# ---- uart_rx_stream ----
uart_rx_stream, clock network drawn from the DEF:
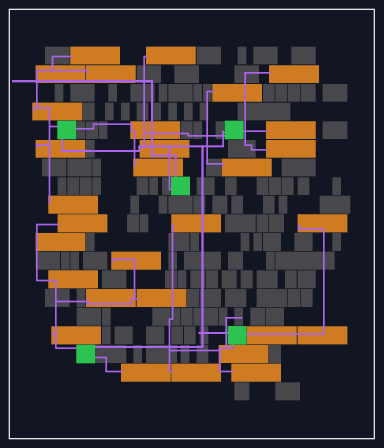

--- src/rtl/uart_rx_stream.sv ---
// rtl/uart_rx_stream.sv - 8N1 UART receiver presenting bytes on a valid/ready stream
//
// Optional feature macro: UART_RX_MAJORITY_EN
//   defined   : each bit decision is the 2-of-3 majority of the samples at
//               mid-1, mid and mid+1, so every decision lands one cycle later
//   undefined : single sample at the bit mid-point
//
// Ports:
//   clk        system clock
//   reset      synchronous, active-high reset
//   rx         serial line, idle high, already synchronized by the parent
//   rx_data    received byte (LSB first on the wire), stable while rx_valid
//   rx_valid   rx_data holds an unconsumed byte
//   rx_ready   consumer takes the byte when rx_valid && rx_ready
//   frame_err  one-cycle pulse when the stop bit samples low
//   overrun    one-cycle pulse when a byte completes while the slot is full

module uart_rx_stream #(
    parameter int PRESCALER = 24
) (
    input  logic       clk,
    input  logic       reset,
    input  logic       rx,
    output logic [7:0] rx_data,
    output logic       rx_valid,
    input  logic       rx_ready,
    output logic       frame_err,
    output logic       overrun
);

    localparam int CW = $clog2(PRESCALER);

    // The counter holds the number of cycles remaining until the next
    // decision; a decision is taken when it reaches zero. Loading N-1
    // keeps a full bit period inside $clog2(PRESCALER) bits.
    localparam logic [CW-1:0] BIT_RELOAD = CW'(PRESCALER - 1);
`ifdef UART_RX_MAJORITY_EN
    // One extra cycle so the decision sees the mid+1 sample.
    localparam logic [CW-1:0] START_LOAD = CW'(PRESCALER / 2);
`else
    localparam logic [CW-1:0] START_LOAD = CW'(PRESCALER / 2 - 1);
`endif

    typedef enum logic [2:0] {
        WAIT_IDLE,
        IDLE,
        START,
        DATA,
        STOP
    } state_t;

    state_t          state;
    state_t          state_next;
    logic [CW-1:0]   cnt;
    logic [CW-1:0]   cnt_next;
    logic [2:0]      idx;
    logic [7:0]      shift;
    logic            bit_val;
    logic            mid;
    logic            take_byte;
    logic            drop_byte;
    logic            bad_stop;
    logic            handshake;

`ifdef UART_RX_MAJORITY_EN
    // hist[0] is rx one cycle ago, hist[1] two cycles ago.
    logic [1:0] hist;

    always_ff @(posedge clk) begin
        if (reset) begin
            hist <= 2'b11;
        end else begin
            hist <= {hist[0], rx};
        end
    end

    assign bit_val = (rx & hist[0]) | (rx & hist[1]) | (hist[0] & hist[1]);
`else
    assign bit_val = rx;
`endif

    assign mid       = (cnt == '0);
    assign handshake = rx_valid & rx_ready;

    always_ff @(posedge clk) begin
        if (reset) begin
            state <= WAIT_IDLE;
        end else begin
            state <= state_next;
        end
    end

    always_comb begin
        state_next = state;
        cnt_next   = cnt;
        take_byte  = 1'b0;
        drop_byte  = 1'b0;
        bad_stop   = 1'b0;
        case (state)
            WAIT_IDLE: begin
                if (rx) begin
                    state_next = IDLE;
                end
            end
            IDLE: begin
                if (!rx) begin
                    cnt_next   = START_LOAD;
                    state_next = START;
                end
            end
            START: begin
                if (!mid) begin
                    cnt_next = cnt - 1'b1;
                end else if (bit_val) begin
                    state_next = IDLE;
                end else begin
                    cnt_next   = BIT_RELOAD;
                    state_next = DATA;
                end
            end
            DATA: begin
                if (!mid) begin
                    cnt_next = cnt - 1'b1;
                end else begin
                    cnt_next = BIT_RELOAD;
                    if (idx == 3'd7) begin
                        state_next = STOP;
                    end
                end
            end
            STOP: begin
                if (!mid) begin
                    cnt_next = cnt - 1'b1;
                end else if (!bit_val) begin
                    // A low stop bit may be a break; wait for the line to recover.
                    bad_stop   = 1'b1;
                    state_next = WAIT_IDLE;
                end else begin
                    // Return early so the next start edge can be caught anywhere
                    // in the second half of the stop bit.
                    state_next = IDLE;
                    if (rx_valid && !rx_ready) begin
                        drop_byte = 1'b1;
                    end else begin
                        take_byte = 1'b1;
                    end
                end
            end
            default: state_next = WAIT_IDLE;
        endcase
    end

    always_ff @(posedge clk) begin
        if (reset) begin
            cnt       <= '0;
            idx       <= 3'd0;
            shift     <= 8'h00;
            rx_data   <= 8'h00;
            rx_valid  <= 1'b0;
            frame_err <= 1'b0;
            overrun   <= 1'b0;
        end else begin
            cnt       <= cnt_next;
            frame_err <= bad_stop;
            overrun   <= drop_byte;
            if (state == START) begin
                idx <= 3'd0;
            end
            if (state == DATA && mid) begin
                shift <= {bit_val, shift[7:1]};
                idx   <= idx + 3'd1;
            end
            // A handshake in the same cycle frees the slot, so loading wins.
            if (take_byte) begin
                rx_data  <= shift;
                rx_valid <= 1'b1;
            end else if (handshake) begin
                rx_valid <= 1'b0;
            end
        end
    end

endmodule

--- config.mk ---
export PLATFORM = sky130hd
export DESIGN_NAME = uart_rx_stream
export DESIGN_NICKNAME = d
export VERILOG_FILES = /design/src/rtl/uart_rx_stream.sv
export SDC_FILE = /design/constraint.sdc
export NUM_CORES = 1
export LEC_CHECK = 0
export ABC_AREA = 0
export CORE_ASPECT_RATIO = 1.2
export CORE_MARGIN = 3
export CORE_UTILIZATION = 50
export DETAILED_ROUTE_END_ITERATION = 7
export GPL_ROUTABILITY_DRIVEN = 0
export GPL_TIMING_DRIVEN = 0
export MAX_ROUTING_LAYER = met4
export PLACE_DENSITY = 0.72
export SYNTH_ARGS = -nofsm -noshare
export SYNTH_HDL_FRONTEND = slang
export SYNTH_SLANG_ARGS = --single-unit
--- constraint.sdc ---
create_clock -name clk -period 2.53 [get_ports clk]
set_input_delay 0.3795 -clock clk [delete_from_list [all_inputs] [get_ports clk]]
set_output_delay 0.3795 -clock clk [all_outputs]
set_load 0.03 [all_outputs]
# ---- fattree_port_allocator ----
`config.mk`:
```
export PLATFORM = sky130hd
export DESIGN_NAME = fattree_port_allocator
export DESIGN_NICKNAME = d
export VERILOG_FILES = /design/src/rtl/fattree_port_allocator.sv
export SDC_FILE = /design/constraint.sdc
export NUM_CORES = 1
export LEC_CHECK = 0
export CELL_PAD_IN_SITES_DETAIL_PLACEMENT = 1
export CELL_PAD_IN_SITES_GLOBAL_PLACEMENT = 2
export CORE_MARGIN = 2
export CORE_UTILIZATION = 39
export CTS_CLUSTER_DIAMETER = 120
export CTS_CLUSTER_SIZE = 14
export DETAILED_ROUTE_END_ITERATION = 10
export GPL_ROUTABILITY_DRIVEN = 1
export PLACE_DENSITY = 0.85
export SLEW_MARGIN = 40
export SYNTH_ARGS = -nofsm -noshare
export SYNTH_HDL_FRONTEND = slang
export SYNTH_SLANG_ARGS = --single-unit
```
`constraint.sdc`:
```
create_clock -name clk -period 26.8 [get_ports clk]
set_clock_uncertainty 0.2 [all_clocks]
set_input_delay 6.7 -clock clk [delete_from_list [all_inputs] [get_ports clk]]
set_output_delay 6.7 -clock clk [all_outputs]
set_load 0.01 [all_outputs]
```
`src/rtl/fattree_port_allocator.sv`:
```
// Switch allocator for one fat-tree router: round-robin per output, wormhole lock until tail,
// per-output credit tracking, registered crossbar select.
module fattree_port_allocator #(
  parameter int K            = 4,
  parameter int CREDIT_DEPTH = 4,
  localparam int P  = 2 * K,
  localparam int PW = $clog2(P),
  localparam int CW = $clog2(CREDIT_DEPTH + 1)
) (
  input  logic                 clk,
  input  logic                 reset,
  input  logic [P-1:0]         in_valid,
  input  logic [P-1:0]         in_hdr,
  input  logic [P-1:0]         in_tail,
  input  logic [P*(K+1)-1:0]   in_destport,
  input  logic [P-1:0]         credit_in,
  output logic [P-1:0]         in_grant,
  output logic [P-1:0]         out_valid,
  output logic [P*PW-1:0]      out_sel,
  output logic [P-1:0]         out_locked,
  output logic                 err
);

  // state     | meaning
  // ST_IDLE   | output free, arbitrates among head flits
  // ST_LOCKED | output owned by owner[o] until its tail flit is granted
  localparam logic ST_IDLE   = 1'b0;
  localparam logic ST_LOCKED = 1'b1;

  logic [P-1:0]          state;
  logic [P-1:0][PW-1:0]  owner;
  logic [P-1:0][PW-1:0]  ptr;
  logic [P-1:0][CW-1:0]  credit;

  logic [P-1:0]          legal;
  logic [P-1:0][P-1:0]   req;    // req[o][i]: input i targets output o
  logic [P-1:0][P-1:0]   cand;
  logic [P-1:0]          owned;
  logic [P-1:0][P-1:0]   gnt;    // gnt[o][i]
  logic [P-1:0][PW-1:0]  win;
  logic [P-1:0]          out_gnt;
  logic [PW-1:0]         rr_idx;
  logic                  found;

  always_comb begin
    legal = '0;
    req   = '0;
    for (int i = 0; i < P; i++) begin
      legal[i] = $onehot(in_destport[i*(K+1) +: K]);
      for (int j = 0; j < K; j++) begin
        if (legal[i] && in_destport[i*(K+1) + j]) begin
          req[(in_destport[i*(K+1) + K] ? K : 0) + j][i] = 1'b1;
        end
      end
    end
  end

  // An owner presenting a head mid-packet is a protocol error; keep it out of all arbitration.
  always_comb begin
    owned = '0;
    for (int o = 0; o < P; o++) begin
      if (state[o] == ST_LOCKED) owned[owner[o]] = 1'b1;
    end
    cand = '0;
    for (int o = 0; o < P; o++) begin
      cand[o] = req[o] & in_valid & in_hdr & ~owned;
    end
  end

  always_comb begin
    gnt     = '0;
    win     = '0;
    out_gnt = '0;
    rr_idx  = '0;
    found   = 1'b0;
    for (int o = 0; o < P; o++) begin
      if (credit[o] != '0) begin
        if (state[o] == ST_LOCKED) begin
          if (in_valid[owner[o]] && !in_hdr[owner[o]]) begin
            win[o]     = owner[o];
            out_gnt[o] = 1'b1;
          end
        end else begin
          found = 1'b0;
          for (int k = 0; k < P; k++) begin
            rr_idx = PW'((int'(ptr[o]) + k) % P);
            if (!found && cand[o][rr_idx]) begin
              found      = 1'b1;
              win[o]     = rr_idx;
              out_gnt[o] = 1'b1;
            end
          end
        end
      end
      if (out_gnt[o]) gnt[o][win[o]] = 1'b1;
    end
  end

  always_comb begin
    in_grant = '0;
    for (int o = 0; o < P; o++) begin
      in_grant = in_grant | gnt[o];
    end
  end

  assign out_locked = state;

  always_ff @(posedge clk or negedge reset) begin
    if (!reset) begin
      state     <= '0;
      owner     <= '0;
      ptr       <= '0;
      out_valid <= '0;
      out_sel   <= '0;
      err       <= 1'b0;
      for (int o = 0; o < P; o++) begin
        credit[o] <= CW'(CREDIT_DEPTH);
      end
    end else begin
      if (|(in_valid & ~legal)) err <= 1'b1;
      for (int o = 0; o < P; o++) begin
        out_valid[o] <= out_gnt[o];
        if (out_gnt[o]) begin
          out_sel[o*PW +: PW] <= win[o];
          if (state[o] == ST_LOCKED) begin
            if (in_tail[win[o]]) state[o] <= ST_IDLE;
          end else begin
            ptr[o] <= PW'((int'(win[o]) + 1) % P);
            if (!in_tail[win[o]]) begin
              state[o] <= ST_LOCKED;
              owner[o] <= win[o];
            end
          end
        end
        if (credit_in[o] && !out_gnt[o]) begin
          if (credit[o] == CW'(CREDIT_DEPTH)) err <= 1'b1;
          else credit[o] <= credit[o] + CW'(1);
        end else if (!credit_in[o] && out_gnt[o]) begin
          credit[o] <= credit[o] - CW'(1);
        end
      end
    end
  end

endmodule

```
# ---- ssd_scan_driver ----
**config.mk**
```make
export PLATFORM = sky130hd
export DESIGN_NAME = ssd_scan_driver
export DESIGN_NICKNAME = d
export VERILOG_FILES = /design/src/rtl/ssd_scan_driver.sv
export SDC_FILE = /design/constraint.sdc
export NUM_CORES = 1
export LEC_CHECK = 0
export CORE_ASPECT_RATIO = 0.7
export CORE_MARGIN = 2
export CORE_UTILIZATION = 30
export CTS_CLUSTER_DIAMETER = 30
export DETAILED_ROUTE_END_ITERATION = 8
export RECOVER_POWER = 100
export SETUP_SLACK_MARGIN = 0.5
export SLEW_MARGIN = 20
export SYNTH_ARGS = -nofsm -noshare
export SYNTH_HDL_FRONTEND = slang
export SYNTH_SLANG_ARGS = --single-unit
```
**constraint.sdc**
```tcl
create_clock -name clk -period 4.24 [get_ports clk]
set_input_delay 0.848 -clock clk [delete_from_list [all_inputs] [get_ports clk]]
set_output_delay 0.848 -clock clk [all_outputs]
set_load 0.03 [all_outputs]
```
**src/rtl/ssd_scan_driver.sv**
```systemverilog
// Four-digit multiplexed seven-segment driver with per-frame capture and optional blink.
// Define SSD_BLINK_EN to enable per-digit blinking; otherwise digits are shown continuously.
module ssd_scan_driver #(
  parameter int REFRESH_DIV = 50000,
  parameter int BLINK_DIV   = 25000000
) (
  input  logic        clk,
  input  logic        rst,
  input  logic [19:0] ssd,
  input  logic [3:0]  blink,
  output logic [6:0]  seg,
  output logic [3:0]  an,
  output logic        dp
);

  localparam int RW = $clog2(REFRESH_DIV);
  localparam logic [RW-1:0] R_LAST = RW'(REFRESH_DIV - 1);
  localparam logic [19:0] FRAME_BLANK = {4{5'h10}};

  logic [RW-1:0] rcnt_q, rcnt_d;
  logic [1:0]    slot_q, slot_d;
  logic          start_q, start_d;
  logic [19:0]   frame_q, frame_d;
  logic [6:0]    seg_q, seg_d;
  logic [3:0]    an_q, an_d;
  logic          slot_adv;
  logic          frame_start;
  logic [19:0]   disp;
  logic [4:0]    code;

  // Active-high segment pattern {g,f,e,d,c,b,a}; inverted at the output.
  function automatic logic [6:0] decode(input logic [4:0] c);
    case (c)
      5'h00:   decode = 7'h3F;
      5'h01:   decode = 7'h06;
      5'h02:   decode = 7'h5B;
      5'h03:   decode = 7'h4F;
      5'h04:   decode = 7'h66;
      5'h05:   decode = 7'h6D;
      5'h06:   decode = 7'h7D;
      5'h07:   decode = 7'h07;
      5'h08:   decode = 7'h7F;
      5'h09:   decode = 7'h6F;
      5'h0A:   decode = 7'h77;
      5'h0B:   decode = 7'h7C;
      5'h0C:   decode = 7'h39;
      5'h0D:   decode = 7'h5E;
      5'h0E:   decode = 7'h79;
      5'h0F:   decode = 7'h71;
      5'h11:   decode = 7'h38;
      5'h12:   decode = 7'h5E;
      5'h13:   decode = 7'h73;
      5'h14:   decode = 7'h54;
      default: decode = 7'h00;
    endcase
  endfunction

`ifdef SSD_BLINK_EN
  localparam int BW = $clog2(BLINK_DIV);
  localparam logic [BW-1:0] B_LAST = BW'(BLINK_DIV - 1);

  logic [BW-1:0] bcnt_q, bcnt_d;
  logic          phase_q, phase_d;
  logic [3:0]    fblink_q, fblink_d;
  logic [3:0]    dblink;

  always_comb begin
    bcnt_d   = (bcnt_q == B_LAST) ? '0 : bcnt_q + BW'(1);
    phase_d  = (bcnt_q == B_LAST) ? ~phase_q : phase_q;
    fblink_d = frame_start ? blink : fblink_q;
    dblink   = (slot_q == 2'd3) ? fblink_d : fblink_q;
  end

  always_ff @(posedge clk) begin
    if (rst) begin
      bcnt_q   <= '0;
      phase_q  <= 1'b1;
      fblink_q <= 4'b0000;
    end else begin
      bcnt_q   <= bcnt_d;
      phase_q  <= phase_d;
      fblink_q <= fblink_d;
    end
  end
`else
  logic unused_blink;
  assign unused_blink = ^blink;
`endif

  always_comb begin
    slot_adv    = (rcnt_q == R_LAST);
    rcnt_d      = slot_adv ? '0 : rcnt_q + RW'(1);
    slot_d      = slot_adv ? slot_q - 2'd1 : slot_q;
    start_d     = 1'b0;
    frame_start = start_q | (slot_adv & (slot_q == 2'd0));
    frame_d     = frame_start ? ssd : frame_q;
    // Capture only happens while slot_q is 3 (post-reset) or 0 (frame wrap), so slot 3 may
    // read the just-captured frame while slot 0 keeps the old one -- no tearing either way.
    disp        = (slot_q == 2'd3) ? frame_d : frame_q;
    case (slot_q)
      2'd3:    code = disp[19:15];
      2'd2:    code = disp[14:10];
      2'd1:    code = disp[9:5];
      default: code = disp[4:0];
    endcase
    seg_d = ~decode(code);
`ifdef SSD_BLINK_EN
    if (dblink[slot_q] && !phase_q) seg_d = 7'h7F;
`endif
    an_d = ~(4'b0001 << slot_q);
  end

  always_ff @(posedge clk) begin
    if (rst) begin
      rcnt_q  <= '0;
      slot_q  <= 2'd3;
      start_q <= 1'b1;
      frame_q <= FRAME_BLANK;
      seg_q   <= 7'h7F;
      an_q    <= 4'b1111;
    end else begin
      rcnt_q  <= rcnt_d;
      slot_q  <= slot_d;
      start_q <= start_d;
      frame_q <= frame_d;
      seg_q   <= seg_d;
      an_q    <= an_d;
    end
  end

  assign seg = seg_q;
  assign an  = an_q;
  assign dp  = 1'b1;

endmodule
```

==> gallery <==
Signal wires by layer.
panel A
The bar under the picture is 50 um long. Two of the layers only.
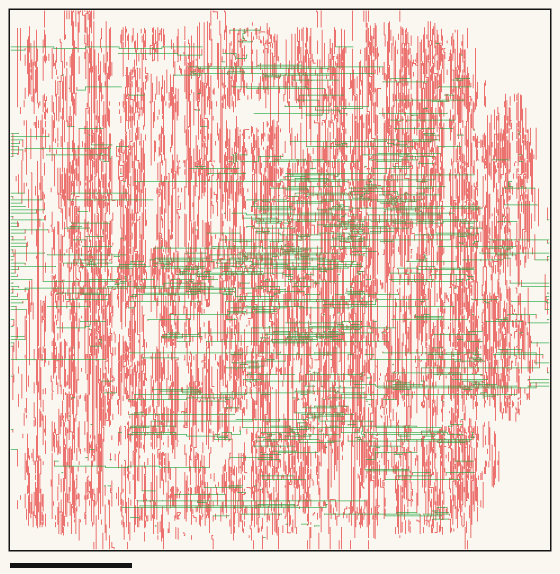
panel B
The bar under the picture is 20 um long. Two of the layers only.
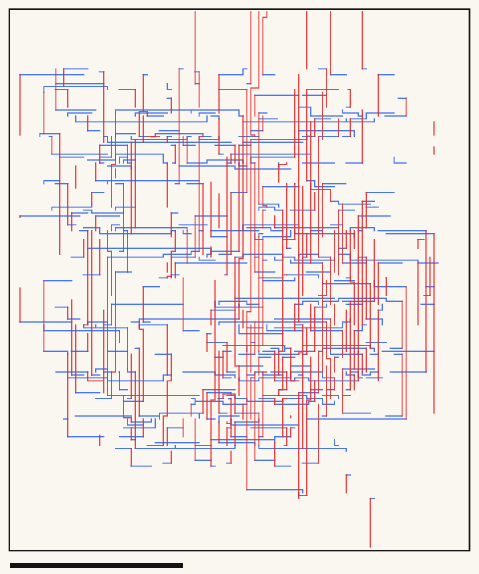
panel C
The bar under the picture is 20 um long. Two of the layers only.
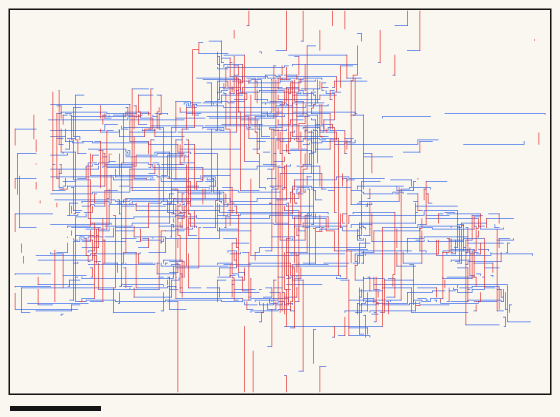
ssd_scan_driver is panel C.
fattree_port_allocator is panel A.
uart_rx_stream is panel B.
The one with the most wire is panel A.

ssd_scan_driver, cell outlines without signal wires:
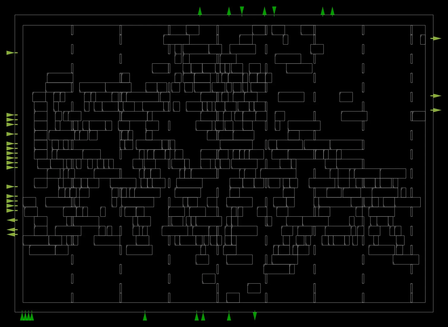
Final Util: 36.7%
registers: 50

ssd_scan_driver, clock network drawn from the DEF:
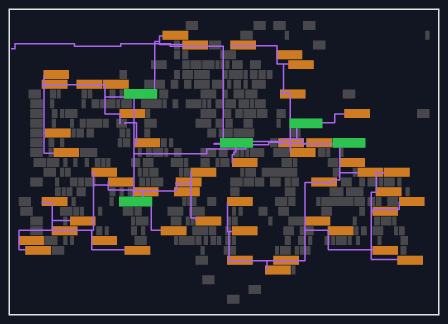
[flip-flops] orange | count: 50
[clock drivers] green | count: 5
[clock wires] purple | length: 694 um
routed clock nets	6
Late-Pin Clk Latency: 0.30 ns
clock share of power: 37.6%
clock skew: 0.0106 ns
Clock group: 0.402 mW

==> results.sh, ssd_scan_driver <==
# source this file to load flow results
export IMPL_status="finished clean"
export IMPL_endpoint_kind="flip-flop"
export IMPL_power_density_nw_per_um2=323
export IMPL_core_area_um2=9030
export IMPL_cpPeakStageDelay_ns=0.52
export IMPL_seq_area_um2=1000
export IMPL_num_nonclk_inverters=9
export IMPL_synthArstFlopShare_pct=0
export IMPL_synth_area_yosys_um2=2780
export IMPL_slowest_stage="a41o_1"
export IMPL_ys_cells=323
export IMPL_top_cells_by_count="60 x nand2_1, 50 x dfxtp_1, 28 x a21oi_1, 19 x nor2_1, 14 x nand3_1"
export IMPL_min_path_cells=2
export IMPL_clkbuf_count=6
export IMPL_n_antenna_cell=0
export IMPL_mostFrequentLayoutCells="60 x nand2_1, 50 x dfxtp_1, 28 x a21oi_1"
export IMPL_ys_seq_share_pct=36.0
export IMPL_grt_first_pass_wirelength_mm=11.4
export IMPL_final_clk_cell_share_pct=4.42
export IMPL_p_comb_mw=0.166
export IMPL_clockBufferDepth=2
export IMPL_via_per_inst=5.06
export IMPL_fp_util_pct=30.8
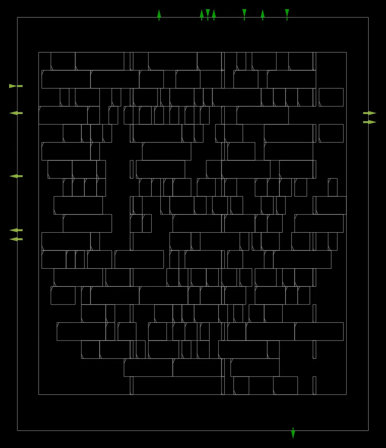
uart_rx_stream: cell outlines without signal wires
Core Rows: 19
registers: 30

## Picture notes: 'clock network drawn from the DEF' of uart_rx_stream
[flip-flops] orange | count: 30
[clock wires] purple | length: 382 um
[clock drivers] green | count: 5
routed clock nets	6
clock skew: 0.00810 ns
clock share of power: 28.4%
Late-Pin Clk Latency: 0.33 ns
Clock group: 0.258 mW

==> results.sh, uart_rx_stream <==
# source this file to load flow results
export IMPL_crit_end="shift[3]$_SDFFE_PP0P_"
export IMPL_grt_max_degree=11
export IMPL_cp_num_cells=6
export IMPL_ys_cells=147
export IMPL_status="finished clean"
export IMPL_tns_ns=0
export IMPL_hold_buffers=0
export IMPL_fp_util_pct=55.2
export IMPL_synthCells=147
export IMPL_fp_nets=154
export IMPL_hold_start="reset"
export IMPL_post_place_cells=190
export IMPL_cap_violations=0
export IMPL_die_y_um=62.4
export IMPL_cp_arrival_ns=2.21
export IMPL_crit_chain="inv_1, ha_1, nor4b_4, nand3_1, nand2_1, a21oi_1"
export IMPL_seq_area_um2=601
export IMPL_grt_pass1_vias=1066
export IMPL_grt_total_usage_pct=19.4
fattree_port_allocator, supply network:
The bar under the picture is 50 um long. Pins as bars on the die edge. Tap cells in gray.
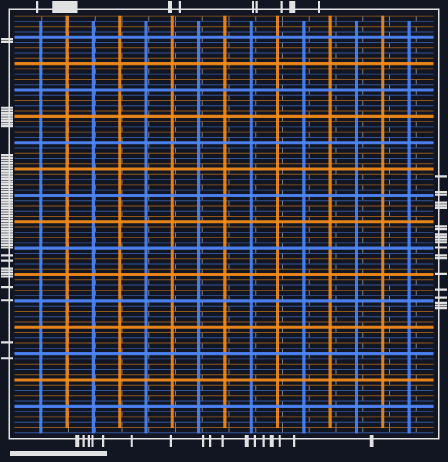
net	color
VDD	orange
VSS	blue
met1 rails	80
met5 straps	15
rows	79
die width: 221 um
worst vdd ir: 0.000102 V

==> results.sh, fattree_port_allocator <==
# source this file to load flow results
export IMPL_worst_pin_slew_ns=0.909
export IMPL_grt_busiest_layer="met2"
export IMPL_via_per_inst=7.13
export IMPL_htreeDepth=4
export IMPL_hpwl_mm=72.8
export IMPL_fin_crit_sh_pct=79.0
export IMPL_met2_usage_pct=58.3
export IMPL_tns_ns=0
export IMPL_grt_max_degree=60
export IMPL_mux_share_pct=13.7
export IMPL_route_vias_total=22400
export IMPL_core_area_um2=46500
export IMPL_top_cells_by_count="273 x nand2_1, 212 x nor2_1, 157 x inv_1, 118 x o21ai_0"
export IMPL_synth_area_yosys_um2=18300
export IMPL_grt_ovfl_total=0
export IMPL_crit_buf_inv=4
export IMPL_cts_buffers=17
export IMPL_synthCells=2494
export IMPL_hp_class="reg2reg"
export IMPL_crit_fanout=13
export IMPL_critPathRequiredTime_ns=19.90
export IMPL_insertion_delay_ns=0.46
export IMPL_status="finished clean"
export IMPL_route_met3_wl_mm=8.73
export IMPL_yosys_warnings=0
export IMPL_grt_first_pass_wirelength_mm=140
export IMPL_power_frac_comb_pct=76.1
export IMPL_comb_area_um2=14300

# ---- alu_exec ----
**config.mk**
```make
export PLATFORM = sky130hd
export DESIGN_NAME = alu_exec
export DESIGN_NICKNAME = d
export VERILOG_FILES = /design/src/rtl/alu_exec.sv
export SDC_FILE = /design/constraint.sdc
export NUM_CORES = 1
export LEC_CHECK = 0
export ABC_CLOCK_PERIOD_IN_PS = 3700
export CAP_MARGIN = 20
export CELL_PAD_IN_SITES_DETAIL_PLACEMENT = 1
export CELL_PAD_IN_SITES_GLOBAL_PLACEMENT = 2
export CORE_MARGIN = 2
export CORE_UTILIZATION = 32
export CTS_CLUSTER_SIZE = 28
export DETAILED_ROUTE_END_ITERATION = 10
export PLACE_DENSITY = 0.81
export SETUP_SLACK_MARGIN = 0.1
export SLEW_MARGIN = 40
export SYNTH_ARGS = -nofsm -noshare
export SYNTH_HDL_FRONTEND = slang
export SYNTH_SLANG_ARGS = --single-unit
```
**constraint.sdc**
```tcl
create_clock -name clk -period 3.7 [get_ports clk]
set_clock_uncertainty 0.1 [all_clocks]
set_input_delay 0.555 -clock clk [delete_from_list [all_inputs] [get_ports clk]]
set_output_delay 0.555 -clock clk [all_outputs]
set_load 0.01 [all_outputs]
```
**src/rtl/alu_exec.sv**
```systemverilog
// Execute-stage ALU with valid/ready handshakes on both sides and a registered result.
// Define ALU_EXEC_MUL_EN to build the iterative shift-add multiply (ALU_CTRL 1000).
module alu_exec #(
  parameter int unsigned WIDTH = 32
) (
  input  logic             clk,
  input  logic             rst,
  input  logic             in_valid,
  output logic             in_ready,
  input  logic [3:0]       ALU_CTRL,
  input  logic [WIDTH-1:0] src1,
  input  logic [WIDTH-1:0] src2,
  output logic             out_valid,
  input  logic             out_ready,
  output logic [WIDTH-1:0] result,
  output logic             zero,
  output logic             overflow,
  output logic             illegal
);

  localparam logic [3:0] OpAnd = 4'b0000;
  localparam logic [3:0] OpOr  = 4'b0001;
  localparam logic [3:0] OpAdd = 4'b0010;
  localparam logic [3:0] OpSub = 4'b0110;
  localparam logic [3:0] OpSlt = 4'b0111;

`ifdef ALU_EXEC_MUL_EN
  localparam logic [3:0]  OpMul = 4'b1000;
  localparam int unsigned CntW  = $clog2(WIDTH);

  typedef enum logic [1:0] {StIdle, StDone, StMul} state_e;

  logic [CntW-1:0]  cnt_q, cnt_d;
  logic [WIDTH-1:0] acc_q, acc_d;
  logic [WIDTH-1:0] mcand_q, mcand_d;
  logic [WIDTH-1:0] mplier_q, mplier_d;
  logic [WIDTH-1:0] addend, acc_next;
`else
  typedef enum logic [1:0] {StIdle, StDone} state_e;
`endif

  state_e           state_q, state_d;
  logic [WIDTH-1:0] result_q, result_d;
  logic             zero_q, zero_d;
  logic             ovf_q, ovf_d;
  logic             ill_q, ill_d;

  logic             accept;
  logic [WIDTH-1:0] sum, diff, alu_res;
  logic             alu_ovf, alu_ill;

  assign in_ready  = (state_q == StIdle) | ((state_q == StDone) & out_ready);
  assign accept    = in_valid & in_ready;
  assign out_valid = (state_q == StDone);
  assign result    = result_q;
  assign zero      = zero_q;
  assign overflow  = ovf_q;
  assign illegal   = ill_q;

  // Single-cycle datapath; codes not listed here (including 1000) decode as illegal.
  always_comb begin
    sum     = src1 + src2;
    diff    = src1 - src2;
    alu_res = '0;
    alu_ovf = 1'b0;
    alu_ill = 1'b0;
    case (ALU_CTRL)
      OpAnd: alu_res = src1 & src2;
      OpOr:  alu_res = src1 | src2;
      OpAdd: begin
        alu_res = sum;
        alu_ovf = (src1[WIDTH-1] == src2[WIDTH-1]) & (sum[WIDTH-1] != src1[WIDTH-1]);
      end
      OpSub: begin
        alu_res = diff;
        alu_ovf = (src1[WIDTH-1] != src2[WIDTH-1]) & (diff[WIDTH-1] != src1[WIDTH-1]);
      end
      OpSlt: alu_res = {{(WIDTH-1){1'b0}}, ($signed(src1) < $signed(src2))};
      default: alu_ill = 1'b1;
    endcase
  end

`ifdef ALU_EXEC_MUL_EN
  always_comb begin
    addend   = mplier_q[cnt_q] ? (mcand_q << cnt_q) : '0;
    acc_next = acc_q + addend;
  end
`endif

  always_comb begin
    state_d  = state_q;
    result_d = result_q;
    zero_d   = zero_q;
    ovf_d    = ovf_q;
    ill_d    = ill_q;
`ifdef ALU_EXEC_MUL_EN
    cnt_d    = cnt_q;
    acc_d    = acc_q;
    mcand_d  = mcand_q;
    mplier_d = mplier_q;
`endif
    if (accept) begin
`ifdef ALU_EXEC_MUL_EN
      if (ALU_CTRL == OpMul) begin
        state_d  = StMul;
        cnt_d    = '0;
        acc_d    = '0;
        mcand_d  = src1;
        mplier_d = src2;
      end else
`endif
      begin
        state_d  = StDone;
        result_d = alu_res;
        zero_d   = (alu_res == '0);
        ovf_d    = alu_ovf;
        ill_d    = alu_ill;
      end
    end else if ((state_q == StDone) && out_ready) begin
      state_d = StIdle;
    end
`ifdef ALU_EXEC_MUL_EN
    else if (state_q == StMul) begin
      // Last partial product folds straight into the result register.
      if (cnt_q == CntW'(WIDTH - 1)) begin
        state_d  = StDone;
        result_d = acc_next;
        zero_d   = (acc_next == '0);
        ovf_d    = 1'b0;
        ill_d    = 1'b0;
      end else begin
        acc_d = acc_next;
        cnt_d = cnt_q + 1'b1;
      end
    end
`endif
  end

  always_ff @(posedge clk or posedge rst) begin
    if (rst) begin
      state_q  <= StIdle;
      result_q <= '0;
      zero_q   <= 1'b0;
      ovf_q    <= 1'b0;
      ill_q    <= 1'b0;
`ifdef ALU_EXEC_MUL_EN
      cnt_q    <= '0;
      acc_q    <= '0;
      mcand_q  <= '0;
      mplier_q <= '0;
`endif
    end else begin
      state_q  <= state_d;
      result_q <= result_d;
      zero_q   <= zero_d;
      ovf_q    <= ovf_d;
      ill_q    <= ill_d;
`ifdef ALU_EXEC_MUL_EN
      cnt_q    <= cnt_d;
      acc_q    <= acc_d;
      mcand_q  <= mcand_d;
      mplier_q <= mplier_d;
`endif
    end
  end

endmodule
```
# ---- mem_dbus_ctrl ----
`src/rtl/mem_dbus_ctrl_pkg.sv`:
```
// Shared definitions for the MEM-stage data-bus controller: state codes,
// bus size codes and the byte-lane / word bus widths.
package mem_dbus_ctrl_pkg;

    localparam int BSEL_BUS = 4;
    localparam int WORD_BUS = 32;

    typedef logic [2:0]          dbus_state_t;
    typedef logic [BSEL_BUS-1:0] bsel_t;
    typedef logic [1:0]          dbus_size_t;

    localparam dbus_state_t DBUS_IDLE   = 3'd0;
    localparam dbus_state_t DBUS_REQ    = 3'd1;
    localparam dbus_state_t DBUS_WAIT   = 3'd2;
    localparam dbus_state_t DBUS_DONE   = 3'd3;
    localparam dbus_state_t DBUS_CANCEL = 3'd4;

    localparam dbus_size_t SIZE_BYTE = 2'd0;
    localparam dbus_size_t SIZE_HALF = 2'd1;
    localparam dbus_size_t SIZE_WORD = 2'd2;

endpackage

```
`src/rtl/mem_dbus_ctrl_size_enc.sv`:
```
// Byte-lane select to bus transfer size. Any pattern that is neither a full
// word nor an aligned half falls through to a byte access.
module mem_dbus_ctrl_size_enc
    import mem_dbus_ctrl_pkg::*;
(
    input  logic [3:0] bsel,
    output logic [1:0] size
);

    // Decode the lane pattern into the bus size code
    always_comb begin
        size = SIZE_BYTE;
        case (bsel)
            4'b1111:          size = SIZE_WORD;
            4'b1100, 4'b0011: size = SIZE_HALF;
            default:          size = SIZE_BYTE;
        endcase
    end

endmodule

```
`src/rtl/mem_dbus_ctrl.sv`:
```
// MEM-stage data-bus access controller. Converts one load/store into a single
// SRAM-like bus transaction, stalls the pipeline while it is outstanding,
// registers read data into dm and cancels/drains the access on a flush.
module mem_dbus_ctrl
    import mem_dbus_ctrl_pkg::*;
#(
    parameter int ADDR_W = 32,
    parameter int DATA_W = 32
) (
    input  logic              cpu_clk_50M,
    input  logic              cpu_rst,
    input  logic              mem_req_i,
    input  logic              mem_wr_i,
    input  logic [ADDR_W-1:0] mem_addr_i,
    input  logic [3:0]        mem_bsel_i,
    input  logic [DATA_W-1:0] mem_wdata_i,
    input  logic              flush_i,
    input  logic              pipe_hold_i,
    output logic              data_sram_req,
    output logic              data_sram_wr,
    output logic [1:0]        data_sram_size,
    output logic [ADDR_W-1:0] data_sram_addr,
    output logic [3:0]        data_sram_wstrb,
    output logic [DATA_W-1:0] data_sram_wdata,
    input  logic              data_sram_addr_ok,
    input  logic              data_sram_data_ok,
    input  logic [DATA_W-1:0] data_sram_rdata,
    output logic [DATA_W-1:0] dm,
    output logic              mem_operation_ok,
    output logic              stall_req_o
);

    dbus_state_t       state;
    dbus_state_t       state_nxt;
    logic              cancel_pend;
    logic              accept;
    logic              req_active;

    logic              req_wr;
    logic [ADDR_W-1:0] req_addr;
    logic [3:0]        req_bsel;
    logic [DATA_W-1:0] req_wdata;
    logic [1:0]        req_size;

    assign accept     = (state == DBUS_IDLE) && mem_req_i && !flush_i;
    assign req_active = (state == DBUS_REQ);

    mem_dbus_ctrl_size_enc u_size_enc (
        .bsel (req_bsel),
        .size (req_size)
    );

    // Next-state decision for the single outstanding bus transaction
    always_comb begin
        state_nxt = state;
        case (state)
            DBUS_IDLE: begin
                if (accept)
                    state_nxt = DBUS_REQ;
            end
            DBUS_REQ: begin
                // The request is never withdrawn; a flush only redirects
                // where the addr_ok handshake lands.
                if (data_sram_addr_ok)
                    state_nxt = (flush_i || cancel_pend) ? DBUS_CANCEL : DBUS_WAIT;
            end
            DBUS_WAIT: begin
                if (data_sram_data_ok)
                    state_nxt = flush_i ? DBUS_IDLE : DBUS_DONE;
                else if (flush_i)
                    state_nxt = DBUS_CANCEL;
            end
            DBUS_DONE: begin
                if (flush_i || !pipe_hold_i)
                    state_nxt = DBUS_IDLE;
            end
            DBUS_CANCEL: begin
                if (data_sram_data_ok)
                    state_nxt = DBUS_IDLE;
            end
            default: state_nxt = DBUS_IDLE;
        endcase
    end

    // FSM state and the pending-cancel flag for a flush seen before addr_ok
    always_ff @(posedge cpu_clk_50M or posedge cpu_rst) begin
        if (cpu_rst) begin
            state       <= DBUS_IDLE;
            cancel_pend <= 1'b0;
        end else begin
            state <= state_nxt;
            if (req_active && !data_sram_addr_ok && flush_i)
                cancel_pend <= 1'b1;
            else if (!req_active)
                cancel_pend <= 1'b0;
            else if (data_sram_addr_ok)
                cancel_pend <= 1'b0;
        end
    end

    // Request fields are captured once on acceptance and held until addr_ok
    always_ff @(posedge cpu_clk_50M) begin
        if (accept) begin
            req_wr    <= mem_wr_i;
            req_addr  <= mem_addr_i;
            req_bsel  <= mem_bsel_i;
            req_wdata <= mem_wdata_i;
        end
    end

    // Read data register: only a load completing without a flush updates it
    always_ff @(posedge cpu_clk_50M or posedge cpu_rst) begin
        if (cpu_rst)
            dm <= '0;
        else if ((state == DBUS_WAIT) && data_sram_data_ok && !flush_i && !req_wr)
            dm <= data_sram_rdata;
    end

    // Bus outputs are driven only while requesting, so reset forces them to 0
    always_comb begin
        data_sram_req   = req_active;
        data_sram_wr    = req_active && req_wr;
        data_sram_size  = req_active ? req_size : SIZE_BYTE;
        data_sram_addr  = req_active ? req_addr : '0;
        data_sram_wstrb = (req_active && req_wr) ? req_bsel : 4'b0000;
        data_sram_wdata = req_active ? req_wdata : '0;
    end

    // Stall while a transaction is live, including the cycle it is accepted
    always_comb begin
        stall_req_o = accept || (state == DBUS_REQ) || (state == DBUS_WAIT)
                      || (state == DBUS_CANCEL);
        mem_operation_ok = !stall_req_o;
    end

endmodule
```
`config.mk`:
```
export PLATFORM = sky130hd
export DESIGN_NAME = mem_dbus_ctrl
export DESIGN_NICKNAME = d
export VERILOG_FILES = /design/src/rtl/mem_dbus_ctrl_pkg.sv /design/src/rtl/mem_dbus_ctrl_size_enc.sv /design/src/rtl/mem_dbus_ctrl.sv
export SDC_FILE = /design/constraint.sdc
export NUM_CORES = 1
export LEC_CHECK = 0
export CAP_MARGIN = 30
export CORE_ASPECT_RATIO = 1.25
export CORE_MARGIN = 1.5
export CORE_UTILIZATION = 40
export CTS_BUF_LIST = sky130_fd_sc_hd__clkbuf_4 sky130_fd_sc_hd__clkbuf_8 sky130_fd_sc_hd__clkbuf_16
export DETAILED_ROUTE_END_ITERATION = 10
export HOLD_SLACK_MARGIN = 0.05
export MAX_ROUTING_LAYER = met4
export PLACE_DENSITY = 0.81
export SKIP_LAST_GASP = 1
export SYNTH_ARGS = -nofsm -noshare
export SYNTH_HDL_FRONTEND = slang
export SYNTH_SLANG_ARGS = --single-unit
```
`constraint.sdc`:
```
create_clock -name cpu_clk_50M -period 26.2 [get_ports cpu_clk_50M]
set_input_delay 5.24 -clock cpu_clk_50M [delete_from_list [all_inputs] [get_ports cpu_clk_50M]]
set_output_delay 5.24 -clock cpu_clk_50M [all_outputs]
set_load 0.1 [all_outputs]
```
# ---- reg_file_sb ----
## src/rtl/cpu_defs_pkg.sv

```systemverilog
// Shared CPU definitions: register-index constants used by the destination-select
// mux and the register file.
package cpu_defs;

  localparam int          NUM_REGS = 32;
  localparam logic [4:0]  REG_ZERO = 5'd0;
  localparam logic [4:0]  REG_AT   = 5'd1;
  localparam logic [4:0]  REG_V0   = 5'd2;
  localparam logic [4:0]  REG_SP   = 5'd29;
  localparam logic [4:0]  REG_FP   = 5'd30;
  localparam logic [4:0]  REG_RA   = 5'd31;

endpackage

```

## src/rtl/reg_file_sb_popcount.sv

```systemverilog
// Combinational population count of the scoreboard's pending vector.
module sb_popcount
  import cpu_defs::*;
#(
  parameter int N = NUM_REGS,
  parameter int W = $clog2(NUM_REGS + 1)
) (
  input  logic [N-1:0] vec,
  output logic [W-1:0] cnt
);

  always_comb begin
    cnt = '0;
    for (int i = 0; i < N; i++) begin
      cnt = cnt + W'(vec[i]);
    end
  end

endmodule

```

## src/rtl/reg_file_sb.sv

```systemverilog
// General-purpose register file with write-first bypass and a per-register
// pending-write scoreboard for the hazard unit.
module reg_file_sb
  import cpu_defs::*;
#(
  parameter int DATA_W = 32,
  parameter int ADDR_W = 5
) (
  input  logic              clk,
  input  logic              rst_n,
  input  logic [ADDR_W-1:0] ra1,
  input  logic [ADDR_W-1:0] ra2,
  output logic [DATA_W-1:0] rd1,
  output logic [DATA_W-1:0] rd2,
  output logic              pend1,
  output logic              pend2,
  input  logic              we,
  input  logic [ADDR_W-1:0] wa,
  input  logic [DATA_W-1:0] wd,
  input  logic              issue_en,
  input  logic [ADDR_W-1:0] issue_addr,
  input  logic [ADDR_W-1:0] dbg_addr,
  output logic [DATA_W-1:0] dbg_data,
  output logic [ADDR_W:0]   pend_cnt
);

  localparam int NREGS = 2 ** ADDR_W;

  logic [DATA_W-1:0] mem [NREGS];
  logic [NREGS-1:0]  pending;
  logic [NREGS-1:0]  pending_nxt;
  logic [ADDR_W:0]   cnt_nxt;
  logic              wr_live;

  assign wr_live = we && (wa != ADDR_W'(REG_ZERO));

  always_ff @(posedge clk or negedge rst_n) begin
    if (!rst_n) begin
      for (int i = 0; i < NREGS; i++) begin
        mem[i] <= '0;
      end
    end else if (wr_live) begin
      mem[wa] <= wd;
    end
  end

  // A new issue supersedes a retiring write to the same register.
  always_comb begin
    pending_nxt = pending;
    for (int i = 1; i < NREGS; i++) begin
      if (issue_en && (issue_addr == ADDR_W'(i))) begin
        pending_nxt[i] = 1'b1;
      end else if (we && (wa == ADDR_W'(i))) begin
        pending_nxt[i] = 1'b0;
      end
    end
    pending_nxt[0] = 1'b0;
  end

  sb_popcount #(
    .N (NREGS),
    .W (ADDR_W + 1)
  ) u_popcount (
    .vec (pending_nxt),
    .cnt (cnt_nxt)
  );

  always_ff @(posedge clk or negedge rst_n) begin
    if (!rst_n) begin
      pending  <= '0;
      pend_cnt <= '0;
    end else begin
      pending  <= pending_nxt;
      pend_cnt <= cnt_nxt;
    end
  end

  // Bypass is gated by reset so a write presented during reset is invisible.
  always_comb begin
    rd1 = '0;
    rd2 = '0;
    if (rst_n) begin
      if (ra1 != ADDR_W'(REG_ZERO)) begin
        rd1 = (we && (wa == ra1)) ? wd : mem[ra1];
      end
      if (ra2 != ADDR_W'(REG_ZERO)) begin
        rd2 = (we && (wa == ra2)) ? wd : mem[ra2];
      end
    end
  end

  always_comb begin
    pend1 = rst_n && pending[ra1] &&
            !(we && (wa == ra1) && !(issue_en && (issue_addr == ra1)));
    pend2 = rst_n && pending[ra2] &&
            !(we && (wa == ra2) && !(issue_en && (issue_addr == ra2)));
  end

  assign dbg_data = mem[dbg_addr];

endmodule

```

## config.mk

```make
export PLATFORM = sky130hd
export DESIGN_NAME = reg_file_sb
export DESIGN_NICKNAME = d
export VERILOG_FILES = /design/src/rtl/cpu_defs_pkg.sv /design/src/rtl/reg_file_sb_popcount.sv /design/src/rtl/reg_file_sb.sv
export SDC_FILE = /design/constraint.sdc
export NUM_CORES = 2
export LEC_CHECK = 0
export CAP_MARGIN = 20
export CORE_MARGIN = 3
export CORE_UTILIZATION = 59
export CTS_BUF_LIST = sky130_fd_sc_hd__clkbuf_8
export CTS_CLUSTER_DIAMETER = 30
export CTS_CLUSTER_SIZE = 10
export DETAILED_ROUTE_END_ITERATION = 7
export MAX_ROUTING_LAYER = met4
export PLACE_DENSITY_LB_ADDON = 0.12
export SYNTH_ARGS = -nofsm -noshare
export SYNTH_HDL_FRONTEND = slang
export SYNTH_HIERARCHICAL = 1
export SYNTH_SLANG_ARGS = --single-unit
```

## constraint.sdc

```tcl
create_clock -name clk -period 4.4 [get_ports clk]
set_input_delay 0.44 -clock clk [delete_from_list [all_inputs] [get_ports clk]]
set_output_delay 0.44 -clock clk [all_outputs]
set_load 0.005 [all_outputs]
```


==> layout pictures side by side <==
Cells colored by class.
(a)
The bar under the picture is 100 um long.
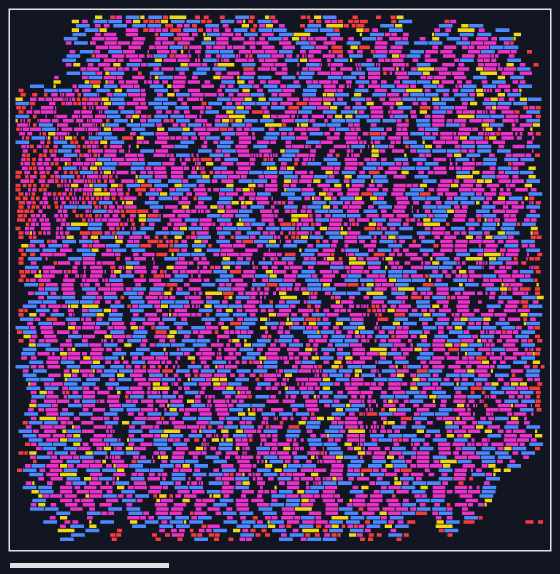
(b)
The bar under the picture is 20 um long.
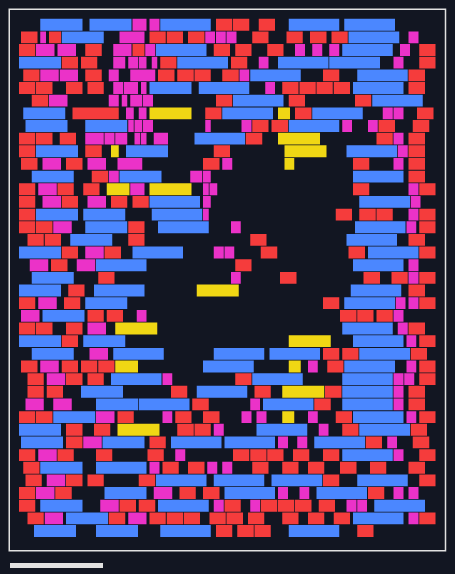
(c)
The bar under the picture is 50 um long.
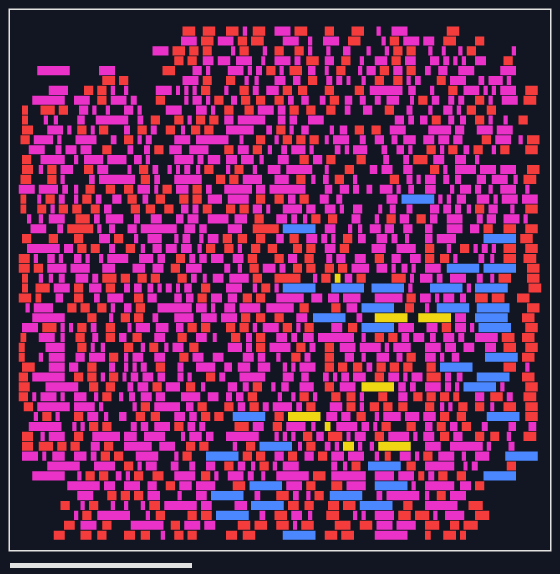
- smallest die: (b)
- fewest sequential cells: (c)
(a) comes from reg_file_sb.
(b) comes from mem_dbus_ctrl.
(c) comes from alu_exec.

mem_dbus_ctrl, clock network drawn from the DEF:
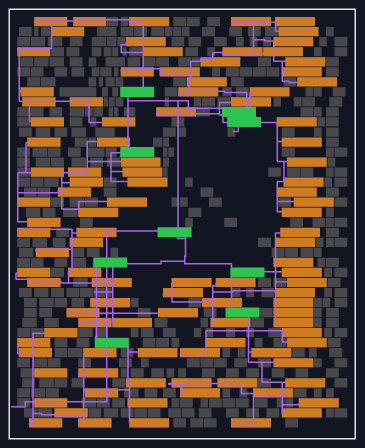
[clock drivers] green | count: 9
[flip-flops] orange | count: 105
[clock wires] purple | length: 1,200 um
routed clock nets	10
clock skew: 0.00721 ns
Late-Pin Clk Latency: 0.33 ns

mem_dbus_ctrl, supply network:
The bar under the picture is 20 um long. Pins as bars on the die edge. Tap cells in gray.
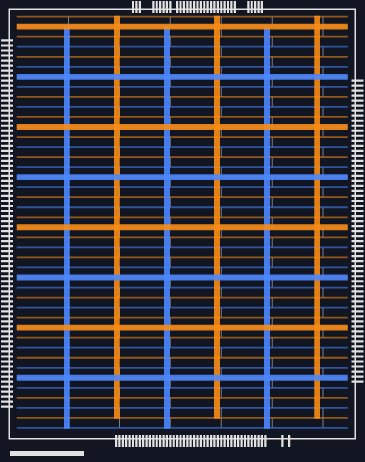
net	color
VDD	orange
VSS	blue
rows	41
met4 straps	6
tap cells	129
met1 rails	42
signal pins	214
die width: 93.4 um
core area: 10,000 um^2
die y size: 116 um

==> results.sh, mem_dbus_ctrl <==
# source this file to load flow results
export IMPL_status="finished clean"
export IMPL_clockRootBuffer="clkbuf_16"
export IMPL_hold_buffers=0
export IMPL_met2_usage_pct=29.7
export IMPL_rsz0062_at_grt="false"
export IMPL_ys_flop_type="edfxtp_1"
export IMPL_ctsResizeCount=0
export IMPL_nFillCells=745
export IMPL_top_layer_used="met4"
export IMPL_layout_drive_gt1_share_pct=10.9
export IMPL_drt_initial_drc_count=112
export IMPL_comb_cells=137
export IMPL_synth_area_yosys_um2=4090
export IMPL_final_cells=606
export IMPL_area_leaders="edfxtp_1 51%, dfrtp_1 22%, and2_1 10%"
export IMPL_fin_crit_sh_pct=49.2
export IMPL_route_met3_wl_um=696
export IMPL_slowest_stage="clkdlybuf4s50_1"
export IMPL_post_cts_buffers=0
export IMPL_die_area_um2=10800
export IMPL_ys_cells=257
export IMPL_comb_area_um2=1040
export IMPL_htreeDepth=3
export IMPL_synthArstFlopShare_pct=34.3
export IMPL_postPlaceCellArea_um2=6360
export IMPL_cap_violations=0
export IMPL_cts_sinks=105
export IMPL_reg_top3="dm: 32 flops, req_addr: 32 flops, req_wdata: 32 flops"
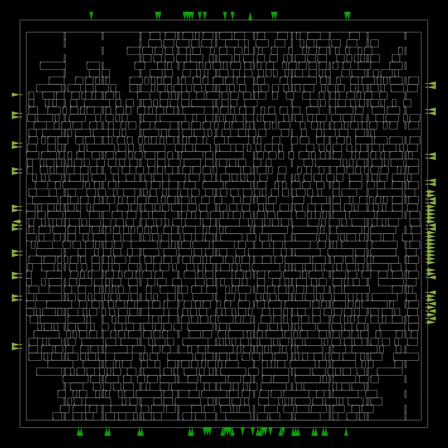
alu_exec: cell outlines without signal wires
Final Util: 58.3%
registers: 36

==> results.sh, alu_exec <==
# source this file to load flow results
export IMPL_status="finished with violations"
export IMPL_failed_checks="negative setup slack"
export IMPL_grt_first_pass_wirelength_mm=51.6
export IMPL_min_to="overflow$_DFFE_PP0P_"
export IMPL_max_slew_margin_pct=48.1
export IMPL_synth_area_yosys_um2=6690
export IMPL_drt_initial_drc_count=488
export IMPL_sh_comb_area_pct=52.3
export IMPL_comb_cells=711
export IMPL_cp_startpoint="src1[0]"
export IMPL_endpoint_kind="flip-flop"
export IMPL_ys_ff=36
export IMPL_crit_top_cell="buf_6"
export IMPL_crit_end="zero$_DFFE_PP0P_"
export IMPL_setup_violations_final=1
export IMPL_grt_total_usage_pct=29.3
export IMPL_top_layer_used="met4"
export IMPL_cts_buffers=5
export IMPL_clkbuf_count=5
export IMPL_post_place_ws_ns=-1.10
export IMPL_grt_busiest_layer="met2"
export IMPL_num_rows=52
export IMPL_worst_slack_ns=-0.347
export IMPL_yosysUniqueCellTypes=92
export IMPL_n_tap_cell=270
export IMPL_via_per_inst=5.57
export IMPL_clockBufferDepth=2
export IMPL_cap_violations=0
export IMPL_nets=1518
export IMPL_timing_rr_start="state_q[0]$_DFFE_PP0P_"
reg_file_sb, signal wires by layer:
The bar under the picture is 100 um long. Two of the layers only.
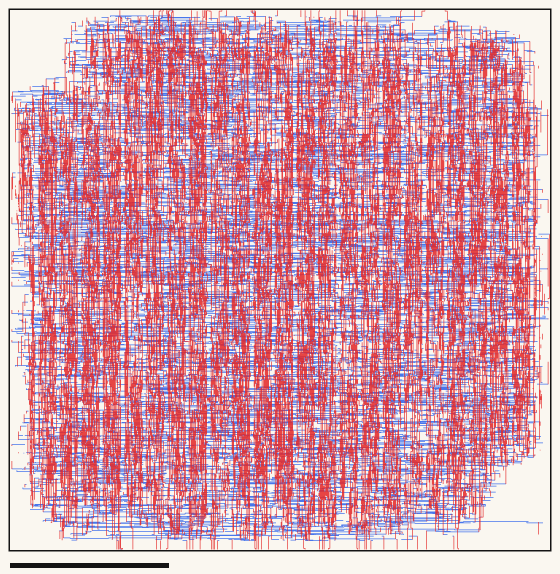
layer	color	wire length
metal 2	red	103 mm
metal 1	blue	82.2 mm
routed vias: 45,800
routed wire length: 222 mm
detailed-route wire length per cell: 35.4 um
Global Route Usage Sum: 40.1%

==> results.sh, reg_file_sb <==
# source this file to load flow results
export IMPL_cp_startpoint="wa[1]"
export IMPL_status="finished with violations"
export IMPL_cp_num_cells=19
export IMPL_mux_share_pct=49.2
export IMPL_maxSlewViolCount=0
export IMPL_ys_flop_type="dfrtp_1"
export IMPL_worst_slack_ns=-0.657
export IMPL_failed_checks="negative setup slack"
export IMPL_met2_usage_pct=59.2
export IMPL_drt_initial_drc_count=5141
export IMPL_n_antenna_cell=9
export IMPL_met3_usage_pct=11.1
export IMPL_ys_sh_simple_pct=2.13
export IMPL_area_share_nonclk_buffers_pct=6.23
export IMPL_drc=0
export IMPL_hold_buffers=2
export IMPL_crit_chain="clkdlybuf4s50_1, and3_1, nand2_4, a32o_1, fa_1, ha_1, inv_2, fa_1, fa_1, fa_1, fa_1, fa_1, inv_1, fa_2, buf_4, buf_4, a211o_1, o211ai_1, a21oi_1"
export IMPL_layout_drive_gt1_share_pct=57.2
export IMPL_setup_violations_final=5
export IMPL_worst_pin_slew_ns=1.23
export IMPL_hpwl_mm=132

# ---- lif_array ----
## src/rtl/lif_pkg.sv

```systemverilog
// Shared constants for the leaky integrate-and-fire neuron array.
// Holds the default array geometry, the refractory counter width and the spike-counter width.
package lif_pkg;

    localparam int unsigned NChDefault      = 4;
    localparam int unsigned WDefault        = 8;
    localparam int unsigned LeakShiftDefault = 2;
    localparam int unsigned RefracDefault   = 2;

    // Refractory counter per channel; REFRAC may be at most 2^RefrW - 1.
    localparam int unsigned RefrW = 4;
    // Total spike counter, saturating.
    localparam int unsigned CntW  = 16;

endpackage

```

## src/rtl/lif_core.sv

```systemverilog
// One combinational leaky integrate-and-fire update.
// Ports:
//   v_i          current membrane value
//   refr_i       current refractory count (0 = not refractory)
//   stim_i       unsigned stimulus for this update
//   threshold_i  unsigned firing threshold
//   v_next_o     membrane value after the update
//   refr_next_o  refractory count after the update
//   fired_o      1 when this update produced a spike
module lif_core
    import lif_pkg::*;
#(
    parameter int unsigned W          = WDefault,
    parameter int unsigned LEAK_SHIFT = LeakShiftDefault,
    parameter int unsigned REFRAC     = RefracDefault
) (
    input  logic [W-1:0]     v_i,
    input  logic [RefrW-1:0] refr_i,
    input  logic [W-1:0]     stim_i,
    input  logic [W-1:0]     threshold_i,
    output logic [W-1:0]     v_next_o,
    output logic [RefrW-1:0] refr_next_o,
    output logic             fired_o
);

    logic [W-1:0] v_leak;
    logic [W:0]   sum_wide;
    logic [W-1:0] sum_sat;

    // V - (V >> s) cannot underflow since (V >> s) <= V.
    assign v_leak   = v_i - (v_i >> LEAK_SHIFT);
    assign sum_wide = {1'b0, v_leak} + {1'b0, stim_i};
    assign sum_sat  = sum_wide[W] ? {W{1'b1}} : sum_wide[W-1:0];

    always_comb begin
        v_next_o    = '0;
        refr_next_o = '0;
        fired_o     = 1'b0;
        if (refr_i != '0) begin
            // Refractory: membrane clamped, stimulus ignored.
            refr_next_o = refr_i - 1'b1;
        end else if (sum_sat >= threshold_i) begin
            fired_o     = 1'b1;
            refr_next_o = RefrW'(REFRAC);
        end else begin
            v_next_o = sum_sat;
        end
    end

endmodule

```

## src/rtl/lif_array.sv

```systemverilog
// Time-multiplexed array of N_CH leaky integrate-and-fire neurons sharing one lif_core.
// Ports:
//   clk, rst      clock and synchronous active-high reset
//   en            process channel ch and advance the pointer this cycle
//   stim_current  per-channel stimulus, channel k at [k*W +: W]
//   threshold     firing threshold shared by all channels
//   mon_sel       channel whose membrane value drives mon_state (combinational)
//   spike_pulse   registered fire flag of the just-updated channel
//   spike_ch      channel of the last update
//   spike_vec     fire flags of the last completed frame
//   frame_done    one-cycle pulse when spike_vec is refreshed
//   spike_count   saturating total spike count
module lif_array
    import lif_pkg::*;
#(
    parameter int unsigned N_CH       = NChDefault,
    parameter int unsigned W          = WDefault,
    parameter int unsigned LEAK_SHIFT = LeakShiftDefault,
    parameter int unsigned REFRAC     = RefracDefault
) (
    input  logic                      clk,
    input  logic                      rst,
    input  logic                      en,
    input  logic [N_CH*W-1:0]         stim_current,
    input  logic [W-1:0]              threshold,
    input  logic [$clog2(N_CH)-1:0]   mon_sel,
    output logic [W-1:0]              mon_state,
    output logic                      spike_pulse,
    output logic [$clog2(N_CH)-1:0]   spike_ch,
    output logic [N_CH-1:0]           spike_vec,
    output logic                      frame_done,
    output logic [CntW-1:0]           spike_count
);

    localparam int unsigned ChW = $clog2(N_CH);

    logic [W-1:0]     v_q    [N_CH];
    logic [RefrW-1:0] refr_q [N_CH];
    logic [W-1:0]     stim_arr [N_CH];

    logic [ChW-1:0]  ch_q, ch_d;
    logic [N_CH-1:0] acc_q, acc_d;
    logic [N_CH-1:0] spike_vec_q, spike_vec_d;
    logic [ChW-1:0]  spike_ch_q, spike_ch_d;
    logic            spike_pulse_q, spike_pulse_d;
    logic            frame_done_q, frame_done_d;
    logic [CntW-1:0] count_q, count_d;

    logic [W-1:0]     v_next;
    logic [RefrW-1:0] refr_next;
    logic             fired;
    logic             last_ch;

    for (genvar k = 0; k < N_CH; k++) begin : g_stim
        assign stim_arr[k] = stim_current[k*W +: W];
    end

    lif_core #(
        .W          (W),
        .LEAK_SHIFT (LEAK_SHIFT),
        .REFRAC     (REFRAC)
    ) u_core (
        .v_i         (v_q[ch_q]),
        .refr_i      (refr_q[ch_q]),
        .stim_i      (stim_arr[ch_q]),
        .threshold_i (threshold),
        .v_next_o    (v_next),
        .refr_next_o (refr_next),
        .fired_o     (fired)
    );

    assign last_ch = (ch_q == ChW'(N_CH - 1));

    always_comb begin
        ch_d          = ch_q;
        acc_d         = acc_q;
        spike_vec_d   = spike_vec_q;
        spike_ch_d    = spike_ch_q;
        spike_pulse_d = 1'b0;
        frame_done_d  = 1'b0;
        count_d       = count_q;
        if (en) begin
            ch_d          = ch_q + 1'b1;  // wraps: N_CH is a power of two
            spike_pulse_d = fired;
            spike_ch_d    = ch_q;
            acc_d[ch_q]   = fired;
            if (last_ch) begin
                // Last channel's result bypasses acc so the frame vector is complete now.
                spike_vec_d  = {fired, acc_q[N_CH-2:0]};
                frame_done_d = 1'b1;
                acc_d        = '0;
            end
            if (fired && (count_q != {CntW{1'b1}})) begin
                count_d = count_q + 1'b1;
            end
        end
    end

    always_ff @(posedge clk) begin
        if (rst) begin
            for (int k = 0; k < N_CH; k++) begin
                v_q[k]    <= '0;
                refr_q[k] <= '0;
            end
            ch_q          <= '0;
            acc_q         <= '0;
            spike_vec_q   <= '0;
            spike_ch_q    <= '0;
            spike_pulse_q <= 1'b0;
            frame_done_q  <= 1'b0;
            count_q       <= '0;
        end else begin
            if (en) begin
                v_q[ch_q]    <= v_next;
                refr_q[ch_q] <= refr_next;
            end
            ch_q          <= ch_d;
            acc_q         <= acc_d;
            spike_vec_q   <= spike_vec_d;
            spike_ch_q    <= spike_ch_d;
            spike_pulse_q <= spike_pulse_d;
            frame_done_q  <= frame_done_d;
            count_q       <= count_d;
        end
    end

    assign mon_state   = v_q[mon_sel];
    assign spike_pulse = spike_pulse_q;
    assign spike_ch    = spike_ch_q;
    assign spike_vec   = spike_vec_q;
    assign frame_done  = frame_done_q;
    assign spike_count = count_q;

endmodule
```

## config.mk

```make
export PLATFORM = sky130hd
export DESIGN_NAME = lif_array
export DESIGN_NICKNAME = d
export VERILOG_FILES = /design/src/rtl/lif_pkg.sv /design/src/rtl/lif_core.sv /design/src/rtl/lif_array.sv
export SDC_FILE = /design/constraint.sdc
export NUM_CORES = 1
export LEC_CHECK = 0
export CAP_MARGIN = 40
export CELL_PAD_IN_SITES_DETAIL_PLACEMENT = 1
export CELL_PAD_IN_SITES_GLOBAL_PLACEMENT = 1
export CORE_ASPECT_RATIO = 1.4
export CORE_MARGIN = 2
export CORE_UTILIZATION = 25
export CTS_CLUSTER_DIAMETER = 120
export DETAILED_ROUTE_END_ITERATION = 7
export PLACE_DENSITY = 0.56
export REMOVE_ABC_BUFFERS = 1
export SYNTH_ARGS = -nofsm -noshare
export SYNTH_HDL_FRONTEND = slang
export SYNTH_SLANG_ARGS = --single-unit
```

## constraint.sdc

```tcl
create_clock -name clk -period 5.23 [get_ports clk]
set_clock_uncertainty 0.15 [all_clocks]
set_input_delay 1.3075 -clock clk [delete_from_list [all_inputs] [get_ports clk]]
set_output_delay 1.3075 -clock clk [all_outputs]
set_load 0.005 [all_outputs]
```

# ---- div_multiciclo ----
$ cat src/rtl/div_multiciclo.sv
// Multicycle restoring signed divider for DIV: remainder -> hi_out, quotient -> lo_out.
// Define DIV_UNSIGNED_EN to add the unsigned_op input (DIVU).
module div_multiciclo #(
  parameter int WIDTH = 32
) (
  input  logic             clock,
  input  logic             reset,
  input  logic             start,
`ifdef DIV_UNSIGNED_EN
  input  logic             unsigned_op,
`endif
  input  logic [WIDTH-1:0] dividend,
  input  logic [WIDTH-1:0] divisor,
  output logic [WIDTH-1:0] hi_out,
  output logic [WIDTH-1:0] lo_out,
  output logic             done,
  output logic             div_zero,
  output logic             busy
);

  localparam int CW = $clog2(WIDTH + 1);
  localparam logic [CW-1:0] LAST = CW'(WIDTH - 1);

  typedef enum logic [2:0] {
    IDLE,
    CHECK,
    ITER,
    FIX,
    DONE
  } stateT;

  stateT state;
  stateT stateNext;

  logic [WIDTH-1:0] aReg;
  logic [WIDTH-1:0] bReg;
  logic             sa;
  logic             sb;
  logic [WIDTH-1:0] rem;
  logic [WIDTH-1:0] quo;
  logic [WIDTH-1:0] dsr;
  logic [CW-1:0]    cnt;
  logic [WIDTH:0]   shifted;
  logic [WIDTH:0]   trial;
  logic             uop;

`ifdef DIV_UNSIGNED_EN
  assign uop = unsigned_op;
`else
  assign uop = 1'b0;
`endif

  // Trial subtract needs one extra bit: its MSB says whether it went negative.
  assign shifted = {rem, quo[WIDTH-1]};
  assign trial   = shifted - {1'b0, dsr};

  always_ff @(posedge clock or posedge reset) begin
    if (reset) begin
      state <= IDLE;
    end else begin
      state <= stateNext;
    end
  end

  always_comb begin
    stateNext = state;
    unique case (state)
      IDLE:    if (start) stateNext = CHECK;
      CHECK:   stateNext = (bReg == '0) ? IDLE : ITER;
      ITER:    if (cnt == LAST) stateNext = FIX;
      FIX:     stateNext = DONE;
      DONE:    stateNext = IDLE;
      default: stateNext = IDLE;
    endcase
  end

  always_ff @(posedge clock or posedge reset) begin
    if (reset) begin
      aReg     <= '0;
      bReg     <= '0;
      sa       <= 1'b0;
      sb       <= 1'b0;
      rem      <= '0;
      quo      <= '0;
      dsr      <= '0;
      cnt      <= '0;
      hi_out   <= '0;
      lo_out   <= '0;
      done     <= 1'b0;
      div_zero <= 1'b0;
      busy     <= 1'b0;
    end else begin
      done     <= 1'b0;
      div_zero <= 1'b0;
      busy     <= (stateNext != IDLE);
      unique case (state)
        IDLE: begin
          if (start) begin
            aReg <= dividend;
            bReg <= divisor;
            sa   <= dividend[WIDTH-1] & ~uop;
            sb   <= divisor[WIDTH-1] & ~uop;
          end
        end
        CHECK: begin
          if (bReg == '0) begin
            div_zero <= 1'b1;
          end else begin
            quo <= sa ? -aReg : aReg;
            dsr <= sb ? -bReg : bReg;
            rem <= '0;
            cnt <= '0;
          end
        end
        ITER: begin
          if (trial[WIDTH]) begin
            rem <= shifted[WIDTH-1:0];
            quo <= {quo[WIDTH-2:0], 1'b0};
          end else begin
            rem <= trial[WIDTH-1:0];
            quo <= {quo[WIDTH-2:0], 1'b1};
          end
          cnt <= cnt + 1'b1;
        end
        FIX: begin
          lo_out <= (sa ^ sb) ? -quo : quo;
          hi_out <= sa ? -rem : rem;
          done   <= 1'b1;
        end
        DONE: begin
        end
        default: begin
        end
      endcase
    end
  end

endmodule

$ cat config.mk
export PLATFORM = sky130hd
export DESIGN_NAME = div_multiciclo
export DESIGN_NICKNAME = d
export VERILOG_FILES = /design/src/rtl/div_multiciclo.sv
export SDC_FILE = /design/constraint.sdc
export NUM_CORES = 1
export LEC_CHECK = 0
export ABC_AREA = 1
export CORE_ASPECT_RATIO = 1.5
export CORE_MARGIN = 3
export CORE_UTILIZATION = 42
export CTS_BUF_LIST = sky130_fd_sc_hd__clkbuf_4 sky130_fd_sc_hd__clkbuf_8 sky130_fd_sc_hd__clkbuf_16
export CTS_CLUSTER_DIAMETER = 120
export DETAILED_ROUTE_END_ITERATION = 8
export PLACE_DENSITY_LB_ADDON = 0.12
export SYNTH_ARGS = -nofsm -noshare
export SYNTH_HDL_FRONTEND = slang
export SYNTH_SLANG_ARGS = --single-unit
$ cat constraint.sdc
create_clock -name clock -period 9.35 [get_ports clock]
set_input_delay 1.4025 -clock clock [delete_from_list [all_inputs] [get_ports clock]]
set_output_delay 1.4025 -clock clock [all_outputs]
set_load 0.005 [all_outputs]
lif_array, cell outlines without signal wires:
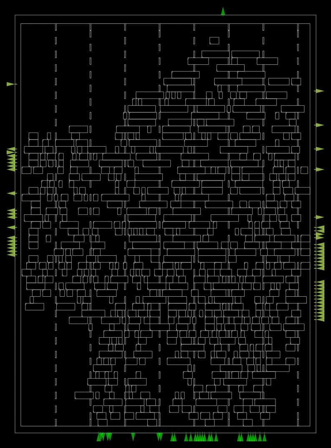
Non-Filler Instances: 838
fraction of area in registers: 29.0%
registers: 79
Core Rows: 59

==> results.sh, lif_array <==
# source this file to load flow results
export IMPL_p_clk_mw=0.658
export IMPL_min_to="spike_vec[0]$_SDFFE_PP0P_"
export IMPL_port_buffers=76
export IMPL_nets=664
export IMPL_comb_cells=310
export IMPL_failed_checks="negative setup slack"
export IMPL_n_antenna_cell=0
export IMPL_status="finished with violations"
export IMPL_worst_slack_ns=-0.0433
export IMPL_seq_power_share_pct=22.9
export IMPL_tns_ns=-0.109
export IMPL_synthCells=443
export IMPL_setup_violations_final=4
export IMPL_hold_viol=0
export IMPL_pg_seq_mw=0.716
export IMPL_power_frac_comb_pct=56.1
export IMPL_ys_sh_adder_pct=8.27
div_multiciclo, cells colored by class:
The bar under the picture is 50 um long.
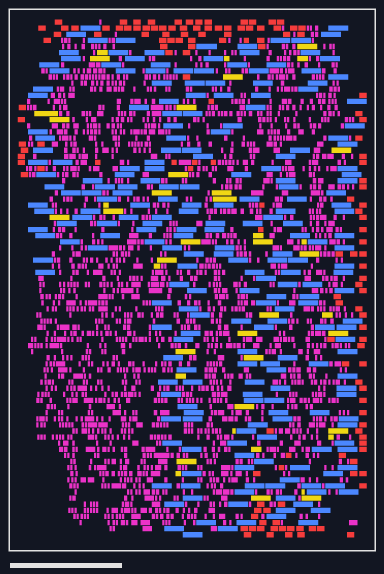
class	color	cells	share of their area
clock drivers and dummy loads	yellow	41	4.8%
remaining buffers and delay cells	red	144	8.1%
combinational and other logic	magenta	1,961	53%
sequential cells	blue	236	34%
Core Rows: 85
fraction of area in registers: 32.9%

div_multiciclo, supply network:
The bar under the picture is 50 um long. Pins as bars on the die edge. Tap cells in gray.
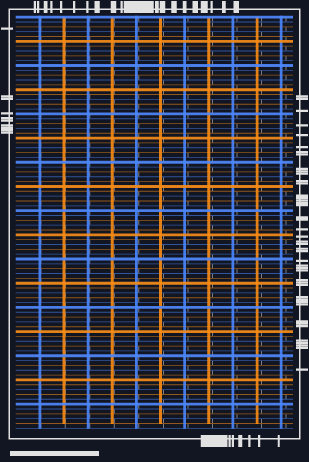
net	color
VDD	orange
VSS	blue
met1 rails	86
met5 straps	17
tap cells	478
die y size: 241 um
worst vdd ir: 0.000175 V
core area: 36,100 um^2
die width: 162 um

==> results.sh, div_multiciclo <==
# source this file to load flow results
export IMPL_status="finished clean"
export IMPL_clkTransAtPathRegs_ns=0.06
export IMPL_ys_cells=2271
export IMPL_largestClassByArea="multi-input combinational cells"
export IMPL_clockRootBuffer="clkbuf_16"
export IMPL_nFillCells=3680
export IMPL_fp_nets=2376
export IMPL_hold_start="cnt[5]$_DFFE_PP0P_"
export IMPL_final_core_util_pct=49.8
export IMPL_n_tap_cell=478
export IMPL_crit_end="quo[4]$_DFFE_PP0P_"
export IMPL_htreeDepth=1
export IMPL_post_place_cells=2819
export IMPL_critPathRequiredTime_ns=9.78
export IMPL_endpoint_kind="flip-flop"
export IMPL_mux_share_pct=0
export IMPL_firstDrtPassIters=6

# ---- ed_sweep_ctrl ----
`src/rtl/ed_sweep_pkg.sv`:
```
// Shared types and constants for the ED sweep sequencer.
package ed_sweep_pkg;

  localparam int MAX_NODES = 16;
  localparam int NODE_W    = 4;
  localparam int ED_W      = 32;

  // Value the two-minimum finder holds in a slot that has not been filled.
  localparam logic [31:0] ED_SENTINEL = 32'hFFFF_FFFF;

  typedef enum logic [2:0] {
    IDLE,
    ISSUE,
    FEED,
    CAPTURE,
    DONE
  } state_t;

  // Captured result of one sweep.
  typedef struct packed {
    logic [31:0] min1_node;
    logic [31:0] min2_node;
    logic [31:0] min1_ed;
    logic [31:0] min2_ed;
    logic        single;
  } res_t;

endpackage

```
`src/rtl/sweep_counter.sv`:
```
// Node index counter for one sweep: loads 0 with the sweep length,
// steps once per fed node and flags the final index (N-1).
module sweep_counter #(
  parameter int NODE_W = 4
) (
  input  logic              clk,
  input  logic              rst_n,
  input  logic              load,
  input  logic              inc,
  input  logic [NODE_W:0]   num_nodes,
  output logic [NODE_W-1:0] cnt,
  output logic              last
);

  logic [NODE_W-1:0] last_idx;

  // Index register and latched last index (N-1); legal N always fits NODE_W bits once decremented.
  always_ff @(posedge clk or negedge rst_n) begin
    if (!rst_n) begin
      cnt      <= '0;
      last_idx <= '0;
    end else if (load) begin
      cnt      <= '0;
      last_idx <= NODE_W'(num_nodes - 1'b1);
    end else if (inc) begin
      cnt <= cnt + 1'b1;
    end
  end

  assign last = (cnt == last_idx);

endmodule

```
`src/rtl/ed_sweep_ctrl.sv`:
```
// Sweep sequencer: requests the ED of nodes 0..N-1, streams each ED/node
// pair into the external two-minimum finder, captures the finder's result
// and holds it on a valid/ready port.
//
// Handshakes:
//   ed_req/ed_ack : ed_req and ed_node stay stable until ed_ack is sampled
//                   high on a rising edge (same-cycle ack is allowed).
//   res_valid/res_ready : res_* and res_valid stay stable until res_ready is
//                   sampled high while res_valid is high.
module ed_sweep_ctrl #(
  parameter int MAX_NODES = 16,
  parameter int NODE_W    = 4,
  parameter int ED_W      = 32
) (
  input  logic              clk,
  input  logic              rst_n,
  input  logic              start,
  input  logic [NODE_W:0]   num_nodes,
  output logic              busy,
  output logic              cfg_err,
  output logic              ed_req,
  output logic [NODE_W-1:0] ed_node,
  input  logic              ed_ack,
  input  logic [ED_W-1:0]   ed_value,
  output logic              mf_enable,
  output logic [31:0]       mf_node,
  output logic [31:0]       mf_ed,
  input  logic [31:0]       mf_min1_node,
  input  logic [31:0]       mf_min2_node,
  input  logic [31:0]       mf_min1_ed,
  input  logic [31:0]       mf_min2_ed,
  output logic              res_valid,
  input  logic              res_ready,
  output logic [31:0]       res_min1_node,
  output logic [31:0]       res_min2_node,
  output logic [31:0]       res_min1_ed,
  output logic [31:0]       res_min2_ed,
  output logic              res_single
);

  import ed_sweep_pkg::*;

  localparam logic [NODE_W:0] MAX_N = (NODE_W+1)'(MAX_NODES);

  state_t            state;
  state_t            state_nxt;
  logic [NODE_W-1:0] cnt;
  logic              last;
  logic              legal;
  logic              cnt_load;
  logic              cnt_inc;
  res_t              res_q;

  assign legal    = (num_nodes != '0) && (num_nodes <= MAX_N);
  assign cnt_load = (state == IDLE) && start && legal;
  assign cnt_inc  = (state == FEED) && !last;

  sweep_counter #(
    .NODE_W (NODE_W)
  ) u_counter (
    .clk       (clk),
    .rst_n     (rst_n),
    .load      (cnt_load),
    .inc       (cnt_inc),
    .num_nodes (num_nodes),
    .cnt       (cnt),
    .last      (last)
  );

  // State register.
  always_ff @(posedge clk or negedge rst_n) begin
    if (!rst_n) begin
      state <= IDLE;
    end else begin
      state <= state_nxt;
    end
  end

  // Next-state logic and the state-decoded request outputs.
  always_comb begin
    state_nxt = state;
    ed_req    = 1'b0;
    case (state)
      IDLE: begin
        if (start && legal) state_nxt = ISSUE;
      end
      ISSUE: begin
        ed_req = 1'b1;
        if (ed_ack) state_nxt = FEED;
      end
      FEED: begin
        state_nxt = last ? CAPTURE : ISSUE;
      end
      CAPTURE: begin
        state_nxt = DONE;
      end
      DONE: begin
        if (res_ready) state_nxt = IDLE;
      end
      default: begin
        state_nxt = IDLE;
      end
    endcase
  end

  assign busy    = (state != IDLE);
  assign ed_node = cnt;

  // Config error pulse: only a start seen in IDLE with an out-of-range length.
  always_ff @(posedge clk or negedge rst_n) begin
    if (!rst_n) begin
      cfg_err <= 1'b0;
    end else begin
      cfg_err <= (state == IDLE) && start && !legal;
    end
  end

  // Finder feed: a new ED/node pair per ack; enable falls at capture so the finder clears.
  always_ff @(posedge clk or negedge rst_n) begin
    if (!rst_n) begin
      mf_enable <= 1'b0;
      mf_node   <= '0;
      mf_ed     <= '0;
    end else if ((state == ISSUE) && ed_ack) begin
      mf_enable <= 1'b1;
      mf_node   <= 32'(cnt);
      mf_ed     <= 32'(ed_value);
    end else if (state == CAPTURE) begin
      mf_enable <= 1'b0;
    end
  end

  // Result register and valid flag; fields hold from capture until accepted.
  always_ff @(posedge clk or negedge rst_n) begin
    if (!rst_n) begin
      res_q     <= '0;
      res_valid <= 1'b0;
    end else if (state == CAPTURE) begin
      res_q.min1_node <= mf_min1_node;
      res_q.min2_node <= mf_min2_node;
      res_q.min1_ed   <= mf_min1_ed;
      res_q.min2_ed   <= mf_min2_ed;
      res_q.single    <= (cnt == '0);
      res_valid       <= 1'b1;
    end else if ((state == DONE) && res_ready) begin
      res_valid <= 1'b0;
    end
  end

  assign res_min1_node = res_q.min1_node;
  assign res_min2_node = res_q.min2_node;
  assign res_min1_ed   = res_q.min1_ed;
  assign res_min2_ed   = res_q.min2_ed;
  assign res_single    = res_q.single;

endmodule

```
`config.mk`:
```
export PLATFORM = sky130hd
export DESIGN_NAME = ed_sweep_ctrl
export DESIGN_NICKNAME = d
export VERILOG_FILES = /design/src/rtl/ed_sweep_pkg.sv /design/src/rtl/sweep_counter.sv /design/src/rtl/ed_sweep_ctrl.sv
export SDC_FILE = /design/constraint.sdc
export NUM_CORES = 1
export LEC_CHECK = 0
export CORE_ASPECT_RATIO = 0.8
export CORE_MARGIN = 8
export CORE_UTILIZATION = 43
export DETAILED_ROUTE_END_ITERATION = 12
export PLACE_DENSITY = 0.86
export SYNTH_ARGS = -nofsm -noshare
export SYNTH_HDL_FRONTEND = slang
export SYNTH_SLANG_ARGS = --single-unit
```
`constraint.sdc`:
```
create_clock -name clk -period 2.8 [get_ports clk]
set_clock_uncertainty 0.05 [all_clocks]
set_input_delay 0.56 -clock clk [delete_from_list [all_inputs] [get_ports clk]]
set_output_delay 0.56 -clock clk [all_outputs]
set_load 0.02 [all_outputs]
```
# ---- if_stage_flat ----
File: src/rtl/mips_pkg.sv
// Shared MIPS datapath definitions: default width, NOP encoding, fetch FSM states
// and the J-type target helper.
package mips_pkg;

  localparam int unsigned DATA_WIDTH = 32;
  localparam logic [31:0] NOP_INSTR  = 32'h0000_0000;

  typedef enum logic [1:0] {
    IF_BOOT,
    IF_RUN,
    IF_HALT
  } if_state_t;

  // J-type target: upper nibble of the delay-slot PC, index field, word aligned.
  function automatic logic [31:0] jump_target(input logic [3:0] pc4_hi,
                                              input logic [25:0] idx);
    return {pc4_hi, idx, 2'b00};
  endfunction

endpackage

File: src/rtl/if_stage_if.sv
// Fetch-stage bundle: control inputs from ID, instruction memory port and the
// IF/ID register outputs. master = if_stage, slave = surrounding datapath.
interface if_stage_if #(
  parameter int unsigned DATA_WIDTH = mips_pkg::DATA_WIDTH
);

  logic                  stall;
  logic                  branch_taken;
  logic [DATA_WIDTH-1:0] branch_target;
  logic                  jump;
  logic [25:0]           jump_idx;
  logic [DATA_WIDTH-1:0] imem_addr;
  logic [DATA_WIDTH-1:0] imem_instr;
  logic [DATA_WIDTH-1:0] if_id_instr;
  logic [DATA_WIDTH-1:0] if_id_pc4;
  logic                  if_id_valid;
  logic                  halted;
  logic                  misalign_err;

  modport master (
    input  stall, branch_taken, branch_target, jump, jump_idx, imem_instr,
    output imem_addr, if_id_instr, if_id_pc4, if_id_valid, halted, misalign_err
  );

  modport slave (
    output stall, branch_taken, branch_target, jump, jump_idx, imem_instr,
    input  imem_addr, if_id_instr, if_id_pc4, if_id_valid, halted, misalign_err
  );

endinterface

File: src/rtl/pc_next_mux.sv
// Combinational next-PC selection: redirect target, PC+4 and end-of-image test.
// IF_STAGE_MISALIGN_CHECK_EN: when defined, a branch target with [1:0] != 0 is
// reported through redirect_bad instead of being silently aligned.
module pc_next_mux
  import mips_pkg::*;
#(
  parameter int unsigned DATA_WIDTH = mips_pkg::DATA_WIDTH,
  parameter int unsigned MEM_DEPTH  = 10
) (
  input  logic [DATA_WIDTH-1:0] pc,
  input  logic [3:0]            pc4_hi,
  input  logic                  branch_taken,
  input  logic [DATA_WIDTH-1:0] branch_target,
  input  logic                  jump,
  input  logic [25:0]           jump_idx,
  output logic                  redirect,
  output logic                  redirect_bad,
  output logic [DATA_WIDTH-1:0] target,
  output logic [DATA_WIDTH-1:0] pc_plus4,
  output logic                  at_limit
);

  localparam logic [DATA_WIDTH-1:0] Limit = DATA_WIDTH'(MEM_DEPTH * 4);

  logic [DATA_WIDTH-1:0] raw_target;

  // Jump beats branch; target is always delivered word aligned.
  always_comb begin
    raw_target = jump ? jump_target(pc4_hi, jump_idx) : branch_target;
    redirect   = jump | branch_taken;
    target     = {raw_target[DATA_WIDTH-1:2], 2'b00};
    pc_plus4   = pc + DATA_WIDTH'(4);
    at_limit   = pc >= Limit;
  end

`ifdef IF_STAGE_MISALIGN_CHECK_EN
  assign redirect_bad = redirect & (|raw_target[1:0]);
`else
  logic unused_lo;
  assign unused_lo    = ^raw_target[1:0];
  assign redirect_bad = 1'b0;
`endif

endmodule

File: src/rtl/if_stage.sv
// MIPS instruction-fetch stage: PC, IF/ID register, BOOT/RUN/HALT FSM.
// IF_STAGE_MISALIGN_CHECK_EN: when defined, misaligned redirects halt the stage
// and set the sticky misalign_err flag; otherwise targets are word aligned.
module if_stage
  import mips_pkg::*;
#(
  parameter int unsigned           DATA_WIDTH = mips_pkg::DATA_WIDTH,
  parameter logic [DATA_WIDTH-1:0] RESET_PC   = '0,
  parameter int unsigned           MEM_DEPTH  = 10
) (
  input  logic       clk,
  input  logic       rst_n,
  if_stage_if.master bus
);

  if_state_t             state_q, state_d;
  logic [DATA_WIDTH-1:0] pc_q, pc_d;
  logic [DATA_WIDTH-1:0] instr_q, instr_d;
  logic [DATA_WIDTH-1:0] pc4_q, pc4_d;
  logic                  valid_q, valid_d;

  logic                  redirect, redirect_bad, at_limit;
  logic [DATA_WIDTH-1:0] target, pc_plus4;

  pc_next_mux #(
    .DATA_WIDTH (DATA_WIDTH),
    .MEM_DEPTH  (MEM_DEPTH)
  ) u_pc_next_mux (
    .pc            (pc_q),
    .pc4_hi        (pc4_q[DATA_WIDTH-1 -: 4]),
    .branch_taken  (bus.branch_taken),
    .branch_target (bus.branch_target),
    .jump          (bus.jump),
    .jump_idx      (bus.jump_idx),
    .redirect      (redirect),
    .redirect_bad  (redirect_bad),
    .target        (target),
    .pc_plus4      (pc_plus4),
    .at_limit      (at_limit)
  );

  // Next-state and next PC / IF/ID contents; redirect > stall > limit > fetch.
  always_comb begin
    state_d = state_q;
    pc_d    = pc_q;
    instr_d = instr_q;
    pc4_d   = pc4_q;
    valid_d = valid_q;
    unique case (state_q)
      IF_BOOT: state_d = IF_RUN;
      IF_RUN, IF_HALT: begin
        if (redirect) begin
          instr_d = DATA_WIDTH'(NOP_INSTR);
          pc4_d   = '0;
          valid_d = 1'b0;
          if (redirect_bad) begin
            state_d = IF_HALT;
          end else begin
            pc_d    = target;
            state_d = IF_RUN;
          end
        end else if (state_q == IF_HALT || bus.stall) begin
          // hold everything
        end else if (at_limit) begin
          state_d = IF_HALT;
          instr_d = DATA_WIDTH'(NOP_INSTR);
          pc4_d   = '0;
          valid_d = 1'b0;
        end else begin
          instr_d = bus.imem_instr;
          pc4_d   = pc_plus4;
          valid_d = 1'b1;
          pc_d    = pc_plus4;
        end
      end
      default: state_d = IF_BOOT;
    endcase
  end

  // State, PC and IF/ID registers.
  always_ff @(posedge clk or negedge rst_n) begin
    if (!rst_n) begin
      state_q <= IF_BOOT;
      pc_q    <= RESET_PC;
      instr_q <= DATA_WIDTH'(NOP_INSTR);
      pc4_q   <= '0;
      valid_q <= 1'b0;
    end else begin
      state_q <= state_d;
      pc_q    <= pc_d;
      instr_q <= instr_d;
      pc4_q   <= pc4_d;
      valid_q <= valid_d;
    end
  end

`ifdef IF_STAGE_MISALIGN_CHECK_EN
  logic misalign_q;

  // Sticky until reset; BOOT ignores inputs so it cannot set the flag.
  always_ff @(posedge clk or negedge rst_n) begin
    if (!rst_n) begin
      misalign_q <= 1'b0;
    end else if (state_q != IF_BOOT && redirect_bad) begin
      misalign_q <= 1'b1;
    end
  end

  assign bus.misalign_err = misalign_q;
`else
  assign bus.misalign_err = 1'b0;
`endif

  assign bus.imem_addr   = pc_q;
  assign bus.if_id_instr = instr_q;
  assign bus.if_id_pc4   = pc4_q;
  assign bus.if_id_valid = valid_q;
  assign bus.halted      = (state_q == IF_HALT);

endmodule

File: src/flat_wrapper.sv
// flat-port wrapper written by rule: the top's interface ports become plain ports
module if_stage_flat import mips_pkg::*;
#(
  parameter int unsigned           DATA_WIDTH = mips_pkg::DATA_WIDTH,
  parameter logic [DATA_WIDTH-1:0] RESET_PC   = '0,
  parameter int unsigned           MEM_DEPTH  = 10
)
  (clk, rst_n, bus_stall, bus_branch_taken, bus_branch_target, bus_jump, bus_jump_idx, bus_imem_instr, bus_imem_addr, bus_if_id_instr, bus_if_id_pc4, bus_if_id_valid, bus_halted, bus_misalign_err);
  if_stage_if #(.DATA_WIDTH(DATA_WIDTH)) bus_i ();
  input  logic clk;
  input  logic rst_n;
  input wire logic [$bits(bus_i.stall)-1:0] bus_stall;
  input wire logic [$bits(bus_i.branch_taken)-1:0] bus_branch_taken;
  input wire logic [$bits(bus_i.branch_target)-1:0] bus_branch_target;
  input wire logic [$bits(bus_i.jump)-1:0] bus_jump;
  input wire logic [$bits(bus_i.jump_idx)-1:0] bus_jump_idx;
  input wire logic [$bits(bus_i.imem_instr)-1:0] bus_imem_instr;
  output wire logic [$bits(bus_i.imem_addr)-1:0] bus_imem_addr;
  output wire logic [$bits(bus_i.if_id_instr)-1:0] bus_if_id_instr;
  output wire logic [$bits(bus_i.if_id_pc4)-1:0] bus_if_id_pc4;
  output wire logic [$bits(bus_i.if_id_valid)-1:0] bus_if_id_valid;
  output wire logic [$bits(bus_i.halted)-1:0] bus_halted;
  output wire logic [$bits(bus_i.misalign_err)-1:0] bus_misalign_err;
  assign bus_i.stall = bus_stall;
  assign bus_i.branch_taken = bus_branch_taken;
  assign bus_i.branch_target = bus_branch_target;
  assign bus_i.jump = bus_jump;
  assign bus_i.jump_idx = bus_jump_idx;
  assign bus_i.imem_instr = bus_imem_instr;
  assign bus_imem_addr = bus_i.imem_addr;
  assign bus_if_id_instr = bus_i.if_id_instr;
  assign bus_if_id_pc4 = bus_i.if_id_pc4;
  assign bus_if_id_valid = bus_i.if_id_valid;
  assign bus_halted = bus_i.halted;
  assign bus_misalign_err = bus_i.misalign_err;
  if_stage #(.DATA_WIDTH(DATA_WIDTH), .RESET_PC(RESET_PC), .MEM_DEPTH(MEM_DEPTH)) u_core (.clk(clk), .rst_n(rst_n), .bus(bus_i));
endmodule
File: config.mk
export PLATFORM = sky130hd
export DESIGN_NAME = if_stage_flat
export DESIGN_NICKNAME = d
export VERILOG_FILES = /design/src/rtl/mips_pkg.sv /design/src/rtl/if_stage_if.sv /design/src/rtl/pc_next_mux.sv /design/src/rtl/if_stage.sv /design/src/flat_wrapper.sv
export SDC_FILE = /design/constraint.sdc
export NUM_CORES = 1
export LEC_CHECK = 0
export ABC_CLOCK_PERIOD_IN_PS = 1900
export CORE_UTILIZATION = 24
export DETAILED_ROUTE_END_ITERATION = 12
export GPL_ROUTABILITY_DRIVEN = 1
export PLACE_DENSITY = 0.59
export SYNTH_ARGS = -nofsm -noshare
export SYNTH_HDL_FRONTEND = slang
export SYNTH_SLANG_ARGS = --single-unit
File: constraint.sdc
create_clock -name clk -period 1.9 [get_ports clk]
set_input_delay 0.38 -clock clk [delete_from_list [all_inputs] [get_ports clk]]
set_output_delay 0.38 -clock clk [all_outputs]
set_load 0.05 [all_outputs]
# ---- timer_intr_ctrl_flat ----
==> config.mk <==
export PLATFORM = sky130hd
export DESIGN_NAME = timer_intr_ctrl_flat
export DESIGN_NICKNAME = d
export VERILOG_FILES = /design/src/rtl/timer_intr_ctrl_if.sv /design/src/rtl/timer_intr_ctrl.sv /design/src/flat_wrapper.sv
export SDC_FILE = /design/constraint.sdc
export NUM_CORES = 1
export LEC_CHECK = 0
export ABC_CLOCK_PERIOD_IN_PS = 5100
export CAP_MARGIN = 30
export CORE_MARGIN = 3
export CORE_UTILIZATION = 29
export CTS_CLUSTER_SIZE = 24
export DETAILED_ROUTE_END_ITERATION = 16
export DONT_BUFFER_PORTS = 1
export MAX_ROUTING_LAYER = met4
export PLACE_DENSITY_LB_ADDON = 0.25
export SETUP_SLACK_MARGIN = 0.05
export SYNTH_ARGS = -nofsm -noshare
export SYNTH_HDL_FRONTEND = slang
export SYNTH_SLANG_ARGS = --single-unit
==> constraint.sdc <==
create_clock -name clk -period 5.1 [get_ports clk]
set_clock_uncertainty 0.05 [all_clocks]
set_input_delay 0.765 -clock clk [delete_from_list [all_inputs] [get_ports clk]]
set_output_delay 0.765 -clock clk [all_outputs]
set_load 0.01 [all_outputs]
==> src/rtl/timer_intr_ctrl_if.sv <==
// Data-bus port bundle for the machine-timer window.
// The core drives address/strobes; the timer returns load data and a hit flag.
interface timer_intr_ctrl_if;
  logic [31:0] bus_addr;
  logic [31:0] bus_wdata;
  logic        bus_wr;
  logic        bus_rd;
  logic [31:0] bus_rdata;
  logic        bus_sel;

  modport master (
    output bus_addr,
    output bus_wdata,
    output bus_wr,
    output bus_rd,
    input  bus_rdata,
    input  bus_sel
  );

  modport slave (
    input  bus_addr,
    input  bus_wdata,
    input  bus_wr,
    input  bus_rd,
    output bus_rdata,
    output bus_sel
  );
endinterface

==> src/rtl/timer_intr_ctrl.sv <==
// Machine timer (mtime/mtimecmp) with prescaler and trap-request FSM.
// Feeds mip.MTIP and the one-cycle intr_exc request into csr.
module timer_intr_ctrl #(
  parameter logic [31:0] BASE_ADDR  = 32'h0200_0000,
  parameter int          PRESCALE_W = 8
) (
  input  logic                clk,
  input  logic                reset,
  timer_intr_ctrl_if.slave    bus,
  input  logic                glb_ie,
  input  logic                stall,
  input  logic                mret,
  output logic                timer_irq,
  output logic                intr_exc
);

  typedef enum logic {
    IDLE,
    TRAP
  } state_t;

  state_t state;

  logic [63:0]           mtime;
  logic [63:0]           mtimecmp;
  logic [63:0]           mtime_n;
  logic [63:0]           cmp_n;
  logic                  en;
  logic [PRESCALE_W-1:0] div;
  logic [PRESCALE_W-1:0] pcnt;
  logic [31:0]           ctrl_val;

  logic [4:0] off;
  logic       sel;
  logic       hit_tlo;
  logic       hit_thi;
  logic       hit_clo;
  logic       hit_chi;
  logic       hit_ctl;
  logic       wr_tlo;
  logic       wr_thi;
  logic       wr_clo;
  logic       wr_chi;
  logic       wr_ctl;
  logic       tick;
  logic       trap_req;

  assign off     = bus.bus_addr[4:0];
  assign sel     = bus.bus_addr[31:5] == BASE_ADDR[31:5];
  assign bus.bus_sel = sel;

  assign hit_tlo = sel && off == 5'h00;
  assign hit_thi = sel && off == 5'h04;
  assign hit_clo = sel && off == 5'h08;
  assign hit_chi = sel && off == 5'h0C;
  assign hit_ctl = sel && off == 5'h10;

  assign wr_tlo  = bus.bus_wr && hit_tlo;
  assign wr_thi  = bus.bus_wr && hit_thi;
  assign wr_clo  = bus.bus_wr && hit_clo;
  assign wr_chi  = bus.bus_wr && hit_chi;
  assign wr_ctl  = bus.bus_wr && hit_ctl;

  assign tick    = en && pcnt == div;

  assign ctrl_val = {{(31-PRESCALE_W){1'b0}}, div, en};

  // A half-write overrides the tick; the other half keeps its pre-tick value.
  always_comb begin
    mtime_n = tick ? mtime + 64'd1 : mtime;
    if (wr_tlo) mtime_n = {mtime[63:32], bus.bus_wdata};
    if (wr_thi) mtime_n = {bus.bus_wdata, mtime[31:0]};
  end

  always_comb begin
    cmp_n = mtimecmp;
    if (wr_clo) cmp_n[31:0]  = bus.bus_wdata;
    if (wr_chi) cmp_n[63:32] = bus.bus_wdata;
  end

  always_comb begin
    bus.bus_rdata = '0;
    if (bus.bus_rd) begin
      unique case (1'b1)
        hit_tlo: bus.bus_rdata = mtime[31:0];
        hit_thi: bus.bus_rdata = mtime[63:32];
        hit_clo: bus.bus_rdata = mtimecmp[31:0];
        hit_chi: bus.bus_rdata = mtimecmp[63:32];
        hit_ctl: bus.bus_rdata = ctrl_val;
        default: bus.bus_rdata = '0;
      endcase
    end
  end

  assign trap_req = timer_irq && glb_ie && !stall;
  assign intr_exc = state == IDLE && trap_req;

  always_ff @(posedge clk or negedge reset) begin
    if (!reset) begin
      mtime     <= '0;
      mtimecmp  <= '1;
      en        <= 1'b0;
      div       <= '0;
      pcnt      <= '0;
      timer_irq <= 1'b0;
      state     <= IDLE;
    end else begin
      mtime     <= mtime_n;
      mtimecmp  <= cmp_n;
      timer_irq <= mtime_n >= cmp_n;
      if (wr_ctl) begin
        {div, en} <= bus.bus_wdata[PRESCALE_W:0];
      end
      if (wr_ctl || !en || tick) begin
        pcnt <= '0;
      end else begin
        pcnt <= pcnt + PRESCALE_W'(1);
      end
      unique case (state)
        IDLE: if (trap_req) state <= TRAP;
        TRAP: if (mret)     state <= IDLE;
        default:            state <= IDLE;
      endcase
    end
  end

endmodule

==> src/flat_wrapper.sv <==
// flat-port wrapper written by rule: the top's interface ports become plain ports
module timer_intr_ctrl_flat 
#(
  parameter logic [31:0] BASE_ADDR  = 32'h0200_0000,
  parameter int          PRESCALE_W = 8
)
  (clk, reset, glb_ie, stall, mret, timer_irq, intr_exc, bus_bus_addr, bus_bus_wdata, bus_bus_wr, bus_bus_rd, bus_bus_rdata, bus_bus_sel);
  timer_intr_ctrl_if bus_i ();
  input  logic clk;
  input  logic reset;
  input  logic glb_ie;
  input  logic stall;
  input  logic mret;
  output logic timer_irq;
  output logic intr_exc;
  input wire logic [$bits(bus_i.bus_addr)-1:0] bus_bus_addr;
  input wire logic [$bits(bus_i.bus_wdata)-1:0] bus_bus_wdata;
  input wire logic [$bits(bus_i.bus_wr)-1:0] bus_bus_wr;
  input wire logic [$bits(bus_i.bus_rd)-1:0] bus_bus_rd;
  output wire logic [$bits(bus_i.bus_rdata)-1:0] bus_bus_rdata;
  output wire logic [$bits(bus_i.bus_sel)-1:0] bus_bus_sel;
  assign bus_i.bus_addr = bus_bus_addr;
  assign bus_i.bus_wdata = bus_bus_wdata;
  assign bus_i.bus_wr = bus_bus_wr;
  assign bus_i.bus_rd = bus_bus_rd;
  assign bus_bus_rdata = bus_i.bus_rdata;
  assign bus_bus_sel = bus_i.bus_sel;
  timer_intr_ctrl #(.BASE_ADDR(BASE_ADDR), .PRESCALE_W(PRESCALE_W)) u_core (.clk(clk), .reset(reset), .bus(bus_i), .glb_ie(glb_ie), .stall(stall), .mret(mret), .timer_irq(timer_irq), .intr_exc(intr_exc));
endmodule
# ---- mux8_rr_arbiter_flat ----
<file path="src/rtl/mux8_rr_arbiter_if.sv">
// Request/grant bundle between the 8 bus requesters and the Mux8 round-robin arbiter.
// The arbiter is the slave side: it samples req and returns a registered grant and mux select.
interface mux8_rr_arbiter_if;
  logic [7:0] req;
  logic [7:0] grant;
  logic [2:0] sel;
  logic       valid;
  logic       preempt;

  modport master (
    output req,
    input  grant,
    input  sel,
    input  valid,
    input  preempt
  );

  modport slave (
    input  req,
    output grant,
    output sel,
    output valid,
    output preempt
  );
endinterface

</file>
<file path="src/rtl/mux8_rr_arbiter.sv">
// Round-robin owner of the shared 8-input datapath mux with bounded hold time.
// All outputs come straight from flops; req only reaches next-state logic.
module mux8_rr_arbiter #(
  parameter int unsigned MAX_HOLD = 16
) (
  input  logic                 clk,
  input  logic                 rst_n,
  mux8_rr_arbiter_if.slave     bus
);

  localparam logic [0:0] IDLE  = 1'b0;
  localparam logic [0:0] OWNED = 1'b1;

  localparam bit         HOLD_EN   = (MAX_HOLD != 0);
  localparam logic [7:0] HOLD_LAST = 8'(MAX_HOLD - 1);

  logic [0:0] state_q,   state_d;
  logic [7:0] grant_q,   grant_d;
  logic [2:0] sel_q,     sel_d;
  logic [2:0] last_q,    last_d;
  logic       valid_q,   valid_d;
  logic       preempt_q, preempt_d;
  logic [7:0] hold_q,    hold_d;

  logic [7:0]  others;
  logic [15:0] dbl;
  logic [7:0]  rot;
  logic [2:0]  pick_off;
  logic [2:0]  win;
  logic        found;
  logic        owner_req;

  // Candidates never include the current owner, so the same search serves
  // release, expiry and the idle case (grant_q is zero there).
  assign others    = bus.req & ~grant_q;
  assign owner_req = |(bus.req & grant_q);
  assign found     = |others;

  // Rotate so bit 0 of rot is index last+1; the 3-bit add wraps 7->0.
  always_comb begin
    dbl = {others, others} >> (last_q + 3'd1);
    rot = dbl[7:0];
  end

  always_comb begin
    logic hit;
    hit      = 1'b0;
    pick_off = '0;
    for (int unsigned k = 0; k < 8; k++) begin
      if (rot[k] && !hit) begin
        pick_off = 3'(k);
        hit      = 1'b1;
      end
    end
  end

  assign win = last_q + 3'd1 + pick_off;

  always_comb begin
    state_d   = state_q;
    grant_d   = grant_q;
    sel_d     = sel_q;
    last_d    = last_q;
    valid_d   = valid_q;
    hold_d    = hold_q;
    preempt_d = 1'b0;

    case (state_q)
      IDLE: begin
        if (found) begin
          state_d = OWNED;
          grant_d = 8'b1 << win;
          sel_d   = win;
          last_d  = win;
          valid_d = 1'b1;
          hold_d  = '0;
        end
      end
      OWNED: begin
        // Release is tested before expiry so a simultaneous drop never pulses preempt.
        if (!owner_req) begin
          if (found) begin
            grant_d = 8'b1 << win;
            sel_d   = win;
            last_d  = win;
            hold_d  = '0;
          end else begin
            state_d = IDLE;
            grant_d = '0;
            valid_d = 1'b0;
            hold_d  = '0;
          end
        end else if (HOLD_EN && hold_q == HOLD_LAST) begin
          hold_d = '0;
          if (found) begin
            grant_d   = 8'b1 << win;
            sel_d     = win;
            last_d    = win;
            preempt_d = 1'b1;
          end
        end else if (HOLD_EN) begin
          hold_d = hold_q + 8'd1;
        end
      end
    endcase
  end

  always_ff @(posedge clk or negedge rst_n) begin
    if (!rst_n) begin
      state_q   <= IDLE;
      grant_q   <= '0;
      sel_q     <= '0;
      last_q    <= 3'd7;
      valid_q   <= 1'b0;
      preempt_q <= 1'b0;
      hold_q    <= '0;
    end else begin
      state_q   <= state_d;
      grant_q   <= grant_d;
      sel_q     <= sel_d;
      last_q    <= last_d;
      valid_q   <= valid_d;
      preempt_q <= preempt_d;
      hold_q    <= hold_d;
    end
  end

  assign bus.grant   = grant_q;
  assign bus.sel     = sel_q;
  assign bus.valid   = valid_q;
  assign bus.preempt = preempt_q;

endmodule

</file>
<file path="src/flat_wrapper.sv">
// flat-port wrapper written by rule: the top's interface ports become plain ports
module mux8_rr_arbiter_flat 
#(
  parameter int unsigned MAX_HOLD = 16
)
  (clk, rst_n, bus_req, bus_grant, bus_sel, bus_valid, bus_preempt);
  mux8_rr_arbiter_if bus_i ();
  input  logic clk;
  input  logic rst_n;
  input wire logic [$bits(bus_i.req)-1:0] bus_req;
  output wire logic [$bits(bus_i.grant)-1:0] bus_grant;
  output wire logic [$bits(bus_i.sel)-1:0] bus_sel;
  output wire logic [$bits(bus_i.valid)-1:0] bus_valid;
  output wire logic [$bits(bus_i.preempt)-1:0] bus_preempt;
  assign bus_i.req = bus_req;
  assign bus_grant = bus_i.grant;
  assign bus_sel = bus_i.sel;
  assign bus_valid = bus_i.valid;
  assign bus_preempt = bus_i.preempt;
  mux8_rr_arbiter #(.MAX_HOLD(MAX_HOLD)) u_core (.clk(clk), .rst_n(rst_n), .bus(bus_i));
endmodule
</file>
<file path="config.mk">
export PLATFORM = sky130hd
export DESIGN_NAME = mux8_rr_arbiter_flat
export DESIGN_NICKNAME = d
export VERILOG_FILES = /design/src/rtl/mux8_rr_arbiter_if.sv /design/src/rtl/mux8_rr_arbiter.sv /design/src/flat_wrapper.sv
export SDC_FILE = /design/constraint.sdc
export NUM_CORES = 1
export LEC_CHECK = 0
export ABC_AREA = 1
export CORE_MARGIN = 5
export CORE_UTILIZATION = 35
export DETAILED_ROUTE_END_ITERATION = 6
export HOLD_SLACK_MARGIN = 0.08
export PLACE_DENSITY = 0.56
export SLEW_MARGIN = 5
export SYNTH_ARGS = -nofsm -noshare
export SYNTH_HDL_FRONTEND = slang
export SYNTH_SLANG_ARGS = --single-unit
</file>
<file path="constraint.sdc">
create_clock -name clk -period 3.1 [get_ports clk]
set_input_delay 0.62 -clock clk [delete_from_list [all_inputs] [get_ports clk]]
set_output_delay 0.62 -clock clk [all_outputs]
set_load 0.1 [all_outputs]
</file>

## Gallery

Cell outlines without signal wires.
image #1
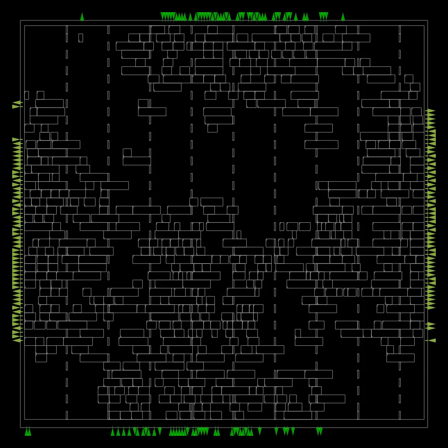
image #2
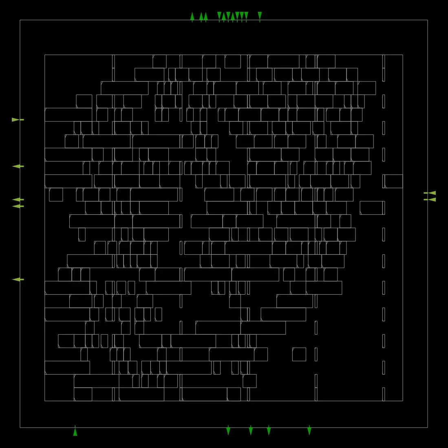
image #3
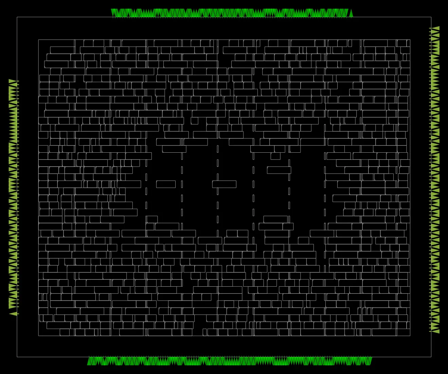
image #4
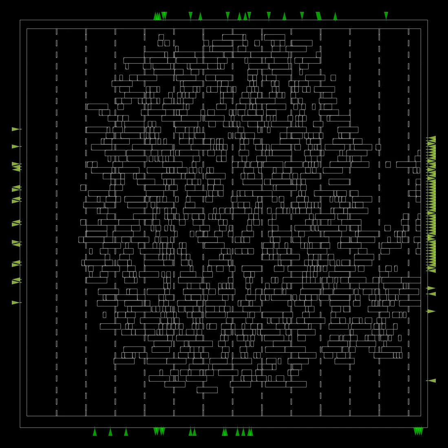
image #1 -> if_stage_flat
image #2 -> mux8_rr_arbiter_flat
image #3 -> ed_sweep_ctrl
image #4 -> timer_intr_ctrl_flat

mux8_rr_arbiter_flat, cells colored by class:
The bar under the picture is 20 um long.
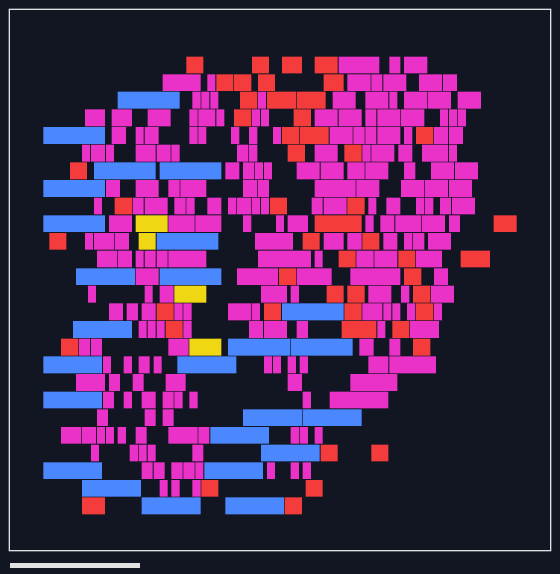
class	color	cells	share of their area
remaining buffers and delay cells	red	50	16%
combinational and other logic	magenta	230	58%
clock drivers and dummy loads	yellow	4	1.8%
sequential cells	blue	25	24%
Core Rows: 26
Final Util: 53.4%
fraction of area in registers: 23.1%
design area: 2760 um^2

mux8_rr_arbiter_flat, supply network:
The bar under the picture is 20 um long. Pins as bars on the die edge. Tap cells in gray.
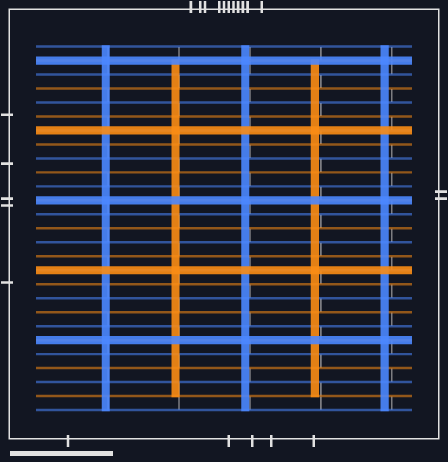
net	color
VSS	blue
VDD	orange
met1 rails	27
signal pins	23
met4 straps	5
die y size: 83.3 um
die width: 83.3 um

==> results.sh, mux8_rr_arbiter_flat <==
# source this file to load flow results
export IMPL_grt_ovfl_total=0
export IMPL_slowest_stage="dfstp_2"
export IMPL_min_to="u_core.hold_q[7]$_DFFE_PN0P_"
export IMPL_worst_pin_slew_ns=0.663
export IMPL_final_clk_cell_share_pct=1.77
export IMPL_failed_checks="negative setup slack"
export IMPL_ff_count=25
export IMPL_min_period_ns=3.15
export IMPL_critPathTopFamily="simple AND/OR/NAND/NOR gates"
export IMPL_min_path_cells=1
export IMPL_worst_slack_ns=-0.0505
export IMPL_top_layer_used="met4"
export IMPL_mux_share_pct=0
export IMPL_fin_crit_sh_pct=102
export IMPL_status="finished with violations"
export IMPL_clockBufferDepth=2
export IMPL_clockRootBuffer="clkbuf_8"
export IMPL_crit_buf_inv=3
export IMPL_cp_arrival_ns=3.30
export IMPL_setup_violations_final=6
export IMPL_routedWlPerCell_um=14.9
export IMPL_r2r_slack_ns=-0.05
export IMPL_mostFrequentLayoutCells="41 x nand2_1, 39 x nand3_2, 39 x buf_4"
export IMPL_detail_route_antenna_nets=0
export IMPL_antenna_found_initial=0
ed_sweep_ctrl, clock network drawn from the DEF:
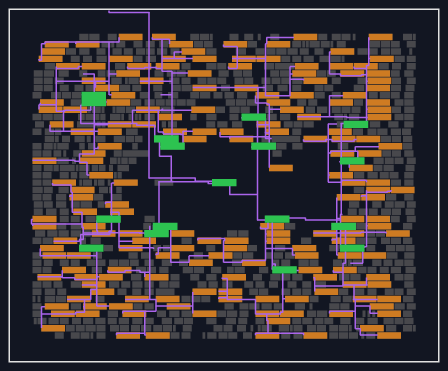
[flip-flops] orange | count: 179
[clock drivers] green | count: 17
[clock wires] purple | length: 2,030 um
routed clock nets	18
flops lie	spread over the die
Late-Pin Clk Latency: 0.42 ns

==> results.sh, ed_sweep_ctrl <==
# source this file to load flow results
export IMPL_largestClassByArea="sequential cells"
export IMPL_status="finished clean"
export IMPL_yosysTopAreaCell="dfrtp_1"
export IMPL_clkTransAtPathRegs_ns=0.07
export IMPL_crit_buf_inv=1
export IMPL_cts_sinks=179
export IMPL_fin_crit_sh_pct=89.8
export IMPL_ctsResizeCount=0
export IMPL_lay_top_count="clkdlybuf4s50_1"
export IMPL_place_congestion=0.806
export IMPL_hp_class="in2async"
export IMPL_drt_total_wl_mm=20.3
export IMPL_n_all_buffers=351
export IMPL_crit_fanout=10
export IMPL_drt_initial_drc_count=181
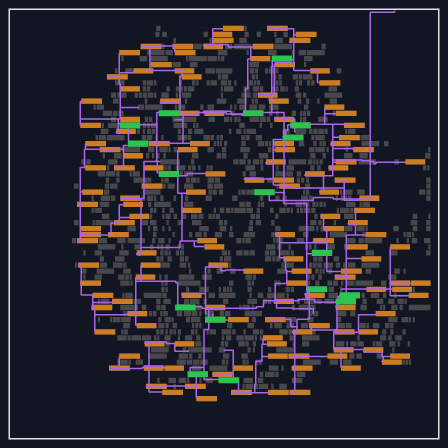
timer_intr_ctrl_flat: clock network drawn from the DEF
[clock drivers] green | count: 17
[clock wires] purple | length: 2,330 um
[flip-flops] orange | count: 147
routed clock nets	18
Late-Pin Clk Latency: 0.44 ns

==> results.sh, timer_intr_ctrl_flat <==
# source this file to load flow results
export IMPL_cap_violations=0
export IMPL_antenna_found_initial=0
export IMPL_worst_pin_slew_ns=0.936
export IMPL_num_rows=67
export IMPL_ys_sh_adder_pct=8.25
export IMPL_comb_area_um2=5740
export IMPL_post_place_cells=1450
export IMPL_fin_area_um2=11300
export IMPL_clockRootBuffer="clkbuf_16"
export IMPL_port_buffers=0
export IMPL_cp_startpoint="u_core.pcnt[5]$_DFF_PN0_"
export IMPL_hp_class="in2async"
export IMPL_tool_warnings=26
export IMPL_die_area_um2=36800
export IMPL_status="finished clean"
if_stage_flat, supply network:
The bar under the picture is 50 um long. Pins as bars on the die edge. Tap cells in gray.
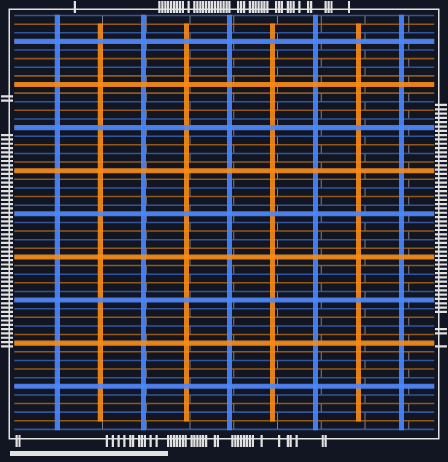
net	color
VSS	blue
VDD	orange
tap cells	225
met5 straps	9
rows	48
signal pins	194
die width: 135 um
die y size: 135 um

if_stage_flat, signal wires by layer:
The bar under the picture is 50 um long. Two of the layers only.
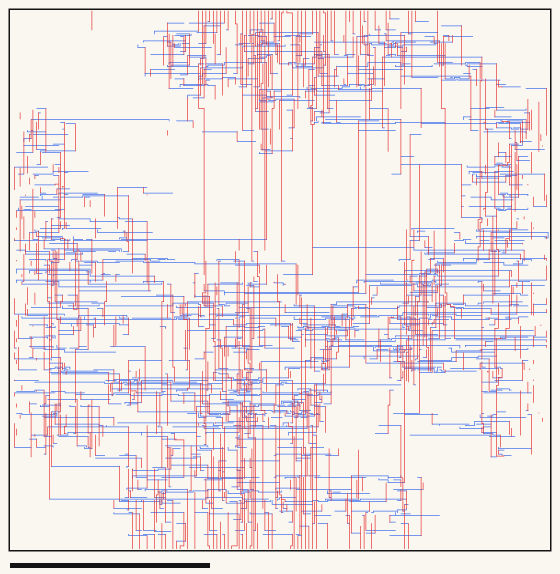
layer	color	wire length
metal 1	blue	6,110 um
metal 2	red	6,120 um
routed vias: 3,545
Global Route Usage Sum: 14.1%
routed wire length: 13.2 mm

==> results.sh, if_stage_flat <==
# source this file to load flow results
export IMPL_fin_skew_ns=0.0120
export IMPL_hold_viol=0
export IMPL_failed_checks="negative setup slack"
export IMPL_crit_chain="buf_6, o31a_4, and3b_1, a31o_4, clkbuf_16, mux2_4"
export IMPL_num_nonclk_inverters=9
export IMPL_area_delta_synth_final_pct=68.9
export IMPL_htreeDepth=3
export IMPL_worst_pin_slew_ns=0.524
export IMPL_fin_area_um2=7170
export IMPL_setup_violations_final=21
export IMPL_ys_seq_share_pct=56.6
export IMPL_critPathRequiredTime_ns=2.12
export IMPL_worst_slack_ns=-0.0632
export IMPL_cts_buffers=9
export IMPL_area_leaders="dfrtp_1 57%, a22o_1 12%, mux2_1 5.6%"
export IMPL_cts_tree="yes"
export IMPL_post_place_ws_ns=-0.198
export IMPL_holdWs_ns=0.00892
export IMPL_status="finished with violations"
export IMPL_top_layer_used="met4"
export IMPL_top_cells_by_count="96 x dfrtp_1, 58 x a22o_1, 27 x and2_1, 21 x mux2_1, 13 x clkbuf_1"
export IMPL_grt_pass1_vias=3579
export IMPL_routedWlPerCell_um=16.9
export IMPL_cts_sinks=96
export IMPL_grt_use_met1_pct=19.3

# ---- i2c_bus_frontend ----
i2c_bus_frontend, signal wires by layer:
The bar under the picture is 20 um long. Two of the layers only.
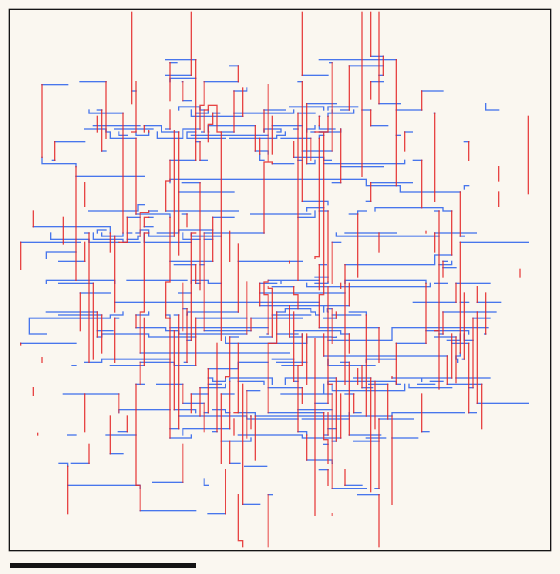

===== config.mk =====
export PLATFORM = sky130hd
export DESIGN_NAME = i2c_bus_frontend
export DESIGN_NICKNAME = d
export VERILOG_FILES = /design/src/rtl/i2c_bus_frontend.sv
export SDC_FILE = /design/constraint.sdc
export NUM_CORES = 1
export LEC_CHECK = 0
export ABC_CLOCK_PERIOD_IN_PS = 4300
export CORE_MARGIN = 2
export CORE_UTILIZATION = 45
export CTS_BUF_LIST = sky130_fd_sc_hd__clkbuf_16
export DETAILED_ROUTE_END_ITERATION = 7
export PLACE_DENSITY = 0.69
export RECOVER_POWER = 50
export SLEW_MARGIN = 20
export SYNTH_ARGS = -nofsm -noshare
export SYNTH_HDL_FRONTEND = slang
export SYNTH_SLANG_ARGS = --single-unit
export TNS_END_PERCENT = 100

===== constraint.sdc =====
create_clock -name clk -period 4.3 [get_ports clk]
set_input_delay 1.29 -clock clk [delete_from_list [all_inputs] [get_ports clk]]
set_output_delay 1.29 -clock clk [all_outputs]
set_load 0.02 [all_outputs]

===== src/rtl/i2c_bus_frontend.sv =====
// I2C pin front end: synchronizes sda/scl and turns them into START/STOP, bit, byte and ACK pulses.
// Optional glitch filter on both lines is compiled in with `define I2C_GLITCH_FILTER_EN.
`timescale 1ns/1ps
module i2c_bus_frontend #(
  parameter int unsigned SYNC_STAGES = 2,
  parameter int unsigned FILT_LEN    = 3
) (
  input  logic       clk,
  input  logic       reset,
  input  logic       sda_in,
  input  logic       scl_in,
  output logic       start_det,
  output logic       stop_det,
  output logic       bit_valid,
  output logic       bit_val,
  output logic       byte_valid,
  output logic [7:0] byte_data,
  output logic       ack_valid,
  output logic       ack_bit,
  output logic       bus_busy,
  output logic       frame_err
);

  if (SYNC_STAGES < 2 || FILT_LEN < 1) begin : g_bad_cfg
    $error("i2c_bus_frontend: SYNC_STAGES must be >= 2 and FILT_LEN >= 1");
  end

  typedef enum logic [1:0] {StIdle, StData, StAck} state_t;

  logic [SYNC_STAGES-1:0] scl_sync, sda_sync;
  logic                   scl_s, sda_s;
  logic                   scl_c, sda_c;
  logic                   prev_scl, prev_sda;
  logic                   start_ev, stop_ev, rise_ev;
  logic [7:0]             shift, shift_nxt;
  logic [2:0]             bit_cnt;
  state_t                 state;

  // Lines idle high, so the chains reset to 1 to avoid a false edge after reset.
  always_ff @(posedge clk) begin
    if (reset) begin
      scl_sync <= '1;
      sda_sync <= '1;
    end else begin
      scl_sync <= {scl_sync[SYNC_STAGES-2:0], scl_in};
      sda_sync <= {sda_sync[SYNC_STAGES-2:0], sda_in};
    end
  end

  assign scl_s = scl_sync[SYNC_STAGES-1];
  assign sda_s = sda_sync[SYNC_STAGES-1];

`ifdef I2C_GLITCH_FILTER_EN
  localparam int unsigned CntW = $clog2(FILT_LEN + 1);

  logic [CntW-1:0] scl_cnt, sda_cnt;
  logic            scl_f, sda_f;

  // Clean level flips only after FILT_LEN consecutive samples disagree with it.
  always_ff @(posedge clk) begin
    if (reset) begin
      scl_f   <= 1'b1;
      sda_f   <= 1'b1;
      scl_cnt <= '0;
      sda_cnt <= '0;
    end else begin
      if (scl_s == scl_f) begin
        scl_cnt <= '0;
      end else if (scl_cnt == CntW'(FILT_LEN - 1)) begin
        scl_f   <= scl_s;
        scl_cnt <= '0;
      end else begin
        scl_cnt <= scl_cnt + 1'b1;
      end
      if (sda_s == sda_f) begin
        sda_cnt <= '0;
      end else if (sda_cnt == CntW'(FILT_LEN - 1)) begin
        sda_f   <= sda_s;
        sda_cnt <= '0;
      end else begin
        sda_cnt <= sda_cnt + 1'b1;
      end
    end
  end

  assign scl_c = scl_f;
  assign sda_c = sda_f;
`else
  assign scl_c = scl_s;
  assign sda_c = sda_s;
`endif

  // START/STOP need scl high on both samples, so a simultaneous scl+sda change is never one.
  assign start_ev  = prev_scl & scl_c & prev_sda & ~sda_c;
  assign stop_ev   = prev_scl & scl_c & ~prev_sda & sda_c;
  assign rise_ev   = ~prev_scl & scl_c;
  assign shift_nxt = {shift[6:0], sda_c};

  always_ff @(posedge clk) begin
    if (reset) begin
      state      <= StIdle;
      bit_cnt    <= '0;
      shift      <= '0;
      prev_scl   <= 1'b1;
      prev_sda   <= 1'b1;
      start_det  <= 1'b0;
      stop_det   <= 1'b0;
      bit_valid  <= 1'b0;
      bit_val    <= 1'b0;
      byte_valid <= 1'b0;
      byte_data  <= '0;
      ack_valid  <= 1'b0;
      ack_bit    <= 1'b0;
      bus_busy   <= 1'b0;
      frame_err  <= 1'b0;
    end else begin
      prev_scl   <= scl_c;
      prev_sda   <= sda_c;
      start_det  <= 1'b0;
      stop_det   <= 1'b0;
      bit_valid  <= 1'b0;
      byte_valid <= 1'b0;
      ack_valid  <= 1'b0;
      frame_err  <= 1'b0;
      if (start_ev) begin
        start_det <= 1'b1;
        frame_err <= (state == StData) && (bit_cnt != 3'd0);
        bus_busy  <= 1'b1;
        state     <= StData;
        bit_cnt   <= '0;
        shift     <= '0;
      end else if (stop_ev) begin
        stop_det  <= 1'b1;
        frame_err <= (state == StData) && (bit_cnt != 3'd0);
        bus_busy  <= 1'b0;
        state     <= StIdle;
        bit_cnt   <= '0;
      end else if (rise_ev) begin
        case (state)
          StData: begin
            shift     <= shift_nxt;
            bit_valid <= 1'b1;
            bit_val   <= sda_c;
            if (bit_cnt == 3'd7) begin
              byte_data  <= shift_nxt;
              byte_valid <= 1'b1;
              bit_cnt    <= '0;
              state      <= StAck;
            end else begin
              bit_cnt <= bit_cnt + 3'd1;
            end
          end
          StAck: begin
            bit_valid <= 1'b1;
            bit_val   <= sda_c;
            ack_valid <= 1'b1;
            ack_bit   <= sda_c;
            bit_cnt   <= '0;
            state     <= StData;
          end
          default: ;
        endcase
      end
    end
  end

endmodule


# ---- multi_cycle_signed_adder ----
## src/rtl/multi_cycle_signed_adder_pkg.sv

```systemverilog
// Shared definitions for the nibble-serial signed adder: slice width and FSM encoding.
package multi_cycle_signed_adder_pkg;

    localparam int unsigned SLICE_W = 4;

    typedef enum logic [1:0] {
        IDLE = 2'd0,
        RUN  = 2'd1,
        DONE = 2'd2
    } state_t;

endpackage

```

## src/rtl/four_bit_signed_adder.sv

```systemverilog
// Four-bit ripple-carry slice; the serial adder reuses it once per nibble.
module four_bit_signed_adder (
    input  logic [3:0] a,
    input  logic [3:0] b,
    input  logic       cin,
    output logic [3:0] out,
    output logic       cout
);

    logic [4:0] carry;

    assign carry[0] = cin;
    assign cout     = carry[4];

    for (genvar i = 0; i < 4; i++) begin : g_fa
        full_adder_gatelevel_module u_fa (
            .a    (a[i]),
            .b    (b[i]),
            .cin  (carry[i]),
            .sum  (out[i]),
            .cout (carry[i+1])
        );
    end

endmodule

```

## src/rtl/full_adder_gatelevel_module.sv

```systemverilog
// One-bit full adder built from gate primitives.
module full_adder_gatelevel_module (
    input  logic a,
    input  logic b,
    input  logic cin,
    output logic sum,
    output logic cout
);

    logic axb;
    logic gen;
    logic prop;

    xor u_x1 (axb, a, b);
    xor u_x2 (sum, axb, cin);
    and u_a1 (gen, a, b);
    and u_a2 (prop, axb, cin);
    or  u_o1 (cout, gen, prop);

endmodule

```

## src/rtl/multi_cycle_signed_adder.sv

```systemverilog
// Sequential signed adder: one 4-bit slice processes the operands LSB nibble first,
// with a start/busy/done handshake around the operation.
module multi_cycle_signed_adder
    import multi_cycle_signed_adder_pkg::*;
#(
    parameter int unsigned WIDTH = 16
) (
    input  logic             clk,
    input  logic             rst,
    input  logic             start,
    input  logic [WIDTH-1:0] a,
    input  logic [WIDTH-1:0] b,
    input  logic             cin,
    output logic             busy,
    output logic             done,
    output logic [WIDTH-1:0] sum,
    output logic             cout,
    output logic             overflow
);

    localparam int unsigned NSL   = WIDTH / SLICE_W;
    localparam int unsigned IDX_W = (NSL > 1) ? $clog2(NSL) : 1;
    localparam logic [IDX_W-1:0] LAST_IDX = IDX_W'(NSL - 1);

    state_t                          state;
    logic [IDX_W-1:0]                idx;
    logic                            carry;
    logic [NSL-1:0][SLICE_W-1:0]     a_r;
    logic [NSL-1:0][SLICE_W-1:0]     b_r;
    logic [NSL-1:0][SLICE_W-1:0]     sum_r;
    logic [SLICE_W-1:0]              slice_sum;
    logic                            slice_cout;

    // Nibble mux into the shared slice.
    four_bit_signed_adder u_slice (
        .a    (a_r[idx]),
        .b    (b_r[idx]),
        .cin  (carry),
        .out  (slice_sum),
        .cout (slice_cout)
    );

    assign sum = sum_r;

    always_ff @(posedge clk) begin
        if (rst) begin
            state    <= IDLE;
            idx      <= '0;
            carry    <= 1'b0;
            a_r      <= '0;
            b_r      <= '0;
            sum_r    <= '0;
            busy     <= 1'b0;
            done     <= 1'b0;
            cout     <= 1'b0;
            overflow <= 1'b0;
        end else begin
            done <= 1'b0;
            case (state)
                IDLE: begin
                    if (start) begin
                        a_r   <= a;
                        b_r   <= b;
                        carry <= cin;
                        idx   <= '0;
                        busy  <= 1'b1;
                        state <= RUN;
                    end
                end
                RUN: begin
                    sum_r[idx] <= slice_sum;
                    carry      <= slice_cout;
                    idx        <= idx + 1'b1;
                    if (idx == LAST_IDX) begin
                        // Final slice: its MSB is the sign of the completed sum.
                        busy     <= 1'b0;
                        done     <= 1'b1;
                        cout     <= slice_cout;
                        overflow <= (a_r[NSL-1][SLICE_W-1] == b_r[NSL-1][SLICE_W-1]) &&
                                    (slice_sum[SLICE_W-1] != a_r[NSL-1][SLICE_W-1]);
                        state    <= DONE;
                    end
                end
                DONE: begin
                    state <= IDLE;
                end
                default: begin
                    state <= IDLE;
                end
            endcase
        end
    end

endmodule
```

## config.mk

```make
export PLATFORM = sky130hd
export DESIGN_NAME = multi_cycle_signed_adder
export DESIGN_NICKNAME = d
export VERILOG_FILES = /design/src/rtl/multi_cycle_signed_adder_pkg.sv /design/src/rtl/four_bit_signed_adder.sv /design/src/rtl/full_adder_gatelevel_module.sv /design/src/rtl/multi_cycle_signed_adder.sv
export SDC_FILE = /design/constraint.sdc
export NUM_CORES = 1
export LEC_CHECK = 0
export ABC_AREA = 1
export CORE_MARGIN = 5
export CORE_UTILIZATION = 40
export CTS_BUF_LIST = sky130_fd_sc_hd__clkbuf_4 sky130_fd_sc_hd__clkbuf_8
export DETAILED_ROUTE_END_ITERATION = 10
export PLACE_DENSITY = 0.75
export SLEW_MARGIN = 20
export SYNTH_ARGS = -nofsm -noshare
export SYNTH_HDL_FRONTEND = slang
export SYNTH_SLANG_ARGS = --single-unit
export TNS_END_PERCENT = 30
```

## constraint.sdc

```tcl
create_clock -name clk -period 3.2 [get_ports clk]
set_input_delay 0.64 -clock clk [delete_from_list [all_inputs] [get_ports clk]]
set_output_delay 0.64 -clock clk [all_outputs]
set_load 0.03 [all_outputs]
```

multi_cycle_signed_adder, signal wires by layer:
The bar under the picture is 20 um long. Two of the layers only.
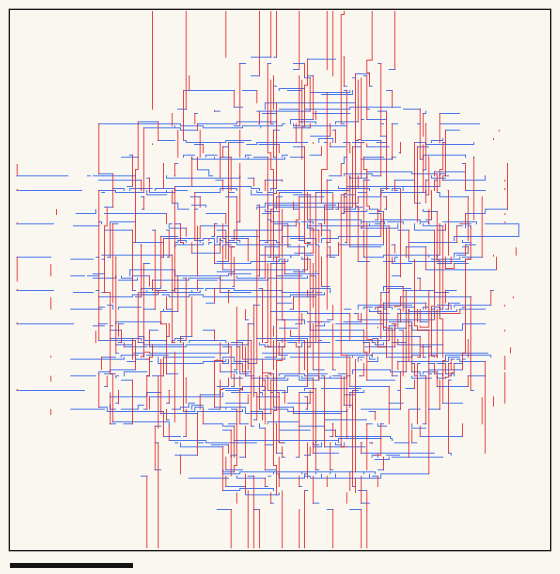
layer	color	wire length
metal 2	red	2,700 um
metal 1	blue	2,480 um
detailed-route wire length per cell: 12.2 um
Global Route Usage Sum: 15.9%

==> results.sh, multi_cycle_signed_adder <==
# source this file to load flow results
export IMPL_synth_area_yosys_um2=2440
export IMPL_setup_violations_final=0
export IMPL_post_cts_buffers=0
export IMPL_largestClassByArea="sequential cells"
export IMPL_fin_total_pwr_mw=1.80
export IMPL_mostFrequentLayoutCells="115 x nor2_1, 59 x o21ai_0, 56 x dfxtp_1"
export IMPL_sh_comb_area_pct=34.5
export IMPL_synth_xor_xnor_area_share_pct=0
export IMPL_place_congestion=0.871
export IMPL_drt_initial_drc_count=155
export IMPL_route_vias_total=2225
export IMPL_post_place_cells=450
export IMPL_p_sw_share_pct=26.3
export IMPL_post_place_ws_ns=0.145
export IMPL_grt_pass1_vias=2105
export IMPL_status="finished clean"
i2c_bus_frontend, cell outlines without signal wires:
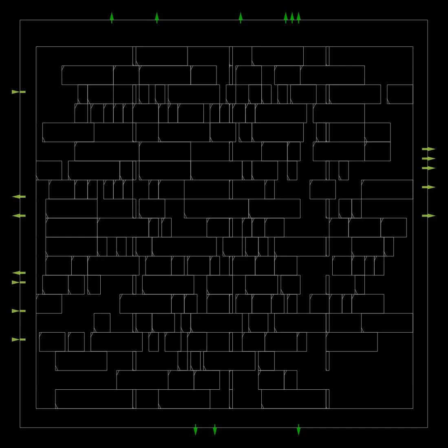
Non-Filler Instances: 194
fillers: 237
core area: 2780 um^2
Well Taps: 31
Final Util: 61.0%

Notes on 'signal wires by layer' of i2c_bus_frontend above:
layer	color	wire length
metal 1	blue	1,100 um
metal 2	red	1,110 um
detailed-route wire length per cell: 12.4 um
routed wire length: 2.41 mm

==> results.sh, i2c_bus_frontend <==
# source this file to load flow results
export IMPL_largest_register_ffs=8
export IMPL_r2r_cells=5
export IMPL_aoi_share_pct=8.70
export IMPL_max_freq_ghz=0.374
export IMPL_fin_crit_sh_pct=62.2
export IMPL_ys_ff=35
export IMPL_top_area_share_pct=53.0
export IMPL_yosys_warnings=0
export IMPL_grt_busiest_layer="met2"
export IMPL_num_rows=19
export IMPL_antenna_found_initial=0
export IMPL_crit_end="shift[2]$_SDFFE_PP0P_"
export IMPL_cts_tree="yes"
export IMPL_largestClassByArea="sequential cells"
export IMPL_ff_count=35
export IMPL_power_density_nw_per_um2=447
export IMPL_p_switching_mw=0.148
export IMPL_grt_first_pass_wirelength_mm=4.10
export IMPL_yosysUniqueCellTypes=27
export IMPL_yosysMostFrequentCell="dfxtp_1"
export IMPL_ys_sh_simple_pct=22.3
export IMPL_crit_buf_inv=2
export IMPL_status="finished clean"
export IMPL_p_sw_share_pct=19.5
export IMPL_drt_initial_drc_count=29
export IMPL_critPathKind="in2reg"
export IMPL_p_clk_mw=0.406
export IMPL_area_delta_synth_final_pct=28.3

# ---- add_round_key_collect ----
add_round_key_collect, cells colored by class:
The bar under the picture is 50 um long.
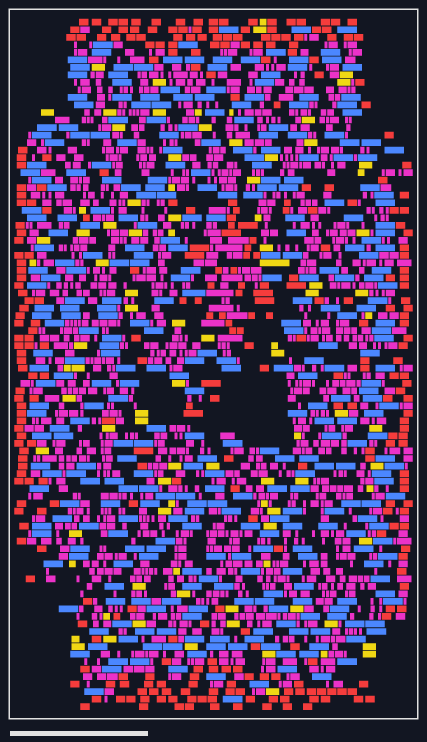

**src/rtl/add_round_key_collect.sv**
```systemverilog
// Word-serial AddRoundKey: XORs each mixed column with its round-key word and
// assembles NUM_COLS columns into a registered state. Define ARK_PARITY_EN to add out_parity.
module add_round_key_collect #(
  parameter int NUM_COLS = 4
) (
  input  logic                    clk,
  input  logic                    rst,
  input  logic                    in_valid,
  output logic                    in_ready,
  input  logic [31:0]             in_word,
  input  logic [32*NUM_COLS-1:0]  round_key,
  output logic                    out_valid,
  input  logic                    out_ready,
  output logic [32*NUM_COLS-1:0]  out_state,
`ifdef ARK_PARITY_EN
  output logic [4*NUM_COLS-1:0]   out_parity,
`endif
  output logic                    busy
);

  localparam int CW = $clog2(NUM_COLS);
  localparam logic [CW-1:0] LAST_COL = CW'(NUM_COLS - 1);

  logic [CW-1:0]            col_cnt_q, col_cnt_d;
  logic [32*NUM_COLS-1:0]   acc_q, acc_d;
  logic [32*NUM_COLS-1:0]   key_q, key_d;
  logic [32*NUM_COLS-1:0]   out_state_q, out_state_d;
  logic                     out_valid_q, out_valid_d;

  logic [31:0]              key_word [NUM_COLS];
  logic [31:0]              kw;
  logic [31:0]              keyed;
  logic [32*NUM_COLS-1:0]   load_state;
  logic                     is_last;
  logic                     in_fire;
  logic                     out_fire;

  genvar gi;
  generate
    for (gi = 0; gi < NUM_COLS; gi++) begin : g_key_word
      assign key_word[gi] = key_q[32*gi +: 32];
    end
  endgenerate

  // Column 0 uses the live key; later columns use the copy latched at column 0.
  assign kw         = (col_cnt_q == '0) ? round_key[31:0] : key_word[col_cnt_q];
  assign keyed      = in_word ^ kw;
  assign load_state = {keyed, acc_q[32*(NUM_COLS-1)-1:0]};
  assign is_last    = (col_cnt_q == LAST_COL);
  assign in_ready   = !is_last || !out_valid_q || out_ready;
  assign in_fire    = in_valid && in_ready;
  assign out_fire   = out_valid_q && out_ready;

  always_comb begin
    col_cnt_d   = col_cnt_q;
    acc_d       = acc_q;
    key_d       = key_q;
    out_state_d = out_state_q;
    out_valid_d = out_valid_q;

    if (out_fire) begin
      out_valid_d = 1'b0;
    end

    if (in_fire) begin
      if (col_cnt_q == '0) begin
        key_d = round_key;
      end
      if (is_last) begin
        // A same-cycle consume and reload keeps out_valid high with no bubble.
        out_state_d = load_state;
        out_valid_d = 1'b1;
        col_cnt_d   = '0;
        acc_d       = '0;
      end else begin
        for (int c = 0; c < NUM_COLS - 1; c++) begin
          if (col_cnt_q == CW'(c)) begin
            acc_d[32*c +: 32] = keyed;
          end
        end
        col_cnt_d = col_cnt_q + CW'(1);
      end
    end
  end

  always_ff @(posedge clk) begin
    if (rst) begin
      col_cnt_q   <= '0;
      acc_q       <= '0;
      key_q       <= '0;
      out_state_q <= '0;
      out_valid_q <= 1'b0;
    end else begin
      col_cnt_q   <= col_cnt_d;
      acc_q       <= acc_d;
      key_q       <= key_d;
      out_state_q <= out_state_d;
      out_valid_q <= out_valid_d;
    end
  end

  assign out_state = out_state_q;
  assign out_valid = out_valid_q;
  assign busy      = (col_cnt_q != '0);

`ifdef ARK_PARITY_EN
  logic [4*NUM_COLS-1:0] parity_q, parity_d;
  logic [4*NUM_COLS-1:0] load_parity;

  for (gi = 0; gi < 4*NUM_COLS; gi++) begin : g_parity
    assign load_parity[gi] = ^load_state[8*gi +: 8];
  end

  // Parity loads on exactly the same condition as out_state so the two stay paired.
  always_comb begin
    parity_d = parity_q;
    if (in_fire && is_last) begin
      parity_d = load_parity;
    end
  end

  always_ff @(posedge clk) begin
    if (rst) begin
      parity_q <= '0;
    end else begin
      parity_q <= parity_d;
    end
  end

  assign out_parity = parity_q;
`endif

endmodule

```
**config.mk**
```make
export PLATFORM = sky130hd
export DESIGN_NAME = add_round_key_collect
export DESIGN_NICKNAME = d
export VERILOG_FILES = /design/src/rtl/add_round_key_collect.sv
export SDC_FILE = /design/constraint.sdc
export NUM_CORES = 1
export LEC_CHECK = 0
export CAP_MARGIN = 20
export CORE_ASPECT_RATIO = 1.75
export CORE_UTILIZATION = 45
export CTS_BUF_LIST = sky130_fd_sc_hd__clkbuf_2 sky130_fd_sc_hd__clkbuf_4 sky130_fd_sc_hd__clkbuf_8
export CTS_CLUSTER_DIAMETER = 50
export DETAILED_ROUTE_END_ITERATION = 16
export PLACE_DENSITY_LB_ADDON = 0.25
export REMOVE_ABC_BUFFERS = 1
export SYNTH_ARGS = -nofsm -noshare
export SYNTH_HDL_FRONTEND = slang
export SYNTH_SLANG_ARGS = --single-unit
```
**constraint.sdc**
```tcl
create_clock -name clk -period 3.4 [get_ports clk]
set_clock_uncertainty 0.15 [all_clocks]
set_input_delay 0.51 -clock clk [delete_from_list [all_inputs] [get_ports clk]]
set_output_delay 0.51 -clock clk [all_outputs]
set_load 0.03 [all_outputs]
```
# ---- popcount_8bit_enum ----
**src/rtl/popcount_8bit_enum.sv**
```systemverilog
// Weight enumerator: streams every 8-bit word whose popcount equals the
// requested k, in ascending order, over a valid/ready handshake.
module popcount_8bit_enum #(
    parameter int unsigned WIDTH = 8,
    parameter int unsigned CNT_W = 4,
    parameter int unsigned IDX_W = 7
) (
    input  logic             clk,
    input  logic             rst_n,
    input  logic             start,
    input  logic [CNT_W-1:0] count,
    output logic             busy,
    output logic             out_valid,
    input  logic             out_ready,
    output logic [WIDTH-1:0] out_data,
    output logic [IDX_W-1:0] out_index,
    output logic             out_last,
    output logic             done,
    output logic             err
);

    localparam int unsigned W1  = WIDTH + 1;
    localparam int unsigned SHW = $clog2(WIDTH);

    generate
        if (WIDTH != 8 || CNT_W != 4 || IDX_W != 7) begin : g_param_check
            $error("popcount_8bit_enum supports only WIDTH=8, CNT_W=4, IDX_W=7");
        end
    endgenerate

    typedef enum logic [1:0] {
        IDLE = 2'd0,
        EMIT = 2'd1,
        DONE = 2'd2
    } state_e;

    state_e             state_q, state_d;
    logic [CNT_W-1:0]   k_q, k_d;
    logic [WIDTH-1:0]   data_q, data_d;
    logic [IDX_W-1:0]   index_q, index_d;
    logic               last_q, last_d;
    logic               valid_q, valid_d;
    logic               busy_q, busy_d;
    logic               done_q, done_d;
    logic               err_q, err_d;

    logic [WIDTH-1:0]   lsb_c;
    logic [WIDTH-1:0]   ripple_c;
    logic [SHW-1:0]     ctz_c;
    logic [WIDTH-1:0]   next_word_c;

    // Smallest word of weight k: k ones packed at the bottom.
    function automatic logic [WIDTH-1:0] first_word(input logic [CNT_W-1:0] k);
        return WIDTH'((W1'(1) << k) - W1'(1));
    endfunction

    // Largest word of weight k: k ones packed at the top.
    function automatic logic [WIDTH-1:0] last_word(input logic [CNT_W-1:0] k);
        return first_word(k) << (CNT_W'(WIDTH) - k);
    endfunction

    // Gosper successor. The carry out of x + c is set only for the top word,
    // which never advances, so the sum is kept at WIDTH bits.
    always_comb begin
        lsb_c    = data_q & (~data_q + WIDTH'(1));
        ripple_c = data_q + lsb_c;
        ctz_c    = '0;
        for (int i = WIDTH - 1; i >= 0; i--) begin
            if (lsb_c[i]) begin
                ctz_c = SHW'(i);
            end
        end
        next_word_c = ripple_c | (((ripple_c ^ data_q) >> 2) >> ctz_c);
    end

    // Next-state and registered-output logic.
    always_comb begin
        state_d = state_q;
        k_d     = k_q;
        data_d  = data_q;
        index_d = index_q;
        last_d  = last_q;
        valid_d = valid_q;
        busy_d  = busy_q;
        done_d  = 1'b0;
        err_d   = 1'b0;

        unique case (state_q)
            IDLE: begin
                if (start) begin
                    if (count > CNT_W'(WIDTH)) begin
                        err_d = 1'b1;
                    end else begin
                        state_d = EMIT;
                        k_d     = count;
                        data_d  = first_word(count);
                        index_d = '0;
                        last_d  = (first_word(count) == last_word(count));
                        valid_d = 1'b1;
                        busy_d  = 1'b1;
                    end
                end
            end
            EMIT: begin
                if (valid_q && out_ready) begin
                    if (last_q) begin
                        state_d = DONE;
                        valid_d = 1'b0;
                        busy_d  = 1'b0;
                        last_d  = 1'b0;
                        done_d  = 1'b1;
                    end else begin
                        data_d  = next_word_c;
                        index_d = index_q + IDX_W'(1);
                        last_d  = (next_word_c == last_word(k_q));
                    end
                end
            end
            DONE: begin
                state_d = IDLE;
            end
            default: begin
                state_d = IDLE;
            end
        endcase
    end

    always_ff @(posedge clk or negedge rst_n) begin
        if (!rst_n) begin
            state_q <= IDLE;
            k_q     <= '0;
            data_q  <= '0;
            index_q <= '0;
            last_q  <= 1'b0;
            valid_q <= 1'b0;
            busy_q  <= 1'b0;
            done_q  <= 1'b0;
            err_q   <= 1'b0;
        end else begin
            state_q <= state_d;
            k_q     <= k_d;
            data_q  <= data_d;
            index_q <= index_d;
            last_q  <= last_d;
            valid_q <= valid_d;
            busy_q  <= busy_d;
            done_q  <= done_d;
            err_q   <= err_d;
        end
    end

    assign busy      = busy_q;
    assign out_valid = valid_q;
    assign out_data  = data_q;
    assign out_index = index_q;
    assign out_last  = last_q;
    assign done      = done_q;
    assign err       = err_q;

endmodule

```
**config.mk**
```make
export PLATFORM = sky130hd
export DESIGN_NAME = popcount_8bit_enum
export DESIGN_NICKNAME = d
export VERILOG_FILES = /design/src/rtl/popcount_8bit_enum.sv
export SDC_FILE = /design/constraint.sdc
export NUM_CORES = 1
export LEC_CHECK = 0
export CORE_MARGIN = 2
export CORE_UTILIZATION = 50
export CTS_CLUSTER_DIAMETER = 80
export DETAILED_ROUTE_END_ITERATION = 8
export PLACE_DENSITY = 0.75
export SLEW_MARGIN = 20
export SYNTH_ARGS = -nofsm -noshare
export SYNTH_HDL_FRONTEND = slang
export SYNTH_SLANG_ARGS = --single-unit
```
**constraint.sdc**
```tcl
create_clock -name clk -period 5.4 [get_ports clk]
set_input_delay 0.54 -clock clk [delete_from_list [all_inputs] [get_ports clk]]
set_output_delay 0.54 -clock clk [all_outputs]
set_load 0.05 [all_outputs]
```
# ---- bcd_scan_display ----
### src/rtl/bcd_scan_display.sv
// rtl/bcd_scan_display.sv - two-digit multiplexed 7-segment driver for an 8-bit BCD count
// Optional leading-zero blanking of the tens digit: define DISP_LZB_EN.
module bcd_scan_display #(
    parameter int DIGIT_TICKS = 100000,
    parameter int BLANK_TICKS = 2000
) (
    input  logic       CLK,
    input  logic       RST,
    input  logic [7:0] Count,
    output logic [6:0] SEG,
    output logic       DP,
    output logic [3:0] AN,
    output logic       Frame
);

    localparam int TW = (DIGIT_TICKS > 1) ? $clog2(DIGIT_TICKS) : 1;
    localparam logic [TW-1:0] TICK_LAST  = TW'(DIGIT_TICKS - 1);
    localparam logic [TW-1:0] BLANK_LAST = TW'(BLANK_TICKS - 1);

    typedef enum logic [1:0] {BLANK0, SHOW0, BLANK1, SHOW1} state_t;

    state_t        state, nxt_state;
    logic [TW-1:0] tick, nxt_tick;
    logic [7:0]    hold, nxt_hold;
    logic          started;
    logic          capture;
    logic [3:0]    an_n;
    logic [6:0]    seg_n;

    function automatic logic [6:0] dec(input logic [3:0] d);
        case (d)
            4'd0:    dec = 7'b1000000;
            4'd1:    dec = 7'b1111001;
            4'd2:    dec = 7'b0100100;
            4'd3:    dec = 7'b0110000;
            4'd4:    dec = 7'b0011001;
            4'd5:    dec = 7'b0010010;
            4'd6:    dec = 7'b0000010;
            4'd7:    dec = 7'b1111000;
            4'd8:    dec = 7'b0000000;
            4'd9:    dec = 7'b0010000;
            default: dec = 7'b0111111;
        endcase
    endfunction

    // The first edge after reset only captures; the scan then begins at BLANK0 tick 0.
    always_comb begin
        capture   = 1'b0;
        nxt_tick  = tick;
        nxt_state = state;
        nxt_hold  = hold;
        if (!started) begin
            capture  = 1'b1;
            nxt_hold = Count;
        end else begin
            nxt_tick = (tick == TICK_LAST) ? '0 : tick + 1'b1;
            case (state)
                BLANK0: if (tick == BLANK_LAST) nxt_state = SHOW0;
                SHOW0:  if (tick == TICK_LAST)  nxt_state = BLANK1;
                BLANK1: if (tick == BLANK_LAST) nxt_state = SHOW1;
                SHOW1: begin
                    if (tick == TICK_LAST) begin
                        nxt_state = BLANK0;
                        capture   = 1'b1;
                        nxt_hold  = Count;
                    end
                end
                default: nxt_state = BLANK0;
            endcase
        end
    end

    // Outputs are decoded from the next state so the registered pins line up with the slot.
    always_comb begin
        an_n  = 4'b1111;
        seg_n = 7'b1111111;
        case (nxt_state)
            SHOW0: begin
                an_n  = 4'b1110;
                seg_n = dec(nxt_hold[3:0]);
            end
            SHOW1: begin
`ifdef DISP_LZB_EN
                if (nxt_hold[7:4] != 4'd0) begin
                    an_n  = 4'b1101;
                    seg_n = dec(nxt_hold[7:4]);
                end
`else
                an_n  = 4'b1101;
                seg_n = dec(nxt_hold[7:4]);
`endif
            end
            default: begin
                an_n  = 4'b1111;
                seg_n = 7'b1111111;
            end
        endcase
    end

    always_ff @(posedge CLK or posedge RST) begin
        if (RST) begin
            state   <= BLANK0;
            tick    <= '0;
            hold    <= 8'h00;
            started <= 1'b0;
            Frame   <= 1'b0;
            AN      <= 4'b1111;
            SEG     <= 7'b1111111;
        end else begin
            state   <= nxt_state;
            tick    <= nxt_tick;
            hold    <= nxt_hold;
            started <= 1'b1;
            Frame   <= capture;
            AN      <= an_n;
            SEG     <= seg_n;
        end
    end

    assign DP = 1'b1;

endmodule
### config.mk
export PLATFORM = sky130hd
export DESIGN_NAME = bcd_scan_display
export DESIGN_NICKNAME = d
export VERILOG_FILES = /design/src/rtl/bcd_scan_display.sv
export SDC_FILE = /design/constraint.sdc
export NUM_CORES = 1
export LEC_CHECK = 0
export ABC_AREA = 1
export CORE_ASPECT_RATIO = 1.5
export CORE_MARGIN = 2
export CORE_UTILIZATION = 40
export CTS_CLUSTER_DIAMETER = 30
export DETAILED_ROUTE_END_ITERATION = 8
export GPL_ROUTABILITY_DRIVEN = 0
export HOLD_SLACK_MARGIN = 0.05
export SLEW_MARGIN = 20
export SYNTH_ARGS = -nofsm -noshare
export SYNTH_HDL_FRONTEND = slang
export SYNTH_SLANG_ARGS = --single-unit
### constraint.sdc
create_clock -name CLK -period 2.35 [get_ports CLK]
set_input_delay 0.47 -clock CLK [delete_from_list [all_inputs] [get_ports CLK]]
set_output_delay 0.47 -clock CLK [all_outputs]
set_load 0.005 [all_outputs]
# ---- pb_debounce ----
--- src/rtl/pb_debounce.sv ---
// Two-channel pushbutton conditioner: synchronises and debounces the left/right
// buttons, producing clean levels, one-cycle press strobes and a tie flag.
// Each channel stays disarmed after reset until its button has been seen stably released.
module pb_debounce #(
    parameter int unsigned STABLE_CNT = 1000,
    parameter int unsigned CNT_W      = 10
) (
    input  logic clk,
    input  logic rst,
    input  logic pbl_raw,
    input  logic pbr_raw,
    output logic pbl,
    output logic pbr,
    output logic pbl_pulse,
    output logic pbr_pulse,
    output logic both_pulse
);

    localparam int unsigned N_CH = 2;
    localparam logic [CNT_W-1:0] CNT_LAST = CNT_W'(STABLE_CNT - 1);

    typedef enum logic [2:0] {
        WAIT_REL,
        IDLE,
        PRESS_CHK,
        HELD,
        REL_CHK
    } state_t;

    logic [N_CH-1:0] raw_c;

    assign raw_c = {pbr_raw, pbl_raw};

    for (genvar i = 0; i < N_CH; i++) begin : g_ch
        logic             s1;
        logic             s2;
        state_t           state;
        logic [CNT_W-1:0] cnt;
        logic             level;
        logic             pulse;
        logic             accept_c;

        // A press is accepted on the edge that delivers the last required stable high sample
        assign accept_c = (state == PRESS_CHK) && s2 && (cnt == CNT_LAST);

        // Two-flop synchroniser feeding the per-channel debounce FSM
        always_ff @(posedge clk) begin
            if (!rst) begin
                s1    <= 1'b0;
                s2    <= 1'b0;
                state <= WAIT_REL;
                cnt   <= '0;
                level <= 1'b0;
                pulse <= 1'b0;
            end else begin
                s1    <= raw_c[i];
                s2    <= s1;
                pulse <= accept_c;
                case (state)
                    WAIT_REL: begin
                        level <= 1'b0;
                        if (s2) begin
                            cnt <= '0;
                        end else if (cnt == CNT_LAST) begin
                            state <= IDLE;
                            cnt   <= '0;
                        end else begin
                            cnt <= cnt + CNT_W'(1);
                        end
                    end
                    IDLE: begin
                        level <= 1'b0;
                        if (s2) begin
                            state <= PRESS_CHK;
                            cnt   <= CNT_W'(1);
                        end
                    end
                    PRESS_CHK: begin
                        if (!s2) begin
                            state <= IDLE;
                            cnt   <= '0;
                        end else if (cnt == CNT_LAST) begin
                            state <= HELD;
                            level <= 1'b1;
                            cnt   <= '0;
                        end else begin
                            cnt <= cnt + CNT_W'(1);
                        end
                    end
                    HELD: begin
                        level <= 1'b1;
                        if (!s2) begin
                            state <= REL_CHK;
                            cnt   <= CNT_W'(1);
                        end
                    end
                    REL_CHK: begin
                        if (s2) begin
                            state <= HELD;
                            cnt   <= '0;
                        end else if (cnt == CNT_LAST) begin
                            state <= IDLE;
                            level <= 1'b0;
                            cnt   <= '0;
                        end else begin
                            cnt <= cnt + CNT_W'(1);
                        end
                    end
                    default: begin
                        state <= WAIT_REL;
                        level <= 1'b0;
                        cnt   <= '0;
                    end
                endcase
            end
        end
    end

    // Tie flag registered alongside the per-channel press strobes
    always_ff @(posedge clk) begin
        if (!rst) begin
            both_pulse <= 1'b0;
        end else begin
            both_pulse <= g_ch[0].accept_c & g_ch[1].accept_c;
        end
    end

    assign pbl       = g_ch[0].level;
    assign pbr       = g_ch[1].level;
    assign pbl_pulse = g_ch[0].pulse;
    assign pbr_pulse = g_ch[1].pulse;

endmodule

--- config.mk ---
export PLATFORM = sky130hd
export DESIGN_NAME = pb_debounce
export DESIGN_NICKNAME = d
export VERILOG_FILES = /design/src/rtl/pb_debounce.sv
export SDC_FILE = /design/constraint.sdc
export NUM_CORES = 1
export LEC_CHECK = 0
export ABC_AREA = 1
export CAP_MARGIN = 10
export CORE_UTILIZATION = 50
export CTS_BUF_LIST = sky130_fd_sc_hd__clkbuf_8
export DETAILED_ROUTE_END_ITERATION = 7
export GPL_TIMING_DRIVEN = 0
export PLACE_DENSITY = 0.65
export SYNTH_ARGS = -nofsm -noshare
export SYNTH_HDL_FRONTEND = slang
export SYNTH_SLANG_ARGS = --single-unit
export TNS_END_PERCENT = 100
--- constraint.sdc ---
create_clock -name clk -period 1.7 [get_ports clk]
set_input_delay 0.34 -clock clk [delete_from_list [all_inputs] [get_ports clk]]
set_output_delay 0.34 -clock clk [all_outputs]
set_load 0.01 [all_outputs]
add_round_key_collect, cell outlines without signal wires:
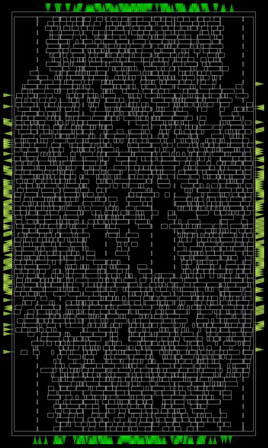
Non-Filler Instances: 2,631
core area: 36,100 um^2

Notes on 'cells colored by class' of add_round_key_collect above:
class	color	cells	share of their area
combinational and other logic	magenta	1,378	43%
clock drivers and dummy loads	yellow	92	5.6%
sequential cells	blue	355	35%
remaining buffers and delay cells	red	330	16%
Final Util: 58.3%
Core Rows: 92
design area: 21,100 um^2

==> results.sh, add_round_key_collect <==
# source this file to load flow results
export IMPL_status="finished clean"
export IMPL_pin_count=295
export IMPL_mostFrequentLayoutCells="385 x nand2_1, 354 x dfxtp_1, 293 x clkdlybuf4s50_1"
export IMPL_worst_slack_ns=0.229
export IMPL_largestClassByArea="multi-input combinational cells"
export IMPL_grt_max_degree=162
export IMPL_nFillCells=3305
export IMPL_maxSlewViolCount=0
export IMPL_syn_avg_cell_area_um2=8.84
export IMPL_ys_sh_simple_pct=16.7
export IMPL_die_y_um=256
export IMPL_aoi_share_pct=21.3
export IMPL_grt_total_usage_pct=25.8
export IMPL_fin_crit_sh_pct=93.3
export IMPL_yosysTopAreaCell="dfxtp_1"
export IMPL_drc=0
export IMPL_route_vias_total=15000
export IMPL_synth_xor_xnor_area_share_pct=0
export IMPL_endpoint_kind="primary output"
export IMPL_n_antenna_cell=6
export IMPL_drt_total_wl_mm=49.8
export IMPL_ys_ff=355
export IMPL_cts_tree="yes"
export IMPL_port_buffers=294
export IMPL_syn_area_um2=16600
export IMPL_clkbuf_count=87
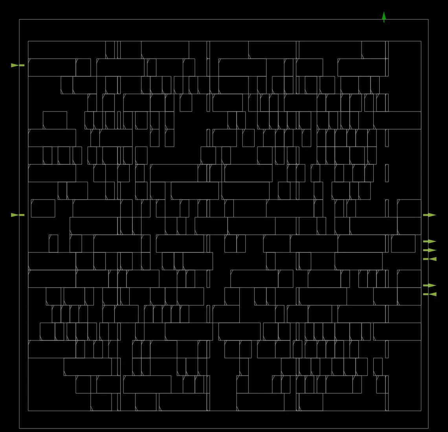
pb_debounce: cell outlines without signal wires
core area: 3470 um^2
Final Util: 61.2%
fillers: 361
Core Rows: 21
registers: 35

pb_debounce, signal wires by layer:
The bar under the picture is 20 um long. Two of the layers only.
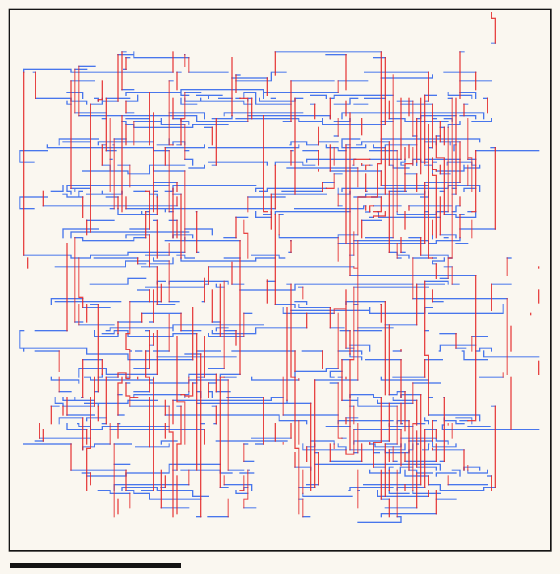
layer	color	wire length
metal 1	blue	1,950 um
metal 2	red	1,510 um
routed wire length: 3.69 mm
routed vias: 1,698
Global Route Usage Sum: 21.0%
detailed-route wire length per cell: 11.0 um

==> results.sh, pb_debounce <==
# source this file to load flow results
export IMPL_crit_buf_inv=2
export IMPL_post_place_ws_ns=-0.0936
export IMPL_status="finished clean"
export IMPL_grt_use_met1_pct=29.4
export IMPL_final_cells=335
export IMPL_yosysTopAreaCell="dfxtp_1"
export IMPL_hold_buffers=0
export IMPL_drc=0
export IMPL_crit_chain="ha_1, nand2_1, nor2_4, nand3_4, nand2_4, nand2_2, nand2_4, inv_2, nand3_1, inv_2"
export IMPL_ys_sh_adder_pct=2.00
export IMPL_nets=296
export IMPL_rsz0062_at_grt="false"
export IMPL_synth_logic_top_family="simple AND/OR/NAND/NOR gates"
export IMPL_cts_sinks=35
export IMPL_clkbuf_count=6
export IMPL_mostFrequentLayoutCells="61 x nand2_1, 35 x nor2_1, 35 x dfxtp_1"
export IMPL_p_clk_mw=0.611
export IMPL_grt_first_pass_wirelength_mm=6.64
export IMPL_power_density_nw_per_um2=818
export IMPL_cap_violations=0
export IMPL_htreeDepth=2
export IMPL_critPathTopFamily="simple AND/OR/NAND/NOR gates"
export IMPL_reg_top3="g_ch.cnt: 20 flops, g_ch.state: 6 flops"
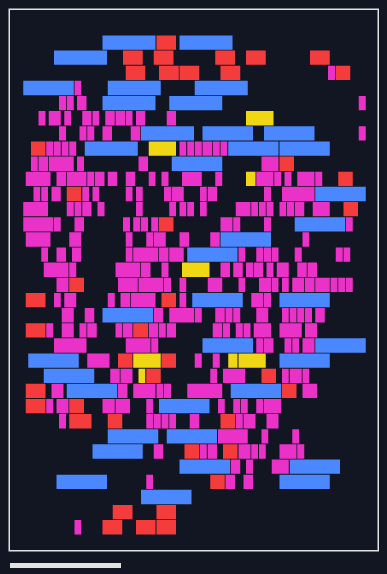
bcd_scan_display: cells colored by class
The bar under the picture is 20 um long.
class	color	cells	share of their area
combinational and other logic	magenta	247	48%
clock drivers and dummy loads	yellow	8	3.0%
remaining buffers and delay cells	red	41	13%
sequential cells	blue	38	35%
Final Util: 50.8%
core area: 5530 um^2

==> results.sh, bcd_scan_display <==
# source this file to load flow results
export IMPL_largestClassByArea="multi-input combinational cells"
export IMPL_top_layer_used="met4"
export IMPL_startpoint_type="flip-flop"
export IMPL_status="finished clean"
export IMPL_firstDrtPassIters=6
export IMPL_fin_area_um2=2810
export IMPL_worstReg2RegEnd="SEG[3]$_DFF_PP1_"
export IMPL_insertion_delay_ns=0.29
export IMPL_ctsResizeCount=0
export IMPL_grt_use_met1_pct=18.7
export IMPL_cp_arrival_ns=2.43
export IMPL_cts_tree="yes"
export IMPL_r2r_cells=16
export IMPL_power_frac_comb_pct=22.9
export IMPL_synth_logic_top_family="simple AND/OR/NAND/NOR gates"
export IMPL_setup_violations_final=0
export IMPL_port_buffers=19
export IMPL_tns_ns=0
export IMPL_final_clk_cell_share_pct=2.94
export IMPL_yosysTopAreaCell="dfrtp_1"
export IMPL_met3_usage_pct=3.26
export IMPL_cpPeakStageDelay_ns=0.40
popcount_8bit_enum, supply network:
The bar under the picture is 20 um long. Pins as bars on the die edge. Tap cells in gray.
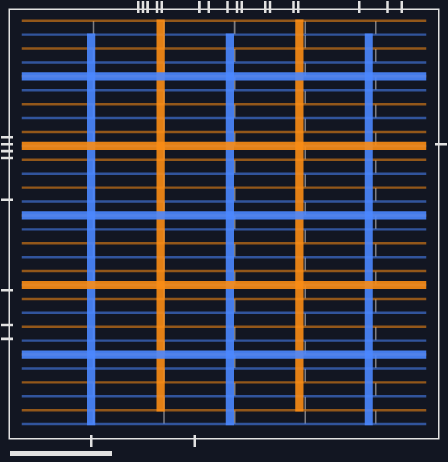
net	color
VSS	blue
VDD	orange
signal pins	28
met4 straps	5
met5 straps	5
met1 rails	30
rows	29
die width: 83.7 um
worst vdd ir: 0.000259 V
core area: 6240 um^2
die y size: 83.7 um

popcount_8bit_enum, cell outlines without signal wires:
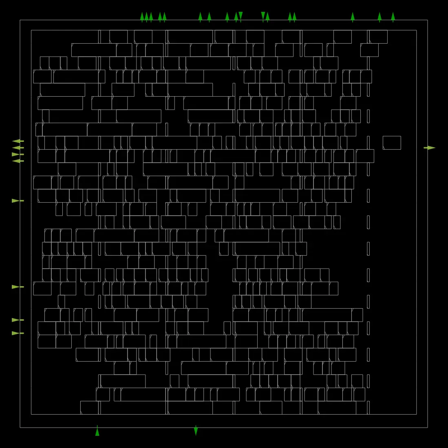
Well Taps: 77
Final Util: 55.2%
registers: 25

==> results.sh, popcount_8bit_enum <==
# source this file to load flow results
export IMPL_status="finished clean"
export IMPL_post_place_ws_ns=0.758
export IMPL_synthCells=429
export IMPL_ys_sh_adder_pct=5.91
export IMPL_grt_total_usage_pct=22.7
export IMPL_worstReg2RegEnd="out_last$_DFFE_PN0P_"
export IMPL_grt_first_pass_wirelength_mm=13.5
export IMPL_drc=0
export IMPL_area_delta_synth_final_pct=8.47
export IMPL_startpoint_type="primary input"
export IMPL_met2_usage_pct=37.4
export IMPL_sh_comb_area_pct=66.9
export IMPL_setup_violations_final=0
export IMPL_endpoint_kind="flip-flop"
export IMPL_synth_xor_xnor_area_share_pct=4.41
export IMPL_synth_area_yosys_um2=3180
export IMPL_syn_area_um2=3180
export IMPL_hold_start="out_index[6]$_DFFE_PN0P_"
export IMPL_critPathKind="in2reg"
export IMPL_cp_num_cells=14
export IMPL_p_leak_nw=1.35
export IMPL_met1Wirelength_mm=3.66

# ---- regwrite_arbiter ----
regwrite_arbiter, signal wires by layer:
The bar under the picture is 20 um long. Two of the layers only.
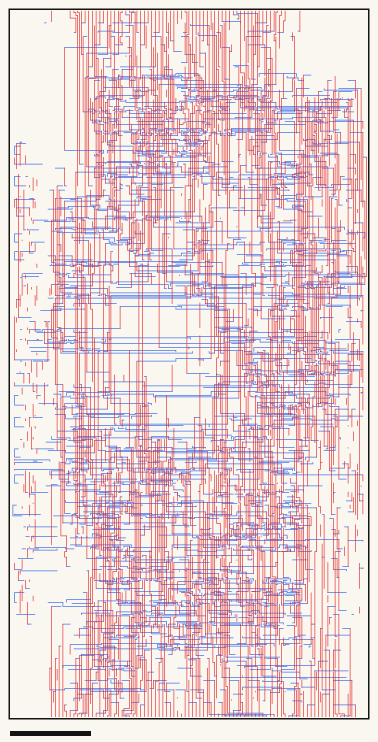

`src/rtl/regwrite_arbiter.sv`:
```
// Round-robin arbiter that funnels ALU, MUL and MEM results into the
// register bank, PC and CPSR write ports.
// Ports:
//   clk1, rst_n            clock, async active-low reset
//   req[2:0] / gnt[2:0]    requests {MEM,MUL,ALU}, combinational grant
//   alu_*, mul_*, mem_*    per-requester result, destination and flags
//   reg_w/address1/reg_write       register bank write port
//   pc_w/pc_write                  PC write port
//   cpsr_w/cpsr_write/cpsr_mask    CPSR flag write port
//   busy                   high while a write is in progress
module regwrite_arbiter #(
    parameter int unsigned RESET_PTR = 0
) (
    input  logic        clk1,
    input  logic        rst_n,
    input  logic [2:0]  req,
    output logic [2:0]  gnt,
    input  logic [3:0]  alu_rd,
    input  logic [31:0] alu_data,
    input  logic        alu_s,
    input  logic [3:0]  alu_flags,
    input  logic [3:0]  mul_rdhi,
    input  logic [3:0]  mul_rdlo,
    input  logic [63:0] mul_data,
    input  logic        mul_long,
    input  logic        mul_s,
    input  logic [3:0]  mul_flags,
    input  logic [3:0]  mem_rd,
    input  logic [31:0] mem_data,
    output logic        reg_w,
    output logic [4:0]  address1,
    output logic [31:0] reg_write,
    output logic        pc_w,
    output logic [31:0] pc_write,
    output logic        cpsr_w,
    output logic [31:0] cpsr_write,
    output logic [31:0] cpsr_mask,
    output logic        busy
);

    typedef enum logic [1:0] {IDLE, WR_A, WR_B} state_e;

    state_e      state_q;
    logic [1:0]  ptr_q;
    logic [1:0]  ptr_d;
    logic        long_q;
    logic [3:0]  lo_rd_q;
    logic [31:0] lo_data_q;

    logic        ready;
    logic [2:0]  gnt_c;
    logic        xfer;

    // Fields of the granted requester
    logic [3:0]  sel_rd;
    logic [31:0] sel_data;
    logic        sel_s;
    logic [3:0]  sel_flags;
    logic        sel_long;
    logic [3:0]  sel_lo_rd;
    logic [31:0] sel_lo_data;

    // Write to be presented in the next cycle
    logic        wr_en;
    logic [3:0]  wr_rd;
    logic [31:0] wr_data;
    logic        wr_cpsr;
    logic [3:0]  wr_flags;

    always_comb begin
        ready = (state_q == IDLE) ||
                (state_q == WR_A && !long_q) ||
                (state_q == WR_B);
        gnt_c = 3'b000;
        if (ready) begin
            case (ptr_q)
                2'd1: begin
                    if (req[1])      gnt_c = 3'b010;
                    else if (req[2]) gnt_c = 3'b100;
                    else if (req[0]) gnt_c = 3'b001;
                end
                2'd2: begin
                    if (req[2])      gnt_c = 3'b100;
                    else if (req[0]) gnt_c = 3'b001;
                    else if (req[1]) gnt_c = 3'b010;
                end
                default: begin
                    if (req[0])      gnt_c = 3'b001;
                    else if (req[1]) gnt_c = 3'b010;
                    else if (req[2]) gnt_c = 3'b100;
                end
            endcase
        end
        xfer = |gnt_c;
    end

    // Reset forces the grant low even though IDLE is a ready state
    assign gnt  = rst_n ? gnt_c : 3'b000;
    assign busy = (state_q != IDLE);

    always_comb begin
        sel_rd      = alu_rd;
        sel_data    = alu_data;
        sel_s       = alu_s;
        sel_flags   = alu_flags;
        sel_long    = 1'b0;
        sel_lo_rd   = alu_rd;
        sel_lo_data = alu_data;
        ptr_d       = ptr_q;
        unique case (1'b1)
            gnt_c[0]: ptr_d = 2'd1;
            gnt_c[1]: begin
                // Long op writes the high word first
                sel_rd      = mul_long ? mul_rdhi : mul_rdlo;
                sel_data    = mul_long ? mul_data[63:32]
                                       : mul_data[31:0];
                sel_s       = mul_s;
                sel_flags   = mul_flags;
                sel_long    = mul_long;
                sel_lo_rd   = mul_rdlo;
                sel_lo_data = mul_data[31:0];
                ptr_d       = 2'd2;
            end
            gnt_c[2]: begin
                sel_rd    = mem_rd;
                sel_data  = mem_data;
                sel_s     = 1'b0;
                sel_flags = 4'b0000;
                ptr_d     = 2'd0;
            end
            default: ;
        endcase
    end

    always_comb begin
        wr_en    = 1'b0;
        wr_rd    = 4'd0;
        wr_data  = 32'd0;
        wr_cpsr  = 1'b0;
        wr_flags = 4'd0;
        if (xfer) begin
            wr_en    = 1'b1;
            wr_rd    = sel_rd;
            wr_data  = sel_data;
            wr_cpsr  = sel_s;
            wr_flags = sel_flags;
        end else if (state_q == WR_A && long_q) begin
            wr_en   = 1'b1;
            wr_rd   = lo_rd_q;
            wr_data = lo_data_q;
        end
    end

    always_ff @(posedge clk1 or negedge rst_n) begin
        if (!rst_n) begin
            state_q    <= IDLE;
            ptr_q      <= 2'(RESET_PTR);
            long_q     <= 1'b0;
            lo_rd_q    <= 4'd0;
            lo_data_q  <= 32'd0;
            reg_w      <= 1'b0;
            address1   <= 5'd0;
            reg_write  <= 32'd0;
            pc_w       <= 1'b0;
            pc_write   <= 32'd0;
            cpsr_w     <= 1'b0;
            cpsr_write <= 32'd0;
            cpsr_mask  <= 32'd0;
        end else begin
            if (xfer) begin
                state_q   <= WR_A;
                ptr_q     <= ptr_d;
                long_q    <= sel_long;
                lo_rd_q   <= sel_lo_rd;
                lo_data_q <= sel_lo_data;
            end else if (state_q == WR_A && long_q) begin
                state_q <= WR_B;
                long_q  <= 1'b0;
            end else begin
                state_q <= IDLE;
                long_q  <= 1'b0;
            end
            // R15 is the PC: redirect instead of a bank write
            reg_w      <= wr_en && (wr_rd != 4'd15);
            address1   <= (wr_en && wr_rd != 4'd15)
                          ? {1'b0, wr_rd} : 5'd0;
            reg_write  <= (wr_en && wr_rd != 4'd15)
                          ? wr_data : 32'd0;
            pc_w       <= wr_en && (wr_rd == 4'd15);
            pc_write   <= (wr_en && wr_rd == 4'd15)
                          ? wr_data : 32'd0;
            cpsr_w     <= wr_cpsr;
            cpsr_write <= wr_cpsr ? {wr_flags, 28'd0} : 32'd0;
            cpsr_mask  <= wr_cpsr ? 32'hF000_0000 : 32'd0;
        end
    end

endmodule

```
`config.mk`:
```
export PLATFORM = sky130hd
export DESIGN_NAME = regwrite_arbiter
export DESIGN_NICKNAME = d
export VERILOG_FILES = /design/src/rtl/regwrite_arbiter.sv
export SDC_FILE = /design/constraint.sdc
export NUM_CORES = 1
export LEC_CHECK = 0
export CORE_ASPECT_RATIO = 2
export CORE_UTILIZATION = 42
export DETAILED_ROUTE_END_ITERATION = 10
export GPL_TIMING_DRIVEN = 0
export MAX_ROUTING_LAYER = met4
export PLACE_DENSITY = 0.9
export SLEW_MARGIN = 25
export SYNTH_ARGS = -nofsm -noshare
export SYNTH_HDL_FRONTEND = slang
export SYNTH_SLANG_ARGS = --single-unit
```
`constraint.sdc`:
```
create_clock -name clk1 -period 3.7 [get_ports clk1]
set_clock_uncertainty 0.1 [all_clocks]
set_input_delay 0.555 -clock clk1 [delete_from_list [all_inputs] [get_ports clk1]]
set_output_delay 0.555 -clock clk1 [all_outputs]
set_load 0.005 [all_outputs]
```
# ---- hb_decim2_nch_flat ----
<file path="src/rtl/hb_decim2_nch_if.sv">
// Sample-stream bundle for the half-band decimator: per-channel packed data plus shared strobes.
interface hb_decim2_nch_if #(
    parameter int IN_W  = 10,
    parameter int OUT_W = 10,
    parameter int NCH   = 2
);
    // Valid-only stream, no ready: a sample is taken on every clock where in_valid=1,
    // and out_valid/sat are one-cycle pulses qualifying out_data, which otherwise holds.
    logic                  in_valid;
    logic [NCH*IN_W-1:0]   in_data;
    logic                  bypass;
    logic                  out_valid;
    logic [NCH*OUT_W-1:0]  out_data;
    logic                  sat;
    logic                  dbg_phase;

    modport master (
        output in_valid, in_data, bypass,
        input  out_valid, out_data, sat, dbg_phase
    );

    modport slave (
        input  in_valid, in_data, bypass,
        output out_valid, out_data, sat, dbg_phase
    );
endinterface

</file>
<file path="src/rtl/hb_decim2_nch.sv">
// 19-tap half-band decimate-by-2 filter over NCH lock-stepped channels.
// The filter path has a two-register pipeline; the bypass path has a one-register pipeline.
module hb_decim2_nch #(
    parameter int IN_W  = 10,
    parameter int OUT_W = 10,
    parameter int NCH   = 2,
    parameter int C0    = 1,
    parameter int C1    = -4,
    parameter int C2    = 13,
    parameter int C3    = -40,
    parameter int C4    = 158,
    parameter int CC    = 256,
    parameter int SHIFT = 9,
    parameter int ACC_W = IN_W + 10
) (
    input  logic           clk,
    input  logic           rst_n,
    hb_decim2_nch_if.slave io
);
    localparam int DL_N = 18;

    localparam logic signed [ACC_W-1:0] K0    = ACC_W'(C0);
    localparam logic signed [ACC_W-1:0] K1    = ACC_W'(C1);
    localparam logic signed [ACC_W-1:0] K2    = ACC_W'(C2);
    localparam logic signed [ACC_W-1:0] K3    = ACC_W'(C3);
    localparam logic signed [ACC_W-1:0] K4    = ACC_W'(C4);
    localparam logic signed [ACC_W-1:0] KC    = ACC_W'(CC);
    localparam logic signed [ACC_W-1:0] RND   = ACC_W'(2 ** (SHIFT - 1));
    localparam logic signed [ACC_W-1:0] Y_MAX = ACC_W'((2 ** (OUT_W - 1)) - 1);
    localparam logic signed [ACC_W-1:0] Y_MIN = ACC_W'(-(2 ** (OUT_W - 1)));

    logic signed [IN_W-1:0]  dl_q [NCH][DL_N];
    logic signed [IN_W-1:0]  dl_d [NCH][DL_N];
    logic                    phase_q, phase_d;
    logic                    v1_q, v1_d;
    logic signed [ACC_W-1:0] acc_q [NCH];
    logic signed [ACC_W-1:0] acc_d [NCH];
    logic signed [ACC_W-1:0] sum_c [NCH];
    logic signed [ACC_W-1:0] y_c;
    logic                    out_valid_q, out_valid_d;
    logic [NCH*OUT_W-1:0]    out_data_q, out_data_d;
    logic                    sat_q, sat_d;

    function automatic logic signed [ACC_W-1:0] sx(input logic signed [IN_W-1:0] v);
        return ACC_W'(v);
    endfunction

    // dl_q[ch][k] holds x[n-1-k]; bypass keeps the history and phase cleared.
    always_comb begin
        phase_d = phase_q;
        dl_d    = dl_q;
        if (io.bypass) begin
            phase_d = 1'b0;
            for (int ch = 0; ch < NCH; ch++) begin
                for (int k = 0; k < DL_N; k++) begin
                    dl_d[ch][k] = '0;
                end
            end
        end else if (io.in_valid) begin
            phase_d = ~phase_q;
            for (int ch = 0; ch < NCH; ch++) begin
                dl_d[ch][0] = $signed(io.in_data[ch*IN_W +: IN_W]);
                for (int k = 1; k < DL_N; k++) begin
                    dl_d[ch][k] = dl_q[ch][k-1];
                end
            end
        end
    end

    // Only even-index taps plus the centre are non-zero; symmetric pairs share one multiply.
    always_comb begin
        v1_d = io.in_valid & ~io.bypass & phase_q;
        for (int ch = 0; ch < NCH; ch++) begin
            sum_c[ch] = K0 * (sx($signed(io.in_data[ch*IN_W +: IN_W])) + sx(dl_q[ch][17]))
                      + K1 * (sx(dl_q[ch][1]) + sx(dl_q[ch][15]))
                      + K2 * (sx(dl_q[ch][3]) + sx(dl_q[ch][13]))
                      + K3 * (sx(dl_q[ch][5]) + sx(dl_q[ch][11]))
                      + K4 * (sx(dl_q[ch][7]) + sx(dl_q[ch][9]))
                      + KC * sx(dl_q[ch][8]);
            acc_d[ch] = v1_d ? sum_c[ch] : acc_q[ch];
        end
    end

    // A filter result already in the pipe takes the output slot ahead of a bypass sample.
    always_comb begin
        out_valid_d = 1'b0;
        sat_d       = 1'b0;
        out_data_d  = out_data_q;
        y_c         = '0;
        if (v1_q) begin
            out_valid_d = 1'b1;
            for (int ch = 0; ch < NCH; ch++) begin
                y_c = (acc_q[ch] + RND) >>> SHIFT;
                if (y_c > Y_MAX) begin
                    y_c   = Y_MAX;
                    sat_d = 1'b1;
                end else if (y_c < Y_MIN) begin
                    y_c   = Y_MIN;
                    sat_d = 1'b1;
                end
                out_data_d[ch*OUT_W +: OUT_W] = y_c[OUT_W-1:0];
            end
        end else if (io.bypass && io.in_valid) begin
            out_valid_d = 1'b1;
            for (int ch = 0; ch < NCH; ch++) begin
                out_data_d[ch*OUT_W +: OUT_W] = OUT_W'($signed(io.in_data[ch*IN_W +: IN_W]));
            end
        end
    end

    always_ff @(posedge clk or negedge rst_n) begin
        if (!rst_n) begin
            phase_q     <= 1'b0;
            v1_q        <= 1'b0;
            out_valid_q <= 1'b0;
            out_data_q  <= '0;
            sat_q       <= 1'b0;
            for (int ch = 0; ch < NCH; ch++) begin
                acc_q[ch] <= '0;
                for (int k = 0; k < DL_N; k++) begin
                    dl_q[ch][k] <= '0;
                end
            end
        end else begin
            phase_q     <= phase_d;
            v1_q        <= v1_d;
            out_valid_q <= out_valid_d;
            out_data_q  <= out_data_d;
            sat_q       <= sat_d;
            acc_q       <= acc_d;
            dl_q        <= dl_d;
        end
    end

    assign io.out_valid = out_valid_q;
    assign io.out_data  = out_data_q;
    assign io.sat       = sat_q;
    assign io.dbg_phase = phase_q;
endmodule

</file>
<file path="src/flat_wrapper.sv">
// flat-port wrapper written by rule: the top's interface ports become plain ports
module hb_decim2_nch_flat 
#(
    parameter int IN_W  = 10,
    parameter int OUT_W = 10,
    parameter int NCH   = 2,
    parameter int C0    = 1,
    parameter int C1    = -4,
    parameter int C2    = 13,
    parameter int C3    = -40,
    parameter int C4    = 158,
    parameter int CC    = 256,
    parameter int SHIFT = 9,
    parameter int ACC_W = IN_W + 10
)
  (clk, rst_n, io_in_valid, io_in_data, io_bypass, io_out_valid, io_out_data, io_sat, io_dbg_phase);
  hb_decim2_nch_if #(.IN_W(IN_W), .OUT_W(OUT_W), .NCH(NCH)) io_i ();
  input  logic clk;
  input  logic rst_n;
  input wire logic [$bits(io_i.in_valid)-1:0] io_in_valid;
  input wire logic [$bits(io_i.in_data)-1:0] io_in_data;
  input wire logic [$bits(io_i.bypass)-1:0] io_bypass;
  output wire logic [$bits(io_i.out_valid)-1:0] io_out_valid;
  output wire logic [$bits(io_i.out_data)-1:0] io_out_data;
  output wire logic [$bits(io_i.sat)-1:0] io_sat;
  output wire logic [$bits(io_i.dbg_phase)-1:0] io_dbg_phase;
  assign io_i.in_valid = io_in_valid;
  assign io_i.in_data = io_in_data;
  assign io_i.bypass = io_bypass;
  assign io_out_valid = io_i.out_valid;
  assign io_out_data = io_i.out_data;
  assign io_sat = io_i.sat;
  assign io_dbg_phase = io_i.dbg_phase;
  hb_decim2_nch #(.IN_W(IN_W), .OUT_W(OUT_W), .NCH(NCH), .C0(C0), .C1(C1), .C2(C2), .C3(C3), .C4(C4), .CC(CC), .SHIFT(SHIFT), .ACC_W(ACC_W)) u_core (.clk(clk), .rst_n(rst_n), .io(io_i));
endmodule
</file>
<file path="config.mk">
export PLATFORM = sky130hd
export DESIGN_NAME = hb_decim2_nch_flat
export DESIGN_NICKNAME = d
export VERILOG_FILES = /design/src/rtl/hb_decim2_nch_if.sv /design/src/rtl/hb_decim2_nch.sv /design/src/flat_wrapper.sv
export SDC_FILE = /design/constraint.sdc
export NUM_CORES = 1
export LEC_CHECK = 0
export CORE_AREA = 2 2 247 249
export DETAILED_ROUTE_END_ITERATION = 6
export DIE_AREA = 0 0 249 251
export GPL_ROUTABILITY_DRIVEN = 0
export PLACE_DENSITY = 0.78
export SLEW_MARGIN = 15
export SYNTH_ARGS = -nofsm -noshare
export SYNTH_HDL_FRONTEND = slang
export SYNTH_SLANG_ARGS = --single-unit
</file>
<file path="constraint.sdc">
create_clock -name clk -period 12.5 [get_ports clk]
set_input_delay 3.125 -clock clk [delete_from_list [all_inputs] [get_ports clk]]
set_output_delay 3.125 -clock clk [all_outputs]
set_load 0.03 [all_outputs]
</file>
# ---- data_mem_ctrl ----
## src/rtl/dmem_pkg.sv

```systemverilog
// -----------------------------------------------------------------------------
// dmem_pkg
// Shared definitions for the data-memory controller:
//   - load/store opcode constants (instruction bits [31:26])
//   - access-size enum and controller FSM state enum
//   - opcode decode and misalignment helpers
// -----------------------------------------------------------------------------
package dmem_pkg;

    localparam logic [5:0] OP_LW = 6'b100011;
    localparam logic [5:0] OP_LB = 6'b100000;
    localparam logic [5:0] OP_LH = 6'b100001;
    localparam logic [5:0] OP_SW = 6'b101011;
    localparam logic [5:0] OP_SB = 6'b101000;
    localparam logic [5:0] OP_SH = 6'b101001;

    typedef enum logic [1:0] {
        SZ_BYTE,
        SZ_HALF,
        SZ_WORD
    } size_e;

    typedef enum logic [1:0] {
        ST_IDLE,
        ST_ACCESS,
        ST_CAPTURE,
        ST_RESP
    } state_e;

    typedef struct packed {
        logic  legal;
        logic  load;
        logic  store;
        size_e size;
    } op_dec_t;

    function automatic op_dec_t decode_op(input logic [5:0] op);
        op_dec_t d;
        d = '{legal: 1'b0, load: 1'b0, store: 1'b0, size: SZ_WORD};
        case (op)
            OP_LW:   d = '{legal: 1'b1, load: 1'b1, store: 1'b0, size: SZ_WORD};
            OP_LH:   d = '{legal: 1'b1, load: 1'b1, store: 1'b0, size: SZ_HALF};
            OP_LB:   d = '{legal: 1'b1, load: 1'b1, store: 1'b0, size: SZ_BYTE};
            OP_SW:   d = '{legal: 1'b1, load: 1'b0, store: 1'b1, size: SZ_WORD};
            OP_SH:   d = '{legal: 1'b1, load: 1'b0, store: 1'b1, size: SZ_HALF};
            OP_SB:   d = '{legal: 1'b1, load: 1'b0, store: 1'b1, size: SZ_BYTE};
            default: d = '{legal: 1'b0, load: 1'b0, store: 1'b0, size: SZ_WORD};
        endcase
        return d;
    endfunction

    // Word accesses need lane 0; halfword accesses need an even lane.
    function automatic logic misaligned(input size_e size, input logic [1:0] lane);
        return ((size == SZ_WORD) && (lane != 2'b00)) ||
               ((size == SZ_HALF) && lane[0]);
    endfunction

endpackage

```

## src/rtl/mem_lane_align.sv

```systemverilog
// -----------------------------------------------------------------------------
// mem_lane_align
// Combinational little-endian lane logic shared by the store and load paths.
//   size      in  access size (byte/half/word)
//   lane      in  byte address bits [1:0]
//   wdata     in  raw store data (rt)
//   rdata     in  raw SRAM read word
//   be        out store byte enables, bit i = byte lane i
//   wdata_rep out store data replicated across all lanes
//   rdata_ext out selected load lane, sign-extended to 32 bits
// Halfword accesses use lane[1] only; word accesses ignore lane.
// -----------------------------------------------------------------------------
module mem_lane_align
    import dmem_pkg::*;
(
    input  size_e       size,
    input  logic [1:0]  lane,
    input  logic [31:0] wdata,
    input  logic [31:0] rdata,
    output logic [3:0]  be,
    output logic [31:0] wdata_rep,
    output logic [31:0] rdata_ext
);

    logic [7:0]  byte_sel;
    logic [15:0] half_sel;

    always_comb begin
        be        = '1;
        wdata_rep = wdata;
        rdata_ext = rdata;
        byte_sel  = rdata[{lane, 3'b000} +: 8];
        half_sel  = lane[1] ? rdata[31:16] : rdata[15:0];
        case (size)
            SZ_BYTE: begin
                be        = 4'b0001 << lane;
                wdata_rep = {4{wdata[7:0]}};
                rdata_ext = {{24{byte_sel[7]}}, byte_sel};
            end
            SZ_HALF: begin
                be        = 4'b0011 << {lane[1], 1'b0};
                wdata_rep = {2{wdata[15:0]}};
                rdata_ext = {{16{half_sel[15]}}, half_sel};
            end
            default: begin
                be        = '1;
                wdata_rep = wdata;
                rdata_ext = rdata;
            end
        endcase
    end

endmodule

```

## src/rtl/data_mem_ctrl.sv

```systemverilog
// -----------------------------------------------------------------------------
// data_mem_ctrl
// Memory-side responder for lw/lh/lb/sw/sh/sb. Accepts one request at a time
// and drives a synchronous single-port word-wide SRAM.
//   clk, rst_n            clock (rising edge), async active-low reset
//   req_valid/req_ready   request handshake (ready only in IDLE)
//   req_op/addr/wdata     opcode [31:26], byte address, store data
//   busy                  high whenever the FSM is not IDLE
//   resp_valid            one-cycle completion pulse
//   resp_rdata/resp_err   load result (0 for stores/errors), error flag;
//                         both hold until the next response
//   sram_en/we/be/addr/wdata  registered SRAM controls
//   sram_rdata            SRAM read data, valid the cycle after last sram_en
// Parameters: MEM_AW (word-address width), WAIT_CYCLES (extra hold cycles).
// Build option: DMEM_MISALIGN_TRAP_EN traps misaligned lw/sw/lh/sh with
// resp_err instead of silently ignoring the low address bits.
// -----------------------------------------------------------------------------
module data_mem_ctrl
    import dmem_pkg::*;
#(
    parameter int unsigned MEM_AW      = 10,
    parameter int unsigned WAIT_CYCLES = 0
) (
    input  logic              clk,
    input  logic              rst_n,
    input  logic              req_valid,
    output logic              req_ready,
    input  logic [5:0]        req_op,
    input  logic [31:0]       req_addr,
    input  logic [31:0]       req_wdata,
    output logic              busy,
    output logic              resp_valid,
    output logic [31:0]       resp_rdata,
    output logic              resp_err,
    output logic              sram_en,
    output logic              sram_we,
    output logic [3:0]        sram_be,
    output logic [MEM_AW-1:0] sram_addr,
    output logic [31:0]       sram_wdata,
    input  logic [31:0]       sram_rdata
);

    localparam logic [2:0] WAIT_LAST = 3'(WAIT_CYCLES);

    state_e            state_q, state_d;
    logic [2:0]        cnt_q, cnt_d;
    size_e             size_q, size_d;
    logic [1:0]        lane_q, lane_d;
    logic              load_q, load_d;
    logic              sram_en_q, sram_en_d;
    logic              sram_we_q, sram_we_d;
    logic [3:0]        sram_be_q, sram_be_d;
    logic [MEM_AW-1:0] sram_addr_q, sram_addr_d;
    logic [31:0]       sram_wdata_q, sram_wdata_d;
    logic [31:0]       resp_rdata_q, resp_rdata_d;
    logic              resp_err_q, resp_err_d;

    op_dec_t     dec;
    logic        trap;
    size_e       al_size;
    logic [1:0]  al_lane;
    logic [3:0]  al_be;
    logic [31:0] al_wdata;
    logic [31:0] al_rdata;
    logic        unused_addr_hi;

    assign dec            = decode_op(req_op);
    assign unused_addr_hi = ^req_addr[31:MEM_AW+2];

`ifdef DMEM_MISALIGN_TRAP_EN
    assign trap = misaligned(dec.size, req_addr[1:0]);
`else
    assign trap = 1'b0;
`endif

    // One aligner serves both paths: it sees the incoming request while IDLE
    // (store steering) and the latched size/lane in CAPTURE (load extract).
    assign al_size = (state_q == ST_CAPTURE) ? size_q : dec.size;
    assign al_lane = (state_q == ST_CAPTURE) ? lane_q : req_addr[1:0];

    mem_lane_align u_align (
        .size      (al_size),
        .lane      (al_lane),
        .wdata     (req_wdata),
        .rdata     (sram_rdata),
        .be        (al_be),
        .wdata_rep (al_wdata),
        .rdata_ext (al_rdata)
    );

    always_comb begin
        state_d      = state_q;
        cnt_d        = cnt_q;
        size_d       = size_q;
        lane_d       = lane_q;
        load_d       = load_q;
        sram_en_d    = sram_en_q;
        sram_we_d    = sram_we_q;
        sram_be_d    = sram_be_q;
        sram_addr_d  = sram_addr_q;
        sram_wdata_d = sram_wdata_q;
        resp_rdata_d = resp_rdata_q;
        resp_err_d   = resp_err_q;

        case (state_q)
            ST_IDLE: begin
                if (req_valid) begin
                    size_d = dec.size;
                    lane_d = req_addr[1:0];
                    load_d = dec.load;
                    cnt_d  = '0;
                    if (dec.legal && !trap) begin
                        state_d      = ST_ACCESS;
                        sram_en_d    = 1'b1;
                        sram_we_d    = dec.store;
                        sram_addr_d  = req_addr[MEM_AW+1:2];
                        sram_be_d    = dec.store ? al_be : '1;
                        sram_wdata_d = dec.store ? al_wdata : '0;
                    end else begin
                        state_d      = ST_RESP;
                        resp_rdata_d = '0;
                        resp_err_d   = 1'b1;
                    end
                end
            end
            ST_ACCESS: begin
                if (cnt_q == WAIT_LAST) begin
                    sram_en_d = 1'b0;
                    sram_we_d = 1'b0;
                    if (load_q) begin
                        state_d = ST_CAPTURE;
                    end else begin
                        state_d      = ST_RESP;
                        resp_rdata_d = '0;
                        resp_err_d   = 1'b0;
                    end
                end else begin
                    cnt_d = cnt_q + 3'd1;
                end
            end
            ST_CAPTURE: begin
                state_d      = ST_RESP;
                resp_rdata_d = al_rdata;
                resp_err_d   = 1'b0;
            end
            ST_RESP: begin
                state_d = ST_IDLE;
            end
            default: begin
                state_d = ST_IDLE;
            end
        endcase
    end

    always_ff @(posedge clk or negedge rst_n) begin
        if (!rst_n) begin
            state_q      <= ST_IDLE;
            cnt_q        <= '0;
            size_q       <= SZ_WORD;
            lane_q       <= '0;
            load_q       <= 1'b0;
            sram_en_q    <= 1'b0;
            sram_we_q    <= 1'b0;
            sram_be_q    <= '0;
            sram_addr_q  <= '0;
            sram_wdata_q <= '0;
            resp_rdata_q <= '0;
            resp_err_q   <= 1'b0;
        end else begin
            state_q      <= state_d;
            cnt_q        <= cnt_d;
            size_q       <= size_d;
            lane_q       <= lane_d;
            load_q       <= load_d;
            sram_en_q    <= sram_en_d;
            sram_we_q    <= sram_we_d;
            sram_be_q    <= sram_be_d;
            sram_addr_q  <= sram_addr_d;
            sram_wdata_q <= sram_wdata_d;
            resp_rdata_q <= resp_rdata_d;
            resp_err_q   <= resp_err_d;
        end
    end

    assign req_ready  = (state_q == ST_IDLE);
    assign busy       = (state_q != ST_IDLE);
    assign resp_valid = (state_q == ST_RESP);
    assign resp_rdata = resp_rdata_q;
    assign resp_err   = resp_err_q;
    assign sram_en    = sram_en_q;
    assign sram_we    = sram_we_q;
    assign sram_be    = sram_be_q;
    assign sram_addr  = sram_addr_q;
    assign sram_wdata = sram_wdata_q;

endmodule

```

## config.mk

```make
export PLATFORM = sky130hd
export DESIGN_NAME = data_mem_ctrl
export DESIGN_NICKNAME = d
export VERILOG_FILES = /design/src/rtl/dmem_pkg.sv /design/src/rtl/mem_lane_align.sv /design/src/rtl/data_mem_ctrl.sv
export SDC_FILE = /design/constraint.sdc
export NUM_CORES = 1
export LEC_CHECK = 0
export CORE_ASPECT_RATIO = 0.75
export CORE_MARGIN = 3
export CORE_UTILIZATION = 30
export DETAILED_ROUTE_END_ITERATION = 8
export PLACE_DENSITY_LB_ADDON = 0.2
export SYNTH_ARGS = -nofsm -noshare
export SYNTH_HDL_FRONTEND = slang
export SYNTH_SLANG_ARGS = --single-unit
```

## constraint.sdc

```tcl
create_clock -name clk -period 4.24 [get_ports clk]
set_clock_uncertainty 0.1 [all_clocks]
set_input_delay 0.848 -clock clk [delete_from_list [all_inputs] [get_ports clk]]
set_output_delay 0.848 -clock clk [all_outputs]
set_load 0.02 [all_outputs]
```

# ---- video_line_writer ----
$ cat config.mk
export PLATFORM = sky130hd
export DESIGN_NAME = video_line_writer
export DESIGN_NICKNAME = d
export VERILOG_FILES = /design/src/rtl/video_line_writer.sv
export SDC_FILE = /design/constraint.sdc
export NUM_CORES = 1
export LEC_CHECK = 0
export CAP_MARGIN = 20
export CELL_PAD_IN_SITES_DETAIL_PLACEMENT = 0
export CELL_PAD_IN_SITES_GLOBAL_PLACEMENT = 1
export CORE_MARGIN = 5
export CORE_UTILIZATION = 34
export CTS_CLUSTER_SIZE = 10
export DETAILED_ROUTE_END_ITERATION = 10
export PLACE_DENSITY = 0.78
export SETUP_SLACK_MARGIN = 0.02
export SYNTH_ARGS = -nofsm -noshare
export SYNTH_HDL_FRONTEND = slang
export SYNTH_SLANG_ARGS = --single-unit
export TNS_END_PERCENT = 1
$ cat constraint.sdc
create_clock -name clk -period 1.55 [get_ports clk]
set_clock_uncertainty 0.05 [all_clocks]
set_input_delay 0.31 -clock clk [delete_from_list [all_inputs] [get_ports clk]]
set_output_delay 0.31 -clock clk [all_outputs]
set_load 0.1 [all_outputs]
$ cat src/rtl/video_line_writer.sv
// Capture-side producer for the 16-bit prefetch line FIFO.
// It takes a DE/VS RGB888 stream and writes frame-aligned RGB565 pixels.
// It checks line length and frame height, and drops the rest of a frame on
// FIFO backpressure.
// Ports: clk, rst (async active-low), enable, vs_in, de_in, rgb_in,
//   fifo_wr_vld in; fifo_wr_en, fifo_wr_data out; status frame_start,
//   frame_done, line_cnt, ovf_cnt, err_len, err_short.
// Option: define VLW_PATTERN_EN to add pat_en, which selects a diagonal
//   test ramp (pix_cnt + line_cnt) instead of the video data.
module video_line_writer #(
    parameter int H_ACTIVE = 1280,
    parameter int V_ACTIVE = 720,
    parameter int CNT_W    = 12
) (
    input  logic             clk,
    input  logic             rst,
    input  logic             enable,
    input  logic             vs_in,
    input  logic             de_in,
    input  logic [23:0]      rgb_in,
`ifdef VLW_PATTERN_EN
    input  logic             pat_en,
`endif
    input  logic             fifo_wr_vld,
    output logic             fifo_wr_en,
    output logic [15:0]      fifo_wr_data,
    output logic             frame_start,
    output logic             frame_done,
    output logic [CNT_W-1:0] line_cnt,
    output logic [7:0]       ovf_cnt,
    output logic             err_len,
    output logic             err_short
);

    typedef enum logic [1:0] {IDLE, WAIT_VS, ACTIVE, DROP} state_t;

    localparam logic [CNT_W-1:0] H_LEN = CNT_W'(H_ACTIVE);
    localparam logic [CNT_W-1:0] V_LEN = CNT_W'(V_ACTIVE);

    state_t           state;
    logic             vs_d;
    logic             vs_d2;
    logic             de_d;
    logic             de_d2;
    logic [23:0]      pix_d;
    logic [CNT_W-1:0] pix_cnt;
    logic [CNT_W-1:0] line_nxt;
    logic [15:0]      rgb565;
    logic             vs_rise;
    logic             line_end;
    logic             unused_bits;

    always_ff @(posedge clk or negedge rst) begin
        if (!rst) begin
            vs_d  <= 1'b0;
            vs_d2 <= 1'b0;
            de_d  <= 1'b0;
            de_d2 <= 1'b0;
            pix_d <= '0;
        end else begin
            vs_d  <= vs_in;
            vs_d2 <= vs_d;
            de_d  <= de_in;
            de_d2 <= de_d;
            pix_d <= rgb_in;
        end
    end

    assign vs_rise  = vs_d & ~vs_d2;
    assign line_end = de_d2 & ~de_d;
    assign line_nxt = line_cnt + 1'b1;

    assign rgb565 = {pix_d[23:19], pix_d[15:10], pix_d[7:3]};
    assign unused_bits = ^{pix_d[18:16], pix_d[9:8], pix_d[2:0]};

    // Only the FIFO ready is combinational; everything else is registered.
    assign fifo_wr_en = de_d & (state == ACTIVE) & fifo_wr_vld;

`ifdef VLW_PATTERN_EN
    logic [15:0] ramp;
    assign ramp = 16'(pix_cnt) + 16'(line_cnt);
    assign fifo_wr_data = pat_en ? ramp : rgb565;
`else
    assign fifo_wr_data = rgb565;
`endif

    always_ff @(posedge clk or negedge rst) begin
        if (!rst) begin
            state       <= IDLE;
            pix_cnt     <= '0;
            line_cnt    <= '0;
            ovf_cnt     <= '0;
            frame_start <= 1'b0;
            frame_done  <= 1'b0;
            err_len     <= 1'b0;
            err_short   <= 1'b0;
        end else begin
            frame_start <= 1'b0;
            frame_done  <= 1'b0;
            unique case (state)
                IDLE: begin
                    if (enable) state <= WAIT_VS;
                end
                WAIT_VS, DROP: begin
                    // DROP ignores de and waits for vsync like WAIT_VS,
                    // but it stays committed to the dropped frame until then.
                    if (state == WAIT_VS && !enable) begin
                        state <= IDLE;
                    end else if (vs_rise) begin
                        pix_cnt     <= '0;
                        line_cnt    <= '0;
                        frame_start <= enable;
                        state       <= enable ? ACTIVE : IDLE;
                    end
                end
                ACTIVE: begin
                    if (vs_rise) begin
                        // The frame was short: restart it on this vsync.
                        err_short   <= 1'b1;
                        pix_cnt     <= '0;
                        line_cnt    <= '0;
                        frame_start <= enable;
                        if (!enable) state <= IDLE;
                    end else if (line_end) begin
                        if (pix_cnt != H_LEN) err_len <= 1'b1;
                        line_cnt <= line_nxt;
                        pix_cnt  <= '0;
                        if (line_nxt == V_LEN) begin
                            frame_done <= 1'b1;
                            state      <= enable ? WAIT_VS : IDLE;
                        end
                    end else if (de_d) begin
                        pix_cnt <= pix_cnt + 1'b1;
                        if (!fifo_wr_vld) begin
                            if (ovf_cnt != 8'hFF) ovf_cnt <= ovf_cnt + 8'd1;
                            state <= DROP;
                        end
                    end
                end
                default: state <= IDLE;
            endcase
        end
    end

endmodule

video_line_writer, supply network:
The bar under the picture is 20 um long. Pins as bars on the die edge. Tap cells in gray.
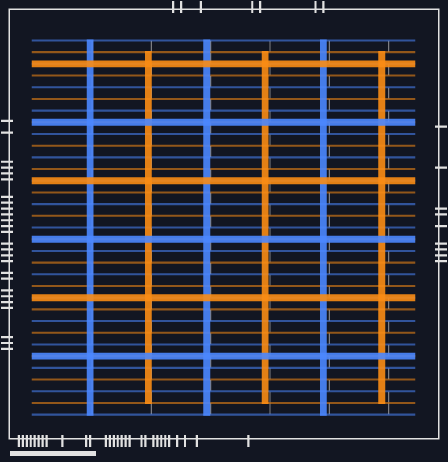
net	color
VSS	blue
VDD	orange
rows	32
met4 straps	6
met1 rails	33
signal pins	71
tap cells	102
die y size: 99.6 um
worst vdd ir: 0.00122 V
die width: 99.6 um
core area: 7770 um^2

video_line_writer, signal wires by layer:
The bar under the picture is 20 um long. Two of the layers only.
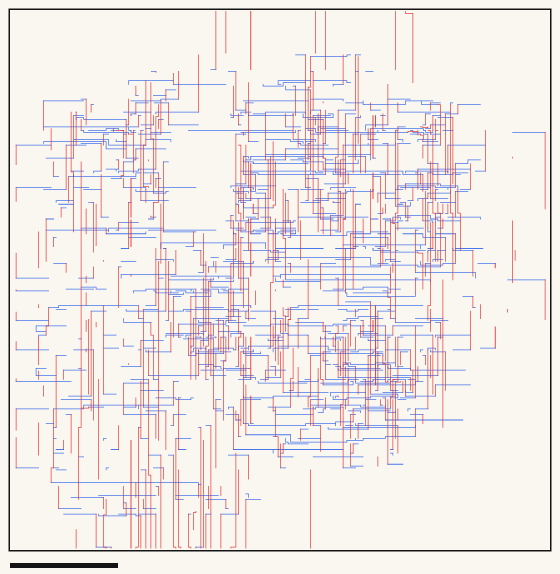
layer	color	wire length
metal 1	blue	2,860 um
metal 2	red	3,190 um
routed wire length: 6.58 mm
routed vias: 2,353
detailed-route wire length per cell: 13.8 um
Global Route Usage Sum: 14.4%

==> results.sh, video_line_writer <==
# source this file to load flow results
export IMPL_crit_buf_inv=2
export IMPL_failed_checks="negative setup slack"
export IMPL_p_switching_mw=2.11
export IMPL_mux_share_pct=0.780
export IMPL_worstReg2RegEnd="state[1]$_DFFE_PN0P_"
export IMPL_n_antenna_cell=0
export IMPL_cts_tree="yes"
export IMPL_htreeDepth=3
export IMPL_final_cells=478
export IMPL_power_leader="combinational cells"
export IMPL_route_met3_wl_um=383
export IMPL_worst_slack_ns=-0.215
export IMPL_setup_violations_final=19
export IMPL_p_int_mw=3.33
export IMPL_layout_drive_gt1_share_pct=44.4
export IMPL_clkTransAtPathRegs_ns=0.07
export IMPL_grt_max_degree=59
export IMPL_r2r_slack_ns=-0.13
export IMPL_cp_startpoint="state[0]$_DFFE_PN0P_"
export IMPL_port_buffers=62
export IMPL_cts_sinks=58
export IMPL_critPathKind="reg2out"
export IMPL_grt_pass1_vias=2521
export IMPL_comb_cells=177
export IMPL_status="finished with violations"
export IMPL_hpwl_mm=4.84
export IMPL_fin_area_um2=4660
export IMPL_maxSlewViolCount=0
export IMPL_fp_util_pct=35.1
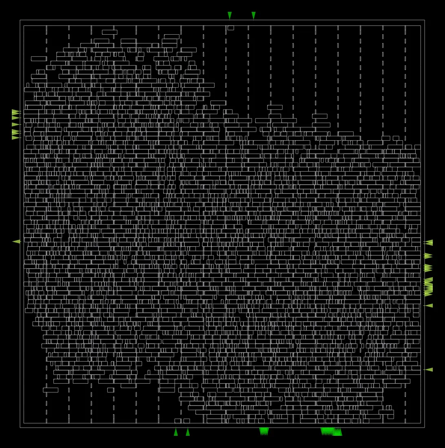
hb_decim2_nch_flat: cell outlines without signal wires
Final Util: 59.9%
Well Taps: 782

hb_decim2_nch_flat, cells colored by class:
The bar under the picture is 50 um long.
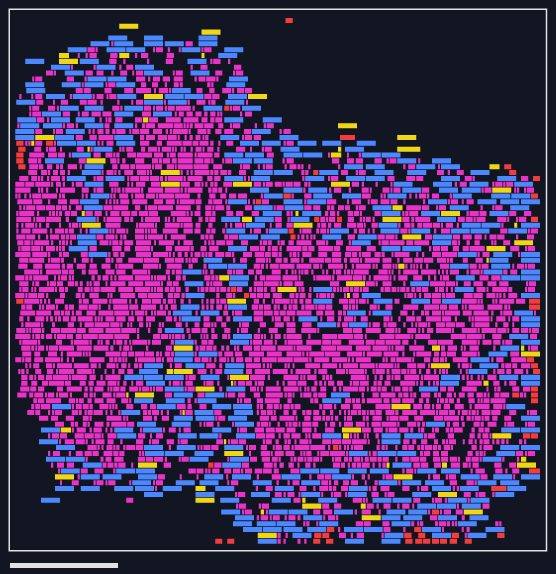
class	color	cells	share of their area
combinational and other logic	magenta	2,774	65%
clock drivers and dummy loads	yellow	81	4.1%
sequential cells	blue	408	29%
remaining buffers and delay cells	red	59	1.7%
fraction of area in registers: 28.5%
core area: 59,800 um^2
Core Rows: 90

==> results.sh, hb_decim2_nch_flat <==
# source this file to load flow results
export IMPL_status="finished clean"
export IMPL_power_frac_comb_pct=25.5
export IMPL_clkTransAtPathRegs_ns=0.06
export IMPL_hold_start="u_core.io.out_data[13]$_DFFE_PN0P_"
export IMPL_n_antenna_cell=0
export IMPL_comb_cells=2309
export IMPL_final_clk_cell_share_pct=4.00
export IMPL_fp_nets=3917
export IMPL_min_to="u_core.io.out_data[13]$_DFFE_PN0P_"
export IMPL_dieWidth_um=249
export IMPL_p_int_mw=2.50
export IMPL_die_area_um2=62500
export IMPL_maxSlewViolCount=0
export IMPL_area_share_nonclk_buffers_pct=1.67
export IMPL_area_delta_synth_final_pct=8.05
export IMPL_cts_buffers=44
export IMPL_firstDrtPassIters=5
export IMPL_holdWs_ns=0.485
export IMPL_top_area_share_pct=30.8
export IMPL_post_place_cells=4023
export IMPL_tns_ns=0
export IMPL_met1Wirelength_mm=31.5
export IMPL_detail_route_antenna_nets=0
export IMPL_comb_area_um2=20800
export IMPL_insertion_delay_ns=0.59
export IMPL_drc=0
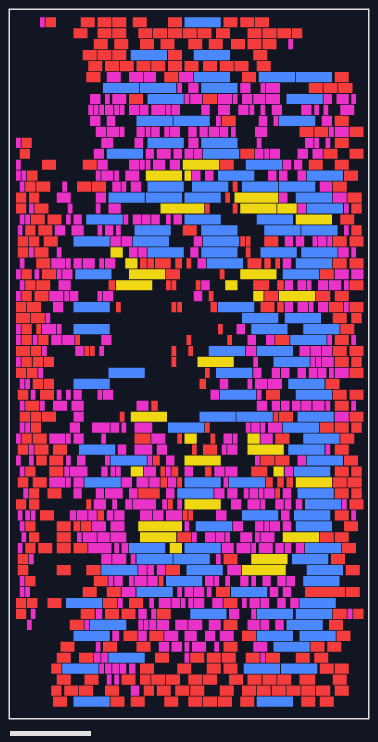
regwrite_arbiter: cells colored by class
The bar under the picture is 20 um long.
class	color	cells	share of their area
clock drivers and dummy loads	yellow	32	6.6%
combinational and other logic	magenta	472	30%
sequential cells	blue	116	30%
remaining buffers and delay cells	red	371	33%
design area: 9900 um^2
Final Util: 66.8%

## Picture notes: 'signal wires by layer' of regwrite_arbiter
layer	color	wire length
metal 2	red	13,300 um
metal 1	blue	8,320 um
Global Route Usage Sum: 33.6%
routed vias: 6,825
detailed-route wire length per cell: 21.0 um
routed wire length: 24.9 mm

==> results.sh, regwrite_arbiter <==
# source this file to load flow results
export IMPL_clockRootBuffer="clkbuf_16"
export IMPL_route_met3_wl_mm=1.84
export IMPL_peakVddDrop_v=0.000354
export IMPL_core_area_um2=14800
export IMPL_ys_seq_share_pct=45.8
export IMPL_num_rows=63
export IMPL_status="finished clean"
export IMPL_timing_rr_start="ptr_q[0]$_DFFE_PN0N_"
export IMPL_clockBufferDepth=2
export IMPL_die_y_um=176
export IMPL_insertion_delay_ns=0.42
export IMPL_worstReg2RegEnd="pc_write[9]$_DFF_PN0_"
export IMPL_post_place_cells=1155
export IMPL_crit_end="gnt[1]"
export IMPL_setup_violations_final=0
export IMPL_tool_warnings=27
export IMPL_cap_violations=0
export IMPL_grt_first_pass_wirelength_mm=37.4
export IMPL_power_leader="combinational cells"
export IMPL_p_switching_mw=3.45
export IMPL_pg_seq_mw=1.91
export IMPL_detail_route_antenna_nets=0
export IMPL_ys_flop_type="dfrtp_1"
export IMPL_top_area_share_pct=45.8
export IMPL_ctsResizeCount=3
export IMPL_cpPeakStageDelay_ns=0.43
export IMPL_num_nonclk_inverters=5
export IMPL_critPathKind="reg2out"
data_mem_ctrl, supply network:
The bar under the picture is 50 um long. Pins as bars on the die edge. Tap cells in gray.
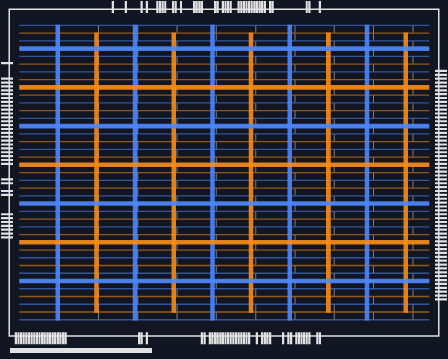
net	color
VDD	orange
VSS	blue
signal pins	189
rows	38
met4 straps	10
tap cells	200
worst vdd ir: 0.000282 V
die y size: 114 um

==> results.sh, data_mem_ctrl <==
# source this file to load flow results
export IMPL_p_comb_mw=2.26
export IMPL_timing_rr_start="state_q[0]$_DFFE_PN0P_"
export IMPL_met2_wirelength_mm=6.46
export IMPL_hpwl_mm=11.0
export IMPL_p_switching_mw=1.80
export IMPL_nets=730
export IMPL_seq_power_share_pct=30.6
export IMPL_crit_buf_inv=2
export IMPL_hp_class="reg2reg"
export IMPL_drc=0
export IMPL_num_rows=38
export IMPL_cp_arrival_ns=3.46
export IMPL_cts_tree="yes"
export IMPL_hold_viol=0
export IMPL_mostFrequentLayoutCells="167 x clkdlybuf4s50_1, 90 x nand2_1, 90 x dfrtp_1"
export IMPL_route_met3_wl_mm=1.25
export IMPL_via_per_inst=5.11
export IMPL_maxSlewViolCount=0
export IMPL_pg_seq_mw=1.39
export IMPL_top_layer_used="met4"
export IMPL_hold_buffers=0
export IMPL_status="finished clean"
export IMPL_yosysUniqueCellTypes=55
export IMPL_sh_comb_area_pct=32.5
export IMPL_fin_total_pwr_mw=4.52
export IMPL_post_cts_buffers=0
export IMPL_power_leader="combinational cells"

# ---- lsu_ctrl_flat ----
lsu_ctrl_flat, clock network drawn from the DEF:
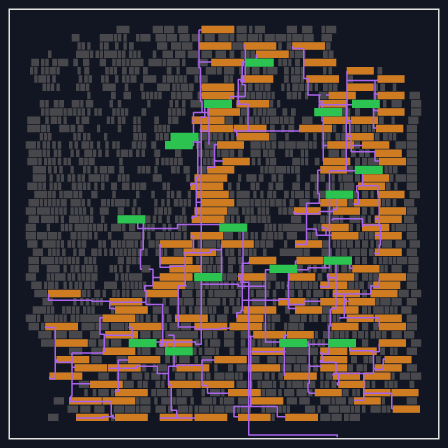

<file path="config.mk">
export PLATFORM = sky130hd
export DESIGN_NAME = lsu_ctrl_flat
export DESIGN_NICKNAME = d
export VERILOG_FILES = /design/src/rtl/lsu_ctrl_if.sv /design/src/rtl/lsu_ctrl.sv /design/src/flat_wrapper.sv
export SDC_FILE = /design/constraint.sdc
export NUM_CORES = 1
export LEC_CHECK = 0
export ABC_AREA = 1
export CORE_MARGIN = 5
export CORE_UTILIZATION = 55
export DETAILED_ROUTE_END_ITERATION = 10
export MAX_ROUTING_LAYER = met4
export PLACE_DENSITY = 0.86
export SETUP_SLACK_MARGIN = 0.3
export SYNTH_ARGS = -nofsm -noshare
export SYNTH_HDL_FRONTEND = slang
export SYNTH_SLANG_ARGS = --single-unit
export TNS_END_PERCENT = 30
</file>
<file path="constraint.sdc">
create_clock -name clk -period 5.1 [get_ports clk]
set_input_delay 0.51 -clock clk [delete_from_list [all_inputs] [get_ports clk]]
set_output_delay 0.51 -clock clk [all_outputs]
set_load 0.005 [all_outputs]
</file>
<file path="src/rtl/lsu_ctrl_if.sv">
// -----------------------------------------------------------------------------
// lsu_ctrl_if : request/response channel between the execute stage and the
// load/store control stage.
//
//   req_valid  master->slave  request present
//   req_ready  slave->master  slave can accept a request
//   req_wr     master->slave  1 = store, 0 = load
//   req_size   master->slave  00 byte, 01 half-word, 10 word, 11 illegal
//   req_sx     master->slave  1 = sign-extend load result
//   req_addr   master->slave  byte address
//   req_wdata  master->slave  store data, little-endian
//   resp_valid slave->master  one-cycle completion pulse
//   resp_err   slave->master  access faulted (qualifies resp_valid)
//   resp_rdata slave->master  extended load data, 0 for stores and faults
// -----------------------------------------------------------------------------
interface lsu_ctrl_if #(
  parameter int BUS_WIDTH = 32
);
  logic                 req_valid;
  logic                 req_ready;
  logic                 req_wr;
  logic [1:0]           req_size;
  logic                 req_sx;
  logic [BUS_WIDTH-1:0] req_addr;
  logic [BUS_WIDTH-1:0] req_wdata;
  logic                 resp_valid;
  logic                 resp_err;
  logic [BUS_WIDTH-1:0] resp_rdata;

  modport master (
    output req_valid, req_wr, req_size, req_sx, req_addr, req_wdata,
    input  req_ready, resp_valid, resp_err, resp_rdata
  );

  modport slave (
    input  req_valid, req_wr, req_size, req_sx, req_addr, req_wdata,
    output req_ready, resp_valid, resp_err, resp_rdata
  );
endinterface

</file>
<file path="src/rtl/lsu_ctrl.sv">
// -----------------------------------------------------------------------------
// lsu_ctrl : load/store control stage in front of a byte-addressable data
// memory with combinational read data. Takes one request at a time, drives the
// memory for one or more beats, reassembles/extends load data and returns a
// one-cycle response.
//
// Ports
//   clk           clock, rising edge
//   rst           asynchronous, active-low reset
//   bus           lsu_ctrl_if.slave request/response channel
//   mem_address   memory byte address
//   mem_data_in   memory write data
//   mem_wr_en     memory write enable (held for the whole beat cycle)
//   mem_size      memory access size (00 byte, 01 half, 10 word)
//   mem_sz_ex     memory sign-extend select
//   mem_data_out  memory combinational read data
//
// Build option
//   LSU_MISALIGN_TRAP_EN  when defined, misaligned half/word accesses fault
//                         instead of being split into byte beats.
//
// Lane assembly and extension assume BUS_WIDTH = 32.
// -----------------------------------------------------------------------------
module lsu_ctrl #(
  parameter int BUS_WIDTH = 32,
  parameter int MEM_LIMIT = 256
) (
  input  logic                 clk,
  input  logic                 rst,
  lsu_ctrl_if.slave            bus,
  output logic [BUS_WIDTH-1:0] mem_address,
  output logic [BUS_WIDTH-1:0] mem_data_in,
  output logic                 mem_wr_en,
  output logic [1:0]           mem_size,
  output logic                 mem_sz_ex,
  input  logic [BUS_WIDTH-1:0] mem_data_out
);

  localparam logic [1:0] IDLE = 2'd0;
  localparam logic [1:0] BEAT = 2'd1;
  localparam logic [1:0] RESP = 2'd2;

  logic [1:0]           state;
  logic [2:0]           cnt;
  logic [BUS_WIDTH-1:0] asm_q;
  logic                 err_q;
  logic                 resp_valid_q;
  logic                 resp_err_q;
  logic [BUS_WIDTH-1:0] resp_rdata_q;

  // Latched request (data only, no reset needed)
  logic                 wr_q;
  logic [1:0]           size_q;
  logic                 sx_q;
  logic [BUS_WIDTH-1:0] addr_q;
  logic [BUS_WIDTH-1:0] wdata_q;
  logic                 split_q;
  logic [2:0]           nbeats_q;

  // Request decode
  logic [2:0]           nbytes;
  logic                 misaligned;
  logic [BUS_WIDTH:0]   last_byte;
  logic                 fault;
  logic                 accept;
  logic [7:0]           wbyte;

  function automatic logic [BUS_WIDTH-1:0] extend(
    input logic [1:0]           size,
    input logic                 sx,
    input logic [BUS_WIDTH-1:0] raw
  );
    logic fill8;
    logic fill16;
    fill8  = sx & raw[7];
    fill16 = sx & raw[15];
    case (size)
      2'b00:   extend = {{(BUS_WIDTH-8){fill8}}, raw[7:0]};
      2'b01:   extend = {{(BUS_WIDTH-16){fill16}}, raw[15:0]};
      default: extend = raw;
    endcase
  endfunction

  assign accept = (state == IDLE) && bus.req_valid;

  always_comb begin
    case (bus.req_size)
      2'b01:   nbytes = 3'd2;
      2'b10:   nbytes = 3'd4;
      default: nbytes = 3'd1;
    endcase
    misaligned = ((bus.req_size == 2'b01) && bus.req_addr[0]) ||
                 ((bus.req_size == 2'b10) && (bus.req_addr[1:0] != 2'b00));
    // One extra bit so an address that wraps past the top still faults
    last_byte  = {1'b0, bus.req_addr} + (BUS_WIDTH+1)'(nbytes) - (BUS_WIDTH+1)'(1);
    fault      = (bus.req_size == 2'b11) || (last_byte >= (BUS_WIDTH+1)'(MEM_LIMIT));
`ifdef LSU_MISALIGN_TRAP_EN
    fault      = fault || misaligned;
`else
    fault      = fault;
`endif
  end

  // Accept stage: capture request fields
  always_ff @(posedge clk) begin
    if (accept) begin
      wr_q     <= bus.req_wr;
      size_q   <= bus.req_size;
      sx_q     <= bus.req_sx;
      addr_q   <= bus.req_addr;
      wdata_q  <= bus.req_wdata;
      split_q  <= misaligned;
      nbeats_q <= misaligned ? nbytes : 3'd1;
    end
  end

  // Control: state, beat counter, assembly and response registers
  always_ff @(posedge clk or negedge rst) begin
    if (!rst) begin
      state        <= IDLE;
      cnt          <= 3'd0;
      asm_q        <= '0;
      err_q        <= 1'b0;
      resp_valid_q <= 1'b0;
      resp_err_q   <= 1'b0;
      resp_rdata_q <= '0;
    end else begin
      resp_valid_q <= 1'b0;
      case (state)
        IDLE: begin
          if (accept) begin
            cnt   <= 3'd0;
            asm_q <= '0;
            err_q <= fault;
            state <= fault ? RESP : BEAT;
          end
        end
        BEAT: begin
          if (!wr_q) begin
            if (split_q) begin
              for (int k = 0; k < 4; k++) begin
                if (cnt[1:0] == 2'(k)) asm_q[8*k +: 8] <= mem_data_out[7:0];
              end
            end else begin
              asm_q <= mem_data_out;
            end
          end
          cnt <= cnt + 3'd1;
          if (cnt == nbeats_q - 3'd1) state <= RESP;
        end
        RESP: begin
          resp_valid_q <= 1'b1;
          resp_err_q   <= err_q;
          resp_rdata_q <= (err_q || wr_q) ? '0 : extend(size_q, sx_q, asm_q);
          state        <= IDLE;
        end
        default: state <= IDLE;
      endcase
    end
  end

  // Beat stage: memory drive, combinational from state so reset drops wr_en at once
  always_comb begin
    case (cnt[1:0])
      2'd0:    wbyte = wdata_q[7:0];
      2'd1:    wbyte = wdata_q[15:8];
      2'd2:    wbyte = wdata_q[23:16];
      default: wbyte = wdata_q[31:24];
    endcase
    mem_wr_en   = 1'b0;
    mem_address = '0;
    mem_data_in = '0;
    mem_size    = 2'b10;
    mem_sz_ex   = 1'b0;
    if (state == BEAT) begin
      mem_wr_en = wr_q;
      if (split_q) begin
        mem_size    = 2'b00;
        mem_address = addr_q + BUS_WIDTH'(cnt);
        mem_data_in = BUS_WIDTH'(wbyte);
      end else begin
        mem_size    = size_q;
        mem_sz_ex   = sx_q;
        mem_address = addr_q;
        mem_data_in = wdata_q;
      end
    end
  end

  assign bus.req_ready  = (state == IDLE);
  assign bus.resp_valid = resp_valid_q;
  assign bus.resp_err   = resp_err_q;
  assign bus.resp_rdata = resp_rdata_q;

endmodule

</file>
<file path="src/flat_wrapper.sv">
// flat-port wrapper written by rule: the top's interface ports become plain ports
module lsu_ctrl_flat 
#(
  parameter int BUS_WIDTH = 32,
  parameter int MEM_LIMIT = 256
)
  (clk, rst, mem_address, mem_data_in, mem_wr_en, mem_size, mem_sz_ex, mem_data_out, bus_req_valid, bus_req_wr, bus_req_size, bus_req_sx, bus_req_addr, bus_req_wdata, bus_req_ready, bus_resp_valid, bus_resp_err, bus_resp_rdata);
  lsu_ctrl_if #(.BUS_WIDTH(BUS_WIDTH)) bus_i ();
  input  logic clk;
  input  logic rst;
  output logic [BUS_WIDTH-1:0] mem_address;
  output logic [BUS_WIDTH-1:0] mem_data_in;
  output logic mem_wr_en;
  output logic [1:0] mem_size;
  output logic mem_sz_ex;
  input  logic [BUS_WIDTH-1:0] mem_data_out;
  input wire logic [$bits(bus_i.req_valid)-1:0] bus_req_valid;
  input wire logic [$bits(bus_i.req_wr)-1:0] bus_req_wr;
  input wire logic [$bits(bus_i.req_size)-1:0] bus_req_size;
  input wire logic [$bits(bus_i.req_sx)-1:0] bus_req_sx;
  input wire logic [$bits(bus_i.req_addr)-1:0] bus_req_addr;
  input wire logic [$bits(bus_i.req_wdata)-1:0] bus_req_wdata;
  output wire logic [$bits(bus_i.req_ready)-1:0] bus_req_ready;
  output wire logic [$bits(bus_i.resp_valid)-1:0] bus_resp_valid;
  output wire logic [$bits(bus_i.resp_err)-1:0] bus_resp_err;
  output wire logic [$bits(bus_i.resp_rdata)-1:0] bus_resp_rdata;
  assign bus_i.req_valid = bus_req_valid;
  assign bus_i.req_wr = bus_req_wr;
  assign bus_i.req_size = bus_req_size;
  assign bus_i.req_sx = bus_req_sx;
  assign bus_i.req_addr = bus_req_addr;
  assign bus_i.req_wdata = bus_req_wdata;
  assign bus_req_ready = bus_i.req_ready;
  assign bus_resp_valid = bus_i.resp_valid;
  assign bus_resp_err = bus_i.resp_err;
  assign bus_resp_rdata = bus_i.resp_rdata;
  lsu_ctrl #(.BUS_WIDTH(BUS_WIDTH), .MEM_LIMIT(MEM_LIMIT)) u_core (.clk(clk), .rst(rst), .bus(bus_i), .mem_address(mem_address), .mem_data_in(mem_data_in), .mem_wr_en(mem_wr_en), .mem_size(mem_size), .mem_sz_ex(mem_sz_ex), .mem_data_out(mem_data_out));
endmodule
</file>
# ---- load_store_unit ----
`src/rtl/lsu_pkg.sv`:
```
// Shared definitions for the load/store unit: access size encodings,
// control state machine states and the default data memory depth.
package lsu_pkg;

    localparam logic [1:0] SZ_BYTE = 2'b00;
    localparam logic [1:0] SZ_HALF = 2'b01;
    localparam logic [1:0] SZ_WORD = 2'b10;

    localparam int DEPTH_DEFAULT = 1024;

    typedef enum logic [2:0] {
        IDLE   = 3'd0,
        RD     = 3'd1,
        RMW_RD = 3'd2,
        WR     = 3'd3,
        RSP    = 3'd4
    } lsu_state_e;

endpackage

```
`src/rtl/lsu_align.sv`:
```
// Little-endian lane handling: extracts and extends a load lane, and merges
// store data into an old memory word for sub-word writes.
module lsu_align
    import lsu_pkg::*;
(
    input  logic [1:0]  lane_i,
    input  logic [1:0]  size_i,
    input  logic        unsigned_i,
    input  logic [31:0] ld_word_i,
    input  logic [31:0] old_word_i,
    input  logic [31:0] wdata_i,
    output logic [31:0] ext_o,
    output logic [31:0] merged_o
);

    logic [7:0]  byte_s;
    logic [15:0] half_s;

    // Lane extract with sign or zero extension
    always_comb begin
        byte_s = ld_word_i[{lane_i, 3'b000} +: 8];
        half_s = ld_word_i[{lane_i[1], 4'b0000} +: 16];
        case (size_i)
            SZ_BYTE: ext_o = {{24{~unsigned_i & byte_s[7]}}, byte_s};
            SZ_HALF: ext_o = {{16{~unsigned_i & half_s[15]}}, half_s};
            default: ext_o = ld_word_i;
        endcase
    end

    // Store merge: only the addressed lane takes new data
    always_comb begin
        merged_o = old_word_i;
        case (size_i)
            SZ_BYTE: merged_o[{lane_i, 3'b000} +: 8]    = wdata_i[7:0];
            SZ_HALF: merged_o[{lane_i[1], 4'b0000} +: 16] = wdata_i[15:0];
            default: merged_o = wdata_i;
        endcase
    end

endmodule

```
`src/rtl/load_store_unit.sv`:
```
// Load/store unit: turns byte-addressed execute-stage requests into accesses
// to a word-addressed data memory, with read-modify-write for sub-word stores.
module load_store_unit
    import lsu_pkg::*;
#(
    parameter int DEPTH = DEPTH_DEFAULT,
    parameter int AW    = 32
) (
    input  logic          clk,
    input  logic          rst,
    input  logic          req_valid,
    output logic          req_ready,
    input  logic          req_we,
    input  logic [1:0]    req_size,
    input  logic          req_unsigned,
    input  logic [AW-1:0] req_addr,
    input  logic [31:0]   req_wdata,
    output logic          rsp_valid,
    output logic [31:0]   rsp_rdata,
    output logic          rsp_err,
    output logic [31:0]   mem_a,
    output logic          mem_we,
    output logic [31:0]   mem_wd,
    output logic          mem_sel,
    input  logic [31:0]   mem_rd
);

    localparam logic [AW-3:0] DEPTH_W = (AW-2)'(DEPTH);

    lsu_state_e    state_q, state_d;
    logic [AW-1:0] addr_q, addr_d;
    logic [1:0]    size_q, size_d;
    logic          we_q, we_d;
    logic          uns_q, uns_d;
    logic [31:0]   wdata_q, wdata_d;
    logic [31:0]   merge_q, merge_d;
    logic [31:0]   rdata_q, rdata_d;
    logic          err_q, err_d;

    logic          req_err_s;
    logic [31:0]   ext_s;
    logic [31:0]   merged_s;

    lsu_align u_align (
        .lane_i     (addr_q[1:0]),
        .size_i     (size_q),
        .unsigned_i (uns_q),
        .ld_word_i  (mem_rd),
        .old_word_i (merge_q),
        .wdata_i    (wdata_q),
        .ext_o      (ext_s),
        .merged_o   (merged_s)
    );

    // Request legality: size, alignment and word index range
    always_comb begin
        case (req_size)
            SZ_BYTE: req_err_s = 1'b0;
            SZ_HALF: req_err_s = req_addr[0];
            SZ_WORD: req_err_s = (req_addr[1:0] != 2'b00);
            default: req_err_s = 1'b1;
        endcase
        req_err_s = req_err_s | (req_addr[AW-1:2] >= DEPTH_W);
    end

    // Next-state and capture logic; response fields only change on entry to RSP
    always_comb begin
        state_d = state_q;
        addr_d  = addr_q;
        size_d  = size_q;
        we_d    = we_q;
        uns_d   = uns_q;
        wdata_d = wdata_q;
        merge_d = merge_q;
        rdata_d = rdata_q;
        err_d   = err_q;
        case (state_q)
            IDLE: begin
                if (req_valid) begin
                    addr_d  = req_addr;
                    size_d  = req_size;
                    we_d    = req_we;
                    uns_d   = req_unsigned;
                    wdata_d = req_wdata;
                    if (req_err_s) begin
                        state_d = RSP;
                        rdata_d = 32'h0000_0000;
                        err_d   = 1'b1;
                    end else if (!req_we) begin
                        state_d = RD;
                    end else if (req_size == SZ_WORD) begin
                        state_d = WR;
                    end else begin
                        state_d = RMW_RD;
                    end
                end else begin
                    state_d = IDLE;
                end
            end
            RD: begin
                state_d = RSP;
                rdata_d = ext_s;
                err_d   = 1'b0;
            end
            RMW_RD: begin
                state_d = WR;
                merge_d = mem_rd;
            end
            WR: begin
                state_d = RSP;
                rdata_d = 32'h0000_0000;
                err_d   = 1'b0;
            end
            RSP:     state_d = IDLE;
            default: state_d = IDLE;
        endcase
    end

    // State and capture registers
    always_ff @(posedge clk or posedge rst) begin
        if (rst) begin
            state_q <= IDLE;
            addr_q  <= '0;
            size_q  <= 2'b00;
            we_q    <= 1'b0;
            uns_q   <= 1'b0;
            wdata_q <= 32'h0000_0000;
            merge_q <= 32'h0000_0000;
            rdata_q <= 32'h0000_0000;
            err_q   <= 1'b0;
        end else begin
            state_q <= state_d;
            addr_q  <= addr_d;
            size_q  <= size_d;
            we_q    <= we_d;
            uns_q   <= uns_d;
            wdata_q <= wdata_d;
            merge_q <= merge_d;
            rdata_q <= rdata_d;
            err_q   <= err_d;
        end
    end

    // Memory strobes come from the state register alone so reset kills them at once
    assign req_ready = (state_q == IDLE);
    assign rsp_valid = (state_q == RSP);
    assign rsp_rdata = rdata_q;
    assign rsp_err   = err_q;
    assign mem_sel   = (state_q == RD) || (state_q == RMW_RD) || (state_q == WR);
    assign mem_we    = (state_q == WR);
    assign mem_wd    = (state_q == WR) ? merged_s : 32'h0000_0000;
    assign mem_a     = 32'(addr_q[AW-1:2]);

endmodule

```
`config.mk`:
```
export PLATFORM = sky130hd
export DESIGN_NAME = load_store_unit
export DESIGN_NICKNAME = d
export VERILOG_FILES = /design/src/rtl/lsu_pkg.sv /design/src/rtl/lsu_align.sv /design/src/rtl/load_store_unit.sv
export SDC_FILE = /design/constraint.sdc
export NUM_CORES = 1
export LEC_CHECK = 0
export CAP_MARGIN = 20
export CELL_PAD_IN_SITES_DETAIL_PLACEMENT = 2
export CELL_PAD_IN_SITES_GLOBAL_PLACEMENT = 2
export CORE_MARGIN = 2
export CORE_UTILIZATION = 27
export DETAILED_ROUTE_END_ITERATION = 8
export PLACE_DENSITY = 0.74
export SLEW_MARGIN = 20
export SYNTH_ARGS = -nofsm -noshare
export SYNTH_HDL_FRONTEND = slang
export SYNTH_SLANG_ARGS = --single-unit
```
`constraint.sdc`:
```
create_clock -name clk -period 4.9 [get_ports clk]
set_input_delay 0.98 -clock clk [delete_from_list [all_inputs] [get_ports clk]]
set_output_delay 0.98 -clock clk [all_outputs]
set_load 0.01 [all_outputs]
```
# ---- shift_right_operand ----
## config.mk

```make
export PLATFORM = sky130hd
export DESIGN_NAME = shift_right_operand
export DESIGN_NICKNAME = d
export VERILOG_FILES = /design/src/rtl/pkg_system_mdr.sv /design/src/rtl/mdr_step_counter.sv /design/src/rtl/shift_right_operand.sv
export SDC_FILE = /design/constraint.sdc
export NUM_CORES = 1
export LEC_CHECK = 0
export CAP_MARGIN = 5
export CELL_PAD_IN_SITES_DETAIL_PLACEMENT = 1
export CELL_PAD_IN_SITES_GLOBAL_PLACEMENT = 1
export CORE_MARGIN = 1.5
export CORE_UTILIZATION = 36
export DETAILED_ROUTE_END_ITERATION = 10
export PLACE_DENSITY = 0.83
export SLEW_MARGIN = 25
export SYNTH_ARGS = -nofsm -noshare
export SYNTH_HDL_FRONTEND = slang
export SYNTH_SLANG_ARGS = --single-unit
export TNS_END_PERCENT = 10
```

## constraint.sdc

```tcl
create_clock -name clk -period 2.23 [get_ports clk]
set_clock_uncertainty 0.2 [all_clocks]
set_input_delay 0.669 -clock clk [delete_from_list [all_inputs] [get_ports clk]]
set_output_delay 0.669 -clock clk [all_outputs]
set_load 0.02 [all_outputs]
```

## src/rtl/pkg_system_mdr.sv

```systemverilog
// rtl/pkg_system_mdr.sv - shared MDR datapath types, states and width helpers
//
// Purpose : common definitions for the MDR iterative datapath.
// Contents: DATA_W / data_t    - operand word type
//           shr_state_t        - right-shift serializer states
//           step_count_width() - width of a step counter that must hold 0..SDW/SHIFT
package pkg_system_mdr;

  localparam int DATA_W = 32;

  typedef logic [DATA_W-1:0] data_t;

  typedef enum logic [1:0] {
    SHR_IDLE,
    SHR_SHIFT,
    SHR_DONE
  } shr_state_t;

  // The counter must reach STEPS itself (not just STEPS-1), hence the +1.
  function automatic int step_count_width(input int sdw, input int shift);
    return $clog2(sdw / shift + 1);
  endfunction

endpackage

```

## src/rtl/mdr_step_counter.sv

```systemverilog
// rtl/mdr_step_counter.sv - saturating step counter with terminal detection
//
// Purpose : counts completed iteration steps, never passing TERMINAL.
// Ports   : clk        - clock, posedge
//           rst        - asynchronous active-low reset, count -> 0
//           i_clear    - synchronous clear to 0 (highest priority)
//           i_load     - synchronous load of i_load_val
//           i_load_val - value loaded by i_load
//           i_incr     - count one step (ignored once at TERMINAL)
//           o_count    - current count
//           o_last     - count == TERMINAL-1, i.e. the next increment is the final one
module mdr_step_counter #(
  parameter int TERMINAL = 32,
  parameter int W        = $clog2(TERMINAL + 1)
) (
  input  logic         clk,
  input  logic         rst,
  input  logic         i_clear,
  input  logic         i_load,
  input  logic [W-1:0] i_load_val,
  input  logic         i_incr,
  output logic [W-1:0] o_count,
  output logic         o_last
);

  logic [W-1:0] count_q;
  logic [W-1:0] count_d;

  always_comb begin
    count_d = count_q;
    if (i_clear) begin
      count_d = '0;
    end else if (i_load) begin
      count_d = i_load_val;
    end else if (i_incr && (count_q != W'(TERMINAL))) begin
      count_d = count_q + 1'b1;
    end
  end

  always_ff @(posedge clk or negedge rst) begin
    if (!rst) begin
      count_q <= '0;
    end else begin
      count_q <= count_d;
    end
  end

  assign o_count = count_q;
  assign o_last  = (count_q == W'(TERMINAL - 1));

endmodule

```

## src/rtl/shift_right_operand.sv

```systemverilog
// rtl/shift_right_operand.sv - sequential right-shift operand serializer
//
// Purpose : loads an operand, then shifts it right SHIFT bits per enabled step,
//           handing the shifted-out group to the iterative core.
// Ports   : clk      - clock, posedge
//           rst      - asynchronous active-low reset
//           i_val    - operand captured on load
//           i_load   - load i_val and (re)start a sequence
//           i_enable - advance one step while shifting
//           i_clear  - synchronous abort to idle (beats i_load and i_enable)
//           o_val    - remaining operand
//           o_bits   - group shifted out on the most recent step
//           o_busy   - sequence in progress
//           o_done   - one-cycle pulse after the final step
//           o_count  - steps completed in the current sequence
module shift_right_operand
  import pkg_system_mdr::*;
#(
  parameter  int SHIFT = 1,
  parameter  int SDW   = 32,
  localparam int STEPS = SDW / SHIFT,
  localparam int CW    = step_count_width(SDW, SHIFT)
) (
  input  logic             clk,
  input  logic             rst,
  input  logic [SDW-1:0]   i_val,
  input  logic             i_load,
  input  logic             i_enable,
  input  logic             i_clear,
  output data_t            o_val,
  output logic [SHIFT-1:0] o_bits,
  output logic             o_busy,
  output logic             o_done,
  output logic [CW-1:0]    o_count
);

  shr_state_t       state_q, state_d;
  logic [SDW-1:0]   val_q, val_d;
  logic [SHIFT-1:0] bits_q, bits_d;
  logic             busy_q, busy_d;
  logic             done_q, done_d;
  logic             cnt_incr;
  logic             cnt_last;

  always_comb begin
    state_d  = state_q;
    val_d    = val_q;
    bits_d   = bits_q;
    cnt_incr = 1'b0;

    if (i_clear) begin
      state_d = SHR_IDLE;
      val_d   = '0;
      bits_d  = '0;
    end else if (i_load) begin
      // Accepted in every state, including the DONE cycle.
      state_d = SHR_SHIFT;
      val_d   = i_val;
      bits_d  = '0;
    end else begin
      unique case (state_q)
        SHR_SHIFT: begin
          if (i_enable) begin
            val_d    = val_q >> SHIFT;
            bits_d   = val_q[SHIFT-1:0];
            cnt_incr = 1'b1;
            if (cnt_last) begin
              state_d = SHR_DONE;
            end
          end
        end
        SHR_DONE: state_d = SHR_IDLE;
        default:  state_d = SHR_IDLE;
      endcase
    end

    // Flags are registered copies of the next state so they switch with it.
    busy_d = (state_d == SHR_SHIFT);
    done_d = (state_d == SHR_DONE);
  end

  always_ff @(posedge clk or negedge rst) begin
    if (!rst) begin
      state_q <= SHR_IDLE;
      val_q   <= '0;
      bits_q  <= '0;
      busy_q  <= 1'b0;
      done_q  <= 1'b0;
    end else begin
      state_q <= state_d;
      val_q   <= val_d;
      bits_q  <= bits_d;
      busy_q  <= busy_d;
      done_q  <= done_d;
    end
  end

  // Load always restarts the count at zero, so the load value is fixed.
  mdr_step_counter #(
    .TERMINAL (STEPS),
    .W        (CW)
  ) u_step_counter (
    .clk        (clk),
    .rst        (rst),
    .i_clear    (i_clear),
    .i_load     (i_load),
    .i_load_val ({CW{1'b0}}),
    .i_incr     (cnt_incr),
    .o_count    (o_count),
    .o_last     (cnt_last)
  );

  assign o_val  = val_q;
  assign o_bits = bits_q;
  assign o_busy = busy_q;
  assign o_done = done_q;

endmodule

```

# ---- alarm_ringer ----
`src/rtl/alarm_ringer.sv`:
```
`default_nettype none
// +----------------------------------------------------------------------------+
// | alarm_ringer: gated square-wave buzzer sequencer with stop/snooze/timeout  |
// | Rev 1.0                                                                    |
// +----------------------------------------------------------------------------+
module alarm_ringer #(
   parameter int unsigned HALF_P1      = 25000,
   parameter int unsigned HALF_P2      = 12500,
   parameter int unsigned BEAT_CYC     = 12500000,
   parameter int unsigned RING_BEATS   = 120,
   parameter int unsigned SNOOZE_BEATS = 1200
) (
   input  logic       clk,
   input  logic       rst,
   input  logic [1:0] alarm_up_clk,
   input  logic [4:0] key,
   output logic       beep,
   output logic       ringing,
   output logic       snoozing,
   output logic [1:0] ring_tone
);

   localparam int unsigned HALF_MAX  = (HALF_P1 > HALF_P2) ? HALF_P1 : HALF_P2;
   localparam int unsigned BEATS_MAX = (RING_BEATS > SNOOZE_BEATS) ? RING_BEATS : SNOOZE_BEATS;
   localparam int TW = $clog2(HALF_MAX + 1);
   localparam int BW = $clog2(BEAT_CYC + 1);
   localparam int IW = $clog2(BEATS_MAX + 1);

   localparam logic [TW-1:0] HALF1_LAST  = TW'(HALF_P1 - 1);
   localparam logic [TW-1:0] HALF2_LAST  = TW'(HALF_P2 - 1);
   localparam logic [BW-1:0] BEAT_LAST   = BW'(BEAT_CYC - 1);
   localparam logic [IW-1:0] RING_LAST   = IW'(RING_BEATS - 1);
   localparam logic [IW-1:0] SNOOZE_LAST = IW'(SNOOZE_BEATS - 1);

   // State bit 0 doubles as ringing, bit 1 as snoozing.
   localparam logic [1:0] ST_IDLE   = 2'b00;
   localparam logic [1:0] ST_RING   = 2'b01;
   localparam logic [1:0] ST_SNOOZE = 2'b10;

   logic [1:0]    state_q, state_d;
   logic [1:0]    tone_q, tone_d;
   logic [TW-1:0] tcnt_q, tcnt_d;
   logic          sq_q, sq_d;
   logic [BW-1:0] bcnt_q, bcnt_d;
   logic [IW-1:0] bidx_q, bidx_d;

   logic          w_trigger;
   logic          w_beat_wrap;
   logic [TW-1:0] w_half_last;
   logic          w_gate;
   logic          w_clear;
   logic          w_unused_keys;

   assign w_trigger     = |alarm_up_clk;
   assign w_beat_wrap   = (bcnt_q == BEAT_LAST);
   assign w_half_last   = (tone_q == 2'b10) ? HALF2_LAST : HALF1_LAST;
   assign w_unused_keys = ^key[4:2];

   // Later assignments override earlier ones: timeout < snooze < stop < trigger.
   always_comb begin
      state_d = state_q;
      tone_d  = tone_q;
      tcnt_d  = tcnt_q;
      sq_d    = sq_q;
      bcnt_d  = bcnt_q;
      bidx_d  = bidx_q;
      w_clear = 1'b0;
      case (state_q)
         ST_RING: begin
            if (tcnt_q == w_half_last) begin
               tcnt_d = '0;
               sq_d   = ~sq_q;
            end else begin
               tcnt_d = tcnt_q + 1'b1;
            end
            if (w_beat_wrap) begin
               bcnt_d = '0;
               if (bidx_q == RING_LAST) begin
                  state_d = ST_IDLE;
                  tone_d  = 2'b00;
                  w_clear = 1'b1;
               end else begin
                  bidx_d = bidx_q + 1'b1;
               end
            end else begin
               bcnt_d = bcnt_q + 1'b1;
            end
            if (key[1]) begin
               state_d = ST_SNOOZE;
               tone_d  = tone_q;
               w_clear = 1'b1;
            end
            if (key[0]) begin
               state_d = ST_IDLE;
               tone_d  = 2'b00;
               w_clear = 1'b1;
            end
         end
         ST_SNOOZE: begin
            if (w_beat_wrap) begin
               bcnt_d = '0;
               if (bidx_q == SNOOZE_LAST) begin
                  state_d = ST_RING;
                  w_clear = 1'b1;
               end else begin
                  bidx_d = bidx_q + 1'b1;
               end
            end else begin
               bcnt_d = bcnt_q + 1'b1;
            end
            if (key[0]) begin
               state_d = ST_IDLE;
               tone_d  = 2'b00;
               w_clear = 1'b1;
            end
         end
         default: begin
            state_d = ST_IDLE;
            tone_d  = 2'b00;
            w_clear = 1'b1;
         end
      endcase
      if (w_trigger) begin
         state_d = ST_RING;
         tone_d  = alarm_up_clk[0] ? 2'b01 : 2'b10;
         w_clear = 1'b1;
      end
      if (w_clear) begin
         tcnt_d = '0;
         sq_d   = 1'b0;
         bcnt_d = '0;
         bidx_d = '0;
      end
   end

   always_ff @(posedge clk) begin
      if (rst) begin
         state_q <= ST_IDLE;
         tone_q  <= 2'b00;
         tcnt_q  <= '0;
         sq_q    <= 1'b0;
         bcnt_q  <= '0;
         bidx_q  <= '0;
      end else begin
         state_q <= state_d;
         tone_q  <= tone_d;
         tcnt_q  <= tcnt_d;
         sq_q    <= sq_d;
         bcnt_q  <= bcnt_d;
         bidx_q  <= bidx_d;
      end
   end

   // Tone 1 alternates beats on/off; tone 2 sounds two beats, rests two.
   assign w_gate    = tone_q[0] ? ~bidx_q[0] : ~bidx_q[1];
   assign ringing   = state_q[0];
   assign snoozing  = state_q[1];
   assign ring_tone = tone_q;
   assign beep      = sq_q & w_gate & ringing;

endmodule
`default_nettype wire

```
`config.mk`:
```
export PLATFORM = sky130hd
export DESIGN_NAME = alarm_ringer
export DESIGN_NICKNAME = d
export VERILOG_FILES = /design/src/rtl/alarm_ringer.sv
export SDC_FILE = /design/constraint.sdc
export NUM_CORES = 1
export LEC_CHECK = 0
export CELL_PAD_IN_SITES_DETAIL_PLACEMENT = 1
export CELL_PAD_IN_SITES_GLOBAL_PLACEMENT = 1
export CORE_MARGIN = 5
export CORE_UTILIZATION = 25
export DETAILED_ROUTE_END_ITERATION = 8
export GPL_TIMING_DRIVEN = 1
export HOLD_SLACK_MARGIN = 0.02
export PLACE_DENSITY = 0.5
export SETUP_SLACK_MARGIN = 0.1
export SLEW_MARGIN = 25
export SYNTH_ARGS = -nofsm -noshare
export SYNTH_HDL_FRONTEND = slang
export SYNTH_SLANG_ARGS = --single-unit
```
`constraint.sdc`:
```
create_clock -name clk -period 5.9 [get_ports clk]
set_input_delay 1.18 -clock clk [delete_from_list [all_inputs] [get_ports clk]]
set_output_delay 1.18 -clock clk [all_outputs]
set_load 0.1 [all_outputs]
```

==> screenshots <==
Signal wires by layer.
shot_01.png
The bar under the picture is 50 um long. Two of the layers only.
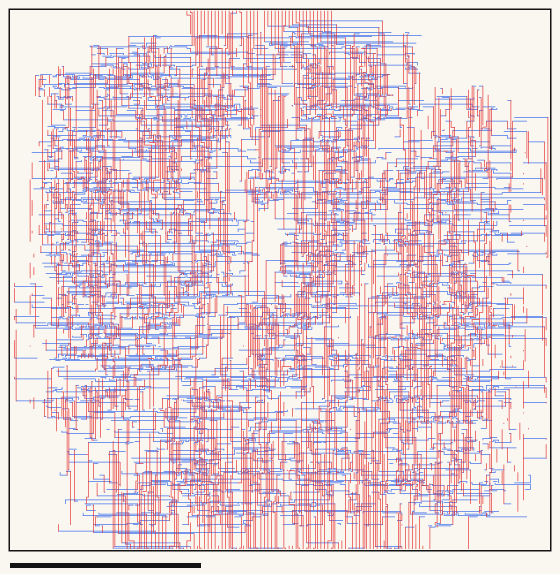
shot_02.png
The bar under the picture is 50 um long. Two of the layers only.
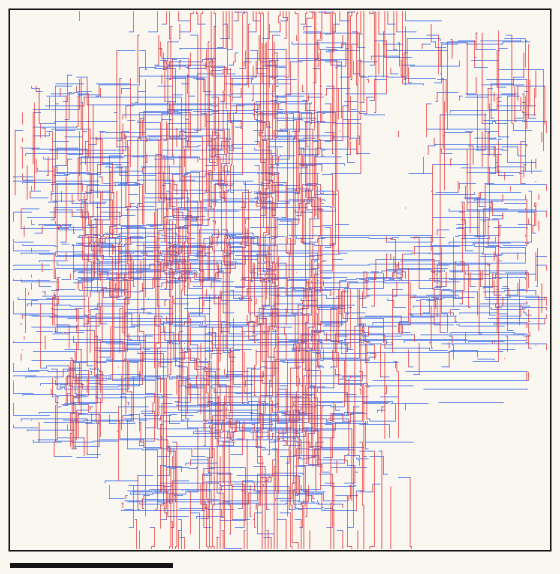
shot_03.png
The bar under the picture is 20 um long. Two of the layers only.
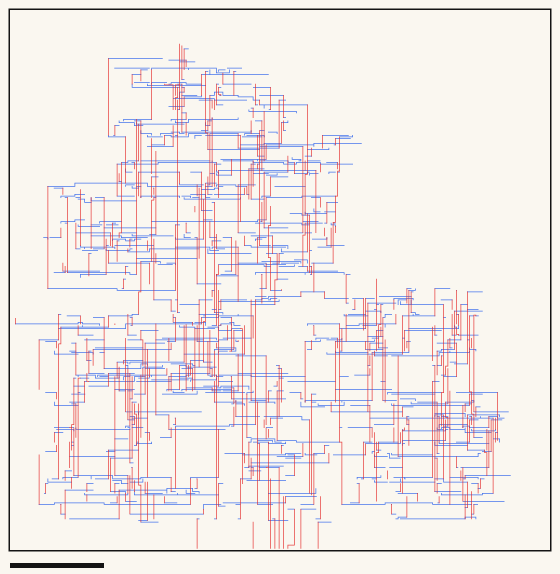
shot_04.png
The bar under the picture is 20 um long. Two of the layers only.
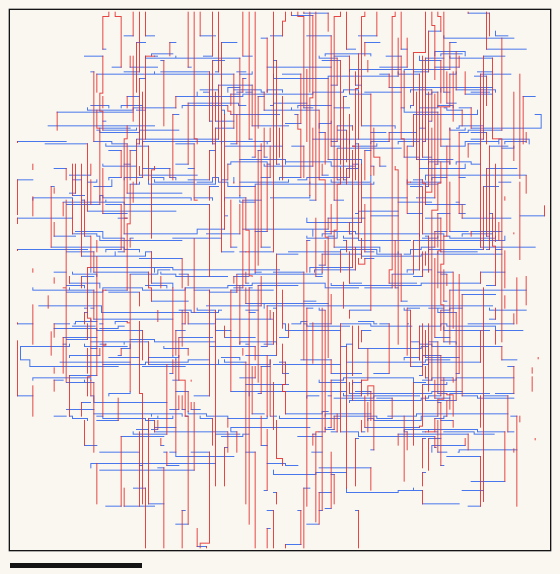
load_store_unit: shot_02.png
lsu_ctrl_flat: shot_01.png
shift_right_operand: shot_04.png
alarm_ringer: shot_03.png
The one with the smallest die is shot_04.png.
The one with the largest die is shot_02.png.

Key to shot_04.png:
layer	color	wire length
metal 2	red	3,420 um
metal 1	blue	2,880 um

lsu_ctrl_flat, supply network:
The bar under the picture is 50 um long. Pins as bars on the die edge. Tap cells in gray.
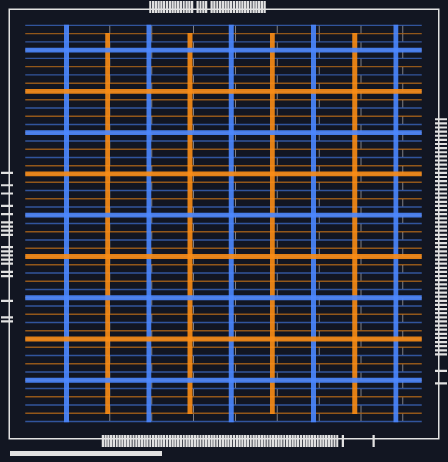
net	color
VDD	orange
VSS	blue
met1 rails	49
rows	48
met5 straps	9
met4 straps	9
die y size: 141 um
die width: 141 um
core area: 17,100 um^2
worst vdd ir: 0.000268 V

Notes on 'clock network drawn from the DEF' of lsu_ctrl_flat above:
[clock wires] purple | length: 1,760 um
[clock drivers] green | count: 17
[flip-flops] orange | count: 144
routed clock nets	18
flops lie	spread over the die
Late-Pin Clk Latency: 0.43 ns
clock skew: 0.0104 ns
clock share of power: 32.8%

==> results.sh, lsu_ctrl_flat <==
# source this file to load flow results
export IMPL_status="finished clean"
export IMPL_p_comb_mw=0.949
export IMPL_tns_ns=0
export IMPL_clockRootBuffer="clkbuf_16"
export IMPL_power_leader="sequential cells"
export IMPL_setup_violations_final=0
export IMPL_cp_num_cells=11
export IMPL_nets=1606
export IMPL_htreeDepth=4
export IMPL_cap_violations=0
export IMPL_n_all_buffers=212
export IMPL_synthArstFlopShare_pct=50.0
export IMPL_place_congestion=0.967
export IMPL_pin_count=206
export IMPL_grt_max_degree=57
export IMPL_power_frac_comb_pct=25.0
export IMPL_largestClassByArea="multi-input combinational cells"
export IMPL_final_core_util_pct=72.1
export IMPL_slowest_stage="clkdlybuf4s50_1"
export IMPL_ctsResizeCount=0
export IMPL_maxSlewViolCount=0
export IMPL_drt_initial_drc_count=700
export IMPL_crit_chain="ha_1, inv_1, fa_1, o21ai_1, nand2_1, nor4_2, nand2_1, clkinv_1, a21oi_1, nor3_1, clkdlybuf4s50_1"
export IMPL_fp_util_pct=55.4
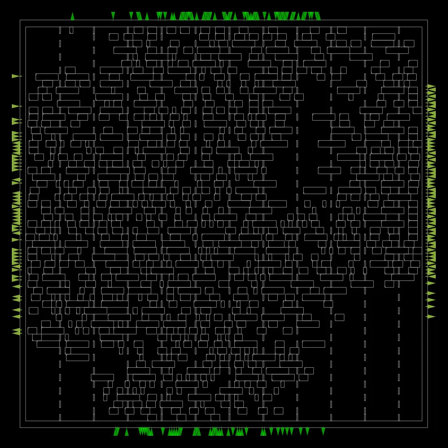
load_store_unit: cell outlines without signal wires
core area: 25,900 um^2
fraction of area in registers: 34.3%
Non-Filler Instances: 1,148
Well Taps: 335

load_store_unit, clock network drawn from the DEF:
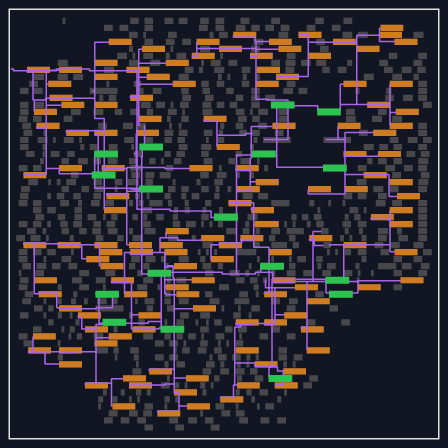
[clock drivers] green | count: 17
[flip-flops] orange | count: 135
[clock wires] purple | length: 2,290 um
flops lie	spread over the die
clock skew: 0.0124 ns
clock share of power: 42.2%

==> results.sh, load_store_unit <==
# source this file to load flow results
export IMPL_route_vias_total=6005
export IMPL_critPathTopFamily="buffers and inverters"
export IMPL_tool_warnings=30
export IMPL_met1Wirelength_mm=12.1
export IMPL_fin_crit_sh_pct=92.8
export IMPL_status="finished clean"
export IMPL_n_all_buffers=216
export IMPL_sh_comb_area_pct=32.7
export IMPL_synthArstFlopShare_pct=100
export IMPL_routedWlPerCell_um=23.8
export IMPL_seq_power_share_pct=38.5
export IMPL_port_buffers=201
export IMPL_power_density_nw_per_um2=341
export IMPL_n_antenna_cell=0
export IMPL_firstDrtPassIters=5
export IMPL_endpoint_kind="primary output"
export IMPL_clockRootBuffer="clkbuf_16"
export IMPL_cap_violations=0
export IMPL_startpoint_type="flip-flop"
export IMPL_hp_class="reg2reg"
export IMPL_edf_count=0
export IMPL_clkTransAtPathRegs_ns=0.06
export IMPL_crit_end="mem_wd[20]"
export IMPL_grt_ovfl_total=0
export IMPL_p_switching_mw=0.976
export IMPL_met3_usage_pct=4.08
export IMPL_post_place_ws_ns=0.956
export IMPL_yosysMostFrequentCell="dfrtp_1"
alarm_ringer, clock network drawn from the DEF:
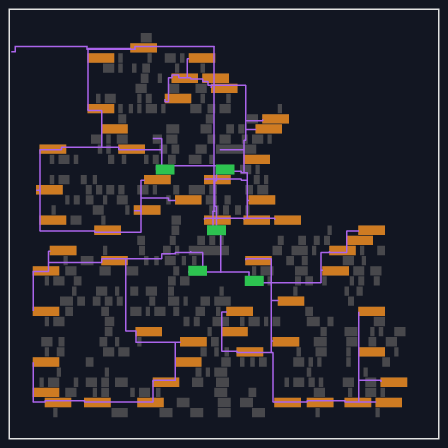
[clock drivers] green | count: 5
[flip-flops] orange | count: 55
[clock wires] purple | length: 816 um
routed clock nets	6
Clock group: 0.298 mW
Late-Pin Clk Latency: 0.31 ns

==> results.sh, alarm_ringer <==
# source this file to load flow results
export IMPL_final_cells=479
export IMPL_area_leaders="dfxtp_1 40%, nor2_1 9.3%, xor2_1 8.0%"
export IMPL_post_cts_buffers=0
export IMPL_worst_pin_slew_ns=0.967
export IMPL_edf_count=0
export IMPL_cp_num_cells=3
export IMPL_postPlaceCellArea_um2=2980
export IMPL_core_area_um2=10800
export IMPL_r2r_slack_ns=3.35
export IMPL_cts_buffers=5
export IMPL_htreeDepth=2
export IMPL_n_all_buffers=11
export IMPL_cts_sinks=55
export IMPL_peakVddDrop_v=0.0000952
export IMPL_ys_sh_simple_pct=35.5
export IMPL_power_density_nw_per_um2=225
export IMPL_top_cells_by_count="68 x nor2_1, 55 x dfxtp_1, 25 x xor2_1, 23 x nand2_1"
export IMPL_timing_rr_start="bcnt_q[0]$_SDFFE_PP0P_"
export IMPL_status="finished clean"
export IMPL_n_tap_cell=140
export IMPL_critPathTopFamily="buffers and inverters"
export IMPL_met3_usage_pct=2.05
export IMPL_route_met3_wl_um=113
export IMPL_yosysUniqueCellTypes=44
export IMPL_port_buffers=10
export IMPL_fin_crit_sh_pct=58.1
shift_right_operand, supply network:
The bar under the picture is 20 um long. Pins as bars on the die edge. Tap cells in gray.
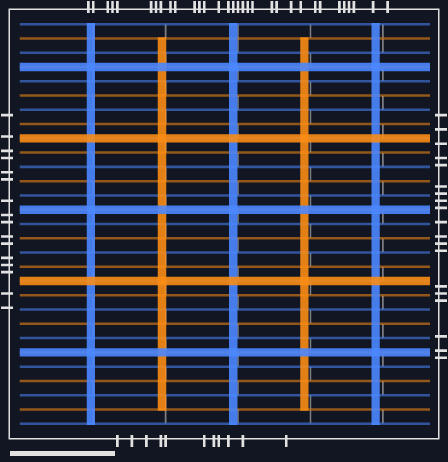
net	color
VDD	orange
VSS	blue
met1 rails	29
signal pins	78
tap cells	75
met5 straps	5
rows	28
die y size: 81.6 um
core area: 5960 um^2
die width: 81.6 um

==> results.sh, shift_right_operand <==
# source this file to load flow results
export IMPL_max_slew_margin_pct=62.8
export IMPL_aoi_share_pct=21.7
export IMPL_clkTransAtPathRegs_ns=0.09
export IMPL_critPathRequiredTime_ns=1.36
export IMPL_ys_sh_adder_pct=1.13
export IMPL_p_int_mw=1.38
export IMPL_grt_use_met1_pct=25.9
export IMPL_crit_buf_inv=1
export IMPL_cp_arrival_ns=1.31
export IMPL_die_area_um2=6660
export IMPL_grt_max_degree=44
export IMPL_drc=0
export IMPL_met2_wirelength_mm=3.42
export IMPL_postPlaceCellArea_um2=3110
export IMPL_status="finished clean"
export IMPL_seq_area_um2=1080
export IMPL_n_antenna_cell=0
export IMPL_seq_power_share_pct=45.2
export IMPL_pin_count=78
export IMPL_timing_rr_start="state_q[1]$_DFF_PN0_"
export IMPL_grt_total_usage_pct=19.8
export IMPL_crit_fanout=3
export IMPL_num_nonclk_inverters=5
export IMPL_clockRootBuffer="clkbuf_8"
export IMPL_met3_usage_pct=3.33
export IMPL_yosysMostFrequentCell="nand2_1"
export IMPL_lay_top_count="nand2_1"

# ---- issue_rename_ctrl ----
issue_rename_ctrl, supply network:
The bar under the picture is 20 um long. Pins as bars on the die edge. Tap cells in gray.
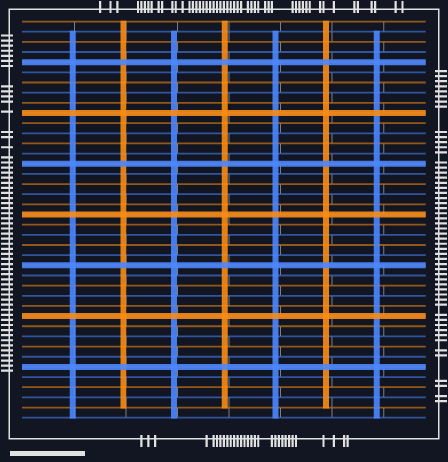
===== src/rtl/issue_rename_ctrl_pkg.sv =====
// Shared widths, FSM state encoding and the dispatch packet layout used by the
// issue/rename controller and its ROB allocation counter.
package issue_rename_ctrl_pkg;

    localparam int ROB_BIT  = 3;
    localparam int ROB_SIZE = 1 << ROB_BIT;
    localparam int REG_W    = 5;
    localparam int XLEN     = 32;

    typedef enum logic [0:0] {
        ST_RUN   = 1'b0,
        ST_FLUSH = 1'b1
    } ctrl_state_e;

    typedef struct packed {
        logic [ROB_BIT-1:0] rob_entry;
        logic [XLEN-1:0]    val1;
        logic [XLEN-1:0]    val2;
        logic               has_dep1;
        logic               has_dep2;
        logic [ROB_BIT-1:0] dep1;
        logic [ROB_BIT-1:0] dep2;
    } disp_pkt_t;

endpackage


===== src/rtl/issue_rename_ctrl_rob_alloc_counter.sv =====
// ROB tail pointer and occupancy counter: allocates the tail tag on issue,
// releases one slot per commit, and snaps back to empty on a flush.
module rob_alloc_counter
    import issue_rename_ctrl_pkg::*;
(
    input  logic               clk_i,
    input  logic               rst_ni,
    input  logic               alloc_i,
    input  logic               free_i,
    input  logic               clear_i,
    output logic [ROB_BIT-1:0] tail_o,
    output logic               full_o,
    output logic               empty_o
);

    localparam logic [ROB_BIT:0] FULL_COUNT = (ROB_BIT+1)'(ROB_SIZE);

    logic [ROB_BIT-1:0] tail_q, tail_d;
    logic [ROB_BIT:0]   count_q, count_d;

    always_comb begin
        // NOTE: every output of a combinational block gets a default first so no latch is inferred.
        tail_d  = tail_q;
        count_d = count_q;
        if (clear_i) begin
            tail_d  = '0;
            count_d = '0;
        end else begin
            if (alloc_i) begin
                tail_d = tail_q + 1'b1;
            end
            case ({alloc_i, free_i})
                2'b10:   count_d = count_q + 1'b1;
                2'b01:   if (count_q != '0) count_d = count_q - 1'b1;
                default: count_d = count_q;
            endcase
        end
    end

    always_ff @(posedge clk_i) begin
        // NOTE: sequential state uses non-blocking assignments so all registers update together.
        if (!rst_ni) begin
            tail_q  <= '0;
            count_q <= '0;
        end else begin
            tail_q  <= tail_d;
            count_q <= count_d;
        end
    end

    assign tail_o  = tail_q;
    assign full_o  = (count_q == FULL_COUNT);
    assign empty_o = (count_q == '0);

    underflow_a : assert property (@(posedge clk_i) disable iff (!rst_ni)
        !(free_i && !clear_i && count_q == '0))
        else $fatal(1, "rob_commit with empty ROB");

endmodule


===== src/rtl/issue_rename_ctrl.sv =====
// Dispatch sequencer: accepts the IQ head, reads operands, renames rd to the
// ROB tail tag, registers the dispatch packet and sequences flush recovery.
module issue_rename_ctrl
    import issue_rename_ctrl_pkg::*;
#(
    parameter int FLUSH_CYCLES = 1
) (
    input  logic               clk_in,
    input  logic               rst_in,
    input  logic               rdy_in,

    input  logic               inst_valid,
    output logic               inst_ready,
    input  logic [REG_W-1:0]   inst_rd,
    input  logic               inst_has_rd,
    input  logic [REG_W-1:0]   inst_rs1,
    input  logic [REG_W-1:0]   inst_rs2,

    input  logic               rs_full,
    input  logic               rob_commit,
    input  logic               rob_clear_up,

    output logic [REG_W-1:0]   get_id1,
    output logic [REG_W-1:0]   get_id2,
    input  logic [XLEN-1:0]    val1,
    input  logic [XLEN-1:0]    val2,
    input  logic               has_dep1,
    input  logic               has_dep2,
    input  logic [ROB_BIT-1:0] dep1,
    input  logic [ROB_BIT-1:0] dep2,

    output logic               issue_pollute,
    output logic [REG_W-1:0]   issue_reg_id,
    output logic [ROB_BIT-1:0] issue_rob_entry,

    output logic               disp_valid,
    output logic [ROB_BIT-1:0] disp_rob_entry,
    output logic [XLEN-1:0]    disp_val1,
    output logic [XLEN-1:0]    disp_val2,
    output logic               disp_has_dep1,
    output logic               disp_has_dep2,
    output logic [ROB_BIT-1:0] disp_dep1,
    output logic [ROB_BIT-1:0] disp_dep2,

    output logic               rob_full,
    output logic               rob_empty
);

    localparam int FC_W = (FLUSH_CYCLES > 1) ? $clog2(FLUSH_CYCLES) : 1;
    localparam logic [FC_W-1:0] FLUSH_LOAD = FC_W'(FLUSH_CYCLES - 1);

    ctrl_state_e        state_q;
    logic [FC_W-1:0]    flush_cnt_q;
    logic               disp_valid_q;
    disp_pkt_t          disp_q;

    logic               fire;
    logic [ROB_BIT-1:0] tail;

    // Fullness comes from the registered count, so a same-cycle commit cannot make room.
    assign inst_ready = rst_in && rdy_in && (state_q == ST_RUN) && !rob_full
                        && !rs_full && !rob_clear_up;
    assign fire       = inst_valid && inst_ready;

    assign get_id1         = inst_rs1;
    assign get_id2         = inst_rs2;
    assign issue_pollute   = fire && inst_has_rd && (inst_rd != '0);
    assign issue_reg_id    = inst_rd;
    assign issue_rob_entry = tail;

    rob_alloc_counter u_rob_alloc_counter (
        .clk_i   (clk_in),
        .rst_ni  (rst_in),
        .alloc_i (fire),
        .free_i  (rob_commit && rdy_in),
        .clear_i (rob_clear_up),
        .tail_o  (tail),
        .full_o  (rob_full),
        .empty_o (rob_empty)
    );

    always_ff @(posedge clk_in) begin
        if (!rst_in) begin
            state_q     <= ST_RUN;
            flush_cnt_q <= '0;
        end else if (rob_clear_up) begin
            state_q     <= ST_FLUSH;
            flush_cnt_q <= FLUSH_LOAD;
        end else if (rdy_in && state_q == ST_FLUSH) begin
            if (flush_cnt_q == '0) begin
                state_q <= ST_RUN;
            end else begin
                flush_cnt_q <= flush_cnt_q - 1'b1;
            end
        end
    end

    always_ff @(posedge clk_in) begin
        if (!rst_in) begin
            disp_valid_q <= 1'b0;
            disp_q       <= '0;
        end else if (rob_clear_up) begin
            disp_valid_q <= 1'b0;
        end else if (rdy_in) begin
            disp_valid_q <= fire;
            if (fire) begin
                disp_q <= '{rob_entry: tail,     val1: val1,         val2: val2,
                            has_dep1:  has_dep1, has_dep2: has_dep2,
                            dep1:      dep1,     dep2: dep2};
            end
        end
    end

    assign disp_valid     = disp_valid_q;
    assign disp_rob_entry = disp_q.rob_entry;
    assign disp_val1      = disp_q.val1;
    assign disp_val2      = disp_q.val2;
    assign disp_has_dep1  = disp_q.has_dep1;
    assign disp_has_dep2  = disp_q.has_dep2;
    assign disp_dep1      = disp_q.dep1;
    assign disp_dep2      = disp_q.dep2;

endmodule


===== config.mk =====
export PLATFORM = sky130hd
export DESIGN_NAME = issue_rename_ctrl
export DESIGN_NICKNAME = d
export VERILOG_FILES = /design/src/rtl/issue_rename_ctrl_pkg.sv /design/src/rtl/issue_rename_ctrl_rob_alloc_counter.sv /design/src/rtl/issue_rename_ctrl.sv
export SDC_FILE = /design/constraint.sdc
export NUM_CORES = 1
export LEC_CHECK = 0
export CAP_MARGIN = 25
export CELL_PAD_IN_SITES_DETAIL_PLACEMENT = 1
export CELL_PAD_IN_SITES_GLOBAL_PLACEMENT = 1
export CORE_MARGIN = 3
export CORE_UTILIZATION = 29
export DETAILED_ROUTE_END_ITERATION = 6
export GPL_ROUTABILITY_DRIVEN = 0
export PLACE_DENSITY_LB_ADDON = 0.1
export SYNTH_ARGS = -nofsm -noshare
export SYNTH_HDL_FRONTEND = slang
export SYNTH_SLANG_ARGS = --single-unit

===== constraint.sdc =====
create_clock -name clk_in -period 6.9 [get_ports clk_in]
set_input_delay 1.035 -clock clk_in [delete_from_list [all_inputs] [get_ports clk_in]]
set_output_delay 1.035 -clock clk_in [all_outputs]
set_load 0.005 [all_outputs]

==> results.sh <==
# source this file to load flow results
export IMPL_startpoint_type="primary input"
export IMPL_drt_initial_drc_count=76
export IMPL_status="finished clean"
export IMPL_seq_share_pct=31.1
export IMPL_grt_total_usage_pct=15.5
export IMPL_grt_busiest_layer="met2"
export IMPL_mostFrequentLayoutCells="171 x clkdlybuf4s50_1, 154 x nand2_1, 84 x dfxtp_1"
export IMPL_power_frac_comb_pct=8.6
export IMPL_routedWlPerCell_um=14.7
export IMPL_detail_route_antenna_nets=0
export IMPL_power_density_nw_per_um2=194
export IMPL_synth_logic_top_family="simple AND/OR/NAND/NOR gates"
export IMPL_tns_ns=0
export IMPL_n_all_buffers=176
export IMPL_fin_total_pwr_mw=1.05
export IMPL_ys_cells=399
export IMPL_worst_pin_slew_ns=0.930
export IMPL_met1Wirelength_mm=4.32
export IMPL_cp_arrival_ns=3.77
About 'supply network' of issue_rename_ctrl:
net	color
VDD	orange
VSS	blue
met5 straps	7
signal pins	193
die y size: 115 um
die width: 115 um
worst vdd ir: 0.0000906 V
core area: 11,500 um^2



==> screenshots <==
Cells colored by class.
picture 1
The bar under the picture is 20 um long.
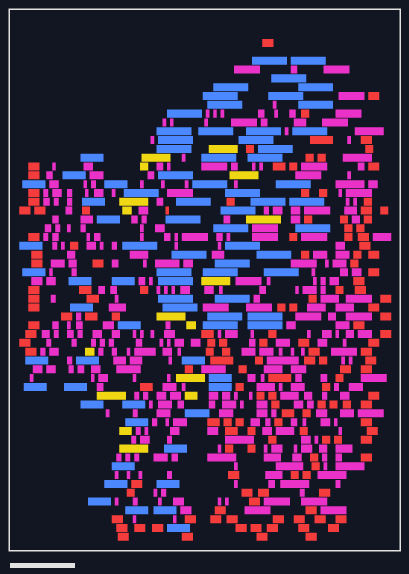
picture 2
The bar under the picture is 50 um long.
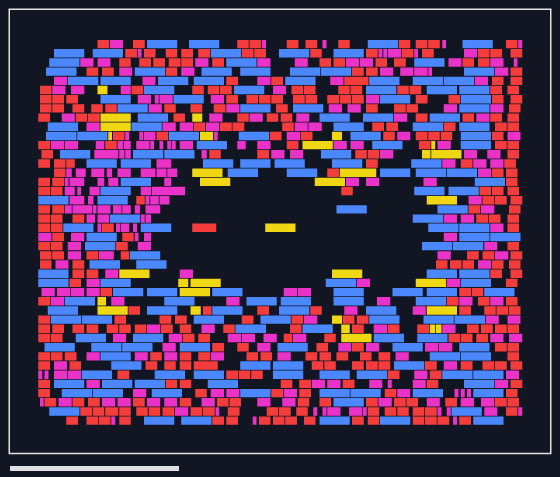
picture 3
The bar under the picture is 20 um long.
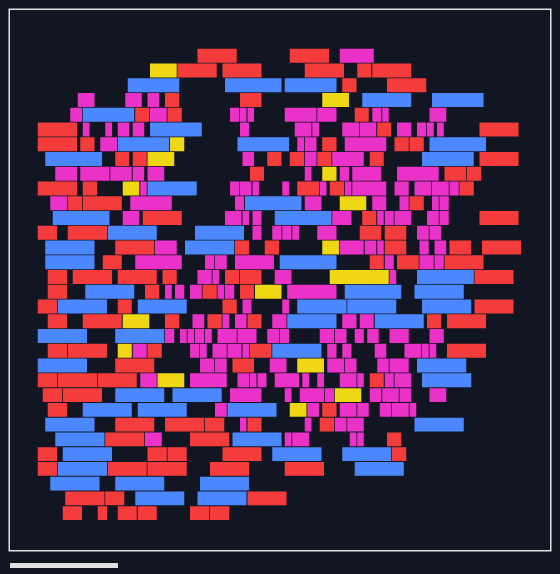
picture 4
The bar under the picture is 50 um long.
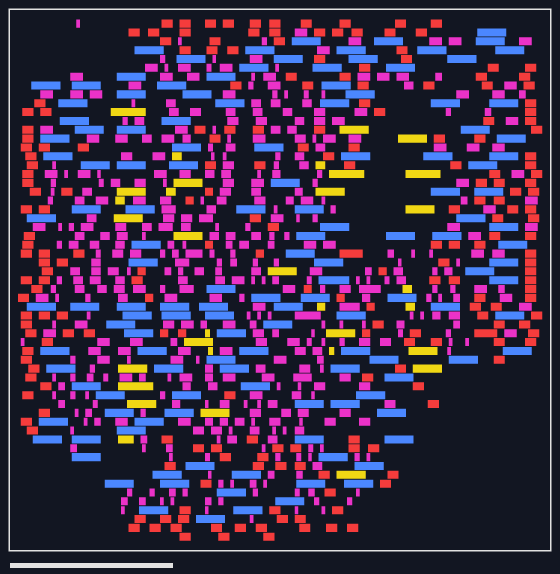
picture 5
The bar under the picture is 20 um long.
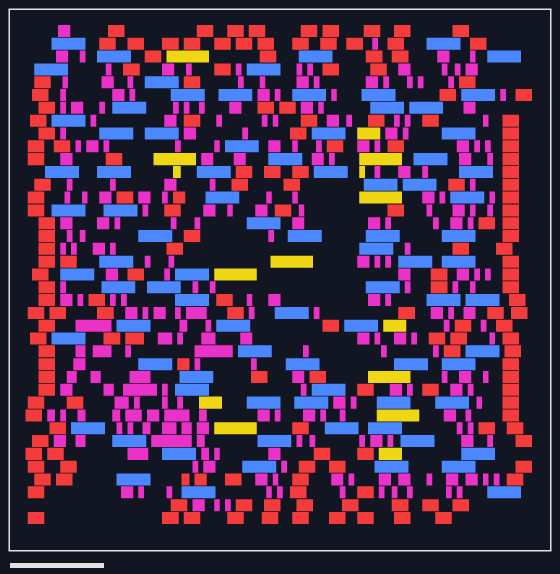
picture 6
The bar under the picture is 50 um long.
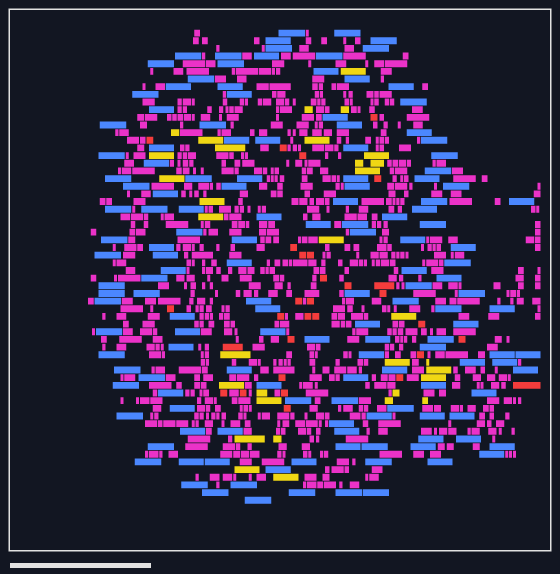
picture 3 -> video_line_writer
picture 2 -> ed_sweep_ctrl
picture 1 -> lif_array
picture 4 -> load_store_unit
picture 5 -> issue_rename_ctrl
picture 6 -> timer_intr_ctrl_flat
- fewest cells: picture 3
- most cells: picture 6


==> notes/layouts.md <==
Pictures saved along the way, in no particular order.

Cells colored by class.
Plate I
The bar under the picture is 20 um long.
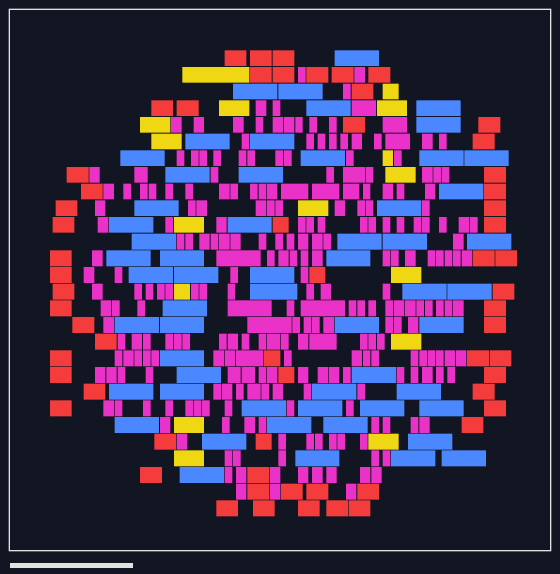
Plate II
The bar under the picture is 20 um long.
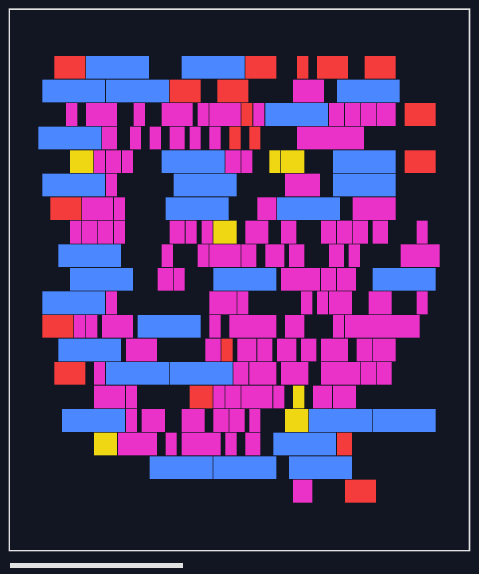
Plate III
The bar under the picture is 50 um long.
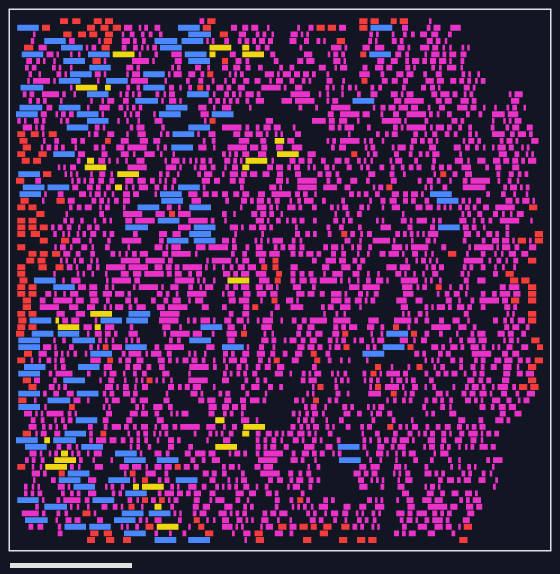
Plate IV
The bar under the picture is 20 um long.
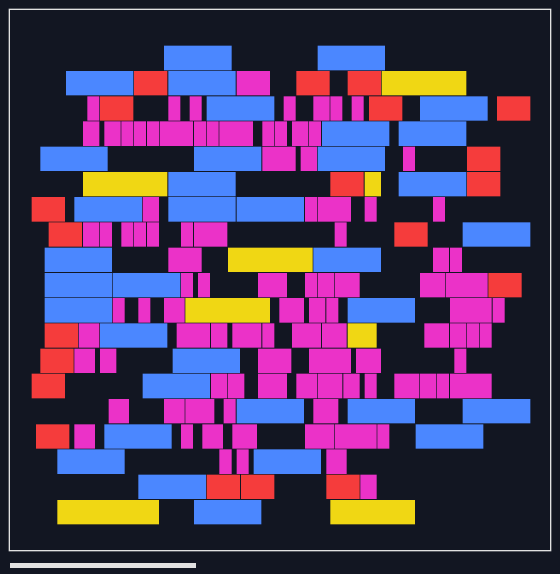
Plate V
The bar under the picture is 20 um long.
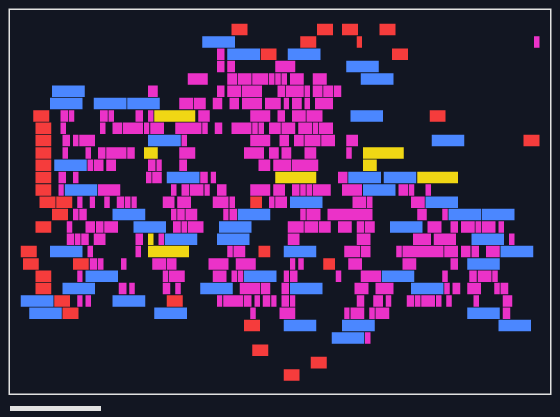
Plate VI
The bar under the picture is 50 um long.
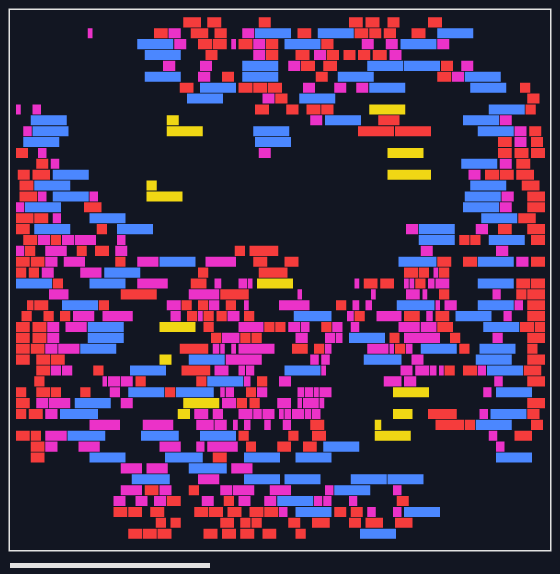
- most sequential cells: Plate III
- most cells: Plate III
Plate II: uart_rx_stream
Plate III: fattree_port_allocator
Plate VI: if_stage_flat
Plate I: multi_cycle_signed_adder
Plate IV: i2c_bus_frontend
Plate V: ssd_scan_driver

Key to Plate VI:
class	color	cells	share of their area
sequential cells	blue	96	35%
clock drivers and dummy loads	yellow	16	4.5%
remaining buffers and delay cells	red	234	33%
combinational and other logic	magenta	210	27%

Power and IR drop assume default switching activity.
